# cam_ctrl

Fig. 1: cam_ctrl, sequential cells coloured by netlist name
(4 px per um) Other sequential cells in the stronger grey, the rest of the logic in the fainter grey.
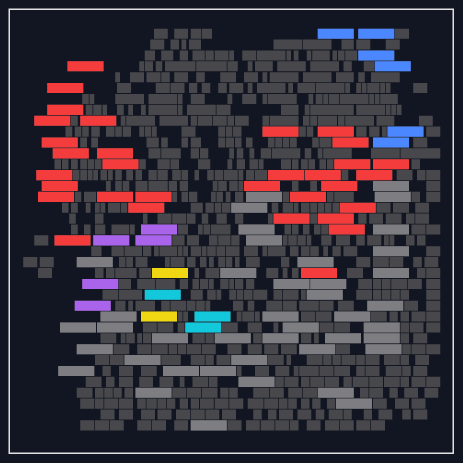

## src/rtl/cam_pkg.sv

```systemverilog
// Shared types for the CAM request controller: request opcodes and FSM states.
package cam_pkg;

    typedef enum logic [1:0] {
        LOOKUP = 2'd0,
        INSERT = 2'd1,
        DELETE = 2'd2,
        RSVD   = 2'd3
    } op_e;

    typedef enum logic [2:0] {
        IDLE   = 3'd0,
        SEARCH = 3'd1,
        EVAL   = 3'd2,
        WRITE  = 3'd3,
        RESP   = 3'd4
    } state_e;

endpackage

```

## src/rtl/priority_encoder.sv

```systemverilog
// Lowest-set-bit priority encoder; found is low when no request bit is set.
module priority_encoder #(
    parameter int WIDTH       = 32,
    parameter int INDEX_WIDTH = 5
) (
    input  logic [WIDTH-1:0]       req,
    output logic [INDEX_WIDTH-1:0] index,
    output logic                   found
);

    // NOTE: both outputs get a default before the loop so no latch is inferred.
    always_comb begin
        index = '0;
        found = 1'b0;
        for (int i = WIDTH - 1; i >= 0; i--) begin
            if (req[i]) begin
                index = INDEX_WIDTH'(i);
                found = 1'b1;
            end
        end
    end

endmodule

```

## src/rtl/cam_ctrl.sv

```systemverilog
// Request controller for an external CAM: serialises LOOKUP/INSERT/DELETE into
// search/write strobes and tracks entry validity, occupancy and round-robin eviction.
module cam_ctrl
    import cam_pkg::*;
#(
    parameter int WIDTH      = 32,
    parameter int ADDR_WIDTH = 5,
    parameter int HEIGHT     = 2 ** ADDR_WIDTH
) (
    input  logic                  clk_i,
    input  logic                  rst_i,
    input  logic                  req_valid_i,
    output logic                  req_ready_o,
    input  logic [1:0]            req_op_i,
    input  logic [WIDTH-1:0]      req_key_i,
    output logic                  rsp_valid_o,
    input  logic                  rsp_ready_i,
    output logic                  rsp_hit_o,
    output logic [ADDR_WIDTH-1:0] rsp_index_o,
    output logic                  rsp_evict_o,
    output logic                  rsp_err_o,
    output logic [ADDR_WIDTH:0]   occupancy_o,
    output logic                  cam_search_enable_o,
    output logic [WIDTH-1:0]      cam_search_data_o,
    input  logic                  cam_search_valid_i,
    input  logic [ADDR_WIDTH-1:0] cam_search_index_i,
    output logic                  cam_write_enable_o,
    output logic [ADDR_WIDTH-1:0] cam_write_index_o,
    output logic [WIDTH-1:0]      cam_write_data_o
);

    state_e                state_q, state_d;
    op_e                   op_q;
    logic [WIDTH-1:0]      key_q;
    logic [HEIGHT-1:0]     valid_q;
    logic [ADDR_WIDTH-1:0] rr_q;
    logic [ADDR_WIDTH:0]   occ_q;
    logic                  ready_q;
    logic                  rsp_hit_q, rsp_evict_q, rsp_err_q;
    logic [ADDR_WIDTH-1:0] rsp_index_q;

    logic                  accept, hit, stale;
    logic [HEIGHT-1:0]     free_vec;
    logic [ADDR_WIDTH-1:0] free_idx, ins_target;
    logic                  free_found, ins_evict;

    assign free_vec = ~valid_q;

    priority_encoder #(
        .WIDTH       (HEIGHT),
        .INDEX_WIDTH (ADDR_WIDTH)
    ) u_free_slot (
        .req   (free_vec),
        .index (free_idx),
        .found (free_found)
    );

    // A CAM match on an entry we have invalidated is stale and may be recycled.
    assign accept     = req_valid_i & req_ready_o;
    assign hit        = cam_search_valid_i & valid_q[cam_search_index_i];
    assign stale      = cam_search_valid_i & ~valid_q[cam_search_index_i];
    assign ins_evict  = ~stale & ~free_found;
    assign ins_target = stale ? cam_search_index_i : (free_found ? free_idx : rr_q);

    always_ff @(posedge clk_i or negedge rst_i) begin
        if (!rst_i) state_q <= IDLE;
        else        state_q <= state_d;
    end

    always_comb begin
        state_d = state_q;
        case (state_q)
            IDLE:    if (accept) state_d = (op_e'(req_op_i) == RSVD) ? RESP : SEARCH;
            SEARCH:  state_d = EVAL;
            EVAL:    state_d = (op_q == INSERT && !hit) ? WRITE : RESP;
            WRITE:   state_d = RESP;
            RESP:    if (rsp_ready_i) state_d = IDLE;
            default: state_d = IDLE;
        endcase
    end

    // NOTE: every register here uses <= so all updates see pre-edge values of each other.
    always_ff @(posedge clk_i or negedge rst_i) begin
        if (!rst_i) begin
            op_q        <= LOOKUP;
            key_q       <= '0;
            valid_q     <= '0;
            rr_q        <= '0;
            occ_q       <= '0;
            ready_q     <= 1'b0;
            rsp_hit_q   <= 1'b0;
            rsp_index_q <= '0;
            rsp_evict_q <= 1'b0;
            rsp_err_q   <= 1'b0;
        end else begin
            ready_q <= 1'b1;
            occ_q   <= (ADDR_WIDTH + 1)'($countones(valid_q));
            case (state_q)
                IDLE: if (accept) begin
                    op_q        <= op_e'(req_op_i);
                    key_q       <= req_key_i;
                    rsp_hit_q   <= 1'b0;
                    rsp_index_q <= '0;
                    rsp_evict_q <= 1'b0;
                    rsp_err_q   <= (op_e'(req_op_i) == RSVD);
                end
                EVAL: begin
                    rsp_hit_q   <= hit;
                    rsp_index_q <= hit ? cam_search_index_i : '0;
                    if (op_q == DELETE && hit) valid_q[cam_search_index_i] <= 1'b0;
                    if (op_q == INSERT && !hit) begin
                        rsp_index_q <= ins_target;
                        rsp_evict_q <= ins_evict;
                        if (ins_evict) rr_q <= rr_q + 1'b1;
                    end
                end
                WRITE:   valid_q[rsp_index_q] <= 1'b1;
                default: ;
            endcase
        end
    end

    // Outputs are gated by state so nothing leaks outside its phase or during reset.
    assign req_ready_o         = ready_q && (state_q == IDLE);
    assign rsp_valid_o         = (state_q == RESP);
    assign rsp_hit_o           = rsp_valid_o & rsp_hit_q;
    assign rsp_index_o         = rsp_valid_o ? rsp_index_q : '0;
    assign rsp_evict_o         = rsp_valid_o & rsp_evict_q;
    assign rsp_err_o           = rsp_valid_o & rsp_err_q;
    assign occupancy_o         = occ_q;
    assign cam_search_enable_o = (state_q == SEARCH);
    assign cam_search_data_o   = cam_search_enable_o ? key_q : '0;
    assign cam_write_enable_o  = (state_q == WRITE);
    assign cam_write_index_o   = cam_write_enable_o ? rsp_index_q : '0;
    assign cam_write_data_o    = cam_write_enable_o ? key_q : '0;

endmodule

```

## config.mk

```make
export PLATFORM = sky130hd
export DESIGN_NAME = cam_ctrl
export DESIGN_NICKNAME = d
export VERILOG_FILES = /design/src/rtl/cam_pkg.sv /design/src/rtl/priority_encoder.sv /design/src/rtl/cam_ctrl.sv
export SDC_FILE = /design/constraint.sdc
export NUM_CORES = 1
export LEC_CHECK = 0
export CAP_MARGIN = 20
export CORE_MARGIN = 3
export CORE_UTILIZATION = 51
export DETAILED_ROUTE_END_ITERATION = 10
export GPL_TIMING_DRIVEN = 0
export MAX_ROUTING_LAYER = met4
export PLACE_DENSITY = 0.89
export SLEW_MARGIN = 20
export SYNTH_ARGS = -nofsm -noshare
export SYNTH_HDL_FRONTEND = slang
export SYNTH_SLANG_ARGS = --single-unit
```

## constraint.sdc

```tcl
create_clock -name clk_i -period 6.55 [get_ports clk_i]
set_clock_uncertainty 0.15 [all_clocks]
set_input_delay 1.31 -clock clk_i [delete_from_list [all_inputs] [get_ports clk_i]]
set_output_delay 1.31 -clock clk_i [all_outputs]
set_load 0.03 [all_outputs]
```

# instr_fetch_unit_flat

File: config.mk
export PLATFORM = sky130hd
export DESIGN_NAME = instr_fetch_unit_flat
export DESIGN_NICKNAME = d
export VERILOG_FILES = /design/src/rtl/instr_fetch_unit_if.sv /design/src/rtl/instr_fetch_unit.sv /design/src/flat_wrapper.sv
export SDC_FILE = /design/constraint.sdc
export NUM_CORES = 1
export LEC_CHECK = 0
export ABC_AREA = 1
export CAP_MARGIN = 20
export CORE_MARGIN = 10
export CORE_UTILIZATION = 40
export CTS_CLUSTER_SIZE = 30
export DETAILED_ROUTE_END_ITERATION = 10
export PLACE_DENSITY_LB_ADDON = 0.3
export SLEW_MARGIN = 20
export SYNTH_ARGS = -nofsm -noshare
export SYNTH_HDL_FRONTEND = slang
export SYNTH_SLANG_ARGS = --single-unit
File: constraint.sdc
create_clock -name clk -period 2.37 [get_ports clk]
set_input_delay 0.5925 -clock clk [delete_from_list [all_inputs] [get_ports clk]]
set_output_delay 0.5925 -clock clk [all_outputs]
set_load 0.005 [all_outputs]
File: src/rtl/instr_fetch_unit_if.sv
// rtl/instr_fetch_unit_if.sv - instruction memory request/response bundle
interface instr_fetch_unit_if #(
  parameter int XLEN = 32
);
  logic            imem_req_valid;
  logic            imem_req_ready;
  logic [XLEN-1:0] imem_addr;
  logic            imem_rsp_valid;
  logic [31:0]     imem_rdata;

  modport master (
    output imem_req_valid,
    output imem_addr,
    input  imem_req_ready,
    input  imem_rsp_valid,
    input  imem_rdata
  );

  modport slave (
    input  imem_req_valid,
    input  imem_addr,
    output imem_req_ready,
    output imem_rsp_valid,
    output imem_rdata
  );
endinterface

File: src/rtl/instr_fetch_unit.sv
// rtl/instr_fetch_unit.sv - PC/fetch stage: imem handshake, instruction hold, next-PC select
module instr_fetch_unit #(
  parameter int              XLEN     = 32,
  parameter logic [XLEN-1:0] RESET_PC = '0
) (
  input  logic                clk,
  input  logic                rst,
  instr_fetch_unit_if.master  imem,
  output logic [31:0]         instr,
  output logic [6:0]          opcode,
  output logic                instr_valid,
  output logic [XLEN-1:0]     pc,
  output logic [XLEN-1:0]     pc_plus4,
  input  logic                retire,
  input  logic                branch,
  input  logic                jump,
  input  logic                zero,
  input  logic [XLEN-1:0]     pc_target,
  output logic                misalign,
  output logic [31:0]         retired_count
);

  typedef enum logic [1:0] {
    S_REQ  = 2'd0,
    S_WAIT = 2'd1,
    S_HOLD = 2'd2
  } state_t;

  state_t          state_q, state_d;
  logic [XLEN-1:0] pc_q, pc_d;
  logic [31:0]     instr_q, instr_d;
  logic            instr_valid_q, instr_valid_d;
  logic            misalign_q, misalign_d;
  logic [31:0]     count_q, count_d;
  logic            taken;

  always_ff @(posedge clk) begin
    if (rst) begin
      state_q       <= S_REQ;
      pc_q          <= RESET_PC;
      instr_q       <= '0;
      instr_valid_q <= 1'b0;
      misalign_q    <= 1'b0;
      count_q       <= '0;
    end else begin
      state_q       <= state_d;
      pc_q          <= pc_d;
      instr_q       <= instr_d;
      instr_valid_q <= instr_valid_d;
      misalign_q    <= misalign_d;
      count_q       <= count_d;
    end
  end

  // Responses outside S_WAIT and retires outside S_HOLD fall through untouched.
  always_comb begin
    state_d       = state_q;
    pc_d          = pc_q;
    instr_d       = instr_q;
    instr_valid_d = instr_valid_q;
    misalign_d    = 1'b0;
    count_d       = count_q;
    taken         = jump | (branch & zero);
    case (state_q)
      S_REQ: begin
        if (imem.imem_req_ready) state_d = S_WAIT;
      end
      S_WAIT: begin
        if (imem.imem_rsp_valid) begin
          state_d       = S_HOLD;
          instr_d       = imem.imem_rdata;
          instr_valid_d = 1'b1;
        end
      end
      S_HOLD: begin
        if (retire) begin
          state_d       = S_REQ;
          pc_d          = taken ? {pc_target[XLEN-1:2], 2'b00} : pc_plus4;
          instr_valid_d = 1'b0;
          count_d       = count_q + 32'd1;
          misalign_d    = taken & (pc_target[1:0] != 2'b00);
        end
      end
      default: state_d = S_REQ;
    endcase
  end

  assign imem.imem_req_valid = (state_q == S_REQ) && !rst;
  assign imem.imem_addr      = pc_q;
  assign instr               = instr_q;
  assign opcode              = instr_q[6:0];
  assign instr_valid         = instr_valid_q;
  assign pc                  = pc_q;
  assign pc_plus4            = pc_q + XLEN'(4);
  assign misalign            = misalign_q;
  assign retired_count       = count_q;

endmodule

File: src/flat_wrapper.sv
// flat-port wrapper written by rule: the top's interface ports become plain ports
module instr_fetch_unit_flat 
#(
  parameter int              XLEN     = 32,
  parameter logic [XLEN-1:0] RESET_PC = '0
)
  (clk, rst, instr, opcode, instr_valid, pc, pc_plus4, retire, branch, jump, zero, pc_target, misalign, retired_count, imem_imem_req_valid, imem_imem_addr, imem_imem_req_ready, imem_imem_rsp_valid, imem_imem_rdata);
  instr_fetch_unit_if #(.XLEN(XLEN)) imem_i ();
  input  logic clk;
  input  logic rst;
  output logic [31:0] instr;
  output logic [6:0] opcode;
  output logic instr_valid;
  output logic [XLEN-1:0] pc;
  output logic [XLEN-1:0] pc_plus4;
  input  logic retire;
  input  logic branch;
  input  logic jump;
  input  logic zero;
  input  logic [XLEN-1:0] pc_target;
  output logic misalign;
  output logic [31:0] retired_count;
  output wire logic [$bits(imem_i.imem_req_valid)-1:0] imem_imem_req_valid;
  output wire logic [$bits(imem_i.imem_addr)-1:0] imem_imem_addr;
  input wire logic [$bits(imem_i.imem_req_ready)-1:0] imem_imem_req_ready;
  input wire logic [$bits(imem_i.imem_rsp_valid)-1:0] imem_imem_rsp_valid;
  input wire logic [$bits(imem_i.imem_rdata)-1:0] imem_imem_rdata;
  assign imem_imem_req_valid = imem_i.imem_req_valid;
  assign imem_imem_addr = imem_i.imem_addr;
  assign imem_i.imem_req_ready = imem_imem_req_ready;
  assign imem_i.imem_rsp_valid = imem_imem_rsp_valid;
  assign imem_i.imem_rdata = imem_imem_rdata;
  instr_fetch_unit #(.XLEN(XLEN), .RESET_PC(RESET_PC)) u_core (.clk(clk), .rst(rst), .imem(imem_i), .instr(instr), .opcode(opcode), .instr_valid(instr_valid), .pc(pc), .pc_plus4(pc_plus4), .retire(retire), .branch(branch), .jump(jump), .zero(zero), .pc_target(pc_target), .misalign(misalign), .retired_count(retired_count));
endmodule
# pipelined_multiplier_flat

$ cat src/rtl/pipelined_multiplier_if.sv
// Handshake bundle for the pipelined HI/LO multiplier: operand side, result side,
// flush and the busy interlock flag.
interface pipelined_multiplier_if #(
  parameter int WIDTH = 32
);
  logic             flush;
  logic             in_valid;
  logic             in_ready;
  logic             is_signed;
  logic [WIDTH-1:0] a;
  logic [WIDTH-1:0] b;
  logic             out_valid;
  logic             out_ready;
  logic [WIDTH-1:0] hi;
  logic [WIDTH-1:0] lo;
  logic             busy;

  modport master (
    output flush, in_valid, is_signed, a, b, out_ready,
    input  in_ready, out_valid, hi, lo, busy
  );

  modport slave (
    input  flush, in_valid, is_signed, a, b, out_ready,
    output in_ready, out_valid, hi, lo, busy
  );
endinterface

$ cat src/rtl/pipelined_multiplier.sv
// Fully pipelined signed/unsigned multiplier: operands are reduced to magnitudes, one
// K-bit slice of b is accumulated per stage, and the sign is restored before the HI/LO register.
module pipelined_multiplier #(
  parameter int WIDTH  = 32,
  parameter int STAGES = 4
) (
  input  logic                 clk,
  input  logic                 rst,
  pipelined_multiplier_if.slave bus
);
  localparam int K  = WIDTH / STAGES;
  localparam int PW = 2 * WIDTH;

  typedef struct packed {
    logic [PW-1:0]    acc;
    logic [WIDTH-1:0] am;
    logic [WIDTH-1:0] bm;
    logic             neg;
  } stage_t;

  // Adds the partial product of a_mag with the idx-th K-bit slice of b_mag.
  function automatic stage_t step(input stage_t s, input int idx);
    stage_t        r;
    logic [PW-1:0] pp;
    pp    = (PW'(s.am) * PW'(s.bm[idx*K +: K])) << (idx * K);
    r     = s;
    r.acc = s.acc + pp;
    return r;
  endfunction

  logic             adv;
  logic             accept;
  logic [WIDTH-1:0] a_mag;
  logic [WIDTH-1:0] b_mag;
  logic             neg;
  stage_t           in_stage;
  stage_t           last;
  logic             last_v;
  logic             pipe_busy;
  logic [PW-1:0]    result;

  // A stalled result freezes every stage at once, so there is no per-stage skid.
  assign adv          = !bus.out_valid || bus.out_ready;
  assign bus.in_ready = !rst && !bus.flush && adv;
  assign accept       = bus.in_valid && bus.in_ready;

  // The most-negative operand negates to itself, which read unsigned is exactly 2^(WIDTH-1).
  assign a_mag    = (bus.is_signed && bus.a[WIDTH-1]) ? -bus.a : bus.a;
  assign b_mag    = (bus.is_signed && bus.b[WIDTH-1]) ? -bus.b : bus.b;
  assign neg      = bus.is_signed && (bus.a[WIDTH-1] ^ bus.b[WIDTH-1]);
  assign in_stage = {{PW{1'b0}}, a_mag, b_mag, neg};

  if (STAGES == 1) begin : g_single
    assign last      = step(in_stage, 0);
    assign last_v    = accept;
    assign pipe_busy = 1'b0;
  end else begin : g_multi
    stage_t            pipe_q [STAGES-1];
    logic [STAGES-2:0] v_q;

    // NOTE: the wide datapath flops carry no reset; the valid bits alone say whether they mean anything.
    always_ff @(posedge clk) begin
      if (adv) begin
        pipe_q[0] <= step(in_stage, 0);
        for (int s = 1; s < STAGES-1; s++) begin
          pipe_q[s] <= step(pipe_q[s-1], s);
        end
      end
    end

    always_ff @(posedge clk or posedge rst) begin
      if (rst) begin
        v_q <= '0;
      end else if (bus.flush) begin
        v_q <= '0;
      end else if (adv) begin
        v_q <= (v_q << 1) | (STAGES-1)'(accept);
      end
    end

    assign last      = step(pipe_q[STAGES-2], STAGES-1);
    assign last_v    = v_q[STAGES-2];
    assign pipe_busy = |v_q;
  end

  assign result = last.neg ? -last.acc : last.acc;

  // NOTE: all state updates use non-blocking assignments so each flop samples pre-edge values.
  always_ff @(posedge clk or posedge rst) begin
    if (rst) begin
      bus.out_valid <= 1'b0;
      bus.hi        <= '0;
      bus.lo        <= '0;
    end else if (bus.flush) begin
      bus.out_valid <= 1'b0;
    end else if (adv) begin
      bus.out_valid <= last_v;
      if (last_v) begin
        {bus.hi, bus.lo} <= result;
      end
    end
  end

  assign bus.busy = pipe_busy || bus.out_valid;
endmodule

$ cat src/flat_wrapper.sv
// flat-port wrapper written by rule: the top's interface ports become plain ports
module pipelined_multiplier_flat 
#(
  parameter int WIDTH  = 32,
  parameter int STAGES = 4
)
  (clk, rst, bus_flush, bus_in_valid, bus_is_signed, bus_a, bus_b, bus_out_ready, bus_in_ready, bus_out_valid, bus_hi, bus_lo, bus_busy);
  pipelined_multiplier_if #(.WIDTH(WIDTH)) bus_i ();
  input  logic clk;
  input  logic rst;
  input wire logic [$bits(bus_i.flush)-1:0] bus_flush;
  input wire logic [$bits(bus_i.in_valid)-1:0] bus_in_valid;
  input wire logic [$bits(bus_i.is_signed)-1:0] bus_is_signed;
  input wire logic [$bits(bus_i.a)-1:0] bus_a;
  input wire logic [$bits(bus_i.b)-1:0] bus_b;
  input wire logic [$bits(bus_i.out_ready)-1:0] bus_out_ready;
  output wire logic [$bits(bus_i.in_ready)-1:0] bus_in_ready;
  output wire logic [$bits(bus_i.out_valid)-1:0] bus_out_valid;
  output wire logic [$bits(bus_i.hi)-1:0] bus_hi;
  output wire logic [$bits(bus_i.lo)-1:0] bus_lo;
  output wire logic [$bits(bus_i.busy)-1:0] bus_busy;
  assign bus_i.flush = bus_flush;
  assign bus_i.in_valid = bus_in_valid;
  assign bus_i.is_signed = bus_is_signed;
  assign bus_i.a = bus_a;
  assign bus_i.b = bus_b;
  assign bus_i.out_ready = bus_out_ready;
  assign bus_in_ready = bus_i.in_ready;
  assign bus_out_valid = bus_i.out_valid;
  assign bus_hi = bus_i.hi;
  assign bus_lo = bus_i.lo;
  assign bus_busy = bus_i.busy;
  pipelined_multiplier #(.WIDTH(WIDTH), .STAGES(STAGES)) u_core (.clk(clk), .rst(rst), .bus(bus_i));
endmodule
$ cat config.mk
export PLATFORM = sky130hd
export DESIGN_NAME = pipelined_multiplier_flat
export DESIGN_NICKNAME = d
export VERILOG_FILES = /design/src/rtl/pipelined_multiplier_if.sv /design/src/rtl/pipelined_multiplier.sv /design/src/flat_wrapper.sv
export SDC_FILE = /design/constraint.sdc
export NUM_CORES = 2
export LEC_CHECK = 0
export CORE_ASPECT_RATIO = 1.1
export CORE_MARGIN = 2
export CORE_UTILIZATION = 30
export CTS_BUF_LIST = sky130_fd_sc_hd__clkbuf_8
export CTS_CLUSTER_DIAMETER = 30
export DETAILED_ROUTE_END_ITERATION = 10
export GPL_TIMING_DRIVEN = 0
export SYNTH_ARGS = -nofsm -noshare
export SYNTH_HDL_FRONTEND = slang
export SYNTH_SLANG_ARGS = --single-unit
$ cat constraint.sdc
create_clock -name clk -period 13.33 [get_ports clk]
set_input_delay 1.333 -clock clk [delete_from_list [all_inputs] [get_ports clk]]
set_output_delay 1.333 -clock clk [all_outputs]
set_load 0.02 [all_outputs]
# register_heap_view

==> src/rtl/register_heap_view.sv <==
// Paged, frame-snapshotted hex view of a CPU register bank for the VGA debug overlay.
// Define REG_HEAP_CHANGE_HILITE_EN to build per-register change highlighting (changed_hit).
module register_heap_view #(
    parameter int REG_COUNT   = 11,
    parameter int ROWS        = 4,
    parameter int DELTA_Y     = 60,
    parameter int HOLD_FRAMES = 30
) (
    input  logic                      clk,
    input  logic                      rst,
    input  logic [10:0]               x,
    input  logic [10:0]               y,
    input  logic [10:0]               cx,
    input  logic [10:0]               cy,
    input  logic [REG_COUNT*16-1:0]   registers,
    input  logic                      frame_start,
    input  logic                      page_next,
    output logic [3:0]                first_index,
    output logic                      hit,
    output logic                      changed_hit
);

    // A cell is five 3x5 glyphs (index, then four value nibbles MSB first),
    // each drawn at 2x scale on an 8x10 pixel pitch, centred on the row centre.
    localparam logic signed [13:0] HALF_W = 14'sd20;
    localparam logic signed [13:0] HALF_H = 14'sd5;
    localparam logic signed [13:0] CELL_W = 14'sd40;
    localparam logic signed [13:0] CELL_H = 14'sd10;

    logic [15:0]        snap_q [REG_COUNT];
    logic [15:0]        live   [REG_COUNT];
    logic [3:0]         first_index_q, first_index_d;
    logic               pend_q, pend_d;
    logic               hit_q, changed_hit_q;
    logic               hit_c, changed_hit_c;
    logic [ROWS-1:0]    row_hit;
    logic [5:0]         page_sum;
    logic signed [13:0] dx;

`ifdef REG_HEAP_CHANGE_HILITE_EN
    localparam int HOLD_W = $clog2(HOLD_FRAMES + 1);
    logic [HOLD_W-1:0]  hold_q [REG_COUNT];
    logic               primed_q;
    logic [ROWS-1:0]    row_chg;
`endif

    function automatic logic [14:0] glyph_bits(input logic [3:0] d);
        logic [14:0] g;
        case (d)
            4'h0: g = 15'h7B6F;
            4'h1: g = 15'h2C97;
            4'h2: g = 15'h73E7;
            4'h3: g = 15'h73CF;
            4'h4: g = 15'h5BC9;
            4'h5: g = 15'h79CF;
            4'h6: g = 15'h79EF;
            4'h7: g = 15'h7249;
            4'h8: g = 15'h7BEF;
            4'h9: g = 15'h7BCF;
            4'hA: g = 15'h2BED;
            4'hB: g = 15'h6BAE;
            4'hC: g = 15'h7927;
            4'hD: g = 15'h6B6E;
            4'hE: g = 15'h79E7;
            default: g = 15'h79E4;
        endcase
        return g;
    endfunction

    // Glyph bitmaps are row-major with row 0 / column 0 in bit 14; column 3 is the inter-glyph gap.
    function automatic logic font_px(input logic [3:0] d, input logic [2:0] frow,
                                     input logic [1:0] fcol);
        logic [14:0] bits;
        logic [3:0]  pos;
        bits = glyph_bits(d);
        pos  = 4'(frow) * 4'd3 + 4'(fcol);
        if (fcol == 2'd3 || frow > 3'd4) begin
            return 1'b0;
        end
        return bits[4'd14 - pos];
    endfunction

    for (genvar k = 0; k < REG_COUNT; k++) begin : g_unpack
        assign live[k] = registers[(REG_COUNT-k)*16-1 -: 16];
    end

    assign dx = $signed({3'b000, x}) - $signed({3'b000, cx}) + HALF_W;

    for (genvar r = 0; r < ROWS; r++) begin : g_row
        localparam logic signed [12:0] ROW_OFF =
            13'(r * DELTA_Y + DELTA_Y / 2 - (ROWS * DELTA_Y) / 2);

        logic signed [12:0] ccy;
        logic signed [13:0] dy;
        logic [4:0]         idx;
        logic [15:0]        val;
        logic [3:0]         digit;
        logic               in_box;

        assign ccy    = $signed({2'b00, cy}) + ROW_OFF;
        assign dy     = $signed({3'b000, y}) - $signed({ccy[12], ccy}) + HALF_H;
        assign idx    = 5'(first_index_q) + 5'(r);
        // Rows past the end of the bank and rows centred above the screen stay blank.
        assign in_box = (idx < 5'(REG_COUNT)) && !ccy[12] &&
                        (dx >= 14'sd0) && (dx < CELL_W) &&
                        (dy >= 14'sd0) && (dy < CELL_H);

        always_comb begin
            val = '0;
            for (int k = 0; k < REG_COUNT; k++) begin
                if (idx == 5'(k)) val = snap_q[k];
            end
        end

        always_comb begin
            case (dx[5:3])
                3'd0:    digit = idx[3:0];
                3'd1:    digit = val[15:12];
                3'd2:    digit = val[11:8];
                3'd3:    digit = val[7:4];
                default: digit = val[3:0];
            endcase
        end

        assign row_hit[r] = in_box && font_px(digit, dy[3:1], dx[2:1]);

`ifdef REG_HEAP_CHANGE_HILITE_EN
        logic chg;
        always_comb begin
            chg = 1'b0;
            for (int k = 0; k < REG_COUNT; k++) begin
                if (idx == 5'(k)) chg = row_hit[r] && (hold_q[k] != '0);
            end
        end
        assign row_chg[r] = chg;
`endif
    end

    assign hit_c = |row_hit;
`ifdef REG_HEAP_CHANGE_HILITE_EN
    assign changed_hit_c = |row_chg;
`else
    assign changed_hit_c = 1'b0;
`endif

    // Paging requests are only honoured at a frame boundary, so row 0 never shifts mid-frame.
    assign page_sum = {2'b00, first_index_q} + 6'(ROWS);

    always_comb begin
        pend_d        = pend_q | page_next;
        first_index_d = first_index_q;
        if (frame_start) begin
            pend_d = 1'b0;
            if (pend_q || page_next) begin
                first_index_d = (page_sum >= 6'(REG_COUNT)) ? 4'd0 : page_sum[3:0];
            end
        end
    end

    always_ff @(posedge clk) begin
        if (rst) begin
            first_index_q <= '0;
            pend_q        <= 1'b0;
            hit_q         <= 1'b0;
            changed_hit_q <= 1'b0;
            for (int k = 0; k < REG_COUNT; k++) snap_q[k] <= '0;
        end else begin
            first_index_q <= first_index_d;
            pend_q        <= pend_d;
            hit_q         <= hit_c;
            changed_hit_q <= changed_hit_c;
            if (frame_start) begin
                for (int k = 0; k < REG_COUNT; k++) snap_q[k] <= live[k];
            end
        end
    end

`ifdef REG_HEAP_CHANGE_HILITE_EN
    // Comparing the live bus against the previous snapshot detects a change once per frame.
    always_ff @(posedge clk) begin
        if (rst) begin
            primed_q <= 1'b0;
            for (int k = 0; k < REG_COUNT; k++) hold_q[k] <= '0;
        end else if (frame_start) begin
            primed_q <= 1'b1;
            for (int k = 0; k < REG_COUNT; k++) begin
                if (primed_q && (live[k] != snap_q[k])) begin
                    hold_q[k] <= HOLD_W'(HOLD_FRAMES);
                end else if (hold_q[k] != '0) begin
                    hold_q[k] <= hold_q[k] - 1'b1;
                end
            end
        end
    end
`endif

    assign first_index = first_index_q;
    assign hit         = hit_q;
    assign changed_hit = changed_hit_q;

endmodule

==> config.mk <==
export PLATFORM = sky130hd
export DESIGN_NAME = register_heap_view
export DESIGN_NICKNAME = d
export VERILOG_FILES = /design/src/rtl/register_heap_view.sv
export SDC_FILE = /design/constraint.sdc
export NUM_CORES = 1
export LEC_CHECK = 0
export CAP_MARGIN = 25
export CELL_PAD_IN_SITES_DETAIL_PLACEMENT = 2
export CELL_PAD_IN_SITES_GLOBAL_PLACEMENT = 2
export CORE_ASPECT_RATIO = 2
export CORE_MARGIN = 2
export CORE_UTILIZATION = 35
export CTS_BUF_LIST = sky130_fd_sc_hd__clkbuf_4 sky130_fd_sc_hd__clkbuf_8 sky130_fd_sc_hd__clkbuf_16
export DETAILED_ROUTE_END_ITERATION = 7
export MAX_ROUTING_LAYER = met4
export PLACE_DENSITY = 0.82
export SETUP_SLACK_MARGIN = 0.5
export SYNTH_ARGS = -nofsm -noshare
export SYNTH_HDL_FRONTEND = slang
export SYNTH_SLANG_ARGS = --single-unit
==> constraint.sdc <==
create_clock -name clk -period 6.6 [get_ports clk]
set_clock_uncertainty 0.1 [all_clocks]
set_input_delay 0.66 -clock clk [delete_from_list [all_inputs] [get_ports clk]]
set_output_delay 0.66 -clock clk [all_outputs]
set_load 0.05 [all_outputs]
Fig. 2: register_heap_view, track usage over the die
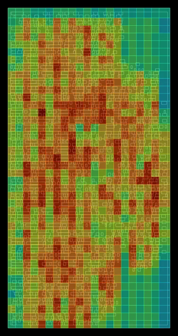
global routing usage on met1: 0.230
met2 usage: 0.483
GR peak layer: met2

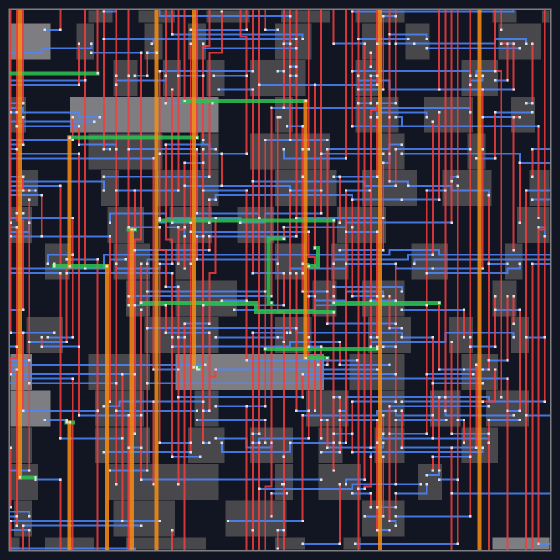
Fig. 3. Zoomed window (register_heap_view).
Region (54, 184) to (94, 224) um. Cells in grey, sequential cells in the stronger grey; small squares are vias.
layer	colour
metal 4	orange
metal 1	blue
metal 3	green
metal 2	red
cells with their middle in the window	80
most frequent	nand2_1 (7), nor2_1 (6), ha_1 (6)
sequential cells in the window	2
netlist names of flops here include	snap_q (2)

==> reports/metrics.yaml, register_heap_view <==
placement:
  dp.cells: 2203
  dp_hpwl_um: 39400
final_layout:
  seq_cells: 180
  layout_top_cell: "clkdlybuf4s50_1"
  antenna_cells: 1
  stdcell_count: 2246
  clkCellAreaFrac: 0.0322
setup_path:
  required_ns: 6.84
  crit_family: "AND-OR/OR-AND gates"
  cp_num_buf_inv: 4
  critPathKind: "in -> reg"
clock_tree:
  htree_levels: 4
  cts.path.max_buffers: 2
  cts_buffers: 17
run_status:
  status: "finished, final reports clean"
floorplan:
  fp.dieW_um: 148
  rows: 105
  fp_util: 0.354
drt:
  via_per_inst: 5.58
  ant_nets: 0
synthesis:
  yosys.cell_types.count: 83
  syn_avg_cell_area_sq_um: 9.68
  ys_cells: 1499
  fa_ha_area_frac: 0.131
  ys_sh_simple: 0.179
final_timing:
  drv_slew: 0
  worst_slew_pin_slew_ns: 0.821
global_routing:
  grt_pass1_vias: 14200
  grt-ovfl-total: 0
flow_run:
  drv_cap: 0
register_heap_view: metrics by stage:
step | utilization | hold WS, ns | instance area, sq um
floorplan | - | 0.329 | 14500
global placement | 0.422 | 0.342 | 17300
detailed placement | 0.422 | 0.359 | 17300
CTS | 0.436 | 0.377 | 17900
global route | 0.441 | 0.455 | 18100
finish | 0.441 | 0.390 | 18100
register_heap_view: per-layer routing:
| metal | up-vias | global-route usage | share of wire |
|---|---|---|---|
| met5 | - | - | 0 |
| met4 | 0 | 0.111 | 0.054 |
| met3 | 130 | 0.0272 | 0.028 |
| met2 | 332 | 0.483 | 0.57 |
| met1 | 6235 | 0.230 | 0.34 |
| li1 | 5837 | - | - |
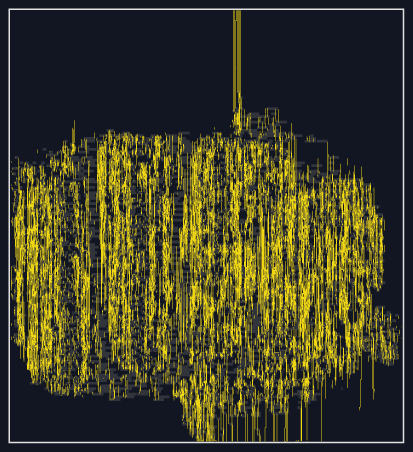
Fig. 4. Metal 2 (pipelined_multiplier_flat).
(1 px per um)
wire length on this layer	66.4 mm
longest straight run	117 um
nets with wire on the layer	5,590
main direction	vertical
via count: 37,700
Routed WL: 138,000 um
met2 usage: 0.276

==> reports/metrics.yaml, pipelined_multiplier_flat <==
final_layout:
  largest_class: "combinational gates"
  buffers_excl_clock: 288
  seq_area_sq_um: 10500
  sh_seq_area: 0.187
flow_run:
  drv_cap: 0
hold_path:
  min_to: "u_core.g_multi.pipe_q[0][337]"
run_status:
  status: "finished, final reports clean"
final_timing:
  setup_tns_ns: 0
setup_path:
  reg2regPathDepth: 34
  reg2reg_to: "u_core.bus.hi[31]"
drt:
  drc: 0
  drtPass1Iterations: 6
placement:
  place_ws_ns: 2.31
floorplan:
  io_pins: 137
global_routing:
  grt-ovfl-total: 0
synthesis:
  syn_nets: 6416
  ys_warn_count: 0
clock_tree:
  clockRootBuffer: "clkbuf_8"
pipelined_multiplier_flat: flip-flops by register name, summed over array words and instances (netlist names):
| signal | count |
|---|---|
| u_core.bus.hi | 32 |
| u_core.bus.lo | 32 |
| u_core.bus.out_valid | 1 |
| u_core.g_multi.pipe_q | 293 |
| u_core.g_multi.v_q | 3 |
pipelined_multiplier_flat: cell usage after synthesis, drive strengths merged, types with 138 or more instances:
library cell	instances
ha	346
and2	425
fa	723
edfxtp	293
a21oi	230
inv	727
xnor2	207
nor2	231
xor2	138
nand2	741
clkbuf	141
o21ai	221
pipelined_multiplier_flat: worst max-delay path: cells and delay by family:
family / cells / cell delay (ns)
fa+ha+maj: 6 / 2.60
compound gates: 10 / 2.63
buf+inv: 5 / 2.08
xor+xnor: 2 / 1.12
simple gates: 4 / 0.96
pipelined_multiplier_flat: metal layers:
layer / track usage / share of wire
met5: 0 / 0.00023
met4: 0.0518 / 0.034
met3: 0.0226 / 0.053
met2: 0.276 / 0.48
met1: 0.213 / 0.43
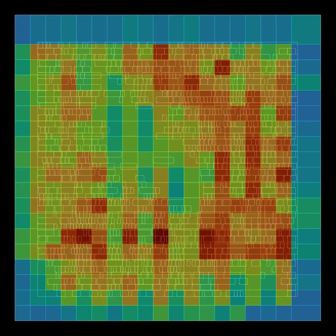
Fig. 5. Track usage over the die (instr_fetch_unit_flat).
WL/cell: 16.2 um
met2 usage: 0.345

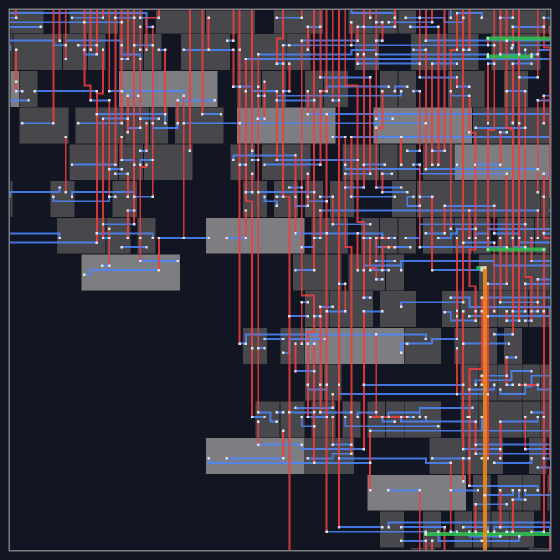
Fig. 6. Zoomed window (instr_fetch_unit_flat).
Region (49, 76) to (89, 116) um. Cells in grey, sequential cells in the stronger grey; small squares are vias.
layer	colour
metal 4	orange
metal 3	green
metal 2	red
metal 1	blue
cells with their middle in the window	126
sequential cells in the window	9
netlist names of flops here include	u_core.imem.imem_addr (7), u_core.instr (2)
most frequent	nand2_1 (34), clkdlybuf4s50_1 (18), a21oi_1 (15)

==> reports/metrics.yaml, instr_fetch_unit_flat <==
run_status:
  status: "finished with violations"
  violations: "setup timing"
final_layout:
  lay_top_cells: "nand2_1 (217), clkdlybuf4s50_1 (206), a21oi_1 (108), nor2_1 (83), dfxtp_1 (82)"
  nNetsFinal: 1183
  seq_area_sq_um: 2000
  mi_logic_area_sq_um: 3140
synthesis:
  synthTopLogicFamily: "simple AND/OR/NAND/NOR gates"
  top_cell: "nand2_1"
  ys_area_sq_um: 5510
setup_path:
  max_stage_delay_ns: 0.38
  r2r_setup_slack_ns: 0.20
  required_ns: 1.78
  end_kind: "output pin"
placement:
  place_congestion: 0.889
clock_tree:
  cts_buffers: 9
  clock.latency.late_pin_ns: 0.35
  clk_pin_slew_ns: 0.07
drt:
  via_per_inst: 4.96
final_timing:
  setup_viol: 1
  setup_ws_ns: -0.0515
  hold_viol: 0
  fmax_ghz: 0.413
  slew_headroom: 0.583
==> instr_fetch_unit_flat: through the flow <==
step	cells	cell area (sq um)	setup TNS (ns)	setup slack, ns	hold slack (ns)
after global placement	1242	8110	-0.0519	-0.0230	0.446
after global routing	1290	8880	-0.480	-0.111	0.475
after detailed placement	1242	8110	-0.257	-0.0560	0.451
after CTS	1286	8750	-0.547	-0.171	0.461
final	1290	8880	-0.0515	-0.0515	0.460
after floorplan	850	5530	0	0.470	0.457
==> instr_fetch_unit_flat: per-layer routing <==
| layer | share of wire | track usage | wire (um) | up-vias |
|---|---|---|---|---|
| met4 | 0.015 | 0.0626 | 319 | 0 |
| met2 | 0.48 | 0.345 | 9980 | 241 |
| li1 | - | - | - | 3205 |
| met3 | 0.12 | 0.0918 | 2600 | 23 |
| met1 | 0.38 | 0.239 | 8000 | 2925 |
| met5 | 0 | 0 | 0 | - |
==> instr_fetch_unit_flat: worst paths after layout <==
check / end / cells after the start
max: pc_plus4[26] / 11
min reg2reg: u_core.instr[8] / 2
max reg2reg: u_core.imem.imem_addr[23] / 15
min: u_core.instr[8] / 2
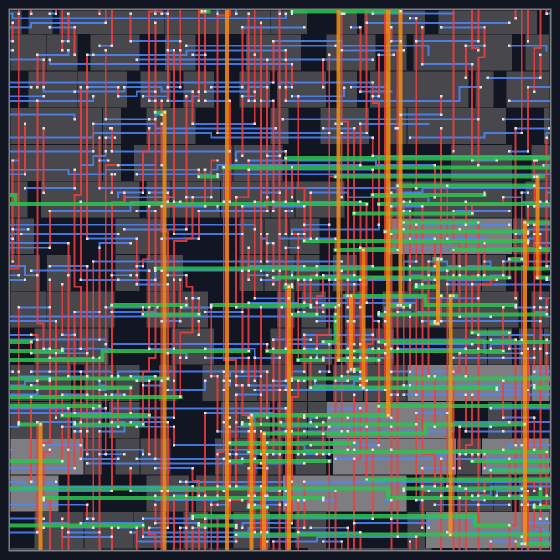
Fig. 7. Zoomed window (cam_ctrl).
Region (35, 57) to (75, 97) um. Cells in grey, sequential cells in the stronger grey; small squares are vias.
layer	colour
metal 2	red
metal 3	green
metal 1	blue
metal 4	orange
sequential cells in the window	8
most frequent	a21oi_1 (16), mux2i_1 (13), inv_1 (12)
netlist names of flops here include	valid_q (6), rsp_index_q (2)
cells with their middle in the window	136

Notes on Fig. 1 above:
signal	colour	placed flops
op_q	yellow	2
occupancy_o	blue	6
state_q	cyan	3
valid_q	red	32
rr_q	purple	5
fin util: 0.693
flop share of the area: 0.306
FF+latch area: 2230 sq um

==> reports/metrics.yaml, cam_ctrl <==
clock_tree:
  cts.path.max_buffers: 2
  cts_tree: "done"
  clk_pin_slew_ns: 0.10
  cts_buffers: 9
  postCtsSetupRepairBufs: 0
placement:
  place_ws_ns: 1.58
  post_dp_cell_area_sq_um: 7080
floorplan:
  chipHeight_um: 111
  fp_util: 0.531
  n_tap_cell: 136
global_routing:
  grt_pass1_vias: 5199
setup_path:
  path_cells: "fa_1 -> inv_1 -> fa_1 -> inv_1 -> fa_1 -> inv_1 -> fa_1 -> fa_1 -> fa_1 -> inv_1 -> ha_1 -> inv_1 -> fa_1 -> inv_1 -> a21o_1 -> a21oi_1 -> xnor2_1"
final_layout:
  stdcell_count: 836
  nNonClkInverters: 37
  mi_logic_area_sq_um: 3120
synthesis:
  yosysTopAreaCellShare: 0.399
  ys_ff: 89
final_timing:
  fmax_ghz: 0.197
  slew_headroom: 0.354
  period_used_share: 0.776
run_status:
  status: "finished, final reports clean"
drt:
  drt-met1-wl_um: 6500
  drc: 0
cam_ctrl: flip-flops by register name, indices dropped and copies added, names as in the netlist, 2 cells and up:
register,count
op_q,2
state_q,3
rsp_index_q,5
rr_q,5
valid_q,32
key_q,32
occupancy_o,6
cam_ctrl: cell families after synthesis:
family,Yosys count
fa+ha+maj,32
xor+xnor,7
mux,52
simple gates,196
other cells,1
flops,89
buf+inv,61
compound gates,116
cam_ctrl: placed cells by master (no fill, tap or decap), types with 4 or more instances in the layout:
master	synthesis	routed
clkdlybuf4s50_1	0	128
clkbuf_1	19	19
nand4_1	12	12
and3_1	8	8
o21ai_0	8	8
nand3_1	14	14
nor3_1	4	4
or3b_1	4	4
mux2_1	35	35
o22ai_1	9	9
and2_1	78	78
dfrtp_1	89	89
nor2b_1	4	4
xnor2_1	4	4
fa_1	24	24
nor2_1	13	13
nor3b_1	8	7
mux2i_1	17	17
ha_1	8	8
clkbuf_8	0	10
a21oi_1	68	68
a31oi_1	7	7
nand2b_1	7	7
nand3b_1	4	4
nand2_1	21	21
inv_1	36	36

==> gallery <==
Sequential cells coloured by netlist name.
image #1
(3 px per um) Other sequential cells in the stronger grey, the rest of the logic in the fainter grey.
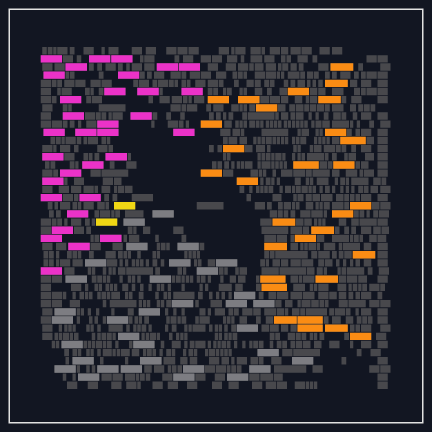
image #2
(2 px per um) Other sequential cells in the stronger grey, the rest of the logic in the fainter grey.
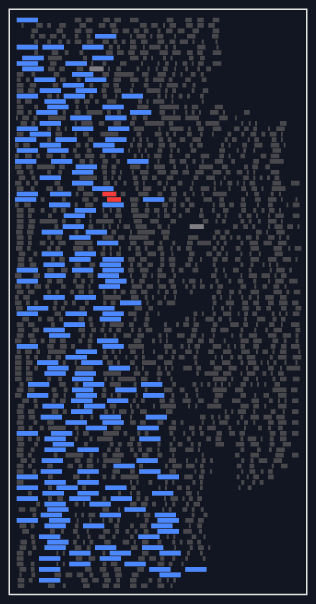
image #3
(1 px per um) Other sequential cells in the stronger grey, the rest of the logic in the fainter grey.
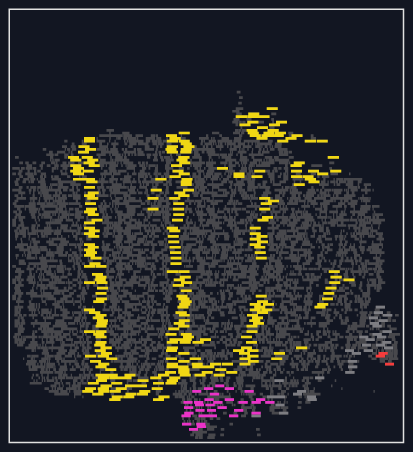
For pipelined_multiplier_flat, see image #3.
For instr_fetch_unit_flat, see image #1.
For register_heap_view, see image #2.
- smallest die: image #1
- most sequential cells: image #3


# prm_edge_mask_acc

Fig. 8: prm_edge_mask_acc, zoomed window
Region (32, 55) to (72, 95) um. Cells in grey, sequential cells in the stronger grey; small squares are vias.
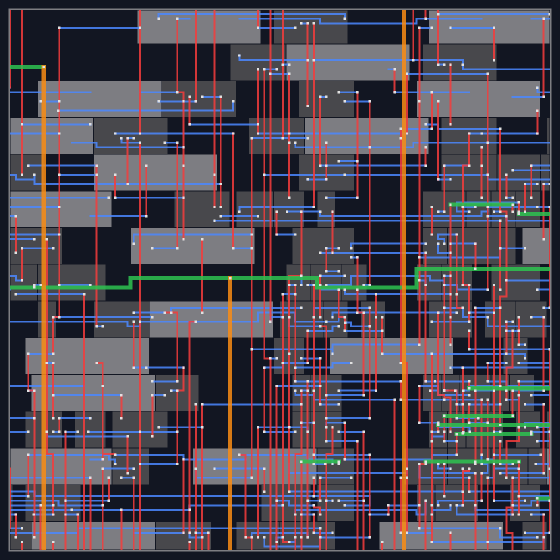

File: src/rtl/prm_pkg.sv
// Shared types for the PRM edge-verdict path: sample code width, accumulator
// states and the per-edge result payload.
package prm_pkg;

    localparam int unsigned PRM_CODE_W = 15;
    localparam int unsigned PRM_ID_W   = 8;
    localparam int unsigned PRM_CNT_W  = 8;
    localparam int unsigned PRM_CIDX_W = 3;

    typedef enum logic {
        IDLE = 1'b0,
        OPEN = 1'b1
    } prm_state_e;

    typedef struct packed {
        logic [PRM_ID_W-1:0]   id;
        logic                  blocked;
        logic [PRM_CNT_W-1:0]  first_idx;
        logic [PRM_CIDX_W-1:0] chk_idx;
        logic [PRM_CNT_W-1:0]  nsamp;
    } prm_edge_res_t;

endpackage

File: src/rtl/prm_prio_enc.sv
// Lowest-set-bit priority encoder; idx_c is 0 when no bit is set.
module prm_prio_enc
    import prm_pkg::*;
#(
    parameter int unsigned N     = 8,
    parameter int unsigned IDX_W = $clog2(N)
) (
    input  logic [N-1:0]     bits,
    output logic [IDX_W-1:0] idx_c
);

    // Scan from the top so the lowest set bit is written last and wins.
    always_comb begin
        idx_c = '0;
        for (int i = int'(N) - 1; i >= 0; i--) begin
            if (bits[i]) begin
                idx_c = IDX_W'(i);
            end
        end
    end

endmodule

File: src/rtl/prm_edge_mask_acc.sv
// Registers samples onto the checker code bus and folds the returned hit masks
// into one blocked/first-hit/count verdict per edge on a valid/ready channel.
module prm_edge_mask_acc
    import prm_pkg::*;
#(
    parameter int unsigned NCHK  = 8,
    parameter int unsigned ID_W  = 8,
    parameter int unsigned CNT_W = 8
) (
    input  logic                    clk,
    input  logic                    rst_n,
    input  logic                    s_valid,
    output logic                    s_ready,
    input  logic [PRM_CODE_W-1:0]   s_code,
    input  logic [ID_W-1:0]         s_id,
    input  logic                    s_last,
    output logic [PRM_CODE_W-1:0]   chk_code,
    input  logic [NCHK-1:0]         chk_mask,
    output logic                    r_valid,
    input  logic                    r_ready,
    output logic [ID_W-1:0]         r_id,
    output logic                    r_blocked,
    output logic [CNT_W-1:0]        r_first_idx,
    output logic [$clog2(NCHK)-1:0] r_chk_idx,
    output logic [CNT_W-1:0]        r_nsamp,
    output logic                    err
);

    localparam int unsigned    CIDX_W  = $clog2(NCHK);
    localparam logic [CNT_W-1:0] CNT_MAX = {CNT_W{1'b1}};

    logic              v1_q;
    logic              last1_q;
    logic [ID_W-1:0]   id1_q;

    prm_state_e        state_q, state_d;
    logic [ID_W-1:0]   cur_id_q, cur_id_d;
    logic [CNT_W-1:0]  cnt_q, cnt_d;
    logic [CNT_W-1:0]  first_idx_q, first_idx_d;
    logic [CIDX_W-1:0] chk_idx_q, chk_idx_d;
    logic              blk_q, blk_d;
    prm_edge_res_t     res_q, res_d;
    logic              r_valid_d;
    logic              err_d;

    logic              mismatch_c;
    logic              close_c;
    logic              stall_c;
    logic              fire1_c;
    logic              hit_c;
    logic [CNT_W-1:0]  idx_c;
    logic [CIDX_W-1:0] enc_idx_c;

    prm_prio_enc #(
        .N     (NCHK),
        .IDX_W (CIDX_W)
    ) u_enc (
        .bits  (chk_mask),
        .idx_c (enc_idx_c)
    );

    // An edge closes on its last sample or on a foreign id; either needs a free result slot.
    always_comb begin
        mismatch_c = v1_q & (state_q == OPEN) & (id1_q != cur_id_q);
        close_c    = last1_q | mismatch_c;
        stall_c    = v1_q & close_c & r_valid & ~r_ready;
        s_ready    = ~stall_c;
        fire1_c    = v1_q & ~stall_c;
    end

    always_ff @(posedge clk or negedge rst_n) begin
        if (!rst_n) begin
            v1_q     <= 1'b0;
            last1_q  <= 1'b0;
            id1_q    <= '0;
            chk_code <= '0;
        end else if (!stall_c) begin
            v1_q <= s_valid;
            if (s_valid) begin
                chk_code <= s_code;
                id1_q    <= s_id;
                last1_q  <= s_last;
            end
        end
    end

    always_ff @(posedge clk or negedge rst_n) begin
        if (!rst_n) begin
            state_q     <= IDLE;
            cur_id_q    <= '0;
            cnt_q       <= '0;
            first_idx_q <= '0;
            chk_idx_q   <= '0;
            blk_q       <= 1'b0;
            res_q       <= '0;
            r_valid     <= 1'b0;
            err         <= 1'b0;
        end else begin
            state_q     <= state_d;
            cur_id_q    <= cur_id_d;
            cnt_q       <= cnt_d;
            first_idx_q <= first_idx_d;
            chk_idx_q   <= chk_idx_d;
            blk_q       <= blk_d;
            res_q       <= res_d;
            r_valid     <= r_valid_d;
            err         <= err_d;
        end
    end

    always_comb begin
        state_d     = state_q;
        cur_id_d    = cur_id_q;
        cnt_d       = cnt_q;
        first_idx_d = first_idx_q;
        chk_idx_d   = chk_idx_q;
        blk_d       = blk_q;
        res_d       = res_q;
        err_d       = err;
        r_valid_d   = r_valid & ~r_ready;
        hit_c       = |chk_mask;
        idx_c       = (state_q == IDLE) ? '0 : cnt_q;

        if (fire1_c) begin
            if (mismatch_c) begin
                // Truncated edge: report blocked with the partial count, drop this sample.
                res_d.id        = PRM_ID_W'(cur_id_q);
                res_d.blocked   = 1'b1;
                res_d.first_idx = PRM_CNT_W'(cnt_q);
                res_d.chk_idx   = PRM_CIDX_W'(chk_idx_q);
                res_d.nsamp     = PRM_CNT_W'(cnt_q);
                r_valid_d       = 1'b1;
                err_d           = 1'b1;
                state_d         = IDLE;
            end else begin
                if (state_q == IDLE) begin
                    cur_id_d    = id1_q;
                    blk_d       = 1'b0;
                    first_idx_d = '0;
                    chk_idx_d   = '0;
                end
                if (hit_c && !blk_d) begin
                    first_idx_d = idx_c;
                    chk_idx_d   = enc_idx_c;
                end
                blk_d = blk_d | hit_c;
                cnt_d = (idx_c == CNT_MAX) ? CNT_MAX : idx_c + CNT_W'(1);
                if (last1_q) begin
                    res_d.id        = PRM_ID_W'(cur_id_d);
                    res_d.blocked   = blk_d;
                    res_d.first_idx = PRM_CNT_W'(first_idx_d);
                    res_d.chk_idx   = PRM_CIDX_W'(chk_idx_d);
                    res_d.nsamp     = PRM_CNT_W'(cnt_d);
                    r_valid_d       = 1'b1;
                    state_d         = IDLE;
                end else begin
                    state_d = OPEN;
                end
            end
        end
    end

    assign r_id        = ID_W'(res_q.id);
    assign r_blocked   = res_q.blocked;
    assign r_first_idx = CNT_W'(res_q.first_idx);
    assign r_chk_idx   = CIDX_W'(res_q.chk_idx);
    assign r_nsamp     = CNT_W'(res_q.nsamp);

endmodule

File: config.mk
export PLATFORM = sky130hd
export DESIGN_NAME = prm_edge_mask_acc
export DESIGN_NICKNAME = d
export VERILOG_FILES = /design/src/rtl/prm_pkg.sv /design/src/rtl/prm_prio_enc.sv /design/src/rtl/prm_edge_mask_acc.sv
export SDC_FILE = /design/constraint.sdc
export NUM_CORES = 1
export LEC_CHECK = 0
export CORE_AREA = 2 2 103 105
export CTS_CLUSTER_SIZE = 28
export DETAILED_ROUTE_END_ITERATION = 12
export DIE_AREA = 0 0 105 107
export HOLD_SLACK_MARGIN = 0.12
export PLACE_DENSITY = 0.69
export SETUP_SLACK_MARGIN = 0.3
export SLEW_MARGIN = 20
export SYNTH_ARGS = -nofsm -noshare
export SYNTH_HDL_FRONTEND = slang
export SYNTH_SLANG_ARGS = --single-unit
File: constraint.sdc
create_clock -name clk -period 5.06 [get_ports clk]
set_input_delay 0.759 -clock clk [delete_from_list [all_inputs] [get_ports clk]]
set_output_delay 0.759 -clock clk [all_outputs]
set_load 0.005 [all_outputs]
# fwd_hazard_unit

==> src/rtl/fwd_hazard_unit_pkg.sv <==
// Shared encodings for the forwarding/hazard unit: operand mux selects and
// hazard-detect FSM states.
package fwd_hazard_unit_pkg;

  localparam logic [1:0] FWD_RF    = 2'b00;
  localparam logic [1:0] FWD_EXMEM = 2'b01;
  localparam logic [1:0] FWD_MEMWB = 2'b10;

  typedef enum logic [0:0] {
    ST_RUN      = 1'b0,
    ST_LU_STALL = 1'b1
  } hd_state_t;

endpackage

==> src/rtl/fwd_hazard_unit_fwd_sel_logic.sv <==
// Forward select for one EX operand: compares its source index against the
// MEM and WB producers, MEM taking priority. Register 0 never forwards.
module fwd_sel_logic
  import fwd_hazard_unit_pkg::*;
#(
  parameter int REG_ADDR_W = 5
) (
  input  logic [REG_ADDR_W-1:0] rs,
  input  logic                  rs_used,
  input  logic                  mem_valid,
  input  logic                  mem_rd_we,
  input  logic [REG_ADDR_W-1:0] mem_rd,
  input  logic                  wb_valid,
  input  logic                  wb_rd_we,
  input  logic [REG_ADDR_W-1:0] wb_rd,
  output logic [1:0]            sel
);

  always_comb begin
    sel = FWD_RF;
    if (rs_used && (rs != '0)) begin
      if (mem_valid && mem_rd_we && (mem_rd == rs)) begin
        sel = FWD_EXMEM;
      end else if (wb_valid && wb_rd_we && (wb_rd == rs)) begin
        sel = FWD_MEMWB;
      end
    end
  end

endmodule

==> src/rtl/fwd_hazard_unit.sv <==
// Forwarding and load-use hazard unit for a 5-stage pipeline: tracks the
// EX/MEM/WB occupants and drives operand selects, stall and bubble.
//
// state       | meaning
// ST_RUN      | normal issue; a load-use hazard inserts one bubble
// ST_LU_STALL | bubble inserted last cycle; consumer proceeds next
module fwd_hazard_unit
  import fwd_hazard_unit_pkg::*;
#(
  parameter int REG_ADDR_W = 5
) (
  input  logic                  clk,
  input  logic                  rst,
  input  logic                  id_valid,
  input  logic [REG_ADDR_W-1:0] id_rs1,
  input  logic [REG_ADDR_W-1:0] id_rs2,
  input  logic                  id_rs1_used,
  input  logic                  id_rs2_used,
  input  logic [REG_ADDR_W-1:0] id_rd,
  input  logic                  id_rd_we,
  input  logic                  id_is_load,
  input  logic                  flush,
  input  logic                  mem_ready,
  output logic [1:0]            fwd_sel_a,
  output logic [1:0]            fwd_sel_b,
  output logic                  stall_if_id,
  output logic                  bubble_ex,
  output logic                  freeze
);

  logic                  ex_valid, ex_rd_we, ex_is_load, ex_rs1_used, ex_rs2_used;
  logic [REG_ADDR_W-1:0] ex_rd, ex_rs1, ex_rs2;
  logic                  mem_valid, mem_rd_we;
  logic [REG_ADDR_W-1:0] mem_rd;
  logic                  wb_valid, wb_rd_we;
  logic [REG_ADDR_W-1:0] wb_rd;

  hd_state_t state;
  logic      load_use, stall;
  logic [1:0] sel_a, sel_b;

  assign freeze = !mem_ready;

  assign load_use = id_valid && ex_valid && ex_is_load && ex_rd_we && (ex_rd != '0) &&
                    ((id_rs1_used && (id_rs1 == ex_rd)) ||
                     (id_rs2_used && (id_rs2 == ex_rd)));

  // Only RUN may raise a stall, so one hazard yields exactly one bubble.
  assign stall       = !rst && !freeze && !flush && (state == ST_RUN) && load_use;
  assign stall_if_id = stall;
  assign bubble_ex   = stall;

  always_ff @(posedge clk) begin
    if (rst) begin
      state <= ST_RUN;
    end else if (!freeze) begin
      if (stall) state <= ST_LU_STALL;
      else       state <= ST_RUN;
    end
  end

  always_ff @(posedge clk) begin
    if (rst) begin
      ex_valid    <= 1'b0;
      ex_rd       <= '0;
      ex_rd_we    <= 1'b0;
      ex_is_load  <= 1'b0;
      ex_rs1      <= '0;
      ex_rs2      <= '0;
      ex_rs1_used <= 1'b0;
      ex_rs2_used <= 1'b0;
      mem_valid   <= 1'b0;
      mem_rd      <= '0;
      mem_rd_we   <= 1'b0;
      wb_valid    <= 1'b0;
      wb_rd       <= '0;
      wb_rd_we    <= 1'b0;
    end else if (!freeze) begin
      wb_valid  <= mem_valid;
      wb_rd     <= mem_rd;
      wb_rd_we  <= mem_rd_we;
      mem_valid <= ex_valid;
      mem_rd    <= ex_rd;
      mem_rd_we <= ex_rd_we;
      if (stall || flush || !id_valid) begin
        ex_valid    <= 1'b0;
        ex_rd       <= '0;
        ex_rd_we    <= 1'b0;
        ex_is_load  <= 1'b0;
        ex_rs1      <= '0;
        ex_rs2      <= '0;
        ex_rs1_used <= 1'b0;
        ex_rs2_used <= 1'b0;
      end else begin
        ex_valid    <= 1'b1;
        ex_rd       <= id_rd;
        ex_rd_we    <= id_rd_we;
        ex_is_load  <= id_is_load;
        ex_rs1      <= id_rs1;
        ex_rs2      <= id_rs2;
        ex_rs1_used <= id_rs1_used;
        ex_rs2_used <= id_rs2_used;
      end
    end
  end

  fwd_sel_logic #(.REG_ADDR_W(REG_ADDR_W)) u_sel_a (
    .rs        (ex_rs1),
    .rs_used   (ex_rs1_used),
    .mem_valid (mem_valid),
    .mem_rd_we (mem_rd_we),
    .mem_rd    (mem_rd),
    .wb_valid  (wb_valid),
    .wb_rd_we  (wb_rd_we),
    .wb_rd     (wb_rd),
    .sel       (sel_a)
  );

  fwd_sel_logic #(.REG_ADDR_W(REG_ADDR_W)) u_sel_b (
    .rs        (ex_rs2),
    .rs_used   (ex_rs2_used),
    .mem_valid (mem_valid),
    .mem_rd_we (mem_rd_we),
    .mem_rd    (mem_rd),
    .wb_valid  (wb_valid),
    .wb_rd_we  (wb_rd_we),
    .wb_rd     (wb_rd),
    .sel       (sel_b)
  );

  // Slots are unknown until the first reset edge, so selects are forced clean.
  assign fwd_sel_a = rst ? FWD_RF : sel_a;
  assign fwd_sel_b = rst ? FWD_RF : sel_b;

endmodule
==> config.mk <==
export PLATFORM = sky130hd
export DESIGN_NAME = fwd_hazard_unit
export DESIGN_NICKNAME = d
export VERILOG_FILES = /design/src/rtl/fwd_hazard_unit_pkg.sv /design/src/rtl/fwd_hazard_unit_fwd_sel_logic.sv /design/src/rtl/fwd_hazard_unit.sv
export SDC_FILE = /design/constraint.sdc
export NUM_CORES = 1
export LEC_CHECK = 0
export CAP_MARGIN = 20
export CORE_MARGIN = 1
export CORE_UTILIZATION = 40
export CTS_BUF_LIST = sky130_fd_sc_hd__clkbuf_16
export CTS_CLUSTER_DIAMETER = 80
export DETAILED_ROUTE_END_ITERATION = 12
export MAX_ROUTING_LAYER = met4
export PLACE_DENSITY = 0.69
export RECOVER_POWER = 25
export SLEW_MARGIN = 20
export SYNTH_ARGS = -nofsm -noshare
export SYNTH_HDL_FRONTEND = slang
export SYNTH_SLANG_ARGS = --single-unit
==> constraint.sdc <==
create_clock -name clk -period 1.7 [get_ports clk]
set_input_delay 0.34 -clock clk [delete_from_list [all_inputs] [get_ports clk]]
set_output_delay 0.34 -clock clk [all_outputs]
set_load 0.01 [all_outputs]
# sata_scrambler

[src/rtl/sata_scrambler.sv]
`default_nettype none
// ============================================================================
// Module      : sata_scrambler
// Description : LFSR x^16+x^15+x^13+x^4+1, advanced 8 bits per enabled byte.
// Revision    : 1.0 - initial release
// ============================================================================
module sata_scrambler #(
    parameter logic [15:0] G_INIT_VAL = 16'hF0F6,
    parameter int          G_OUT_W    = 16
) (
    input  logic               clk,
    input  logic               rst,
    input  logic               p_in_SOF,
    input  logic               p_in_en,
    output logic [G_OUT_W-1:0] p_out_result
);

    logic [15:0] r_lfsr;

    function automatic logic [15:0] step8(input logic [15:0] l);
        logic [15:0] v;
        v = l;
        for (int i = 0; i < 8; i++) begin
            v = {v[14:0], v[15] ^ v[14] ^ v[12] ^ v[3]};
        end
        return v;
    endfunction

    always_ff @(posedge clk) begin
        if (rst || p_in_SOF) begin
            r_lfsr <= G_INIT_VAL;
        end else if (p_in_en) begin
            r_lfsr <= step8(r_lfsr);
        end
    end

    assign p_out_result = r_lfsr[G_OUT_W-1:0];

endmodule
`default_nettype wire

[config.mk]
export PLATFORM = sky130hd
export DESIGN_NAME = sata_scrambler
export DESIGN_NICKNAME = d
export VERILOG_FILES = /design/src/rtl/sata_scrambler.sv
export SDC_FILE = /design/constraint.sdc
export NUM_CORES = 1
export LEC_CHECK = 0
export ABC_AREA = 1
export CORE_MARGIN = 3
export CORE_UTILIZATION = 35
export CTS_CLUSTER_SIZE = 28
export DETAILED_ROUTE_END_ITERATION = 7
export PLACE_DENSITY = 0.69
export SLEW_MARGIN = 20
export SYNTH_ARGS = -nofsm -noshare
export SYNTH_HDL_FRONTEND = slang
export SYNTH_SLANG_ARGS = --single-unit
[constraint.sdc]
create_clock -name clk -period 1.2 [get_ports clk]
set_clock_uncertainty 0.05 [all_clocks]
set_input_delay 0.3 -clock clk [delete_from_list [all_inputs] [get_ports clk]]
set_output_delay 0.3 -clock clk [all_outputs]
set_load 0.01 [all_outputs]
Fig. 9: sata_scrambler, wires at chosen ports, followed through buffers
(8 px per um)
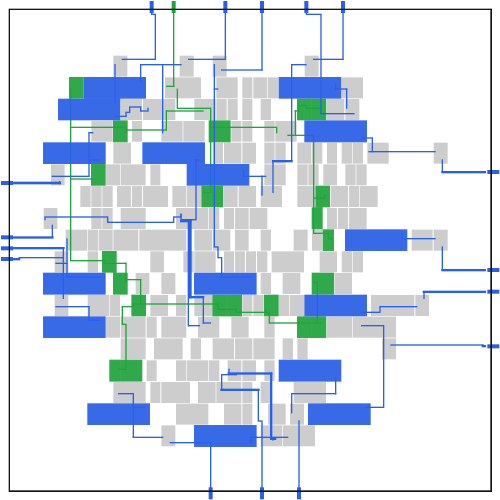
port	colour	bits	direction	edge	end cells	buffers	wire
p_out_result	blue	16	output	5 top, 4 right, 4 left, 3 bottom	16	19	428 um
p_in_en	green	1	input	top	21	3	166 um
input/output buffers: 19
# IOs: 20

==> reports/metrics.yaml, sata_scrambler <==
synthesis:
  yosys.cell_types.count: 18
  ys_area_sq_um: 1020
  yosys-top-cells-count: "nand2_1 (62), dfxtp_1 (16), inv_1 (15)"
  syn_nets: 165
power_and_ir_drop:
  combPwrFrac: 0.302
final_layout:
  clkCellAreaFrac: 0.0159
  seq_area_sq_um: 340
global_routing:
  antenna_found_initial: 0
setup_path:
  cpMaxStageDelayCell: "dfxtp_2"
  required_ns: 0.85
drt:
  drt-met1-wl_um: 1200
  drtPass1Iterations: 4
final_timing:
  setup_viol: 3
  setup_ws_ns: -0.0346
  hold_viol: 0
run_status:
  status: "finished with violations"
  violations: "setup timing"
floorplan:
  core_area_sq_um: 2640
==> sata_scrambler: layout by cell type (no fill, tap or decap), drive strengths merged <==
cell type,synthesis,final
nor2,5,5
nand3,14,14
dfxtp,16,16
buf,8,38
xor2,4,4
clkbuf,0,3
dlymetal6s2s,0,1
nand2,65,65
inv,21,20
a21oi,12,12
o211ai,4,4
xnor2,5,5
o21ai,7,7
clkdlybuf4s50,0,2
clkinvlp,0,2
==> sata_scrambler: path summary, 6_finish.rpt <==
kind	startpoint	to	slack (ns)	cells past startpoint
hold / removal	p_in_en	p_out_result[9]	0.43	3
setup / recovery	p_out_result[10]	p_out_result[10]	-0.03	2
setup reg to reg	p_out_result[11]	p_out_result[3]	0.02	10
hold reg to reg	p_out_result[4]	p_out_result[4]	0.52	3
==> sata_scrambler: per-stage QoR <==
stage | setup TNS, ns | cell area, sq um | setup WS [ns] | hold WS [ns]
after floorplan | 0 | 1020 | 0.0812 | 0.385
after global placement | -2.89 | 1330 | -0.224 | 0.508
after detailed placement | -3.29 | 1330 | -0.278 | 0.506
after CTS | -0.00245 | 1350 | -0.00184 | 0.529
after global routing | -0.419 | 1420 | -0.0647 | 0.428
final | -0.0647 | 1420 | -0.0346 | 0.431
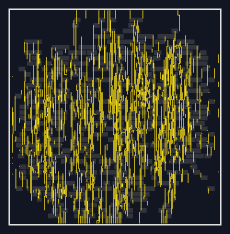
Fig. 10. Metal 2 (prm_edge_mask_acc).
(2 px per um)
share of all routed wire	49%
nets with wire on the layer	452
longest straight run	37.7 um
Routed WL: 10,800 um
via count: 3,564
met2 usage: 0.328

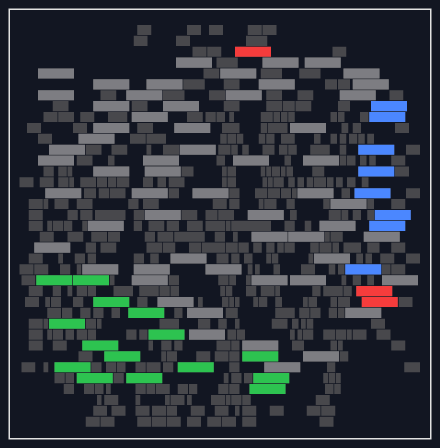
Fig. 11. Sequential cells coloured by netlist name (prm_edge_mask_acc).
(4 px per um) Other sequential cells in the stronger grey, the rest of the logic in the fainter grey.
signal	colour	placed flops
r_chk_idx	red	3
chk_code	green	15
r_first_idx	blue	8
not coloured	58
fin util: 0.541
flop share of the area: 0.385
Seq. pwr: 1.05 mW
FF+latch area: 2100 sq um

## Picture notes: Fig. 8
layer	colour
metal 1	blue
metal 2	red
metal 3	green
metal 4	orange
netlist names of flops here include	r_nsamp (6), cnt_q (5), r_id (3)
most frequent	dfrtp_1 (18), mux2_2 (13), nand2_1 (7)
sequential cells in the window	18
cells with their middle in the window	93

==> reports/metrics.yaml, prm_edge_mask_acc <==
run_status:
  status: "finished, final reports clean"
setup_path:
  cp-endpoint: "s_ready"
  critPathKind: "reg -> out"
  end_kind: "output pin"
  r2r_setup_slack_ns: 2.01
clock_tree:
  postCtsSetupRepairBufs: 0
  clock.latency.late_pin_ns: 0.35
drt:
  avgRoutedWirePerCell_um: 17.1
  drt-initial-drc-count: 105
global_routing:
  grt_start_max_net_pins: 85
  grt_usage: 0.198
floorplan:
  n_tap_cell: 136
power_and_ir_drop:
  power_mw: 2.47
final_timing:
  period_used_share: 0.768
final_layout:
  mi_logic_area_sq_um: 2140
synthesis:
  ys_async_sr_fraction: 1.00
  syn_nets: 464
-- prm_edge_mask_acc: flip-flops by register name (all words and copies together), names as in the netlist, 3 cells and up --
name / count
r_nsamp: 8
first_idx_q: 8
chk_code: 15
r_first_idx: 8
cnt_q: 8
id1_q: 8
r_id: 8
cur_id_q: 8
r_chk_idx: 3
chk_idx_q: 3
-- prm_edge_mask_acc: report_power, final --
group / internal (mW) / switching [mW] / leakage, nW
combinational: 0.548 / 0.464 / 1.05
sequential: 0.874 / 0.176 / 1.04
clock: 0.184 / 0.225 / 0.0848
total: 1.61 / 0.865 / 2.17
-- prm_edge_mask_acc: metal layers --
layer  vias up  share of wire  wire length [um]  global-route usage
met3        16          0.050               542              0.0529
met4         0          0.018               196              0.0590
li1       1698              -                 -                   -
met5         -              0                 0                   0
met1      1748           0.44              4770               0.256
met2       102           0.49              5250               0.328
-- prm_edge_mask_acc: stage by stage --
step,utilization,instances,hold WS (ns)
final,0.541,629,0.435
after detailed placement,0.523,614,0.463
after floorplan,-,427,0.460
after CTS,0.538,628,0.480
after global routing,0.541,629,0.504
after global placement,0.523,614,0.464
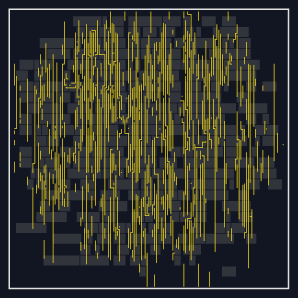
Fig. 12. Metal 2 (fwd_hazard_unit).
(4 px per um)
longest straight run	37.1 um
wire length on this layer	2,900 um
share of all routed wire	51%
met2 usage: 0.402
Routed WL: 5670 um

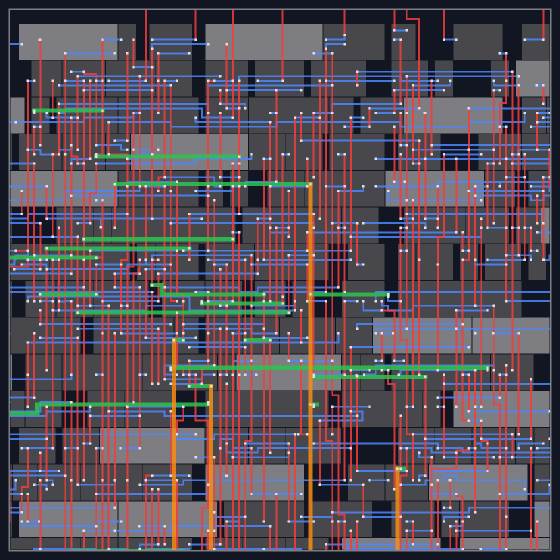
Fig. 13. Zoomed window (fwd_hazard_unit).
Region (15, 29) to (55, 69) um. Cells in grey, sequential cells in the stronger grey; small squares are vias.
layer	colour
metal 4	orange
metal 3	green
metal 1	blue
metal 2	red
most frequent	buf_4 (24), a32oi_1 (11), nand2_1 (10)
netlist names of flops here include	mem_rd (4), ex_rd (3), ex_rs1 (2)
sequential cells in the window	15
cells with their middle in the window	126

==> reports/metrics.yaml, fwd_hazard_unit <==
final_timing:
  worst_slew_pin_slew_ns: 0.523
  setup_viol: 26
  hold_viol: 0
  setup_ws_ns: -0.289
  slew_headroom: 0.651
clock_tree:
  cts_resized: 71
  clockRootBuffer: "clkbuf_16"
setup_path:
  crit_family: "simple AND/OR/NAND/NOR gates"
  cpMaxStageDelayCell: "or4_4"
  reg2regPathDepth: 8
  crit_path_start_kind: "flop"
run_status:
  status: "finished with violations"
  violations: "setup timing"
synthesis:
  yosysTopAreaCellShare: 0.385
  yosys.cell_types.count: 30
global_routing:
  grt_pass1_vias: 1898
final_layout:
  buf_share: 0.252
  nNonClkInverters: 2
  seq_cells: 35
hold_path:
  hp-class: "in -> reg"
flow_run:
  drv_cap: 0
fwd_hazard_unit: power by group:
| part | internal, mW | switching (mW) |
|---|---|---|
| Combinational | 0.202 | 0.157 |
| Clock | 0.527 | 0.336 |
| Sequential | 0.846 | 0.0364 |
| Total | 1.57 | 0.530 |
fwd_hazard_unit: stage by stage:
step / instances / hold slack, ns / util / cell area [sq um] / total power, mW
2_1_floorplan: 202 / 0.425 / - / 1830 / 1.02
3_3_place_gp: 320 / 0.450 / 0.574 / 2500 / 1.19
3_5_place_dp: 320 / 0.473 / 0.574 / 2500 / 1.19
4_1_cts: 335 / 0.470 / 0.633 / 2760 / 2.08
5_1_grt: 335 / 0.379 / 0.661 / 2880 / 2.18
6_report: 335 / 0.365 / 0.661 / 2880 / 2.10
fwd_hazard_unit: per-layer routing:
layer | track usage | routed length, um | part of all wire
met2 | 0.402 | 2900 | 0.51
met4 | 0.109 | 127 | 0.022
met3 | 0.0625 | 270 | 0.048
met1 | 0.295 | 2370 | 0.42
met5 | - | 0 | 0
fwd_hazard_unit: flip-flops by register name, summed over array words and instances, names as in the netlist, 5 cells and up:
name / flops
ex_rd: 5
ex_rs1: 5
ex_rs2: 5
mem_rd: 5
wb_rd: 5

# reset_seq

Fig. 14: reset_seq, selected gate families
(6 px per um)
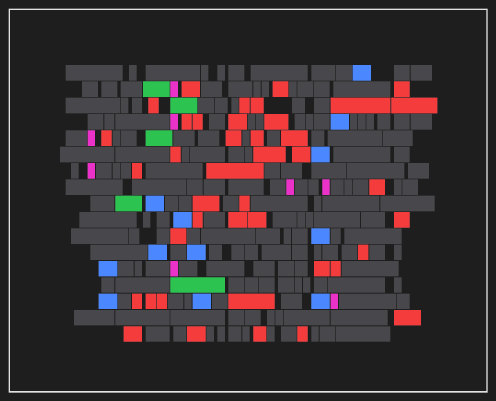

==> config.mk <==
export PLATFORM = sky130hd
export DESIGN_NAME = reset_seq
export DESIGN_NICKNAME = d
export VERILOG_FILES = /design/src/rtl/reset_seq_pkg.sv /design/src/rtl/rst_sync.sv /design/src/rtl/reset_seq.sv
export SDC_FILE = /design/constraint.sdc
export NUM_CORES = 1
export LEC_CHECK = 0
export CAP_MARGIN = 30
export CORE_ASPECT_RATIO = 0.75
export CORE_MARGIN = 8
export CORE_UTILIZATION = 60
export CTS_BUF_LIST = sky130_fd_sc_hd__clkbuf_4
export CTS_CLUSTER_SIZE = 24
export DETAILED_ROUTE_END_ITERATION = 10
export PLACE_DENSITY = 0.89
export SETUP_SLACK_MARGIN = 0.5
export SLEW_MARGIN = 20
export SYNTH_ARGS = -nofsm -noshare
export SYNTH_HDL_FRONTEND = slang
export SYNTH_HIERARCHICAL = 1
export SYNTH_SLANG_ARGS = --single-unit
==> constraint.sdc <==
create_clock -name clk_256fs -period 2.02 [get_ports clk_256fs]
set_input_delay 0.303 -clock clk_256fs [delete_from_list [all_inputs] [get_ports clk_256fs]]
set_output_delay 0.303 -clock clk_256fs [all_outputs]
set_load 0.05 [all_outputs]
==> src/rtl/reset_seq_pkg.sv <==
`default_nettype none
// ============================================================================
// Module      : reset_seq_pkg
// Description : Shared types, constants and helpers for the reset sequencer.
// Revision    : 1.0 - initial release
// ============================================================================
package reset_seq_pkg;

  // Width of every cycle counter in the sequencer.
  localparam int C_CNT_W = 16;
  localparam logic [C_CNT_W-1:0] C_CNT_MAX = '1;

  // Default parameter values of the top-level sequencer.
  localparam int C_DEF_N_STAGES      = 3;
  localparam int C_DEF_HOLD_CYCLES   = 256;
  localparam int C_DEF_GAP_CYCLES    = 16;
  localparam int C_DEF_READY_TIMEOUT = 4096;

  // Sequencer states.
  typedef enum logic [2:0] {
    ST_SYNC       = 3'd0,
    ST_HOLD       = 3'd1,
    ST_RELEASE    = 3'd2,
    ST_WAIT_READY = 3'd3,
    ST_GAP        = 3'd4,
    ST_RUN        = 3'd5,
    ST_FAULT      = 3'd6
  } state_t;

  // Increment that sticks at the maximum instead of wrapping to zero.
  function automatic logic [C_CNT_W-1:0] sat_inc(input logic [C_CNT_W-1:0] v);
    return (v == C_CNT_MAX) ? v : v + C_CNT_W'(1);
  endfunction

endpackage
`default_nettype wire

==> src/rtl/rst_sync.sv <==
`default_nettype none
// ============================================================================
// Module      : rst_sync
// Description : Two-flop reset synchroniser, asynchronous assert and
//               synchronous release; reusable in any clock domain.
// Revision    : 1.0 - initial release
// ============================================================================
module rst_sync (
  input  logic clk,
  input  logic rst_in,
  output logic rst_out
);

  logic r_meta;
  logic r_sync;

  // Both flops preset immediately on reset; a 0 ripples in over two edges.
  always_ff @(posedge clk or posedge rst_in) begin
    if (rst_in) begin
      r_meta <= 1'b1;
      r_sync <= 1'b1;
    end else begin
      r_meta <= 1'b0;
      r_sync <= r_meta;
    end
  end

  assign rst_out = r_sync;

endmodule
`default_nettype wire

==> src/rtl/reset_seq.sv <==
`default_nettype none
// ============================================================================
// Module      : reset_seq
// Description : Multi-domain reset sequencer. Holds all stages in reset after
//               a synchronised release, then releases them one at a time,
//               waiting for each stage's ready before the next one. Supports
//               a software re-run request and a sticky ready-timeout fault.
// Revision    : 1.0 - initial release
// ============================================================================
module reset_seq
  import reset_seq_pkg::*;
#(
  parameter int N_STAGES      = C_DEF_N_STAGES,
  parameter int HOLD_CYCLES   = C_DEF_HOLD_CYCLES,
  parameter int GAP_CYCLES    = C_DEF_GAP_CYCLES,
  parameter int READY_TIMEOUT = C_DEF_READY_TIMEOUT
) (
  input  logic                clk_256fs,
  input  logic                rst,
  input  logic                soft_rst_req,
  input  logic [N_STAGES-1:0] stage_ready,
  output logic [N_STAGES-1:0] rst_stage,
  output logic                soft_rst_ack,
  output logic                all_up,
  output logic                fault
);

  localparam int IDX_W = (N_STAGES > 1) ? $clog2(N_STAGES) : 1;

  // Terminal counts; GAP of zero collapses to "leave on first cycle".
  localparam logic [C_CNT_W-1:0] C_HOLD_LAST = C_CNT_W'(HOLD_CYCLES - 1);
  localparam logic [C_CNT_W-1:0] C_GAP_LAST  =
    C_CNT_W'((GAP_CYCLES > 0) ? (GAP_CYCLES - 1) : 0);
  // The timeout counter starts on the RELEASE cycle, so the fault lands
  // exactly READY_TIMEOUT edges after the stage was released.
  localparam logic [C_CNT_W-1:0] C_TO_LAST   = C_CNT_W'(READY_TIMEOUT - 1);
  localparam logic [IDX_W-1:0]   C_IDX_LAST  = IDX_W'(N_STAGES - 1);

  logic                 w_sync_rst;
  state_t               r_state,     w_state_nxt;
  logic [IDX_W-1:0]     r_idx,       w_idx_nxt;
  logic [IDX_W-1:0]     w_idx_inc;
  logic [C_CNT_W-1:0]   r_cnt,       w_cnt_nxt;
  logic [N_STAGES-1:0]  r_rst_stage, w_rst_stage_nxt;
  logic                 r_ack,       w_ack_nxt;
  logic                 r_all_up,    w_all_up_nxt;
  logic                 r_fault,     w_fault_nxt;
  logic                 r_armed,     w_armed_nxt;

  rst_sync u_rst_sync (
    .clk     (clk_256fs),
    .rst_in  (rst),
    .rst_out (w_sync_rst)
  );

  assign w_idx_inc = r_idx + IDX_W'(1);

  // Next-state, counter, stage-reset and status decode.
  always_comb begin
    w_state_nxt     = r_state;
    w_idx_nxt       = r_idx;
    w_cnt_nxt       = sat_inc(r_cnt);
    w_rst_stage_nxt = r_rst_stage;
    w_ack_nxt       = 1'b0;
    w_fault_nxt     = r_fault;
    // A held request must be seen low once before it can fire again.
    w_armed_nxt     = r_armed | ~soft_rst_req;

    if ((r_state != ST_SYNC) && soft_rst_req && r_armed) begin
      // Soft reset wins over everything, including a same-cycle timeout.
      w_state_nxt     = ST_HOLD;
      w_idx_nxt       = '0;
      w_cnt_nxt       = '0;
      w_rst_stage_nxt = '1;
      w_ack_nxt       = 1'b1;
      w_fault_nxt     = 1'b0;
      w_armed_nxt     = 1'b0;
    end else begin
      case (r_state)
        ST_SYNC: begin
          w_cnt_nxt = '0;
          if (!w_sync_rst) begin
            w_state_nxt = ST_HOLD;
          end
        end
        ST_HOLD: begin
          if (r_cnt >= C_HOLD_LAST) begin
            w_state_nxt        = ST_RELEASE;
            w_idx_nxt          = '0;
            w_cnt_nxt          = '0;
            w_rst_stage_nxt[0] = 1'b0;
          end
        end
        ST_RELEASE: begin
          w_state_nxt = ST_WAIT_READY;
        end
        ST_WAIT_READY: begin
          if (stage_ready[r_idx]) begin
            w_state_nxt = (r_idx == C_IDX_LAST) ? ST_RUN : ST_GAP;
            w_cnt_nxt   = '0;
          end else if (r_cnt >= C_TO_LAST) begin
            w_state_nxt = ST_FAULT;
            w_cnt_nxt   = '0;
            w_fault_nxt = 1'b1;
          end
        end
        ST_GAP: begin
          if (r_cnt >= C_GAP_LAST) begin
            w_state_nxt                = ST_RELEASE;
            w_idx_nxt                  = w_idx_inc;
            w_cnt_nxt                  = '0;
            w_rst_stage_nxt[w_idx_inc] = 1'b0;
          end
        end
        ST_RUN: begin
          w_cnt_nxt = '0;
        end
        ST_FAULT: begin
          w_cnt_nxt = '0;
        end
        default: begin
          w_state_nxt     = ST_SYNC;
          w_idx_nxt       = '0;
          w_cnt_nxt       = '0;
          w_rst_stage_nxt = '1;
        end
      endcase
    end

    // Decoded from the next state so all_up rises on the edge RUN is entered
    // and follows stage_ready with one cycle of latency.
    w_all_up_nxt = (w_state_nxt == ST_RUN) && (&stage_ready);
  end

  // State and output registers; reset forces the safe state at once.
  always_ff @(posedge clk_256fs or posedge rst) begin
    if (rst) begin
      r_state     <= ST_SYNC;
      r_idx       <= '0;
      r_cnt       <= '0;
      r_rst_stage <= '1;
      r_ack       <= 1'b0;
      r_all_up    <= 1'b0;
      r_fault     <= 1'b0;
      r_armed     <= 1'b1;
    end else begin
      r_state     <= w_state_nxt;
      r_idx       <= w_idx_nxt;
      r_cnt       <= w_cnt_nxt;
      r_rst_stage <= w_rst_stage_nxt;
      r_ack       <= w_ack_nxt;
      r_all_up    <= w_all_up_nxt;
      r_fault     <= w_fault_nxt;
      r_armed     <= w_armed_nxt;
    end
  end

  assign rst_stage    = r_rst_stage;
  assign soft_rst_ack = r_ack;
  assign all_up       = r_all_up;
  assign fault        = r_fault;

endmodule
`default_nettype wire

# tx_order_arbiter_flat

--- src/rtl/tx_order_arbiter_if.sv ---
// Request/grant bundle for tx_order_arbiter. The arbiter sits on the slave modport.
// The transmit-path sources and the downstream consumer share the master modport.
interface tx_order_arbiter_if #(
  parameter int NUM_SRC    = 4,
  parameter int FIFO_DEPTH = 8,
  parameter int ID_W       = $clog2(NUM_SRC),
  parameter int CNT_W      = $clog2(FIFO_DEPTH + 1)
);
  logic [NUM_SRC-1:0] req_valid;
  logic [NUM_SRC-1:0] src_en;
  logic               clear;
  logic               grant_valid;
  logic [ID_W-1:0]    grant_id;
  logic               grant_ready;
  logic [NUM_SRC-1:0] pending;
  logic [CNT_W-1:0]   occupancy;

  modport slave (
    input  req_valid, src_en, clear, grant_ready,
    output grant_valid, grant_id, pending, occupancy
  );

  modport master (
    output req_valid, src_en, clear, grant_ready,
    input  grant_valid, grant_id, pending, occupancy
  );
endinterface

--- src/rtl/tx_order_arbiter.sv ---
// Arrival-order arbiter: new requests are logged in an order FIFO, in ascending index
// when several arrive together. The FIFO head is offered downstream as a valid/ready grant.
module tx_order_arbiter #(
  parameter int NUM_SRC    = 4,
  parameter int FIFO_DEPTH = 8,
  parameter int ID_W       = $clog2(NUM_SRC),
  parameter int CNT_W      = $clog2(FIFO_DEPTH + 1)
) (
  input  logic                clk,
  input  logic                arst,
  tx_order_arbiter_if.slave   bus
);
  localparam int PTR_W = $clog2(FIFO_DEPTH);
  localparam int SUM_W = PTR_W + 1;

  logic [ID_W-1:0]    mem_q [FIFO_DEPTH];
  logic [PTR_W-1:0]   wrPtr_q, wrPtr_d;
  logic [PTR_W-1:0]   rdPtr_q, rdPtr_d;
  logic [CNT_W-1:0]   count_q, count_d;
  logic [NUM_SRC-1:0] pending_q, pending_d;
  logic [NUM_SRC-1:0] elig;
  logic [NUM_SRC-1:0] popMask;
  logic [PTR_W-1:0]   slot [NUM_SRC];
  logic [CNT_W-1:0]   pushCnt;
  logic               pop;

  // Modular pointer advance. The sum stays below 2*FIFO_DEPTH, so one subtraction is enough.
  function automatic logic [PTR_W-1:0] ptrAdd(input logic [PTR_W-1:0] base,
                                              input logic [CNT_W-1:0] inc);
    logic [SUM_W-1:0] sum;
    sum = SUM_W'(base) + SUM_W'(inc);
    if (sum >= SUM_W'(FIFO_DEPTH)) begin
      sum = sum - SUM_W'(FIFO_DEPTH);
    end
    return sum[PTR_W-1:0];
  endfunction

  always_comb begin
    elig    = bus.req_valid & bus.src_en & ~pending_q;
    pushCnt = '0;
    for (int i = 0; i < NUM_SRC; i++) begin
      slot[i] = ptrAdd(wrPtr_q, pushCnt);
      if (elig[i]) begin
        pushCnt = pushCnt + CNT_W'(1);
      end
    end

    pop     = (count_q != '0) && bus.grant_ready;
    popMask = '0;
    if (pop) begin
      popMask = NUM_SRC'(1) << mem_q[rdPtr_q];
    end

    wrPtr_d   = ptrAdd(wrPtr_q, pushCnt);
    rdPtr_d   = pop ? ptrAdd(rdPtr_q, CNT_W'(1)) : rdPtr_q;
    count_d   = count_q + pushCnt - CNT_W'(pop);
    // The popped source is still pending in its pop cycle, so it re-arms one cycle later.
    pending_d = (pending_q | elig) & ~popMask;
  end

  always_ff @(posedge clk) begin
    if (!arst || bus.clear) begin
      wrPtr_q   <= '0;
      rdPtr_q   <= '0;
      count_q   <= '0;
      pending_q <= '0;
      for (int i = 0; i < FIFO_DEPTH; i++) begin
        mem_q[i] <= '0;
      end
    end else begin
      wrPtr_q   <= wrPtr_d;
      rdPtr_q   <= rdPtr_d;
      count_q   <= count_d;
      pending_q <= pending_d;
      for (int i = 0; i < NUM_SRC; i++) begin
        if (elig[i]) begin
          mem_q[slot[i]] <= ID_W'(i);
        end
      end
    end
  end

  assign bus.grant_valid = (count_q != '0);
  assign bus.grant_id    = mem_q[rdPtr_q];
  assign bus.pending     = pending_q;
  assign bus.occupancy   = count_q;
endmodule

--- src/flat_wrapper.sv ---
// flat-port wrapper written by rule: the top's interface ports become plain ports
module tx_order_arbiter_flat 
#(
  parameter int NUM_SRC    = 4,
  parameter int FIFO_DEPTH = 8,
  parameter int ID_W       = $clog2(NUM_SRC),
  parameter int CNT_W      = $clog2(FIFO_DEPTH + 1)
)
  (clk, arst, bus_req_valid, bus_src_en, bus_clear, bus_grant_ready, bus_grant_valid, bus_grant_id, bus_pending, bus_occupancy);
  tx_order_arbiter_if #(.NUM_SRC(NUM_SRC), .FIFO_DEPTH(FIFO_DEPTH), .ID_W(ID_W), .CNT_W(CNT_W)) bus_i ();
  input  logic clk;
  input  logic arst;
  input wire logic [$bits(bus_i.req_valid)-1:0] bus_req_valid;
  input wire logic [$bits(bus_i.src_en)-1:0] bus_src_en;
  input wire logic [$bits(bus_i.clear)-1:0] bus_clear;
  input wire logic [$bits(bus_i.grant_ready)-1:0] bus_grant_ready;
  output wire logic [$bits(bus_i.grant_valid)-1:0] bus_grant_valid;
  output wire logic [$bits(bus_i.grant_id)-1:0] bus_grant_id;
  output wire logic [$bits(bus_i.pending)-1:0] bus_pending;
  output wire logic [$bits(bus_i.occupancy)-1:0] bus_occupancy;
  assign bus_i.req_valid = bus_req_valid;
  assign bus_i.src_en = bus_src_en;
  assign bus_i.clear = bus_clear;
  assign bus_i.grant_ready = bus_grant_ready;
  assign bus_grant_valid = bus_i.grant_valid;
  assign bus_grant_id = bus_i.grant_id;
  assign bus_pending = bus_i.pending;
  assign bus_occupancy = bus_i.occupancy;
  tx_order_arbiter #(.NUM_SRC(NUM_SRC), .FIFO_DEPTH(FIFO_DEPTH), .ID_W(ID_W), .CNT_W(CNT_W)) u_core (.clk(clk), .arst(arst), .bus(bus_i));
endmodule
--- config.mk ---
export PLATFORM = sky130hd
export DESIGN_NAME = tx_order_arbiter_flat
export DESIGN_NICKNAME = d
export VERILOG_FILES = /design/src/rtl/tx_order_arbiter_if.sv /design/src/rtl/tx_order_arbiter.sv /design/src/flat_wrapper.sv
export SDC_FILE = /design/constraint.sdc
export NUM_CORES = 1
export LEC_CHECK = 0
export ABC_CLOCK_PERIOD_IN_PS = 4800
export CAP_MARGIN = 10
export CORE_MARGIN = 2
export CORE_UTILIZATION = 56
export DETAILED_ROUTE_END_ITERATION = 10
export PLACE_DENSITY = 0.9
export REMOVE_ABC_BUFFERS = 1
export SYNTH_ARGS = -nofsm -noshare
export SYNTH_HDL_FRONTEND = slang
export SYNTH_SLANG_ARGS = --single-unit
export TNS_END_PERCENT = 100
--- constraint.sdc ---
create_clock -name clk -period 4.8 [get_ports clk]
set_clock_uncertainty 0.1 [all_clocks]
set_input_delay 0.96 -clock clk [delete_from_list [all_inputs] [get_ports clk]]
set_output_delay 0.96 -clock clk [all_outputs]
set_load 0.02 [all_outputs]
# led_pwm_multi

File: src/rtl/led_pwm_multi.sv
// rtl/led_pwm_multi.sv - multi-channel LED dimmer: sigma-delta or counter-compare PWM drive with linear fade
module led_pwm_multi #(
  parameter int WIDTH      = 8,
  parameter int CHANNELS   = 4,
  parameter int CH_W       = 2,
  parameter int RAMP_DIV   = 256,
  parameter bit ACTIVE_LOW = 1'b0
) (
  input  logic                clk,
  input  logic                rst,
  input  logic                mode,
  input  logic                fade_en,
  input  logic                wr_valid,
  output logic                wr_ready,
  input  logic [CH_W-1:0]     wr_ch,
  input  logic [WIDTH-1:0]    wr_data,
  output logic [CHANNELS-1:0] led,
  output logic [CHANNELS-1:0] busy,
  output logic                period_start
);

  localparam int PW = (RAMP_DIV > 1) ? $clog2(RAMP_DIV) : 1;
  localparam logic [PW-1:0] PRE_LAST = PW'(RAMP_DIV - 1);

  logic [WIDTH-1:0]    target [CHANNELS];
  logic [WIDTH-1:0]    level  [CHANNELS];
  logic [WIDTH-1:0]    duty   [CHANNELS];
  logic [WIDTH:0]      acc    [CHANNELS];
  logic [WIDTH-1:0]    cnt;
  logic [PW-1:0]       pre;
  logic                mode_q;
  logic                rdy;
  logic                wr_fire;
  logic                ramp_tick;
  logic                mode_chg;
  logic                cnt_last;
  logic [CHANNELS-1:0] led_raw;

  assign wr_ready  = rdy;
  assign wr_fire   = wr_valid && rdy;
  assign ramp_tick = (pre == PRE_LAST);
  assign mode_chg  = (mode != mode_q);
  assign cnt_last  = &cnt;

  // Drive source follows the live mode input so a mode switch shows on led one cycle later.
  always_comb begin
    busy    = '0;
    led_raw = '0;
    for (int i = 0; i < CHANNELS; i++) begin
      busy[i]    = (level[i] != target[i]);
      led_raw[i] = mode ? (cnt < duty[i]) : acc[i][WIDTH];
    end
  end

  always_ff @(posedge clk) begin
    if (rst) begin
      cnt          <= '0;
      pre          <= '0;
      mode_q       <= 1'b0;
      rdy          <= 1'b0;
      period_start <= 1'b0;
      led          <= {CHANNELS{ACTIVE_LOW}};
      for (int i = 0; i < CHANNELS; i++) begin
        target[i] <= '0;
        level[i]  <= '0;
        duty[i]   <= '0;
        acc[i]    <= '0;
      end
    end else begin
      rdy          <= 1'b1;
      cnt          <= cnt + 1'b1;
      period_start <= (cnt == '0);
      pre          <= ramp_tick ? '0 : pre + 1'b1;
      mode_q       <= mode;
      led          <= led_raw ^ {CHANNELS{ACTIVE_LOW}};
      for (int i = 0; i < CHANNELS; i++) begin
        // Out-of-range channel indices match no entry, so the write is simply dropped.
        if (wr_fire && (wr_ch == CH_W'(i)))
          target[i] <= wr_data;
        if (!fade_en)
          level[i] <= target[i];
        else if (ramp_tick) begin
          if (level[i] < target[i])
            level[i] <= level[i] + 1'b1;
          else if (level[i] > target[i])
            level[i] <= level[i] - 1'b1;
        end
        acc[i] <= mode_chg ? '0 : ({1'b0, acc[i][WIDTH-1:0]} + {1'b0, level[i]});
        if (cnt_last)
          duty[i] <= level[i];
      end
    end
  end

endmodule

File: config.mk
export PLATFORM = sky130hd
export DESIGN_NAME = led_pwm_multi
export DESIGN_NICKNAME = d
export VERILOG_FILES = /design/src/rtl/led_pwm_multi.sv
export SDC_FILE = /design/constraint.sdc
export NUM_CORES = 1
export LEC_CHECK = 0
export ABC_AREA = 0
export CORE_MARGIN = 10
export CORE_UTILIZATION = 35
export DETAILED_ROUTE_END_ITERATION = 10
export PLACE_DENSITY = 0.5
export SYNTH_ARGS = -nofsm -noshare
export SYNTH_HDL_FRONTEND = slang
export SYNTH_SLANG_ARGS = --single-unit
File: constraint.sdc
create_clock -name clk -period 4.2 [get_ports clk]
set_input_delay 0.42 -clock clk [delete_from_list [all_inputs] [get_ports clk]]
set_output_delay 0.42 -clock clk [all_outputs]
set_load 0.02 [all_outputs]
Fig. 15: reset_seq, metal 2
(3 px per um)
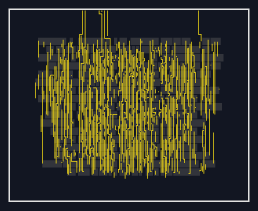
share of all routed wire	46%
nets with wire on the layer	228
wire length on this layer	2,910 um
longest straight run	30.3 um
via count: 1,877
Routed WL: 6360 um
met2 usage: 0.333

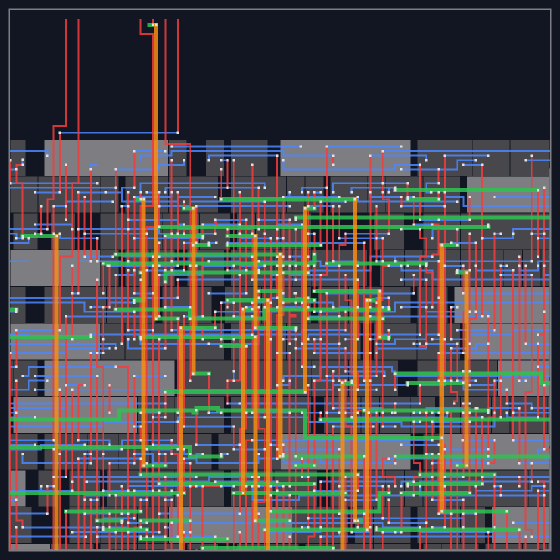
Fig. 16. Zoomed window (reset_seq).
Region (20, 24) to (60, 64) um. Cells in grey, sequential cells in the stronger grey; small squares are vias.
layer	colour
metal 2	red
metal 3	green
metal 1	blue
metal 4	orange
most frequent	nand2_1 (13), buf_4 (10), nor2_1 (8)
netlist names of flops here include	r_cnt (6), r_state (3), r_idx (2)
cells with their middle in the window	116
sequential cells in the window	12

## Picture notes: Fig. 14
family	colour	cells
inv cells	magenta	8
aoi and oai cells	red	41
fa/ha/maj cells	green	5
xor and xnor cells	blue	12
Top cell excl fill/tap: buf_4
final non-filler cell total: 276
fraction of area in multi-input gates: 0.480

==> reports/metrics.yaml, reset_seq <==
placement:
  place_congestion: 0.946
drt:
  via_per_inst: 6.80
run_status:
  status: "finished, final reports clean"
synthesis:
  ys_async_sr_fraction: 1.00
  yosysTopAreaCellShare: 0.332
final_layout:
  mi_logic_area_sq_um: 1160
  sh_seq_area: 0.320
  seq_cells: 30
  buffers_excl_clock: 43
  nNonClkInverters: 8
  buf_share: 0.146
final_timing:
  slew_headroom: 0.607
  rsz0062_at_grt: "true"
  fin_skew_ns: 0.0192
  setup_tns_ns: 0
power_and_ir_drop:
  power_leader: "registers"
  pg_seq_mw: 0.710
flow_run:
  warnings: 32
setup_path:
  max_stage_delay_ns: 0.49
floorplan:
  die_area_sq_um: 5040
clock_tree:
  cts_buffers: 5
  htree_levels: 2
==> reset_seq: per-layer routing <==
metal  track usage  share of wire  vias to the layer above
met5             0              0                        -
met4         0.159          0.051                        0
met3        0.0666           0.11                       43
met2         0.333           0.46                      154
met1         0.246           0.38                      896
li1              -              -                      784
==> reset_seq: worst paths after layout <==
path	startpoint	end	slack [ns]	cells past startpoint
setup / recovery	r_state[1]	all_up	0.02	6
hold / removal	rst	u_rst_sync/r_meta	0.31	2
setup reg to reg	r_state[1]	all_up	0.02	6
hold reg to reg	u_rst_sync/r_meta	u_rst_sync/rst_out	0.37	0
max in group asynchronous	rst	rst_stage[2]	1.36	3
min in group clk_256fs	u_rst_sync/r_meta	u_rst_sync/rst_out	0.37	0
==> reset_seq: stage by stage <==
step / hold WS, ns / setup slack (ns) / total power, mW
after global placement: 0.349 / 0.00870 / 0.868
after CTS: 0.315 / 0.186 / 1.27
final: 0.314 / 0.0193 / 1.33
after global routing: 0.342 / -0.0328 / 1.37
after detailed placement: 0.354 / -0.0857 / 0.887
after floorplan: 0.215 / 0.303 / 0.819
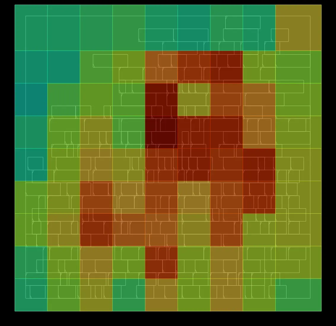
Fig. 17. Track usage over the die (tx_order_arbiter_flat).
total track usage: 0.279
fin util: 0.680
GR peak layer: met2
M3 GR Usage: 0.0625

==> reports/metrics.yaml, tx_order_arbiter_flat <==
run_status:
  status: "finished, final reports clean"
hold_path:
  min_to: "u_core.mem_q[4][1]"
  hp-start: "u_core.mem_q[4][1]"
synthesis:
  syn_area_sq_um: 2080
  top_cell: "dfxtp_1"
  area_leaders: "dfxtp_1 (32%), ha_1 (7.8%), xnor2_1 (5.9%), fa_1 (3.9%), nor2_1 (3.4%)"
  yosysTopAreaCell: "dfxtp_1"
  synthCells: 216
  ys_area_sq_um: 2080
final_layout:
  area_delta_synth_final_pct: 18.1
power_and_ir_drop:
  ir_drop_uv: 441
  p_seq_frac: 0.335
drt:
  wl_met3_um: 281
  drtPass1Iterations: 4
  ant_nets: 0
clock_tree:
  cts_buffers: 5
  clockRootBuffer: "clkbuf_8"
  cts.path.max_buffers: 2
  postCtsSetupRepairBufs: 0
  clock.latency.late_pin_ns: 0.28
flow_run:
  warnings: 25
global_routing:
  antenna_found_initial: 0
final_timing:
  hold_viol: 0
## tx_order_arbiter_flat: cell families after synthesis
| logic type | Yosys count | share of synthesized area |
|---|---|---|
| mux | 9 | 0.0722 |
| compound gates | 52 | 0.191 |
| simple gates | 64 | 0.181 |
| xor+xnor | 19 | 0.0801 |
| fa+ha+maj | 17 | 0.117 |
| flops | 33 | 0.318 |
| buf+inv | 22 | 0.0409 |
## tx_order_arbiter_flat: metrics by stage
step / area [sq um] / setup slack, ns / std cells
after floorplan: 2050 / 1.20 / 209
after global placement: 2340 / 0.615 / 280
after detailed placement: 2340 / 0.369 / 280
after CTS: 2450 / 0.671 / 288
after global routing: 2450 / 0.504 / 288
final: 2450 / 0.670 / 288
## tx_order_arbiter_flat: worst max path at each step
stage	start	endpoint	depth (start not counted)
final	bus_req_valid[1]	u_core.bus.occupancy[3]	14
after global routing	bus_src_en[1]	u_core.bus.occupancy[3]	14
after CTS	bus_src_en[1]	u_core.bus.occupancy[3]	14
after detailed placement	bus_src_en[1]	u_core.bus.occupancy[3]	14
after global placement	bus_req_valid[1]	u_core.bus.occupancy[3]	14
after floorplan	bus_req_valid[1]	u_core.bus.occupancy[3]	13
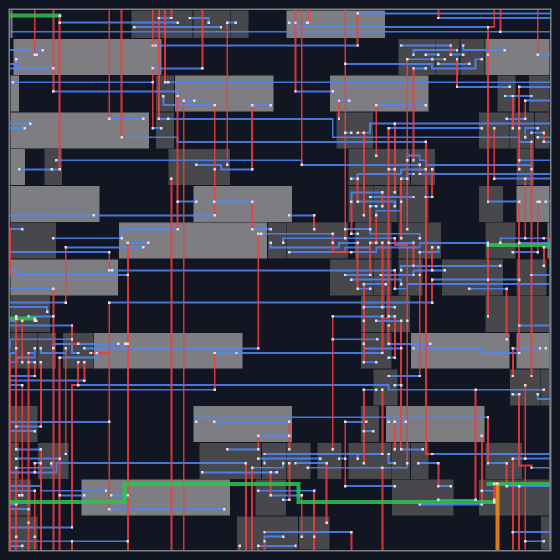
Fig. 18. Zoomed window (led_pwm_multi).
Region (72, 109) to (112, 149) um. Cells in grey, sequential cells in the stronger grey; small squares are vias.
layer	colour
metal 4	orange
metal 2	red
metal 3	green
metal 1	blue
netlist names of flops here include	acc (8), level (7)
cells with their middle in the window	74
sequential cells in the window	15
most frequent	inv_1 (8), ha_1 (8), dfxtp_1 (8)

==> reports/metrics.yaml, led_pwm_multi <==
run_status:
  status: "finished, final reports clean"
setup_path:
  cp-startpoint: "level[0][13]"
  crit_path_start_kind: "flop"
  cp-endpoint: "busy[1]"
final_layout:
  layout_top_cell: "ha_1"
  nMultiInputCombCells: 665
  drive_gt1_frac: 0.0640
  nNonClkInverters: 98
  largest_class: "combinational gates"
  seq_area_sq_um: 4060
clock_tree:
  postCtsSetupRepairBufs: 0
  clk_pin_slew_ns: 0.06
  cts.path.max_buffers: 2
  cts.sinks: 155
placement:
  place_ws_ns: 1.21
drt:
  drc: 0
synthesis:
  ys_area_sq_um: 9370
  synthCells: 942
  ff_type: "edfxtp_1"
global_routing:
  antenna_found_initial: 0
  grt_pass1_wl_um: 36500
final_timing:
  slew_headroom: 0.227
floorplan:
  io_pins: 25
power_and_ir_drop:
  ir_drop_uv: 208
[led_pwm_multi: through the flow]
stage	hold WS, ns	power, mW	util	area (sq um)	cells
5_1_grt	0.495	4.03	0.405	10600	1320
4_1_cts	0.479	3.89	0.405	10600	1320
3_5_place_dp	0.463	2.31	0.382	10000	1288
6_report	0.470	3.86	0.405	10600	1320
2_1_floorplan	0.426	2.14	-	9370	942
3_3_place_gp	0.446	2.31	0.382	10000	1288
[led_pwm_multi: cell families after synthesis]
logic type | after synthesis | share of synthesized area
DFF | 155 | 0.434
AOI/OAI and AO/OA | 221 | 0.161
buffers and inverters | 122 | 0.0492
and+or+nand+nor | 302 | 0.176
xor gates and xnor gates | 31 | 0.0290
muxes | 4 | 0.00427
adders and majority gates | 107 | 0.146
[led_pwm_multi: registers in the layout, indices dropped and copies added (netlist names)]
signal	count
period_start	1
cnt	8
acc	36
mode_q	1
wr_ready	1
duty	32
level	32
pre	8
target	32
led	4
[led_pwm_multi: power by group]
group / internal [mW] / switching [mW] / total, mW
registers: 1.69 / 0.0803 / 1.77
clock network: 0.946 / 0.632 / 1.58
logic: 0.214 / 0.294 / 0.509

# seg_display_ctrl

File: src/rtl/seg_display_ctrl.sv
// -----------------------------------------------------------------------------
// seg_display_ctrl
// Display register and font stage for a 4-digit multiplexed 7-segment driver.
// The CPU writes nibbles into a shadow bank. An update strobe copies the whole
// shadow bank into the display bank in one edge, so the display never shows a
// half-written value. Each digit's pattern is built from the display bank:
// hex font, leading-zero blanking, decimal point and blink. The pattern is
// registered before it leaves the block.
//
// Ports
//   clk        system clock (12 MHz nominal)
//   rst_n      asynchronous active-low reset
//   wrEn       shadow write strobe
//   wrAddr     shadow select: 0..3 digit nibble, 4 dpMask, 5 blinkMask,
//              6 ctrl (bit0 = lzEn), 7 no effect
//   wrData     write data
//   update     commit shadow bank to display bank (includes a same-cycle write)
//   segA..segD active-low {dp,g,f,e,d,c,b,a}; segA is the rightmost digit
//   blinkPhase 1 = digits selected for blinking are dark
// -----------------------------------------------------------------------------
module seg_display_ctrl #(
  parameter logic [23:0] BLINK_HALF = 24'd6000000
) (
  input  logic       clk,
  input  logic       rst_n,
  input  logic       wrEn,
  input  logic [2:0] wrAddr,
  input  logic [3:0] wrData,
  input  logic       update,
  output logic [7:0] segA,
  output logic [7:0] segB,
  output logic [7:0] segC,
  output logic [7:0] segD,
  output logic       blinkPhase
);

  // Hex font, active-low, dp off.
  function automatic logic [7:0] font_hex(input logic [3:0] nib);
    logic [7:0] pat;
    case (nib)
      4'h0: pat = 8'hC0;
      4'h1: pat = 8'hF9;
      4'h2: pat = 8'hA4;
      4'h3: pat = 8'hB0;
      4'h4: pat = 8'h99;
      4'h5: pat = 8'h92;
      4'h6: pat = 8'h82;
      4'h7: pat = 8'hF8;
      4'h8: pat = 8'h80;
      4'h9: pat = 8'h90;
      4'hA: pat = 8'h88;
      4'hB: pat = 8'h83;
      4'hC: pat = 8'hC6;
      4'hD: pat = 8'hA1;
      4'hE: pat = 8'h86;
      4'hF: pat = 8'h8E;
      default: pat = 8'hFF;
    endcase
    return pat;
  endfunction

  // Full digit pattern. The dp survives leading-zero blanking, but blink
  // darkens everything including the dp.
  function automatic logic [7:0] digit_pattern(input logic [3:0] nib,
                                               input logic       dp_on,
                                               input logic       lz_blank,
                                               input logic       blink_dark);
    logic [7:0] pat;
    if (lz_blank) begin
      pat = 8'hFF;
    end else begin
      pat = font_hex(nib);
    end
    if (dp_on) begin
      pat[7] = 1'b0;
    end else begin
      pat[7] = pat[7];
    end
    if (blink_dark) begin
      pat = 8'hFF;
    end else begin
      pat = pat;
    end
    return pat;
  endfunction

  // Shadow bank (CPU-facing) and display bank (what is shown).
  logic [15:0] sh_nib_r, sh_nib_s, dsp_nib_r;
  logic [3:0]  sh_dp_r, sh_dp_s, dsp_dp_r;
  logic [3:0]  sh_blink_r, sh_blink_s, dsp_blink_r;
  logic        sh_lz_r, sh_lz_s, dsp_lz_r;

  logic [23:0] blink_cnt_r;
  logic        blink_phase_r;
  logic        blink_wrap_s;

  logic [7:0]  seg_a_r, seg_b_r, seg_c_r, seg_d_r;
  logic [7:0]  seg_a_s, seg_b_s, seg_c_s, seg_d_s;
  logic        blank3_s, blank2_s, blank1_s;

  // Shadow bank with this cycle's write applied; also the value a commit takes,
  // which is how a write in the same cycle as update reaches the display.
  always_comb begin
    sh_nib_s   = sh_nib_r;
    sh_dp_s    = sh_dp_r;
    sh_blink_s = sh_blink_r;
    sh_lz_s    = sh_lz_r;
    if (wrEn) begin
      case (wrAddr)
        3'd0:    sh_nib_s[3:0]   = wrData;
        3'd1:    sh_nib_s[7:4]   = wrData;
        3'd2:    sh_nib_s[11:8]  = wrData;
        3'd3:    sh_nib_s[15:12] = wrData;
        3'd4:    sh_dp_s         = wrData;
        3'd5:    sh_blink_s      = wrData;
        3'd6:    sh_lz_s         = wrData[0];
        default: sh_lz_s         = sh_lz_r;
      endcase
    end else begin
      sh_lz_s = sh_lz_r;
    end
  end

  // Shadow bank register.
  always_ff @(posedge clk or negedge rst_n) begin
    if (!rst_n) begin
      sh_nib_r   <= 16'h0000;
      sh_dp_r    <= 4'h0;
      sh_blink_r <= 4'h0;
      sh_lz_r    <= 1'b0;
    end else begin
      sh_nib_r   <= sh_nib_s;
      sh_dp_r    <= sh_dp_s;
      sh_blink_r <= sh_blink_s;
      sh_lz_r    <= sh_lz_s;
    end
  end

  // Display bank: atomic copy of the (forwarded) shadow bank on update.
  always_ff @(posedge clk or negedge rst_n) begin
    if (!rst_n) begin
      dsp_nib_r   <= 16'h0000;
      dsp_dp_r    <= 4'h0;
      dsp_blink_r <= 4'h0;
      dsp_lz_r    <= 1'b0;
    end else if (update) begin
      dsp_nib_r   <= sh_nib_s;
      dsp_dp_r    <= sh_dp_s;
      dsp_blink_r <= sh_blink_s;
      dsp_lz_r    <= sh_lz_s;
    end else begin
      dsp_nib_r   <= dsp_nib_r;
      dsp_dp_r    <= dsp_dp_r;
      dsp_blink_r <= dsp_blink_r;
      dsp_lz_r    <= dsp_lz_r;
    end
  end

  assign blink_wrap_s = (blink_cnt_r == (BLINK_HALF - 24'd1));

  // Free-running blink timer; phase flips on every wrap.
  always_ff @(posedge clk or negedge rst_n) begin
    if (!rst_n) begin
      blink_cnt_r   <= 24'd0;
      blink_phase_r <= 1'b0;
    end else if (blink_wrap_s) begin
      blink_cnt_r   <= 24'd0;
      blink_phase_r <= ~blink_phase_r;
    end else begin
      blink_cnt_r   <= blink_cnt_r + 24'd1;
      blink_phase_r <= blink_phase_r;
    end
  end

  // Leading-zero chain: a digit blanks only if it and every digit to its left
  // are zero; digit 0 always shows.
  always_comb begin
    blank3_s = dsp_lz_r && (dsp_nib_r[15:12] == 4'h0);
    blank2_s = blank3_s && (dsp_nib_r[11:8] == 4'h0);
    blank1_s = blank2_s && (dsp_nib_r[7:4] == 4'h0);
    seg_a_s  = digit_pattern(dsp_nib_r[3:0], dsp_dp_r[0], 1'b0,
                             dsp_blink_r[0] && blink_phase_r);
    seg_b_s  = digit_pattern(dsp_nib_r[7:4], dsp_dp_r[1], blank1_s,
                             dsp_blink_r[1] && blink_phase_r);
    seg_c_s  = digit_pattern(dsp_nib_r[11:8], dsp_dp_r[2], blank2_s,
                             dsp_blink_r[2] && blink_phase_r);
    seg_d_s  = digit_pattern(dsp_nib_r[15:12], dsp_dp_r[3], blank3_s,
                             dsp_blink_r[3] && blink_phase_r);
  end

  // Output pattern registers; reset shows "0000".
  always_ff @(posedge clk or negedge rst_n) begin
    if (!rst_n) begin
      seg_a_r <= 8'hC0;
      seg_b_r <= 8'hC0;
      seg_c_r <= 8'hC0;
      seg_d_r <= 8'hC0;
    end else begin
      seg_a_r <= seg_a_s;
      seg_b_r <= seg_b_s;
      seg_c_r <= seg_c_s;
      seg_d_r <= seg_d_s;
    end
  end

  assign segA       = seg_a_r;
  assign segB       = seg_b_r;
  assign segC       = seg_c_r;
  assign segD       = seg_d_r;
  assign blinkPhase = blink_phase_r;

endmodule

File: config.mk
export PLATFORM = sky130hd
export DESIGN_NAME = seg_display_ctrl
export DESIGN_NICKNAME = d
export VERILOG_FILES = /design/src/rtl/seg_display_ctrl.sv
export SDC_FILE = /design/constraint.sdc
export NUM_CORES = 1
export LEC_CHECK = 0
export CAP_MARGIN = 20
export CORE_ASPECT_RATIO = 1.75
export CORE_MARGIN = 4
export CORE_UTILIZATION = 30
export DETAILED_ROUTE_END_ITERATION = 10
export HOLD_SLACK_MARGIN = 0.05
export PLACE_DENSITY = 0.47
export SLEW_MARGIN = 20
export SYNTH_ARGS = -nofsm -noshare
export SYNTH_HDL_FRONTEND = slang
export SYNTH_SLANG_ARGS = --single-unit
File: constraint.sdc
create_clock -name clk -period 2.9 [get_ports clk]
set_input_delay 0.58 -clock clk [delete_from_list [all_inputs] [get_ports clk]]
set_output_delay 0.58 -clock clk [all_outputs]
set_load 0.005 [all_outputs]
# usb_rx_pkt_ctrl_flat

## src/rtl/usb_rx_pkt_ctrl_if.sv

```systemverilog
// Byte-stream inputs from the byte assembler and packet-status outputs of the
// USB full-speed receive packet controller.
interface usb_rx_pkt_ctrl_if #(
  parameter int MAX_PAYLOAD = 64
) ();
  localparam int CW = $clog2(MAX_PAYLOAD + 1);

  logic          edge_start;
  logic          eop;
  logic          byte_valid;
  logic [7:0]    rcv_byte;
  logic          crc5_ok;
  logic          crc16_ok;
  logic [6:0]    dev_addr;

  logic          receiving;
  logic [2:0]    rx_packet;
  logic          store_rx_packet;
  logic          w_enable_buffer;
  logic [7:0]    rx_data;
  logic [3:0]    endpoint;
  logic [CW-1:0] byte_count;
  logic          r_error;
  logic          packet_done;
  logic          crc_clear;
  logic          timer_clear;

  modport master (
    output edge_start, eop, byte_valid, rcv_byte, crc5_ok, crc16_ok, dev_addr,
    input  receiving, rx_packet, store_rx_packet, w_enable_buffer, rx_data,
           endpoint, byte_count, r_error, packet_done, crc_clear, timer_clear
  );

  modport slave (
    input  edge_start, eop, byte_valid, rcv_byte, crc5_ok, crc16_ok, dev_addr,
    output receiving, rx_packet, store_rx_packet, w_enable_buffer, rx_data,
           endpoint, byte_count, r_error, packet_done, crc_clear, timer_clear
  );
endinterface

```

## src/rtl/usb_rx_pkt_ctrl.sv

```systemverilog
// USB full-speed receive packet controller: PID/address checks, CRC verdict gating,
// payload length limit and a 2-byte delay line that keeps CRC16 out of the buffer.
module usb_rx_pkt_ctrl #(
  parameter int MAX_PAYLOAD = 64,
  parameter bit CHECK_CRC   = 1'b1,
  parameter bit CHECK_ADDR  = 1'b1
) (
  input logic              clk,
  input logic              n_rst,
  usb_rx_pkt_ctrl_if.slave bus
);
  localparam int CW = $clog2(MAX_PAYLOAD + 1);

  typedef enum logic [2:0] {IDLE, SYNC, PID, TOKEN, DATA, HSHK, DONE, ERROR} state_t;

  localparam logic [2:0] PKT_IDLE = 3'd0;
  localparam logic [2:0] PKT_IN   = 3'd1;
  localparam logic [2:0] PKT_OUT  = 3'd2;
  localparam logic [2:0] PKT_DATA = 3'd3;
  localparam logic [2:0] PKT_ACK  = 3'd4;
  localparam logic [2:0] PKT_NAK  = 3'd5;
  localparam logic [2:0] PKT_ERR  = 3'd6;

  state_t     state_reg;
  logic [6:0] addr_reg;
  logic [3:0] ep_reg;
  logic [1:0] tok_cnt_reg;
  logic [7:0] dly_new_reg;
  logic [7:0] dly_old_reg;
  logic [1:0] dly_cnt_reg;

  logic [3:0] pid;
  logic       pid_ok;
  logic       at_max;
  logic       ev_err;
  logic       ev_done;
  logic       ev_drop;
  logic       ev_write;

  assign pid    = bus.rcv_byte[3:0];
  assign pid_ok = (bus.rcv_byte[7:4] == ~pid) &&
                  (pid inside {4'b0001, 4'b1001, 4'b0011, 4'b1011, 4'b0010, 4'b1010});
  assign at_max = (bus.byte_count == CW'(MAX_PAYLOAD));

  // Per-state verdicts; eop always takes priority over a coincident byte.
  always_comb begin
    ev_err   = 1'b0;
    ev_done  = 1'b0;
    ev_drop  = 1'b0;
    ev_write = 1'b0;
    case (state_reg)
      SYNC:  ev_err = bus.eop || (bus.byte_valid && bus.rcv_byte != 8'h80);
      PID:   ev_err = bus.eop || (bus.byte_valid && !pid_ok);
      TOKEN: begin
        if (bus.eop) begin
          if (tok_cnt_reg != 2'd2 || (CHECK_CRC && !bus.crc5_ok)) ev_err = 1'b1;
          else if (CHECK_ADDR && bus.dev_addr != addr_reg)     ev_drop = 1'b1;
          else                                                 ev_done = 1'b1;
        end else if (bus.byte_valid && tok_cnt_reg == 2'd2) begin
          ev_err = 1'b1;
        end
      end
      DATA: begin
        if (bus.eop) begin
          if (dly_cnt_reg != 2'd2 || (CHECK_CRC && !bus.crc16_ok)) ev_err = 1'b1;
          else                                                     ev_done = 1'b1;
        end else if (bus.byte_valid && dly_cnt_reg == 2'd2) begin
          if (at_max) ev_err   = 1'b1;
          else        ev_write = 1'b1;
        end
      end
      HSHK: begin
        if (bus.eop)             ev_done = 1'b1;
        else if (bus.byte_valid) ev_err  = 1'b1;
      end
      default: ;
    endcase
  end

  always_ff @(posedge clk or negedge n_rst) begin
    if (!n_rst) begin
      state_reg           <= IDLE;
      addr_reg            <= '0;
      ep_reg              <= '0;
      tok_cnt_reg         <= '0;
      dly_new_reg         <= '0;
      dly_old_reg         <= '0;
      dly_cnt_reg         <= '0;
      bus.receiving       <= 1'b0;
      bus.rx_packet       <= PKT_IDLE;
      bus.store_rx_packet <= 1'b0;
      bus.w_enable_buffer <= 1'b0;
      bus.rx_data         <= '0;
      bus.endpoint        <= '0;
      bus.byte_count      <= '0;
      bus.r_error         <= 1'b0;
      bus.packet_done     <= 1'b0;
      bus.crc_clear       <= 1'b0;
      bus.timer_clear     <= 1'b0;
    end else begin
      bus.store_rx_packet <= 1'b0;
      bus.w_enable_buffer <= 1'b0;
      bus.crc_clear       <= 1'b0;
      if (ev_err) begin
        state_reg     <= ERROR;
        bus.receiving <= 1'b0;
        bus.r_error   <= 1'b1;
        bus.rx_packet <= PKT_ERR;
      end else if (ev_done) begin
        state_reg           <= DONE;
        bus.receiving       <= 1'b0;
        bus.store_rx_packet <= 1'b1;
        bus.packet_done     <= 1'b1;
        bus.timer_clear     <= 1'b1;
        if (state_reg == TOKEN) bus.endpoint <= ep_reg;
      end else if (ev_drop) begin
        state_reg     <= IDLE;
        bus.receiving <= 1'b0;
        bus.rx_packet <= PKT_IDLE;
      end else begin
        case (state_reg)
          IDLE, DONE, ERROR: begin
            if (bus.edge_start && !(state_reg == DONE && bus.eop)) begin
              state_reg       <= SYNC;
              bus.receiving   <= 1'b1;
              bus.crc_clear   <= 1'b1;
              bus.r_error     <= 1'b0;
              bus.packet_done <= 1'b0;
              bus.timer_clear <= 1'b0;
              bus.byte_count  <= '0;
              dly_cnt_reg     <= '0;
              dly_new_reg     <= '0;
              dly_old_reg     <= '0;
            end
          end
          SYNC: if (bus.byte_valid) state_reg <= PID;
          PID: begin
            if (bus.byte_valid) begin
              tok_cnt_reg <= '0;
              case (pid)
                4'b0001: begin state_reg <= TOKEN; bus.rx_packet <= PKT_OUT;  end
                4'b1001: begin state_reg <= TOKEN; bus.rx_packet <= PKT_IN;   end
                4'b0011,
                4'b1011: begin state_reg <= DATA;  bus.rx_packet <= PKT_DATA; end
                4'b0010: begin state_reg <= HSHK;  bus.rx_packet <= PKT_ACK;  end
                4'b1010: begin state_reg <= HSHK;  bus.rx_packet <= PKT_NAK;  end
                default: ;
              endcase
            end
          end
          TOKEN: begin
            if (bus.byte_valid) begin
              if (tok_cnt_reg == 2'd0) begin
                addr_reg  <= bus.rcv_byte[6:0];
                ep_reg[0] <= bus.rcv_byte[7];
              end else begin
                ep_reg[3:1] <= bus.rcv_byte[2:0];
              end
              tok_cnt_reg <= tok_cnt_reg + 2'd1;
            end
          end
          DATA: begin
            // The two newest bytes are held back; they become the CRC16 if eop follows.
            if (bus.byte_valid) begin
              dly_old_reg <= dly_new_reg;
              dly_new_reg <= bus.rcv_byte;
              if (dly_cnt_reg != 2'd2) dly_cnt_reg <= dly_cnt_reg + 2'd1;
              if (ev_write) begin
                bus.rx_data         <= dly_old_reg;
                bus.w_enable_buffer <= 1'b1;
                bus.byte_count      <= bus.byte_count + 1'b1;
              end
            end
          end
          default: ;
        endcase
      end
    end
  end
endmodule

```

## src/flat_wrapper.sv

```systemverilog
// flat-port wrapper written by rule: the top's interface ports become plain ports
module usb_rx_pkt_ctrl_flat 
#(
  parameter int MAX_PAYLOAD = 64,
  parameter bit CHECK_CRC   = 1'b1,
  parameter bit CHECK_ADDR  = 1'b1
)
  (clk, n_rst, bus_edge_start, bus_eop, bus_byte_valid, bus_rcv_byte, bus_crc5_ok, bus_crc16_ok, bus_dev_addr, bus_receiving, bus_rx_packet, bus_store_rx_packet, bus_w_enable_buffer, bus_rx_data, bus_endpoint, bus_byte_count, bus_r_error, bus_packet_done, bus_crc_clear, bus_timer_clear);
  usb_rx_pkt_ctrl_if #(.MAX_PAYLOAD(MAX_PAYLOAD)) bus_i ();
  input logic clk;
  input logic n_rst;
  input wire logic [$bits(bus_i.edge_start)-1:0] bus_edge_start;
  input wire logic [$bits(bus_i.eop)-1:0] bus_eop;
  input wire logic [$bits(bus_i.byte_valid)-1:0] bus_byte_valid;
  input wire logic [$bits(bus_i.rcv_byte)-1:0] bus_rcv_byte;
  input wire logic [$bits(bus_i.crc5_ok)-1:0] bus_crc5_ok;
  input wire logic [$bits(bus_i.crc16_ok)-1:0] bus_crc16_ok;
  input wire logic [$bits(bus_i.dev_addr)-1:0] bus_dev_addr;
  output wire logic [$bits(bus_i.receiving)-1:0] bus_receiving;
  output wire logic [$bits(bus_i.rx_packet)-1:0] bus_rx_packet;
  output wire logic [$bits(bus_i.store_rx_packet)-1:0] bus_store_rx_packet;
  output wire logic [$bits(bus_i.w_enable_buffer)-1:0] bus_w_enable_buffer;
  output wire logic [$bits(bus_i.rx_data)-1:0] bus_rx_data;
  output wire logic [$bits(bus_i.endpoint)-1:0] bus_endpoint;
  output wire logic [$bits(bus_i.byte_count)-1:0] bus_byte_count;
  output wire logic [$bits(bus_i.r_error)-1:0] bus_r_error;
  output wire logic [$bits(bus_i.packet_done)-1:0] bus_packet_done;
  output wire logic [$bits(bus_i.crc_clear)-1:0] bus_crc_clear;
  output wire logic [$bits(bus_i.timer_clear)-1:0] bus_timer_clear;
  assign bus_i.edge_start = bus_edge_start;
  assign bus_i.eop = bus_eop;
  assign bus_i.byte_valid = bus_byte_valid;
  assign bus_i.rcv_byte = bus_rcv_byte;
  assign bus_i.crc5_ok = bus_crc5_ok;
  assign bus_i.crc16_ok = bus_crc16_ok;
  assign bus_i.dev_addr = bus_dev_addr;
  assign bus_receiving = bus_i.receiving;
  assign bus_rx_packet = bus_i.rx_packet;
  assign bus_store_rx_packet = bus_i.store_rx_packet;
  assign bus_w_enable_buffer = bus_i.w_enable_buffer;
  assign bus_rx_data = bus_i.rx_data;
  assign bus_endpoint = bus_i.endpoint;
  assign bus_byte_count = bus_i.byte_count;
  assign bus_r_error = bus_i.r_error;
  assign bus_packet_done = bus_i.packet_done;
  assign bus_crc_clear = bus_i.crc_clear;
  assign bus_timer_clear = bus_i.timer_clear;
  usb_rx_pkt_ctrl #(.MAX_PAYLOAD(MAX_PAYLOAD), .CHECK_CRC(CHECK_CRC), .CHECK_ADDR(CHECK_ADDR)) u_core (.clk(clk), .n_rst(n_rst), .bus(bus_i));
endmodule
```

## config.mk

```make
export PLATFORM = sky130hd
export DESIGN_NAME = usb_rx_pkt_ctrl_flat
export DESIGN_NICKNAME = d
export VERILOG_FILES = /design/src/rtl/usb_rx_pkt_ctrl_if.sv /design/src/rtl/usb_rx_pkt_ctrl.sv /design/src/flat_wrapper.sv
export SDC_FILE = /design/constraint.sdc
export NUM_CORES = 1
export LEC_CHECK = 0
export CORE_UTILIZATION = 48
export DETAILED_ROUTE_END_ITERATION = 10
export HOLD_SLACK_MARGIN = 0.03
export PLACE_DENSITY = 0.81
export SLEW_MARGIN = 40
export SYNTH_ARGS = -nofsm -noshare
export SYNTH_HDL_FRONTEND = slang
export SYNTH_SLANG_ARGS = --single-unit
export TNS_END_PERCENT = 30
```

## constraint.sdc

```tcl
create_clock -name clk -period 2.2 [get_ports clk]
set_input_delay 0.44 -clock clk [delete_from_list [all_inputs] [get_ports clk]]
set_output_delay 0.44 -clock clk [all_outputs]
set_load 0.005 [all_outputs]
```

# tdm_demux_1x4

File: src/rtl/tdm_demux_1x4.sv
// Receive side of a 4-channel TDM link: aligns on the frame-sync marker, stages
// four words and publishes each complete frame with a one-cycle valid pulse.
module tdm_demux_1x4 #(
    parameter int WIDTH = 8
) (
    input  logic               clk,
    input  logic               rst_n,
    input  logic               in_valid,
    input  logic               in_sync,
    input  logic [WIDTH-1:0]   in_data,
    output logic [4*WIDTH-1:0] out_data,
    output logic               out_valid,
    output logic [1:0]         ch_sel,
    output logic               locked,
    output logic               sync_err
);

    typedef enum logic {HUNT = 1'b0, LOCK = 1'b1} state_t;

    state_t                  state_q, state_d;
    logic [1:0]              ctr_q, ctr_d;
    logic [3:0][WIDTH-1:0]   stg_q, stg_d;
    logic [4*WIDTH-1:0]      out_data_q, out_data_d;
    logic                    out_valid_q, out_valid_d;
    logic                    sync_err_q, sync_err_d;

    always_ff @(posedge clk) begin
        if (!rst_n) begin
            state_q     <= HUNT;
            ctr_q       <= 2'd0;
            stg_q       <= '0;
            out_data_q  <= '0;
            out_valid_q <= 1'b0;
            sync_err_q  <= 1'b0;
        end else begin
            state_q     <= state_d;
            ctr_q       <= ctr_d;
            stg_q       <= stg_d;
            out_data_q  <= out_data_d;
            out_valid_q <= out_valid_d;
            sync_err_q  <= sync_err_d;
        end
    end

    always_comb begin
        state_d     = state_q;
        ctr_d       = ctr_q;
        stg_d       = stg_q;
        out_data_d  = out_data_q;
        out_valid_d = 1'b0;
        sync_err_d  = 1'b0;
        if (in_valid) begin
            unique case (state_q)
                HUNT: begin
                    if (in_sync) begin
                        stg_d[0] = in_data;
                        ctr_d    = 2'd1;
                        state_d  = LOCK;
                    end
                end
                LOCK: begin
                    if (in_sync) begin
                        // Early sync abandons the partial frame and restarts at slot 0.
                        sync_err_d = (ctr_q != 2'd0);
                        stg_d[0]   = in_data;
                        ctr_d      = 2'd1;
                    end else if (ctr_q == 2'd0) begin
                        sync_err_d = 1'b1;
                        ctr_d      = 2'd0;
                        state_d    = HUNT;
                    end else begin
                        stg_d[ctr_q] = in_data;
                        ctr_d        = ctr_q + 2'd1;
                        if (ctr_q == 2'd3) begin
                            out_data_d  = {in_data, stg_q[2], stg_q[1], stg_q[0]};
                            out_valid_d = 1'b1;
                        end
                    end
                end
                default: state_d = HUNT;
            endcase
        end
    end

    always_comb begin
        locked    = (state_q == LOCK);
        ch_sel    = ctr_q;
        out_data  = out_data_q;
        out_valid = out_valid_q;
        sync_err  = sync_err_q;
    end

endmodule

File: config.mk
export PLATFORM = sky130hd
export DESIGN_NAME = tdm_demux_1x4
export DESIGN_NICKNAME = d
export VERILOG_FILES = /design/src/rtl/tdm_demux_1x4.sv
export SDC_FILE = /design/constraint.sdc
export NUM_CORES = 1
export LEC_CHECK = 0
export ABC_AREA = 1
export CAP_MARGIN = 20
export CORE_MARGIN = 5
export CORE_UTILIZATION = 30
export DETAILED_ROUTE_END_ITERATION = 6
export PLACE_DENSITY_LB_ADDON = 0.3
export SLEW_MARGIN = 20
export SYNTH_ARGS = -nofsm -noshare
export SYNTH_HDL_FRONTEND = slang
export SYNTH_SLANG_ARGS = --single-unit
File: constraint.sdc
create_clock -name clk -period 3.5 [get_ports clk]
set_input_delay 0.35 -clock clk [delete_from_list [all_inputs] [get_ports clk]]
set_output_delay 0.35 -clock clk [all_outputs]
set_load 0.02 [all_outputs]

==> layout pictures side by side <==
Zoomed window.
panel A
Region (33, 106) to (73, 146) um. Cells in grey, sequential cells in the stronger grey; small squares are vias.
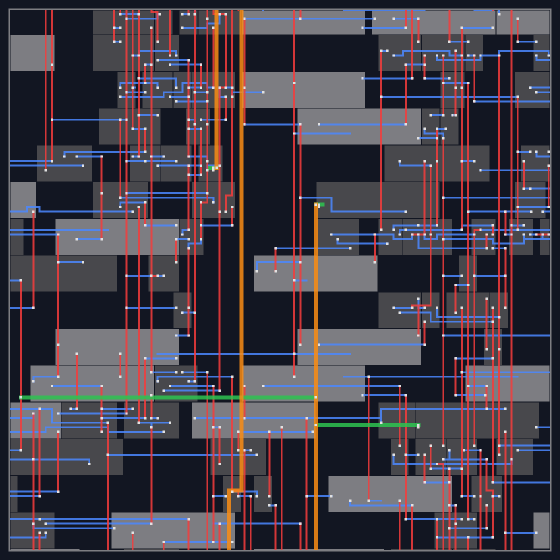
panel B
Region (35, 56) to (75, 96) um. Cells in grey, sequential cells in the stronger grey; small squares are vias.
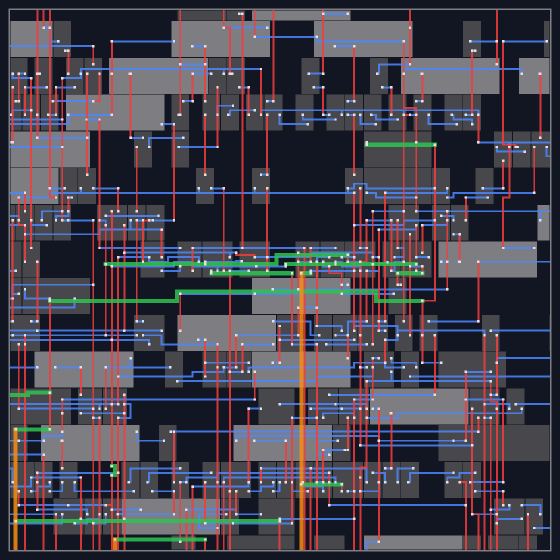
panel C
Region (21, 38) to (61, 78) um. Cells in grey, sequential cells in the stronger grey; small squares are vias.
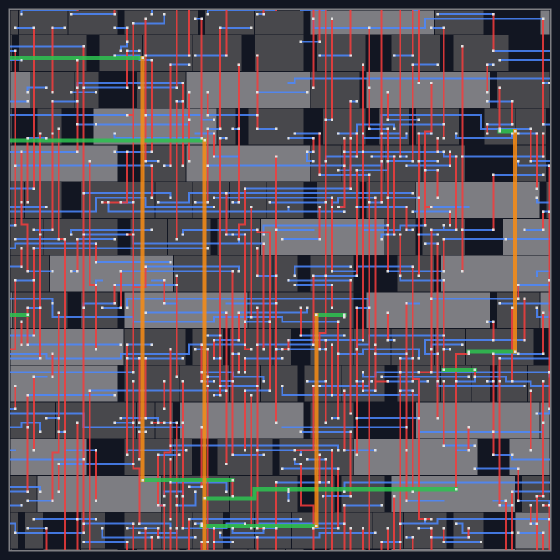
| from | picture |
|---|---|
| usb_rx_pkt_ctrl_flat | panel C |
| seg_display_ctrl | panel A |
| tdm_demux_1x4 | panel B |

Fig. 19: usb_rx_pkt_ctrl_flat, track usage over the die
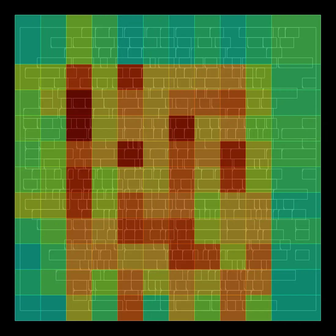
fin util: 0.713
total track usage: 0.242
M3 GR Usage: 0.0484
GR peak layer: met2

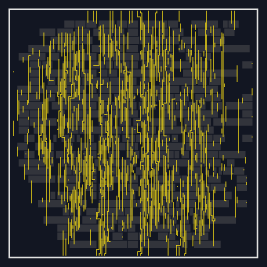
Fig. 20. Metal 2 (usb_rx_pkt_ctrl_flat).
(3 px per um)
nets with wire on the layer	363
wire length on this layer	3,750 um
share of all routed wire	51%
met2 usage: 0.399
via count: 2,523
Routed WL: 7380 um

==> reports/metrics.yaml, usb_rx_pkt_ctrl_flat <==
run_status:
  status: "finished with violations"
  violations: "setup timing"
final_timing:
  fmax_ghz: 0.453
  setup_ws_ns: -0.00711
  setup_viol: 2
  hold_viol: 0
  fin_skew_ns: 0.0118
  period_used_share: 1.00
power_and_ir_drop:
  power_mw: 4.15
  powerDensity_nw_per_um2: 961
  power_leader: "combinational logic"
global_routing:
  antenna_found_initial: 0
  grt_start_max_net_pins: 31
setup_path:
  path_cells: "ha_4 -> and4b_1 -> and4b_1 -> nor3_4 -> nand4_1 -> buf_6 -> nor2_4 -> buf_4 -> mux2_2"
  reg2reg_to: "u_core.addr_reg[5]"
  crit-reg2reg-launch: "u_core.dly_cnt_reg[1]"
  cp_num_buf_inv: 2
  critPathMaxFanout: 6
drt:
  drc: 0
  avgRoutedWirePerCell_um: 16.0
  drt-initial-drc-count: 100
floorplan:
  rows: 28
clock_tree:
  cts.sinks: 62
  cts_resized: 10
  clk_pin_slew_ns: 0.07
  ctsHoldBuffers: 1
synthesis:
  yosysTopAreaCellShare: 0.502
  fa_ha_area_frac: 0.0203
  ff_type: "dfrtp_1"
  synth-edff-count: 0
## usb_rx_pkt_ctrl_flat: metrics by stage
| step | hold slack, ns | util | area [sq um] | setup slack [ns] | instances |
|---|---|---|---|---|---|
| after floorplan | 0.144 | - | 3090 | 0.0534 | 283 |
| after global placement | 0.286 | 0.655 | 3970 | -0.510 | 439 |
| after detailed placement | 0.287 | 0.655 | 3970 | -0.613 | 439 |
| after CTS | 0.451 | 0.701 | 4250 | -0.00849 | 459 |
| after global routing | 0.478 | 0.713 | 4320 | -0.0738 | 461 |
| final | 0.447 | 0.713 | 4320 | -0.00711 | 461 |
## usb_rx_pkt_ctrl_flat: worst register-to-register path, cell delays in order, from the launching register on
cell     delay (ns)
dfrtp_1        0.41
ha_4           0.19
and4b_1        0.20
and4b_1        0.23
nor3_4         0.16
nand4_1        0.15
buf_6          0.16
nor2_4         0.13
buf_4          0.13
mux2_2         0.33
## usb_rx_pkt_ctrl_flat: metal layers
metal,up-vias,wire (um),part of all wire
li1,1206,-,-
met1,1256,3210,0.44
met2,46,3750,0.51
met3,15,254,0.034
met4,0,159,0.022
met5,-,0,0
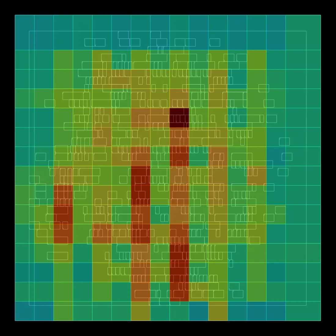
Fig. 21. Track usage over the die (tdm_demux_1x4).
GR peak layer: met2
met2 usage: 0.188
global routing usage on met1: 0.148
fin util: 0.379

==> reports/metrics.yaml, tdm_demux_1x4 <==
synthesis:
  syn_nets: 459
  yosys.cell_types.count: 20
  syn_area_sq_um: 2950
final_layout:
  drive_gt1_frac: 0.0519
  antenna_cells: 0
  nNetsFinal: 495
drt:
  vias: 2577
  wl_met3_um: 401
run_status:
  status: "finished, final reports clean"
global_routing:
  grt-ovfl-total: 0
  grt_use_met3: 0.0367
setup_path:
  end_kind: "flop"
  reg2reg_to: "out_data[23]"
  crit_arrival_ns: 2.67
power_and_ir_drop:
  power_frac_clock: 0.469
  powerComb_mw: 0.0932
floorplan:
  chipHeight_um: 109
## tdm_demux_1x4: cells by family (layout without fill, tap and decap cells)
family,Yosys count,after routing
AOI/OAI and AO/OA,20,20
adders and majority gates,6,6
DFF,61,61
buffers and inverters,146,187
and+or+nand+nor,208,208
## tdm_demux_1x4: worst max path at each step
stage | startpoint | end | slack, ns
floorplan | ch_sel[0] | stg_q[15] | 1.90
global placement | in_sync | out_data[2] | 1.16
detailed placement | in_sync | out_data[0] | 1.07
CTS | ch_sel[1] | out_data[21] | 1.12
global route | ch_sel[1] | out_data[12] | 0.89
finish | ch_sel[1] | out_data[23] | 1.11
## tdm_demux_1x4: per-stage QoR
stage               total power, mW   util  area [sq um]  setup slack, ns  hold WS (ns)
CTS                            1.52  0.379          3670             1.12         0.511
floorplan                     0.787      -          2950             1.90         0.492
global route                   1.57  0.379          3670            0.889         0.549
detailed placement            0.815  0.356          3450             1.07         0.498
finish                         1.51  0.379          3670             1.11         0.508
global placement              0.814  0.356          3450             1.16         0.489
## tdm_demux_1x4: flip-flops by register name, summed over array words and instances (netlist names)
name,cells
sync_err,1
ch_sel,2
out_data,32
out_valid,1
locked,1
stg_q,24
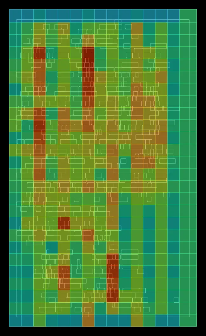
Fig. 22. Track usage over the die (seg_display_ctrl).
total track usage: 0.117
met2 usage: 0.216
M3 GR Usage: 0.0201

==> reports/metrics.yaml, seg_display_ctrl <==
power_and_ir_drop:
  ir_drop_uv: 268
synthesis:
  top_cell: "dfrtp_1"
  area_leaders: "dfrtp_1 (49%), mux2_2 (12%), ha_1 (6.4%), dfstp_2 (4.1%), o211ai_1 (3.6%)"
  mux_share: 0.118
  ff_type: "dfrtp_1"
final_timing:
  period_used_share: 0.806
  slew_headroom: 0.598
  setup_viol: 0
  drv_slew: 0
run_status:
  status: "finished, final reports clean"
setup_path:
  crit_path_start_kind: "flop"
  crit_arrival_ns: 2.53
  cp_num_buf_inv: 2
floorplan:
  n_tap_cell: 224
  core_area_sq_um: 16500
[seg_display_ctrl: registers in the layout, summed over array words and instances (netlist names)]
register and flops:
blink_cnt_r 24, sh_blink_r 4, dsp_dp_r 4, segD 8, sh_dp_r 4, segB 8, sh_lz_r 1, sh_nib_r 16
segA 8, dsp_lz_r 1, dsp_nib_r 16, segC 8, blinkPhase 1, dsp_blink_r 4
[seg_display_ctrl: per-stage QoR]
step	area, sq um	instances	hold slack, ns	utilization	power [mW]
after CTS	6030	703	0.235	0.365	4.46
after global placement	5760	688	0.390	0.349	3.31
after floorplan	5070	431	0.284	-	2.71
after detailed placement	5760	688	0.391	0.349	3.32
after global routing	6030	703	0.249	0.365	4.68
final	6030	703	0.219	0.365	4.38
[seg_display_ctrl: routing by layer]
| layer | vias up | wire [um] |
|---|---|---|
| met4 | 0 | 141 |
| met3 | 9 | 224 |
| met1 | 1674 | 4300 |
| li1 | 1632 | - |
| met2 | 37 | 5870 |
| met5 | - | 0 |
[seg_display_ctrl: kinds of logic after synthesis]
group,Yosys count
DFF,107
buffers and inverters,30
xor gates and xnor gates,18
adders and majority gates,26
and+or+nand+nor,134
muxes,53
AOI/OAI and AO/OA,63

# wb_stage

Fig. 23: wb_stage, selected gate families
(3 px per um)
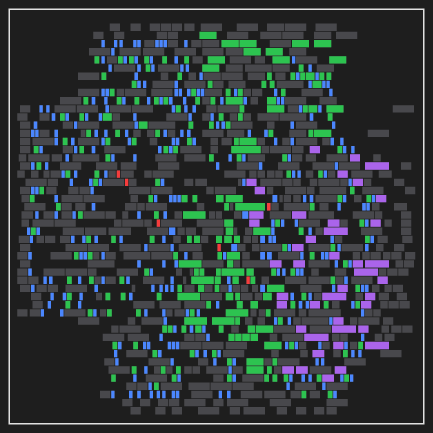

File: src/rtl/wb_stage.sv
// Writeback stage: registers the retiring instruction, extracts load data and drives the register file write port.
// Optional retired-instruction counter under WB_INSTRET_EN.
module wb_stage #(
    parameter int XLEN = 32
) (
    input  logic            clk,
    input  logic            rst,
    input  logic            in_valid,
    input  logic            in_reg_we,
    input  logic [4:0]      in_rd,
    input  logic [1:0]      in_wb_sel,
    input  logic [XLEN-1:0] in_alu,
    input  logic [XLEN-1:0] in_pc4,
    input  logic [2:0]      in_funct3,
    input  logic [1:0]      in_addr_lo,
    input  logic [XLEN-1:0] dmem_dout,
    input  logic            stall,
    input  logic            flush,
    output logic            we,
    output logic [4:0]      wa,
    output logic [XLEN-1:0] wd
`ifdef WB_INSTRET_EN
    ,
    output logic [63:0]     instret
`endif
);

    logic            w_valid;
    logic            w_reg_we;
    logic [4:0]      w_rd;
    logic [1:0]      w_wb_sel;
    logic [XLEN-1:0] w_alu;
    logic [XLEN-1:0] w_pc4;
    logic [2:0]      w_funct3;
    logic [1:0]      w_addr_lo;

    logic [XLEN-1:0] ld_hold;
    logic            ld_hold_v;
    logic [XLEN-1:0] ld_raw;
    logic [7:0]      ld_byte;
    logic [15:0]     ld_half;
    logic [XLEN-1:0] ld_ext;

    always_ff @(posedge clk) begin
        if (rst) begin
            w_valid   <= 1'b0;
            w_reg_we  <= 1'b0;
            w_rd      <= '0;
            w_wb_sel  <= '0;
            w_alu     <= '0;
            w_pc4     <= '0;
            w_funct3  <= '0;
            w_addr_lo <= '0;
        end else if (!stall) begin
            if (flush) begin
                w_valid <= 1'b0;
            end else begin
                w_valid   <= in_valid;
                w_reg_we  <= in_reg_we;
                w_rd      <= in_rd;
                w_wb_sel  <= in_wb_sel;
                w_alu     <= in_alu;
                w_pc4     <= in_pc4;
                w_funct3  <= in_funct3;
                w_addr_lo <= in_addr_lo;
            end
        end
    end

    // Memory data is only valid for one cycle; capture it on the first stalled edge.
    always_ff @(posedge clk) begin
        if (rst) begin
            ld_hold   <= '0;
            ld_hold_v <= 1'b0;
        end else if (stall) begin
            if (w_valid && !ld_hold_v) begin
                ld_hold   <= dmem_dout;
                ld_hold_v <= 1'b1;
            end
        end else begin
            ld_hold_v <= 1'b0;
        end
    end

    assign ld_raw  = ld_hold_v ? ld_hold : dmem_dout;
    assign ld_byte = ld_raw[{w_addr_lo, 3'b000} +: 8];
    assign ld_half = ld_raw[{w_addr_lo[1], 4'b0000} +: 16];

    always_comb begin
        ld_ext = ld_raw;
        case (w_funct3)
            3'b000:  ld_ext = {{(XLEN-8){ld_byte[7]}}, ld_byte};
            3'b001:  ld_ext = {{(XLEN-16){ld_half[15]}}, ld_half};
            3'b100:  ld_ext = {{(XLEN-8){1'b0}}, ld_byte};
            3'b101:  ld_ext = {{(XLEN-16){1'b0}}, ld_half};
            default: ld_ext = ld_raw;
        endcase
    end

    always_comb begin
        wd = w_alu;
        case (w_wb_sel)
            2'd1:    wd = ld_ext;
            2'd2:    wd = w_pc4;
            default: wd = w_alu;
        endcase
    end

    assign we = w_valid && w_reg_we && (w_rd != 5'd0);
    assign wa = w_rd;

`ifdef WB_INSTRET_EN
    always_ff @(posedge clk) begin
        if (rst) begin
            instret <= '0;
        end else if (w_valid && !stall) begin
            instret <= instret + 64'd1;
        end
    end
`endif

endmodule

File: config.mk
export PLATFORM = sky130hd
export DESIGN_NAME = wb_stage
export DESIGN_NICKNAME = d
export VERILOG_FILES = /design/src/rtl/wb_stage.sv
export SDC_FILE = /design/constraint.sdc
export NUM_CORES = 1
export LEC_CHECK = 0
export CORE_MARGIN = 2
export CORE_UTILIZATION = 32
export DETAILED_ROUTE_END_ITERATION = 7
export PLACE_DENSITY = 0.65
export SKIP_CTS_REPAIR_TIMING = 1
export SYNTH_ARGS = -nofsm -noshare
export SYNTH_HDL_FRONTEND = slang
export SYNTH_SLANG_ARGS = --single-unit
export TNS_END_PERCENT = 10
File: constraint.sdc
create_clock -name clk -period 1.9 [get_ports clk]
set_clock_uncertainty 0.05 [all_clocks]
set_input_delay 0.38 -clock clk [delete_from_list [all_inputs] [get_ports clk]]
set_output_delay 0.38 -clock clk [all_outputs]
set_load 0.05 [all_outputs]
# cmp_share_arbiter

--- config.mk ---
export PLATFORM = sky130hd
export DESIGN_NAME = cmp_share_arbiter
export DESIGN_NICKNAME = d
export VERILOG_FILES = /design/src/rtl/cmp_share_arbiter.sv
export SDC_FILE = /design/constraint.sdc
export NUM_CORES = 1
export LEC_CHECK = 0
export CORE_AREA = 2 2 101 54
export DETAILED_ROUTE_END_ITERATION = 8
export DIE_AREA = 0 0 103 56
export GPL_TIMING_DRIVEN = 0
export SKIP_CTS_REPAIR_TIMING = 1
export SLEW_MARGIN = 40
export SYNTH_ARGS = -nofsm -noshare
export SYNTH_HDL_FRONTEND = slang
export SYNTH_SLANG_ARGS = --single-unit
--- constraint.sdc ---
create_clock -name clk -period 2.77 [get_ports clk]
set_clock_uncertainty 0.2 [all_clocks]
set_input_delay 0.554 -clock clk [delete_from_list [all_inputs] [get_ports clk]]
set_output_delay 0.554 -clock clk [all_outputs]
set_load 0.01 [all_outputs]
--- src/rtl/cmp_share_arbiter.sv ---
// cmp_share_arbiter: time-shares one 4-bit magnitude comparator
// among NREQ valid/ready requesters, one compare in flight.
module comparator_4bit (
  input  logic [3:0] a,
  input  logic [3:0] b,
  output logic       gt,
  output logic       eq,
  output logic       lt
);
  assign gt = a > b;
  assign eq = a == b;
  assign lt = a < b;
endmodule

module cmp_share_arbiter #(
  parameter  int NREQ = 4,
  parameter  bit RR   = 1'b1,
  localparam int IDW  = $clog2(NREQ)
) (
  input  logic              clk,
  input  logic              rst_n,
  input  logic [NREQ-1:0]   req_valid,
  output logic [NREQ-1:0]   req_ready,
  input  logic [4*NREQ-1:0] req_a,
  input  logic [4*NREQ-1:0] req_b,
  output logic              rsp_valid,
  input  logic              rsp_ready,
  output logic [IDW-1:0]    rsp_id,
  output logic              rsp_gt,
  output logic              rsp_eq,
  output logic              rsp_lt,
  output logic              busy
);
  typedef enum logic [1:0] {
    IDLE = 2'd0,
    CMP  = 2'd1,
    RESP = 2'd2
  } state_t;

  state_t         state;
  state_t         state_nxt;
  logic [IDW-1:0] rr_ptr;
  logic [IDW-1:0] gnt;
  logic [IDW-1:0] sel;
  logic           gnt_vld;
  logic           accept;
  logic [3:0]     op_a;
  logic [3:0]     op_b;
  logic [IDW-1:0] op_id;
  logic           c_gt;
  logic           c_eq;
  logic           c_lt;
  int             idx;

  // Scan starting at rr_ptr (or 0), wrapping at NREQ.
  always_comb begin
    gnt     = '0;
    gnt_vld = 1'b0;
    idx     = 0;
    sel     = '0;
    for (int k = 0; k < NREQ; k++) begin
      idx = k + (RR ? int'(rr_ptr) : 0);
      if (idx >= NREQ) idx = idx - NREQ;
      sel = IDW'(idx);
      if (!gnt_vld && req_valid[sel]) begin
        gnt_vld = 1'b1;
        gnt     = sel;
      end
    end
  end

  always_ff @(posedge clk or negedge rst_n) begin
    if (!rst_n) state <= IDLE;
    else        state <= state_nxt;
  end

  always_comb begin
    state_nxt = state;
    unique case (state)
      IDLE:    if (gnt_vld) state_nxt = CMP;
      CMP:     state_nxt = RESP;
      RESP:    if (rsp_ready) state_nxt = IDLE;
      default: state_nxt = IDLE;
    endcase
  end

  // rst_n gates the strobe so no accept is offered while held in reset.
  always_comb begin
    req_ready = '0;
    busy      = 1'b1;
    accept    = 1'b0;
    unique case (1'b1)
      (state == IDLE): begin
        busy   = 1'b0;
        accept = gnt_vld & rst_n;
        if (accept) req_ready[gnt] = 1'b1;
      end
      default: ;
    endcase
  end

  comparator_4bit u_cmp (
    .a  (op_a),
    .b  (op_b),
    .gt (c_gt),
    .eq (c_eq),
    .lt (c_lt)
  );

  always_ff @(posedge clk or negedge rst_n) begin
    if (!rst_n) begin
      rr_ptr    <= '0;
      op_a      <= '0;
      op_b      <= '0;
      op_id     <= '0;
      rsp_valid <= 1'b0;
      rsp_id    <= '0;
      rsp_gt    <= 1'b0;
      rsp_eq    <= 1'b0;
      rsp_lt    <= 1'b0;
    end else begin
      if (accept) begin
        op_a   <= req_a[4*gnt +: 4];
        op_b   <= req_b[4*gnt +: 4];
        op_id  <= gnt;
        rr_ptr <= (gnt == IDW'(NREQ-1)) ? '0 : gnt + 1'b1;
      end
      if (state == CMP) begin
        rsp_valid <= 1'b1;
        rsp_id    <= op_id;
        rsp_gt    <= c_gt;
        rsp_eq    <= c_eq;
        rsp_lt    <= c_lt;
      end else if (state == RESP && rsp_ready) begin
        rsp_valid <= 1'b0;
      end
    end
  end
endmodule

Fig. 24: cmp_share_arbiter, wires at chosen ports, followed through buffers
(6 px per um)
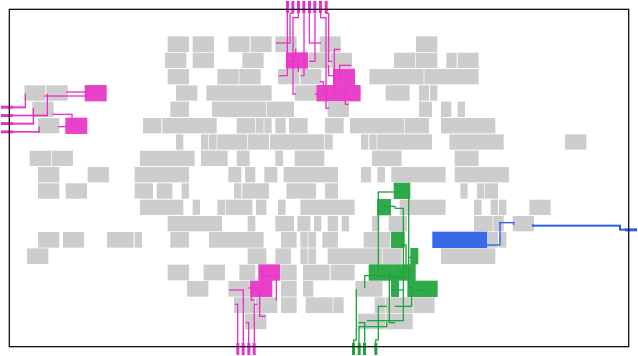
port	colour	bits	direction	edge	end cells	buffers	wire
rsp_valid	blue	1	output	right	1	1	24.9 um
req_valid	green	4	input	bottom	9	4	133 um
req_a	magenta	16	input	8 top, 4 left, 4 bottom	8	16	206 um
# IOs: 50
input/output buffers: 49

==> reports/metrics.yaml, cmp_share_arbiter <==
synthesis:
  fa_ha_area_frac: 0.0521
  area_leaders: "dfrtp_1 (42%), mux2i_1 (13%), nand2_1 (6.3%), o221ai_1 (5.8%), ha_1 (5.2%)"
  yosysTopAreaCell: "dfrtp_1"
  ys_warn_count: 0
  ys_area_sq_um: 1200
final_layout:
  mi_logic_area_sq_um: 643
  fillers: 510
  sh_comb_area: 0.334
  design_area_sq_um: 1930
  drive_gt1_frac: 0.189
  stdcell_count: 250
setup_path:
  cp_num_buf_inv: 5
  crit-reg2reg-launch: "rr_ptr[1]"
  reg2regPathDepth: 8
  crit_path_start_kind: "input pin"
  required_ns: 2.02
  cp-endpoint: "req_ready[3]"
flow_run:
  warnings: 26
clock_tree:
  cts_tree: "done"
  htree_levels: 1
  clockRootBuffer: "clkbuf_8"
run_status:
  status: "finished, final reports clean"
power_and_ir_drop:
  powerComb_mw: 0.885
  leakage_nw: 0.963
global_routing:
  grt_use_met3: 0.0276
  grt_usage: 0.101
drt:
  drt-met1-wl_um: 1320
[cmp_share_arbiter: metrics by stage]
stage | power [mW] | TNS, ns | hold WS [ns]
finish | 1.69 | 0 | 0.0433
global route | 1.83 | -0.0230 | 0.0845
CTS | 1.65 | -2.17 | 0.0529
detailed placement | 1.35 | -2.15 | 0.264
global placement | 1.34 | -3.32 | 0.257
floorplan | 1.05 | 0 | 0.0584
[cmp_share_arbiter: cell usage after synthesis]
cell type and n:
a211oi_2 1, a21o_1 1, a21oi_1 5, a31oi_4 1, and2_4 1, and3_1 1
buf_12 1, buf_2 1, buf_4 1, buf_6 1, clkbuf_1 1, dfrtp_1 20
ha_1 5, inv_1 9, mux2_2 3, mux2i_1 16, nand2_1 20, nand2_2 1
nand2b_1 6, nand4_1 1, nor2_1 6, nor2b_1 1, o21ai_0 4, o21ai_1 2
o21bai_2 1, o221ai_1 8, o22ai_1 1, or2_4 1
[cmp_share_arbiter: state kept, by name, indices dropped and copies added, names as in the netlist]
signal and count:
op_a 4, rr_ptr 2, rsp_id 2, state 2, op_id 2, rsp_eq 1, rsp_valid 1, rsp_gt 1
rsp_lt 1, op_b 4
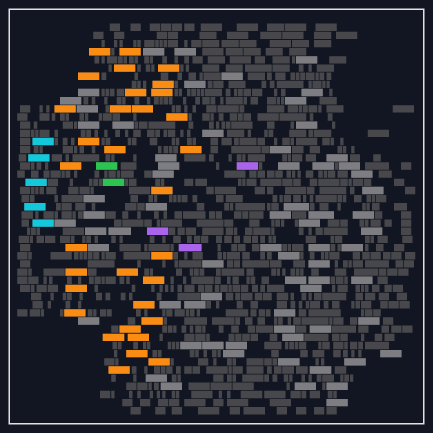
Fig. 25. Sequential cells coloured by netlist name (wb_stage).
(3 px per um) Other sequential cells in the stronger grey, the rest of the logic in the fainter grey.
signal	colour	placed flops
wa	cyan	5
w_wb_sel	green	2
w_funct3	purple	3
w_pc4	orange	32
Seq. pwr: 2.46 mW
FF+latch area: 2230 sq um
flop share of the area: 0.232

Notes on Fig. 23 above:
family	colour	cells
aoi and oai cells	green	221
nand cells	blue	295
mux cells	purple	42
inv cells	red	6
Top cell excl fill/tap: nand2_1
final non-filler cell total: 1,245

==> reports/metrics.yaml, wb_stage <==
run_status:
  status: "finished with violations"
  violations: "setup timing"
clock_tree:
  cts_buffers: 9
  htree_levels: 3
  cts.sinks: 111
hold_path:
  hp-class: "in -> reg"
final_layout:
  design_area_sq_um: 9640
  nNetsFinal: 1131
setup_path:
  crit_arrival_ns: 2.20
  path_cells: "mux4_2 -> and3b_2 -> clkbuf_16 -> nor3_4 -> a21oi_4 -> buf_12"
  cp-startpoint: "ld_hold_v"
  end_kind: "output pin"
placement:
  post_dp_cell_area_sq_um: 9120
  dp.cells: 1224
drt:
  avgRoutedWirePerCell_um: 16.7
  drt-initial-drc-count: 519
  vias: 6246
  drt-met1-wl_um: 9490
synthesis:
  ys_ff: 111
  yosys.cell_types.count: 34
  mux_share: 0.0932
  fa_ha_area_frac: 0.00438
  ys_cells: 795
power_and_ir_drop:
  ir_drop_uv: 496
  leakage_nw: 3.48
final_timing:
  setup_ws_ns: -0.729
  setup_viol: 33
floorplan:
  fp_util: 0.329
## wb_stage: synthesized netlist by cell type (all sizes together), types with 2 or more instances
cell type | n | area, sq um
inv | 6 | 22.5
ha | 2 | 25.0
o32ai | 2 | 17.5
a221o | 3 | 30.0
nor3 | 19 | 140
a31oi | 8 | 50.1
nand3 | 5 | 25.0
dfxtp | 111 | 2220
a21boi | 8 | 60.1
or2 | 8 | 50.1
mux4 | 8 | 180
buf | 15 | 100
mux2i | 24 | 240
and3 | 7 | 43.8
clkbuf | 52 | 195
mux2 | 10 | 113
nor2 | 9 | 33.8
a21oi | 160 | 801
o22ai | 13 | 81.3
nand2b | 3 | 18.8
nand2 | 287 | 1080
o21ai | 29 | 145
## wb_stage: critical path: cells and delay by family, from the launching register on
| family | cells | cell delay (ns) |
|---|---|---|
| multiplexers | 1 | 0.55 |
| flip-flops | 1 | 0.39 |
| AND/OR/NAND/NOR | 2 | 0.47 |
| buffers and inverters | 2 | 0.35 |
| AND-OR/OR-AND | 1 | 0.08 |
## wb_stage: layout make-up
type,count,share of cell area
clock inverters,6,0.00779
inverters,6,0.00234
clock buffers,10,0.0238
multi-input cells,611,0.395
repair buffers,276,0.310
flip-flops and latches,111,0.232
well taps,225,0.0292

## Gallery

Track usage over the die.
Plate I
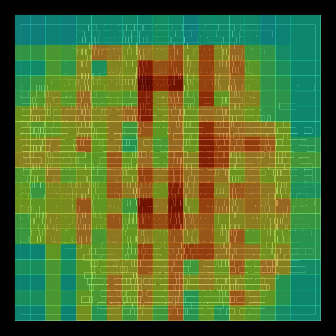
Plate II
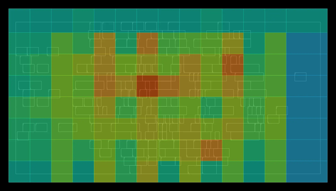
| picture | from |
|---|---|
| Plate II | cmp_share_arbiter |
| Plate I | wb_stage |
- highest utilization: Plate I
- most wire per cell: Plate I


# apb_uart_fifo_bridge

==> src/rtl/apb_uart_fifo_bridge.sv <==
// APB3 slave bridging the system bus to a UART core through TX/RX FIFOs,
// with occupancy status, sticky RX overrun, interrupt and wait-state timeout.
module apb_uart_fifo_bridge #(
   parameter int unsigned DATA_WIDTH = 32,
   parameter int unsigned CHAR_WIDTH = 8,
   parameter int unsigned FIFO_DEPTH = 16,
   parameter int unsigned BAUD_WIDTH = 20,
   parameter int unsigned TIMEOUT    = 255
) (
   input  logic                  PCLK,
   input  logic                  PRESETn,
   input  logic                  PSEL,
   input  logic                  PENABLE,
   input  logic                  PWRITE,
   input  logic [3:0]            PADDR,
   input  logic [DATA_WIDTH-1:0] PWDATA,
   output logic [DATA_WIDTH-1:0] PRDATA,
   output logic                  PREADY,
   output logic                  PSLVERR,
   output logic [CHAR_WIDTH-1:0] tx_data,
   output logic                  tx_valid,
   input  logic                  tx_ready,
   input  logic [CHAR_WIDTH-1:0] rx_data,
   input  logic                  rx_valid,
   output logic [BAUD_WIDTH-1:0] baud_div,
   output logic                  irq
);

   localparam int unsigned AW    = $clog2(FIFO_DEPTH);
   localparam int unsigned PW    = AW + 1;
   localparam int unsigned WW    = (TIMEOUT > 0) ? $clog2(TIMEOUT + 1) : 1;
   localparam logic        TO_EN = (TIMEOUT != 0);

   logic [CHAR_WIDTH-1:0] r_tx_mem [FIFO_DEPTH];
   logic [CHAR_WIDTH-1:0] r_rx_mem [FIFO_DEPTH];
   logic [PW-1:0]         r_tx_wr, r_tx_rd, r_rx_wr, r_rx_rd;
   logic [WW-1:0]         r_wait;
   logic [3:0]            r_cntrl;
   logic [BAUD_WIDTH-1:0] r_baud;
   logic                  r_ovr;

   logic       w_access, w_sel_data, w_sel_stat, w_sel_ctrl, w_stall, w_timeout, w_done;
   logic       w_tx_full, w_tx_empty, w_rx_full, w_rx_empty;
   logic       w_tx_push, w_tx_pop, w_rx_push, w_rx_pop, w_rx_req, w_ovr_set, w_ovr_clr;
   logic [PW-1:0] w_tx_count, w_rx_count;
   logic [23:0]   w_status;
   logic          w_unused;

   // FIFO flags and occupancy from the extended-pointer pairs
   assign w_tx_empty = (r_tx_wr == r_tx_rd);
   assign w_rx_empty = (r_rx_wr == r_rx_rd);
   assign w_tx_full  = (r_tx_wr[AW-1:0] == r_tx_rd[AW-1:0]) && (r_tx_wr[AW] != r_tx_rd[AW]);
   assign w_rx_full  = (r_rx_wr[AW-1:0] == r_rx_rd[AW-1:0]) && (r_rx_wr[AW] != r_rx_rd[AW]);
   assign w_tx_count = r_tx_wr - r_tx_rd;
   assign w_rx_count = r_rx_wr - r_rx_rd;

   // APB access decode; only DATA accesses can stall
   assign w_access   = PSEL & PENABLE;
   assign w_sel_data = (PADDR[3:2] == 2'd0);
   assign w_sel_stat = (PADDR[3:2] == 2'd1);
   assign w_sel_ctrl = (PADDR[3:2] == 2'd2);
   assign w_stall    = w_access & w_sel_data & (PWRITE ? w_tx_full : w_rx_empty);
   assign w_timeout  = w_stall & TO_EN & (r_wait == WW'(TIMEOUT));
   assign PREADY     = ~w_access | ~w_stall | w_timeout;
   assign PSLVERR    = w_timeout;
   assign w_done     = w_access & PREADY & ~w_timeout;

   // FIFO handshakes and overrun detection
   assign tx_valid  = r_cntrl[0] & ~w_tx_empty;
   assign tx_data   = r_tx_mem[r_tx_rd[AW-1:0]];
   assign w_tx_pop  = tx_valid & tx_ready;
   assign w_tx_push = w_done & PWRITE & w_sel_data;
   assign w_rx_pop  = w_done & ~PWRITE & w_sel_data;
   assign w_rx_req  = rx_valid & r_cntrl[1];
   assign w_rx_push = w_rx_req & (~w_rx_full | w_rx_pop);
   assign w_ovr_set = w_rx_req & w_rx_full & ~w_rx_pop;
   assign w_ovr_clr = w_done & PWRITE & w_sel_stat & PWDATA[4];

   assign baud_div = r_baud;
   assign irq      = (r_cntrl[2] & ~w_rx_empty) | (r_cntrl[3] & w_tx_empty) | (r_ovr & r_cntrl[2]);
   assign w_status = {8'(w_rx_count), 8'(w_tx_count), 3'b000, r_ovr,
                      w_rx_empty, w_rx_full, w_tx_empty, w_tx_full};
   assign w_unused = ^{PADDR[1:0], PWDATA};

   // Read mux: zero outside a read access and on timeout
   always_comb begin
      PRDATA = '0;
      if (w_access && !PWRITE && !w_timeout) begin
         case (PADDR[3:2])
            2'd0:    PRDATA = DATA_WIDTH'(r_rx_mem[r_rx_rd[AW-1:0]]);
            2'd1:    PRDATA = DATA_WIDTH'(w_status);
            2'd2:    PRDATA = DATA_WIDTH'(r_cntrl);
            default: PRDATA = DATA_WIDTH'(r_baud);
         endcase
      end
   end

   // FIFO storage, intentionally not reset
   always_ff @(posedge PCLK) begin
      if (w_tx_push) r_tx_mem[r_tx_wr[AW-1:0]] <= PWDATA[CHAR_WIDTH-1:0];
      if (w_rx_push) r_rx_mem[r_rx_wr[AW-1:0]] <= rx_data;
   end

   // FIFO pointers
   always_ff @(posedge PCLK or negedge PRESETn) begin
      if (!PRESETn) begin
         r_tx_wr <= '0;
         r_tx_rd <= '0;
         r_rx_wr <= '0;
         r_rx_rd <= '0;
      end else begin
         if (w_tx_push) r_tx_wr <= r_tx_wr + PW'(1);
         if (w_tx_pop)  r_tx_rd <= r_tx_rd + PW'(1);
         if (w_rx_push) r_rx_wr <= r_rx_wr + PW'(1);
         if (w_rx_pop)  r_rx_rd <= r_rx_rd + PW'(1);
      end
   end

   // Wait-state counter for stalled DATA accesses
   always_ff @(posedge PCLK or negedge PRESETn) begin
      if (!PRESETn)                r_wait <= '0;
      else if (!PSEL)              r_wait <= '0;
      else if (w_access && PREADY) r_wait <= '0;
      else if (w_access)           r_wait <= r_wait + WW'(1);
   end

   // Control/baud registers and sticky overrun (set beats clear)
   always_ff @(posedge PCLK or negedge PRESETn) begin
      if (!PRESETn) begin
         r_cntrl <= '0;
         r_baud  <= '0;
         r_ovr   <= 1'b0;
      end else begin
         if (w_done && PWRITE && w_sel_ctrl) r_cntrl <= PWDATA[3:0];
         if (w_done && PWRITE && (PADDR[3:2] == 2'd3)) r_baud <= PWDATA[BAUD_WIDTH-1:0];
         if (w_ovr_set)      r_ovr <= 1'b1;
         else if (w_ovr_clr) r_ovr <= 1'b0;
      end
   end

endmodule
==> config.mk <==
export PLATFORM = sky130hd
export DESIGN_NAME = apb_uart_fifo_bridge
export DESIGN_NICKNAME = d
export VERILOG_FILES = /design/src/rtl/apb_uart_fifo_bridge.sv
export SDC_FILE = /design/constraint.sdc
export NUM_CORES = 1
export LEC_CHECK = 0
export CORE_MARGIN = 3
export CORE_UTILIZATION = 53
export DETAILED_ROUTE_END_ITERATION = 8
export PLACE_DENSITY = 0.81
export SYNTH_ARGS = -nofsm -noshare
export SYNTH_HDL_FRONTEND = slang
export SYNTH_SLANG_ARGS = --single-unit
==> constraint.sdc <==
create_clock -name PCLK -period 3.6 [get_ports PCLK]
set_input_delay 0.72 -clock PCLK [delete_from_list [all_inputs] [get_ports PCLK]]
set_output_delay 0.72 -clock PCLK [all_outputs]
set_load 0.02 [all_outputs]
# exec_addx_seq_flat

`config.mk`:
```
export PLATFORM = sky130hd
export DESIGN_NAME = exec_addx_seq_flat
export DESIGN_NICKNAME = d
export VERILOG_FILES = /design/src/rtl/exec_addx_seq_if.sv /design/src/rtl/exec_addx_seq.sv /design/src/flat_wrapper.sv
export SDC_FILE = /design/constraint.sdc
export NUM_CORES = 1
export LEC_CHECK = 0
export ABC_AREA = 1
export ABC_CLOCK_PERIOD_IN_PS = 1600
export CAP_MARGIN = 10
export CORE_ASPECT_RATIO = 1.75
export CORE_MARGIN = 5
export CORE_UTILIZATION = 33
export CTS_CLUSTER_DIAMETER = 120
export DETAILED_ROUTE_END_ITERATION = 6
export PLACE_DENSITY = 0.81
export SETUP_SLACK_MARGIN = 0.4
export SKIP_CTS_REPAIR_TIMING = 1
export SYNTH_ARGS = -nofsm -noshare
export SYNTH_HDL_FRONTEND = slang
export SYNTH_SLANG_ARGS = --single-unit
```
`constraint.sdc`:
```
create_clock -name clk_i -period 1.6 [get_ports clk_i]
set_input_delay 0.24 -clock clk_i [delete_from_list [all_inputs] [get_ports clk_i]]
set_output_delay 0.24 -clock clk_i [all_outputs]
set_load 0.1 [all_outputs]
```
`src/rtl/exec_addx_seq_if.sv`:
```
// Handshake and addx-unit bundle for the multi-precision add/sub sequencer.
// The slave modport is the sequencer's view; master is the environment's view.
interface exec_addx_seq_if #(
  parameter int W_OPR   = 32,
  parameter int W_FLAGS = 4,
  parameter int W_CNT   = 4
);
  logic               cmd_valid_i;
  logic               cmd_ready_o;
  logic               cmd_sub_i;
  logic [W_CNT-1:0]   cmd_words_i;

  logic               in_valid_i;
  logic               in_ready_o;
  logic [W_OPR-1:0]   in_a_i;
  logic [W_OPR-1:0]   in_b_i;

  logic               res_valid_o;
  logic               res_ready_i;
  logic [W_OPR-1:0]   res_data_o;
  logic               res_last_o;
  logic [W_FLAGS-1:0] res_flags_o;

  logic [W_OPR-1:0]   addx_opr0_o;
  logic [W_OPR-1:0]   addx_opr1_o;
  logic [1:0]         addx_select_o;
  logic [W_FLAGS-1:0] addx_flags_o;
  logic [W_OPR-1:0]   addx_result_i;
  logic [W_FLAGS-1:0] addx_flags_i;

  modport slave (
    input  cmd_valid_i, cmd_sub_i, cmd_words_i,
    input  in_valid_i, in_a_i, in_b_i,
    input  res_ready_i,
    input  addx_result_i, addx_flags_i,
    output cmd_ready_o, in_ready_o,
    output res_valid_o, res_data_o, res_last_o, res_flags_o,
    output addx_opr0_o, addx_opr1_o, addx_select_o, addx_flags_o
  );

  modport master (
    output cmd_valid_i, cmd_sub_i, cmd_words_i,
    output in_valid_i, in_a_i, in_b_i,
    output res_ready_i,
    output addx_result_i, addx_flags_i,
    input  cmd_ready_o, in_ready_o,
    input  res_valid_o, res_data_o, res_last_o, res_flags_o,
    input  addx_opr0_o, addx_opr1_o, addx_select_o, addx_flags_o
  );
endinterface

```
`src/rtl/exec_addx_seq.sv`:
```
// Multi-precision add/subtract sequencer: drives a single-word addx unit one word
// per cycle, least-significant first, chaining carry/borrow between words.
module exec_addx_seq #(
  parameter int W_OPR   = 32,
  parameter int W_FLAGS = 4,
  parameter int W_CNT   = 4
) (
  input logic           clk_i,
  input logic           rst_i,
  exec_addx_seq_if.slave bus
);

  typedef enum logic [1:0] {
    ST_IDLE  = 2'd0,
    ST_RUN   = 2'd1,
    ST_FLUSH = 2'd2
  } state_t;

  state_t             state_q, state_d;

  logic               sub_q;
  logic [W_CNT-1:0]   words_q;
  logic [W_CNT-1:0]   cnt_q;
  logic               chain_q;
  logic               zacc_q;

  logic               res_valid_q;
  logic               res_last_q;
  logic [W_OPR-1:0]   res_data_q;
  logic [W_FLAGS-1:0] res_flags_q;

  logic               cmd_fire;
  logic               in_ready;
  logic               in_fire;
  logic               res_fire;
  logic               last_word;

  assign cmd_fire  = (state_q == ST_IDLE) && bus.cmd_valid_i;
  // The output slot frees up in the same cycle it is consumed, so words can stream at 1/cycle.
  assign in_ready  = (state_q == ST_RUN) && (!res_valid_q || bus.res_ready_i);
  assign in_fire   = in_ready && bus.in_valid_i;
  assign res_fire  = res_valid_q && bus.res_ready_i;
  assign last_word = (cnt_q == (words_q - W_CNT'(1)));

  // ---------------------------------------------------------------------------
  // FSM
  // ---------------------------------------------------------------------------
  always_ff @(posedge clk_i or posedge rst_i) begin
    if (rst_i) begin
      state_q <= ST_IDLE;
    end else begin
      // NOTE: clocked state uses non-blocking assignment so every register samples pre-edge values.
      state_q <= state_d;
    end
  end

  always_comb begin
    // NOTE: default first so no path leaves state_d unassigned (no latch).
    state_d = state_q;
    unique case (state_q)
      ST_IDLE:  if (cmd_fire)              state_d = ST_RUN;
      ST_RUN:   if (in_fire && last_word)  state_d = ST_FLUSH;
      ST_FLUSH: if (res_fire)              state_d = ST_IDLE;
      default:                             state_d = ST_IDLE;
    endcase
  end

  // ---------------------------------------------------------------------------
  // Operation context: mode, length, word counter, carry chain, zero accumulator
  // ---------------------------------------------------------------------------
  always_ff @(posedge clk_i or posedge rst_i) begin
    if (rst_i) begin
      sub_q   <= 1'b0;
      words_q <= '0;
      cnt_q   <= '0;
      chain_q <= 1'b0;
      zacc_q  <= 1'b1;
    end else if (cmd_fire) begin
      sub_q   <= bus.cmd_sub_i;
      words_q <= (bus.cmd_words_i == '0) ? W_CNT'(1) : bus.cmd_words_i;
      cnt_q   <= '0;
      chain_q <= 1'b0;
      zacc_q  <= 1'b1;
    end else if (in_fire) begin
      // Subtract keeps the borrow (inverted raw carry) so the SBC carry-in works out.
      chain_q <= sub_q ? ~bus.addx_flags_i[0] : bus.addx_flags_i[0];
      zacc_q  <= zacc_q & bus.addx_flags_i[1];
      cnt_q   <= cnt_q + W_CNT'(1);
    end
  end

  // ---------------------------------------------------------------------------
  // One-deep result register
  // ---------------------------------------------------------------------------
  always_ff @(posedge clk_i or posedge rst_i) begin
    if (rst_i) begin
      res_valid_q <= 1'b0;
      res_last_q  <= 1'b0;
      res_data_q  <= '0;
      res_flags_q <= '0;
    end else if (in_fire) begin
      res_valid_q <= 1'b1;
      res_last_q  <= last_word;
      res_data_q  <= bus.addx_result_i;
      res_flags_q <= last_word ? {bus.addx_flags_i[3], bus.addx_flags_i[2],
                                  zacc_q & bus.addx_flags_i[1], bus.addx_flags_i[0]}
                               : '0;
    end else if (res_fire) begin
      res_valid_q <= 1'b0;
      res_last_q  <= 1'b0;
      res_flags_q <= '0;
    end
  end

  // ---------------------------------------------------------------------------
  // Outputs
  // ---------------------------------------------------------------------------
  assign bus.cmd_ready_o   = (state_q == ST_IDLE);
  assign bus.in_ready_o    = in_ready;

  assign bus.res_valid_o   = res_valid_q;
  assign bus.res_data_o    = res_data_q;
  assign bus.res_last_o    = res_last_q;
  assign bus.res_flags_o   = res_flags_q;

  assign bus.addx_opr0_o   = bus.in_a_i;
  assign bus.addx_opr1_o   = bus.in_b_i;
  assign bus.addx_select_o = {(cnt_q != '0), sub_q};
  assign bus.addx_flags_o  = {{(W_FLAGS-1){1'b0}}, chain_q};

endmodule

```
`src/flat_wrapper.sv`:
```
// flat-port wrapper written by rule: the top's interface ports become plain ports
module exec_addx_seq_flat 
#(
  parameter int W_OPR   = 32,
  parameter int W_FLAGS = 4,
  parameter int W_CNT   = 4
)
  (clk_i, rst_i, bus_cmd_valid_i, bus_cmd_sub_i, bus_cmd_words_i, bus_in_valid_i, bus_in_a_i, bus_in_b_i, bus_res_ready_i, bus_addx_result_i, bus_addx_flags_i, bus_cmd_ready_o, bus_in_ready_o, bus_res_valid_o, bus_res_data_o, bus_res_last_o, bus_res_flags_o, bus_addx_opr0_o, bus_addx_opr1_o, bus_addx_select_o, bus_addx_flags_o);
  exec_addx_seq_if #(.W_OPR(W_OPR), .W_FLAGS(W_FLAGS), .W_CNT(W_CNT)) bus_i ();
  input logic clk_i;
  input logic rst_i;
  input wire logic [$bits(bus_i.cmd_valid_i)-1:0] bus_cmd_valid_i;
  input wire logic [$bits(bus_i.cmd_sub_i)-1:0] bus_cmd_sub_i;
  input wire logic [$bits(bus_i.cmd_words_i)-1:0] bus_cmd_words_i;
  input wire logic [$bits(bus_i.in_valid_i)-1:0] bus_in_valid_i;
  input wire logic [$bits(bus_i.in_a_i)-1:0] bus_in_a_i;
  input wire logic [$bits(bus_i.in_b_i)-1:0] bus_in_b_i;
  input wire logic [$bits(bus_i.res_ready_i)-1:0] bus_res_ready_i;
  input wire logic [$bits(bus_i.addx_result_i)-1:0] bus_addx_result_i;
  input wire logic [$bits(bus_i.addx_flags_i)-1:0] bus_addx_flags_i;
  output wire logic [$bits(bus_i.cmd_ready_o)-1:0] bus_cmd_ready_o;
  output wire logic [$bits(bus_i.in_ready_o)-1:0] bus_in_ready_o;
  output wire logic [$bits(bus_i.res_valid_o)-1:0] bus_res_valid_o;
  output wire logic [$bits(bus_i.res_data_o)-1:0] bus_res_data_o;
  output wire logic [$bits(bus_i.res_last_o)-1:0] bus_res_last_o;
  output wire logic [$bits(bus_i.res_flags_o)-1:0] bus_res_flags_o;
  output wire logic [$bits(bus_i.addx_opr0_o)-1:0] bus_addx_opr0_o;
  output wire logic [$bits(bus_i.addx_opr1_o)-1:0] bus_addx_opr1_o;
  output wire logic [$bits(bus_i.addx_select_o)-1:0] bus_addx_select_o;
  output wire logic [$bits(bus_i.addx_flags_o)-1:0] bus_addx_flags_o;
  assign bus_i.cmd_valid_i = bus_cmd_valid_i;
  assign bus_i.cmd_sub_i = bus_cmd_sub_i;
  assign bus_i.cmd_words_i = bus_cmd_words_i;
  assign bus_i.in_valid_i = bus_in_valid_i;
  assign bus_i.in_a_i = bus_in_a_i;
  assign bus_i.in_b_i = bus_in_b_i;
  assign bus_i.res_ready_i = bus_res_ready_i;
  assign bus_i.addx_result_i = bus_addx_result_i;
  assign bus_i.addx_flags_i = bus_addx_flags_i;
  assign bus_cmd_ready_o = bus_i.cmd_ready_o;
  assign bus_in_ready_o = bus_i.in_ready_o;
  assign bus_res_valid_o = bus_i.res_valid_o;
  assign bus_res_data_o = bus_i.res_data_o;
  assign bus_res_last_o = bus_i.res_last_o;
  assign bus_res_flags_o = bus_i.res_flags_o;
  assign bus_addx_opr0_o = bus_i.addx_opr0_o;
  assign bus_addx_opr1_o = bus_i.addx_opr1_o;
  assign bus_addx_select_o = bus_i.addx_select_o;
  assign bus_addx_flags_o = bus_i.addx_flags_o;
  exec_addx_seq #(.W_OPR(W_OPR), .W_FLAGS(W_FLAGS), .W_CNT(W_CNT)) u_core (.clk_i(clk_i), .rst_i(rst_i), .bus(bus_i));
endmodule
```
# sdram_arbiter_flat

--- src/rtl/sdram_arb_pkg.sv ---
// Shared types and constants for the two-port SDRAM request arbiter.
package sdram_arb_pkg;

    typedef enum logic [1:0] {
        IDLE      = 2'd0,
        WAIT_IDLE = 2'd1,
        ISSUE     = 2'd2,
        WAIT_DONE = 2'd3
    } arb_state_t;

    localparam logic RWN_READ  = 1'b1;
    localparam logic RWN_WRITE = 1'b0;

    // Register map of the FSMC bridge (port 0) that fronts this arbiter
    localparam int unsigned      PERIPH_AW           = 8;
    localparam logic [PERIPH_AW-1:0] PERIPH_REG_CTRL    = 8'h00;
    localparam logic [PERIPH_AW-1:0] PERIPH_REG_STATUS  = 8'h04;
    localparam logic [PERIPH_AW-1:0] PERIPH_REG_ADDR_LO = 8'h08;
    localparam logic [PERIPH_AW-1:0] PERIPH_REG_ADDR_HI = 8'h0C;
    localparam logic [PERIPH_AW-1:0] PERIPH_REG_WDATA   = 8'h10;
    localparam logic [PERIPH_AW-1:0] PERIPH_REG_RDATA   = 8'h14;

    function automatic logic [1:0] port_onehot(input logic idx);
        return idx ? 2'b10 : 2'b01;
    endfunction

endpackage

--- src/rtl/sdram_arbiter_if.sv ---
// Request/response bus of both ports plus the controller-facing signals.
interface sdram_arbiter_if #(
    parameter int unsigned ADRW = 27,
    parameter int unsigned DATW = 16
);
    logic [1:0]      req_valid;
    logic [1:0]      req_write;
    logic [ADRW-1:0] req_addr0;
    logic [ADRW-1:0] req_addr1;
    logic [DATW-1:0] req_wdata0;
    logic [DATW-1:0] req_wdata1;
    logic [1:0]      req_ready;
    logic [1:0]      rsp_valid;
    logic            rsp_err;
    logic [DATW-1:0] rsp_rdata;
    logic            sd_init_done;
    logic            sd_busy;
    logic            sd_data_valid;
    logic            sd_write_done;
    logic [DATW-1:0] sd_rdata;
    logic            sd_adv;
    logic            sd_rwn;
    logic [ADRW-1:0] sd_addr;
    logic [DATW-1:0] sd_wdata;

    modport slave (
        input  req_valid, req_write, req_addr0, req_addr1, req_wdata0, req_wdata1,
        output req_ready, rsp_valid, rsp_err, rsp_rdata,
        input  sd_init_done, sd_busy, sd_data_valid, sd_write_done, sd_rdata,
        output sd_adv, sd_rwn, sd_addr, sd_wdata
    );

    modport master (
        output req_valid, req_write, req_addr0, req_addr1, req_wdata0, req_wdata1,
        input  req_ready, rsp_valid, rsp_err, rsp_rdata,
        output sd_init_done, sd_busy, sd_data_valid, sd_write_done, sd_rdata,
        input  sd_adv, sd_rwn, sd_addr, sd_wdata
    );
endinterface

--- src/rtl/sdram_rr_grant.sv ---
// Two-input round-robin grant; r_last remembers the most recently granted port.
module sdram_rr_grant
    import sdram_arb_pkg::*;
(
    input  logic       clk,
    input  logic       nrst,
    input  logic       i_en,
    input  logic [1:0] i_req,
    output logic [1:0] o_gnt_c,
    output logic       o_idx_c
);
    logic r_last;
    logic w_any;

    assign w_any   = i_en & (|i_req);
    assign o_idx_c = (i_req == 2'b11) ? ~r_last : i_req[1];
    assign o_gnt_c = w_any ? port_onehot(o_idx_c) : 2'b00;

    always_ff @(posedge clk or negedge nrst) begin
        if (!nrst) begin
            r_last <= 1'b1;
        end else if (w_any) begin
            r_last <= o_idx_c;
        end
    end
endmodule

--- src/rtl/sdram_arbiter.sv ---
// Shares one SDRAM controller between two single-word request ports,
// issuing one i_adv per request and returning data/completion or a timeout.
module sdram_arbiter
    import sdram_arb_pkg::*;
#(
    parameter int unsigned ADRW = 27,
    parameter int unsigned DATW = 16,
    parameter int unsigned TMO  = 1023
) (
    input logic            clk,
    input logic            nrst,
    sdram_arbiter_if.slave bus
);
    localparam int unsigned CNT_W = $clog2(TMO + 1);

    arb_state_t      r_state,     w_state_nxt;
    logic            r_owner,     w_owner_nxt;
    logic [CNT_W-1:0] r_cnt,      w_cnt_nxt;
    logic            r_sd_adv,    w_sd_adv_nxt;
    logic            r_sd_rwn,    w_sd_rwn_nxt;
    logic [ADRW-1:0] r_sd_addr,   w_sd_addr_nxt;
    logic [DATW-1:0] r_sd_wdata,  w_sd_wdata_nxt;
    logic [1:0]      r_rsp_valid, w_rsp_valid_nxt;
    logic            r_rsp_err,   w_rsp_err_nxt;
    logic [DATW-1:0] r_rsp_rdata, w_rsp_rdata_nxt;

    logic            w_sd_idle;
    logic            w_arb_en;
    logic [1:0]      w_gnt;
    logic            w_gnt_idx;
    logic            w_done;

    assign w_sd_idle = bus.sd_init_done & ~bus.sd_busy;
    // nrst gates the grant so req_ready drops the instant reset asserts
    assign w_arb_en  = (r_state == IDLE) & nrst;

    sdram_rr_grant u_grant (
        .clk     (clk),
        .nrst    (nrst),
        .i_en    (w_arb_en),
        .i_req   (bus.req_valid),
        .o_gnt_c (w_gnt),
        .o_idx_c (w_gnt_idx)
    );

    assign bus.req_ready = w_gnt;
    assign bus.rsp_valid = r_rsp_valid;
    assign bus.rsp_err   = r_rsp_err;
    assign bus.rsp_rdata = r_rsp_rdata;
    assign bus.sd_adv    = r_sd_adv;
    assign bus.sd_rwn    = r_sd_rwn;
    assign bus.sd_addr   = r_sd_addr;
    assign bus.sd_wdata  = r_sd_wdata;

    always_ff @(posedge clk or negedge nrst) begin
        if (!nrst) begin
            r_state     <= IDLE;
            r_owner     <= 1'b0;
            r_cnt       <= '0;
            r_sd_adv    <= 1'b0;
            r_sd_rwn    <= RWN_READ;
            r_sd_addr   <= '0;
            r_sd_wdata  <= '0;
            r_rsp_valid <= 2'b00;
            r_rsp_err   <= 1'b0;
            r_rsp_rdata <= '0;
        end else begin
            r_state     <= w_state_nxt;
            r_owner     <= w_owner_nxt;
            r_cnt       <= w_cnt_nxt;
            r_sd_adv    <= w_sd_adv_nxt;
            r_sd_rwn    <= w_sd_rwn_nxt;
            r_sd_addr   <= w_sd_addr_nxt;
            r_sd_wdata  <= w_sd_wdata_nxt;
            r_rsp_valid <= w_rsp_valid_nxt;
            r_rsp_err   <= w_rsp_err_nxt;
            r_rsp_rdata <= w_rsp_rdata_nxt;
        end
    end

    always_comb begin
        w_state_nxt     = r_state;
        w_owner_nxt     = r_owner;
        w_cnt_nxt       = r_cnt;
        w_sd_adv_nxt    = 1'b0;
        w_sd_rwn_nxt    = r_sd_rwn;
        w_sd_addr_nxt   = r_sd_addr;
        w_sd_wdata_nxt  = r_sd_wdata;
        w_rsp_valid_nxt = 2'b00;
        w_rsp_err_nxt   = 1'b0;
        w_rsp_rdata_nxt = r_rsp_rdata;
        w_done          = 1'b0;

        case (r_state)
            IDLE: begin
                if (|w_gnt) begin
                    w_owner_nxt    = w_gnt_idx;
                    w_sd_rwn_nxt   = bus.req_write[w_gnt_idx] ? RWN_WRITE : RWN_READ;
                    w_sd_addr_nxt  = w_gnt_idx ? bus.req_addr1  : bus.req_addr0;
                    w_sd_wdata_nxt = w_gnt_idx ? bus.req_wdata1 : bus.req_wdata0;
                    w_state_nxt    = WAIT_IDLE;
                end
            end
            WAIT_IDLE: begin
                if (w_sd_idle) begin
                    w_state_nxt = ISSUE;
                end
            end
            ISSUE: begin
                w_sd_adv_nxt = 1'b1;
                w_cnt_nxt    = '0;
                w_state_nxt  = WAIT_DONE;
            end
            WAIT_DONE: begin
                // Only the strobe matching the latched operation completes it
                w_done = (r_sd_rwn == RWN_READ) ? bus.sd_data_valid : bus.sd_write_done;
                if (w_done) begin
                    w_rsp_valid_nxt = port_onehot(r_owner);
                    if (r_sd_rwn == RWN_READ) begin
                        w_rsp_rdata_nxt = bus.sd_rdata;
                    end
                    w_state_nxt = IDLE;
                end else if (r_cnt == CNT_W'(TMO)) begin
                    w_rsp_valid_nxt = port_onehot(r_owner);
                    w_rsp_err_nxt   = 1'b1;
                    w_rsp_rdata_nxt = '0;
                    w_state_nxt     = IDLE;
                end else begin
                    w_cnt_nxt = r_cnt + CNT_W'(1);
                end
            end
            default: begin
                w_state_nxt = IDLE;
            end
        endcase
    end
endmodule

--- src/flat_wrapper.sv ---
// flat-port wrapper written by rule: the top's interface ports become plain ports
module sdram_arbiter_flat import sdram_arb_pkg::*;
#(
    parameter int unsigned ADRW = 27,
    parameter int unsigned DATW = 16,
    parameter int unsigned TMO  = 1023
)
  (clk, nrst, bus_req_valid, bus_req_write, bus_req_addr0, bus_req_addr1, bus_req_wdata0, bus_req_wdata1, bus_req_ready, bus_rsp_valid, bus_rsp_err, bus_rsp_rdata, bus_sd_init_done, bus_sd_busy, bus_sd_data_valid, bus_sd_write_done, bus_sd_rdata, bus_sd_adv, bus_sd_rwn, bus_sd_addr, bus_sd_wdata);
  sdram_arbiter_if #(.ADRW(ADRW), .DATW(DATW)) bus_i ();
  input logic clk;
  input logic nrst;
  input wire logic [$bits(bus_i.req_valid)-1:0] bus_req_valid;
  input wire logic [$bits(bus_i.req_write)-1:0] bus_req_write;
  input wire logic [$bits(bus_i.req_addr0)-1:0] bus_req_addr0;
  input wire logic [$bits(bus_i.req_addr1)-1:0] bus_req_addr1;
  input wire logic [$bits(bus_i.req_wdata0)-1:0] bus_req_wdata0;
  input wire logic [$bits(bus_i.req_wdata1)-1:0] bus_req_wdata1;
  output wire logic [$bits(bus_i.req_ready)-1:0] bus_req_ready;
  output wire logic [$bits(bus_i.rsp_valid)-1:0] bus_rsp_valid;
  output wire logic [$bits(bus_i.rsp_err)-1:0] bus_rsp_err;
  output wire logic [$bits(bus_i.rsp_rdata)-1:0] bus_rsp_rdata;
  input wire logic [$bits(bus_i.sd_init_done)-1:0] bus_sd_init_done;
  input wire logic [$bits(bus_i.sd_busy)-1:0] bus_sd_busy;
  input wire logic [$bits(bus_i.sd_data_valid)-1:0] bus_sd_data_valid;
  input wire logic [$bits(bus_i.sd_write_done)-1:0] bus_sd_write_done;
  input wire logic [$bits(bus_i.sd_rdata)-1:0] bus_sd_rdata;
  output wire logic [$bits(bus_i.sd_adv)-1:0] bus_sd_adv;
  output wire logic [$bits(bus_i.sd_rwn)-1:0] bus_sd_rwn;
  output wire logic [$bits(bus_i.sd_addr)-1:0] bus_sd_addr;
  output wire logic [$bits(bus_i.sd_wdata)-1:0] bus_sd_wdata;
  assign bus_i.req_valid = bus_req_valid;
  assign bus_i.req_write = bus_req_write;
  assign bus_i.req_addr0 = bus_req_addr0;
  assign bus_i.req_addr1 = bus_req_addr1;
  assign bus_i.req_wdata0 = bus_req_wdata0;
  assign bus_i.req_wdata1 = bus_req_wdata1;
  assign bus_req_ready = bus_i.req_ready;
  assign bus_rsp_valid = bus_i.rsp_valid;
  assign bus_rsp_err = bus_i.rsp_err;
  assign bus_rsp_rdata = bus_i.rsp_rdata;
  assign bus_i.sd_init_done = bus_sd_init_done;
  assign bus_i.sd_busy = bus_sd_busy;
  assign bus_i.sd_data_valid = bus_sd_data_valid;
  assign bus_i.sd_write_done = bus_sd_write_done;
  assign bus_i.sd_rdata = bus_sd_rdata;
  assign bus_sd_adv = bus_i.sd_adv;
  assign bus_sd_rwn = bus_i.sd_rwn;
  assign bus_sd_addr = bus_i.sd_addr;
  assign bus_sd_wdata = bus_i.sd_wdata;
  sdram_arbiter #(.ADRW(ADRW), .DATW(DATW), .TMO(TMO)) u_core (.clk(clk), .nrst(nrst), .bus(bus_i));
endmodule
--- config.mk ---
export PLATFORM = sky130hd
export DESIGN_NAME = sdram_arbiter_flat
export DESIGN_NICKNAME = d
export VERILOG_FILES = /design/src/rtl/sdram_arb_pkg.sv /design/src/rtl/sdram_arbiter_if.sv /design/src/rtl/sdram_rr_grant.sv /design/src/rtl/sdram_arbiter.sv /design/src/flat_wrapper.sv
export SDC_FILE = /design/constraint.sdc
export NUM_CORES = 1
export LEC_CHECK = 0
export CAP_MARGIN = 20
export CORE_ASPECT_RATIO = 1.4
export CORE_MARGIN = 2
export CORE_UTILIZATION = 36
export CTS_CLUSTER_SIZE = 20
export DETAILED_ROUTE_END_ITERATION = 8
export MAX_ROUTING_LAYER = met4
export PLACE_DENSITY_LB_ADDON = 0.12
export SLEW_MARGIN = 40
export SYNTH_ARGS = -nofsm -noshare
export SYNTH_HDL_FRONTEND = slang
export SYNTH_SLANG_ARGS = --single-unit
--- constraint.sdc ---
create_clock -name clk -period 1.72 [get_ports clk]
set_input_delay 0.344 -clock clk [delete_from_list [all_inputs] [get_ports clk]]
set_output_delay 0.344 -clock clk [all_outputs]
set_load 0.05 [all_outputs]
Fig. 26: apb_uart_fifo_bridge, metal 2
(1.5 px per um)
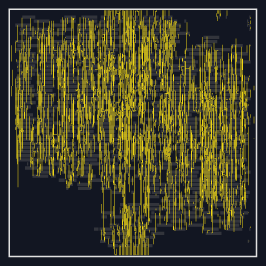
wire length on this layer	15,600 um
longest straight run	71.1 um
share of all routed wire	53%
met2 usage: 0.401
Routed WL: 29,500 um

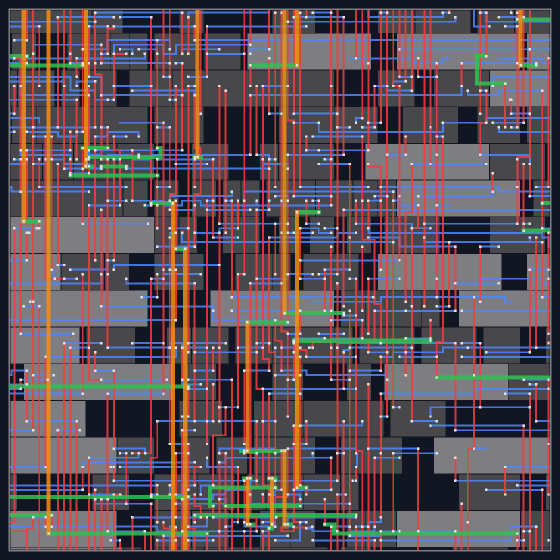
Fig. 27. Zoomed window (apb_uart_fifo_bridge).
Region (62, 95) to (102, 135) um. Cells in grey, sequential cells in the stronger grey; small squares are vias.
layer	colour
metal 3	green
metal 1	blue
metal 2	red
metal 4	orange
sequential cells in the window	16
cells with their middle in the window	119
most frequent	nand2_1 (16), buf_4 (11), dfrtp_1 (10)
netlist names of flops here include	r_rx_mem (6), baud_div (5), r_cntrl (3)

==> reports/metrics.yaml, apb_uart_fifo_bridge <==
drt:
  via_per_inst: 5.88
  wl_met3_um: 1580
  vias: 7521
final_layout:
  area_delta_synth_final_pct: 18.4
floorplan:
  io_pins: 115
  fp.dieW_um: 164
  die_area_sq_um: 26800
global_routing:
  grt_use_met3: 0.0308
run_status:
  status: "finished, final reports clean"
setup_path:
  reg2regPathDepth: 8
  crit_path_start_kind: "flop"
  end_kind: "output pin"
synthesis:
  yosys.cell_types.count: 57
final_timing:
  hold_viol: 0
  hold_slack_ns: 0.233
-- apb_uart_fifo_bridge: repair_timing --
action,in CTS,in global routing
setup buffers,4,2
gates cloned,1,0
resized,24,17
pin swaps,2,0
endpoints found under the setup margin,16,13
endpoints found under the hold margin,0,0
hold buffers,0,0
-- apb_uart_fifo_bridge: cell type report --
type,count,share of cell area
clock buffer,36,0.0527
multi-input combinational,440,0.252
tap,324,0.0259
timing repair buffer,131,0.0783
inverter,18,0.00432
sequential,309,0.577
clock inverter,20,0.00992
-- apb_uart_fifo_bridge: sequential cells by signal, summed over array words and instances, names as in the netlist --
register / cells
r_wait: 8
r_ovr: 1
r_rx_mem: 128
r_rx_rd: 5
r_rx_wr: 5
baud_div: 20
r_cntrl: 4
r_tx_rd: 5
r_tx_mem: 128
r_tx_wr: 5
-- apb_uart_fifo_bridge: critical path, stage by stage, from the launching register on --
cell	delay (ns)
dfrtp_2	0.46
buf_12	0.17
mux2i_1	0.12
mux4_2	0.52
a211oi_1	0.26
o311ai_1	0.19
a21oi_1	0.19
clkdlybuf4s15_1	0.35
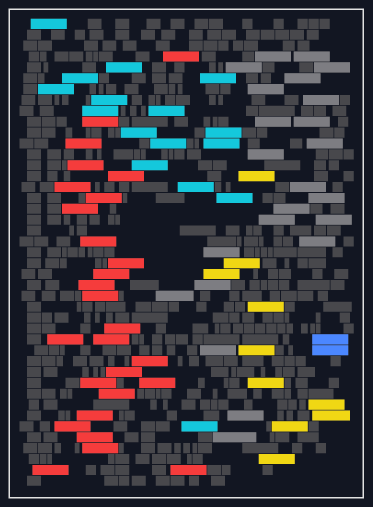
Fig. 28. Sequential cells coloured by netlist name (sdram_arbiter_flat).
(4 px per um) Other sequential cells in the stronger grey, the rest of the logic in the fainter grey.
signal	colour	placed flops
u_core.r_cnt	yellow	10
u_core.bus.sd_wdata	cyan	16
u_core.bus.sd_addr	red	27
u_core.bus.rsp_valid	blue	2
flop share of the area: 0.327
FF+latch area: 1960 sq um

==> reports/metrics.yaml, sdram_arbiter_flat <==
run_status:
  status: "finished with violations"
  violations: "setup timing"
placement:
  port_buffers: 177
  place_congestion: 0.813
setup_path:
  crit_path_start_kind: "flop"
  cpMaxStageDelayCell: "dfrtp_1"
  crit-reg2reg-launch: "u_core.r_cnt[1]"
  crit_family: "buffers and inverters"
final_timing:
  setup_tns_ns: -0.158
  rsz0062_at_grt: "true"
  setup_viol: 2
  setup_ws_ns: -0.0810
final_layout:
  largest_class: "registers"
  nMultiInputCombCells: 227
clock_tree:
  cts.path.max_buffers: 2
global_routing:
  grt_util_met2: 0.326
sdram_arbiter_flat: worst reg2reg max path, delay by kind of cell (launching register included):
family,cells,cell delay (ns)
flip-flops,1,0.35
buffers and inverters,2,0.32
AND-OR/OR-AND,2,0.31
adder cells (fa/ha/maj),1,0.21
AND/OR/NAND/NOR,2,0.37
sdram_arbiter_flat: repair_timing:
action	in CTS	in global routing
hold buffers	0	0
setup buffers	7	5
setup endpoints to repair	4	32
gates resized	8	11
pin swaps	2	7
sdram_arbiter_flat: per-layer routing:
layer	vias up	part of all wire
li1	1582	-
met1	1529	0.38
met2	123	0.54
met3	22	0.059
met4	0	0.022
met5	-	0
sdram_arbiter_flat: registers in the layout (all words and copies together), names as in the netlist:
signal                 flops
u_core.bus.sd_wdata       16
u_core.bus.rsp_err         1
u_core.bus.sd_adv          1
u_core.u_grant.r_last      1
u_core.r_owner             1
u_core.bus.rsp_rdata      16
u_core.bus.sd_rwn          1
u_core.r_state             2
u_core.bus.sd_addr        27
u_core.bus.rsp_valid       2
u_core.r_cnt              10
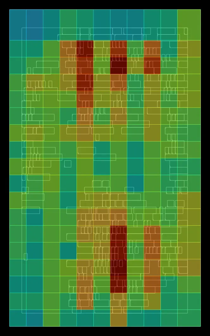
Fig. 29. Track usage over the die (exec_addx_seq_flat).
GR peak layer: met2
met2 usage: 0.239

==> reports/metrics.yaml, exec_addx_seq_flat <==
synthesis:
  ys_warn_count: 0
  yosys.cell_types.count: 22
  top_cell: "nand2_1"
  ys_async_sr_fraction: 1.00
  ys_area_sq_um: 2710
setup_path:
  crit-reg2reg-launch: "u_core.words_q[0]"
  cp-startpoint: "u_core.bus.res_valid_o"
  crit_arrival_ns: 1.27
final_timing:
  hold_slack_ns: 0.349
  setup_ws_ns: 0.0889
  fin_skew_ns: 0.00555
  hold_viol: 0
  period_minus_slack_ns: 1.51
run_status:
  status: "finished, final reports clean"
clock_tree:
  cts_buffers: 5
  clockRootBuffer: "clkbuf_16"
  clock.latency.late_pin_ns: 0.29
flow_run:
  drv_cap: 0
floorplan:
  fp.dieW_um: 78.5
final_layout:
  area_delta_synth_final_pct: 48.9
  antenna_cells: 0
  fin_util: 0.507
  seq_area_sq_um: 1280
  largest_reg_flops: 32
drt:
  drtPass1Iterations: 4
  vias: 2178
global_routing:
  grt-ovfl-total: 0
placement:
  place_ws_ns: 0.0124
-- exec_addx_seq_flat: cell families (layout without fill, tap and decap cells) --
logic type | count (synthesis) | count (layout) | share of synthesized area
buf+inv | 94 | 134 | 0.233
other cells | 1 | 3 | 0.00138
flops | 51 | 51 | 0.471
fa+ha+maj | 3 | 3 | 0.0138
xor+xnor | 1 | 1 | 0.00323
compound gates | 10 | 10 | 0.0185
simple gates | 172 | 172 | 0.259
-- exec_addx_seq_flat: worst max-delay path: cells and delay by family, from the launching register on --
family	cells	cell delay, ns
buffers and inverters	3	0.34
and+or+nand+nor	2	0.13
DFF	1	0.50
-- exec_addx_seq_flat: layout make-up --
type,instances,area share
Clock buffer,6,0.0344
Multi-Input combinational cell,189,0.224
Timing Repair Buffer,108,0.372
Sequential cell,51,0.317
Inverter,18,0.0205
Clock inverter,2,0.00403
Tap cell,90,0.0279
-- exec_addx_seq_flat: routing by layer --
metal,share of wire,up-vias
li1,-,1020
met1,0.30,980
met2,0.52,101
met3,0.070,77
met4,0.10,0
met5,0,-

## Gallery

Selected gate families.
(a)
(4 px per um)
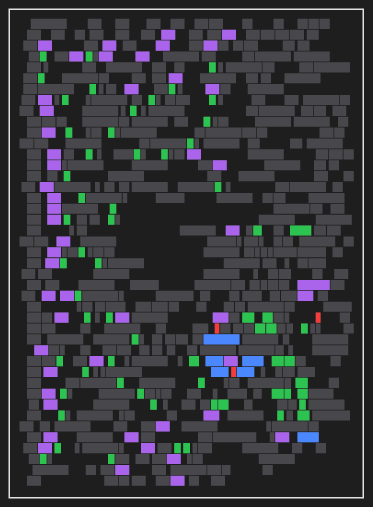
(b)
(3 px per um)
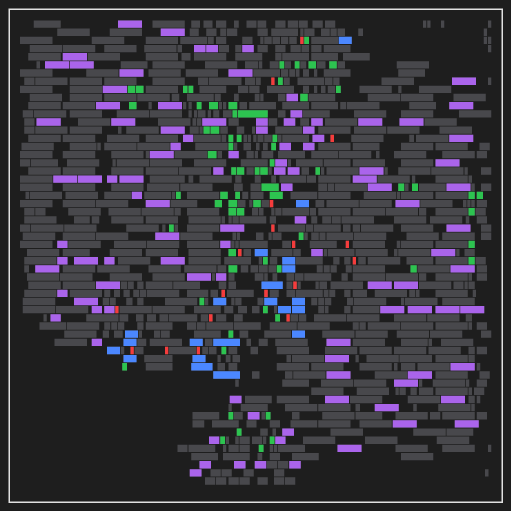
(c)
(4 px per um)
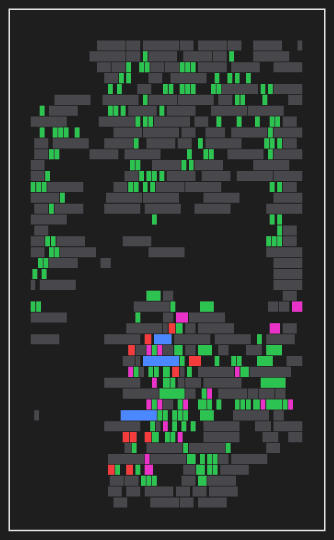
Of these, largest die: (b)
Of these, most cells: (b)
sdram_arbiter_flat -> (a)
apb_uart_fifo_bridge -> (b)
exec_addx_seq_flat -> (c)

Key to (b):
family	colour	cells
inv cells	red	18
fa/ha/maj cells	blue	21
aoi and oai cells	green	68
mux cells	purple	104



## Gallery

Track usage over the die.
shot_01.png
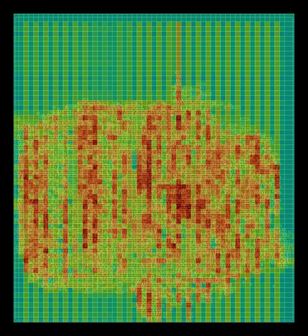
shot_02.png
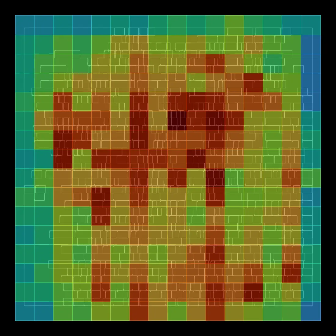
shot_03.png
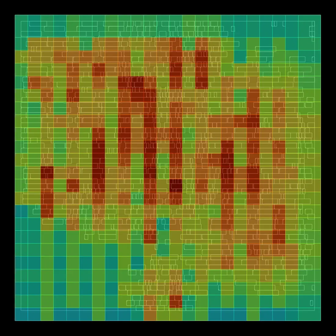
shot_04.png
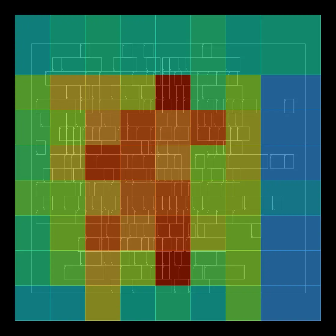
shot_05.png
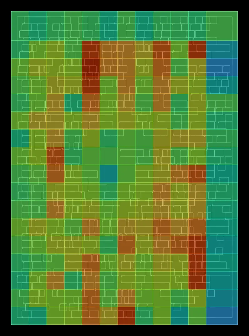
shot_06.png
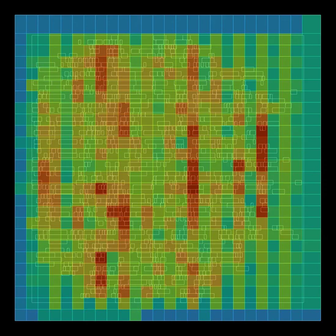
Of these, most wire per cell: shot_03.png
- cam_ctrl = shot_02.png
- led_pwm_multi = shot_06.png
- apb_uart_fifo_bridge = shot_03.png
- pipelined_multiplier_flat = shot_01.png
- sdram_arbiter_flat = shot_05.png
- sata_scrambler = shot_04.png


==> notes/layouts.md <==
Pictures saved along the way, in no particular order.

Zoomed window.
picture 1
Region (10, 20) to (50, 60) um. Cells in grey, sequential cells in the stronger grey; small squares are vias.
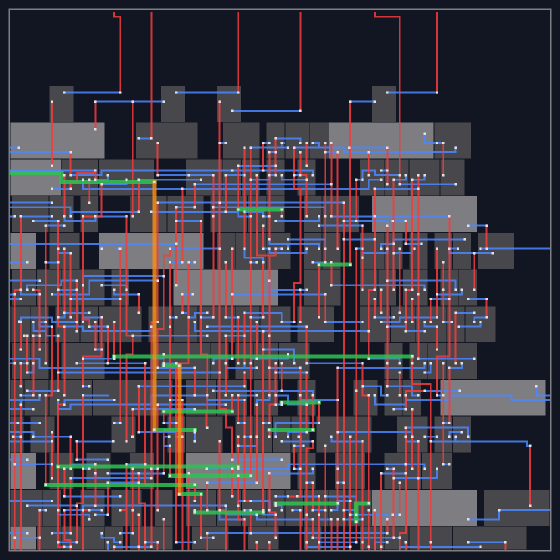
picture 2
Region (12, 25) to (52, 65) um. Cells in grey, sequential cells in the stronger grey; small squares are vias.
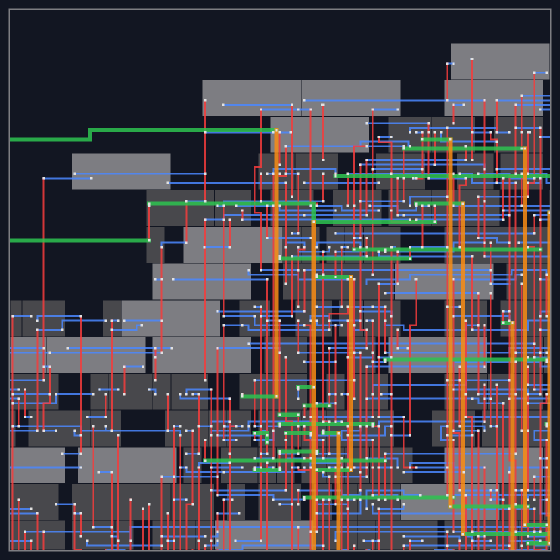
picture 3
Region (19, 71) to (59, 111) um. Cells in grey, sequential cells in the stronger grey; small squares are vias.
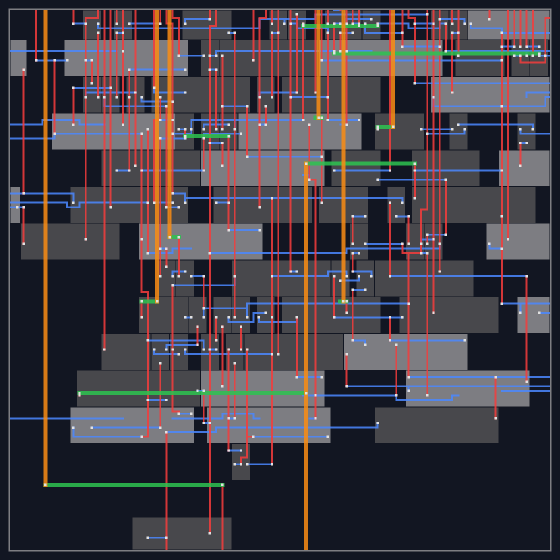
picture 4
Region (24, 65) to (64, 105) um. Cells in grey, sequential cells in the stronger grey; small squares are vias.
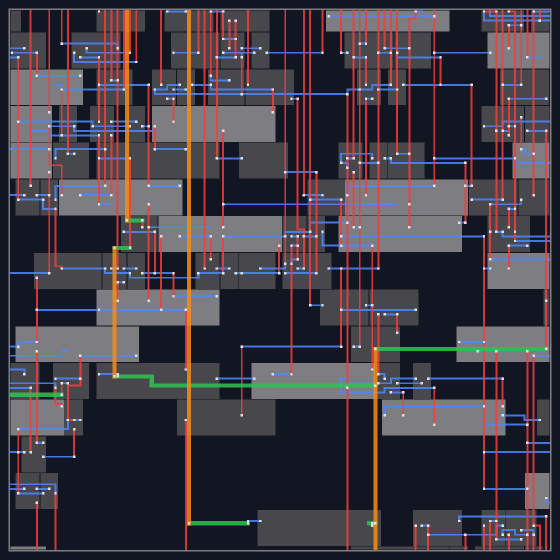
picture 5
Region (176, 282) to (216, 322) um. Cells in grey, sequential cells in the stronger grey; small squares are vias.
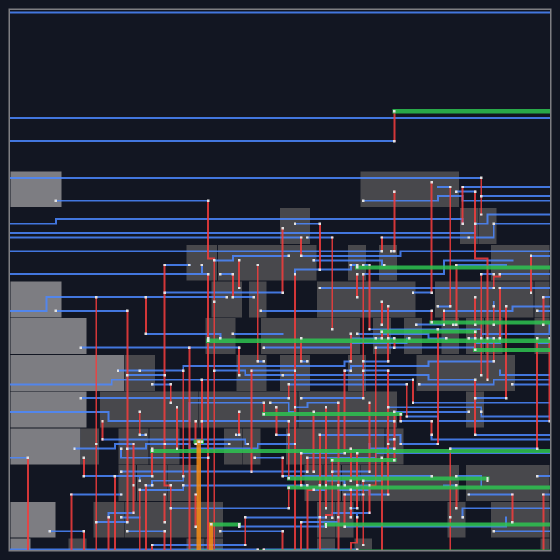
picture 6
Region (49, 76) to (89, 116) um. Cells in grey, sequential cells in the stronger grey; small squares are vias.
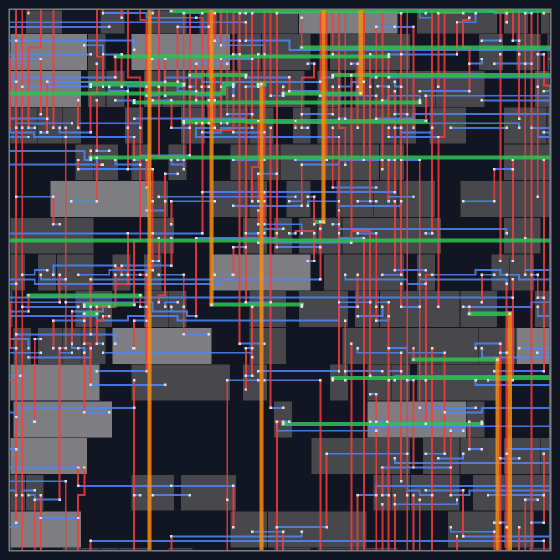
tx_order_arbiter_flat: picture 2
sdram_arbiter_flat: picture 4
pipelined_multiplier_flat: picture 5
wb_stage: picture 6
sata_scrambler: picture 1
exec_addx_seq_flat: picture 3

No activity file was given, so power comes from the tool's default toggle rates.
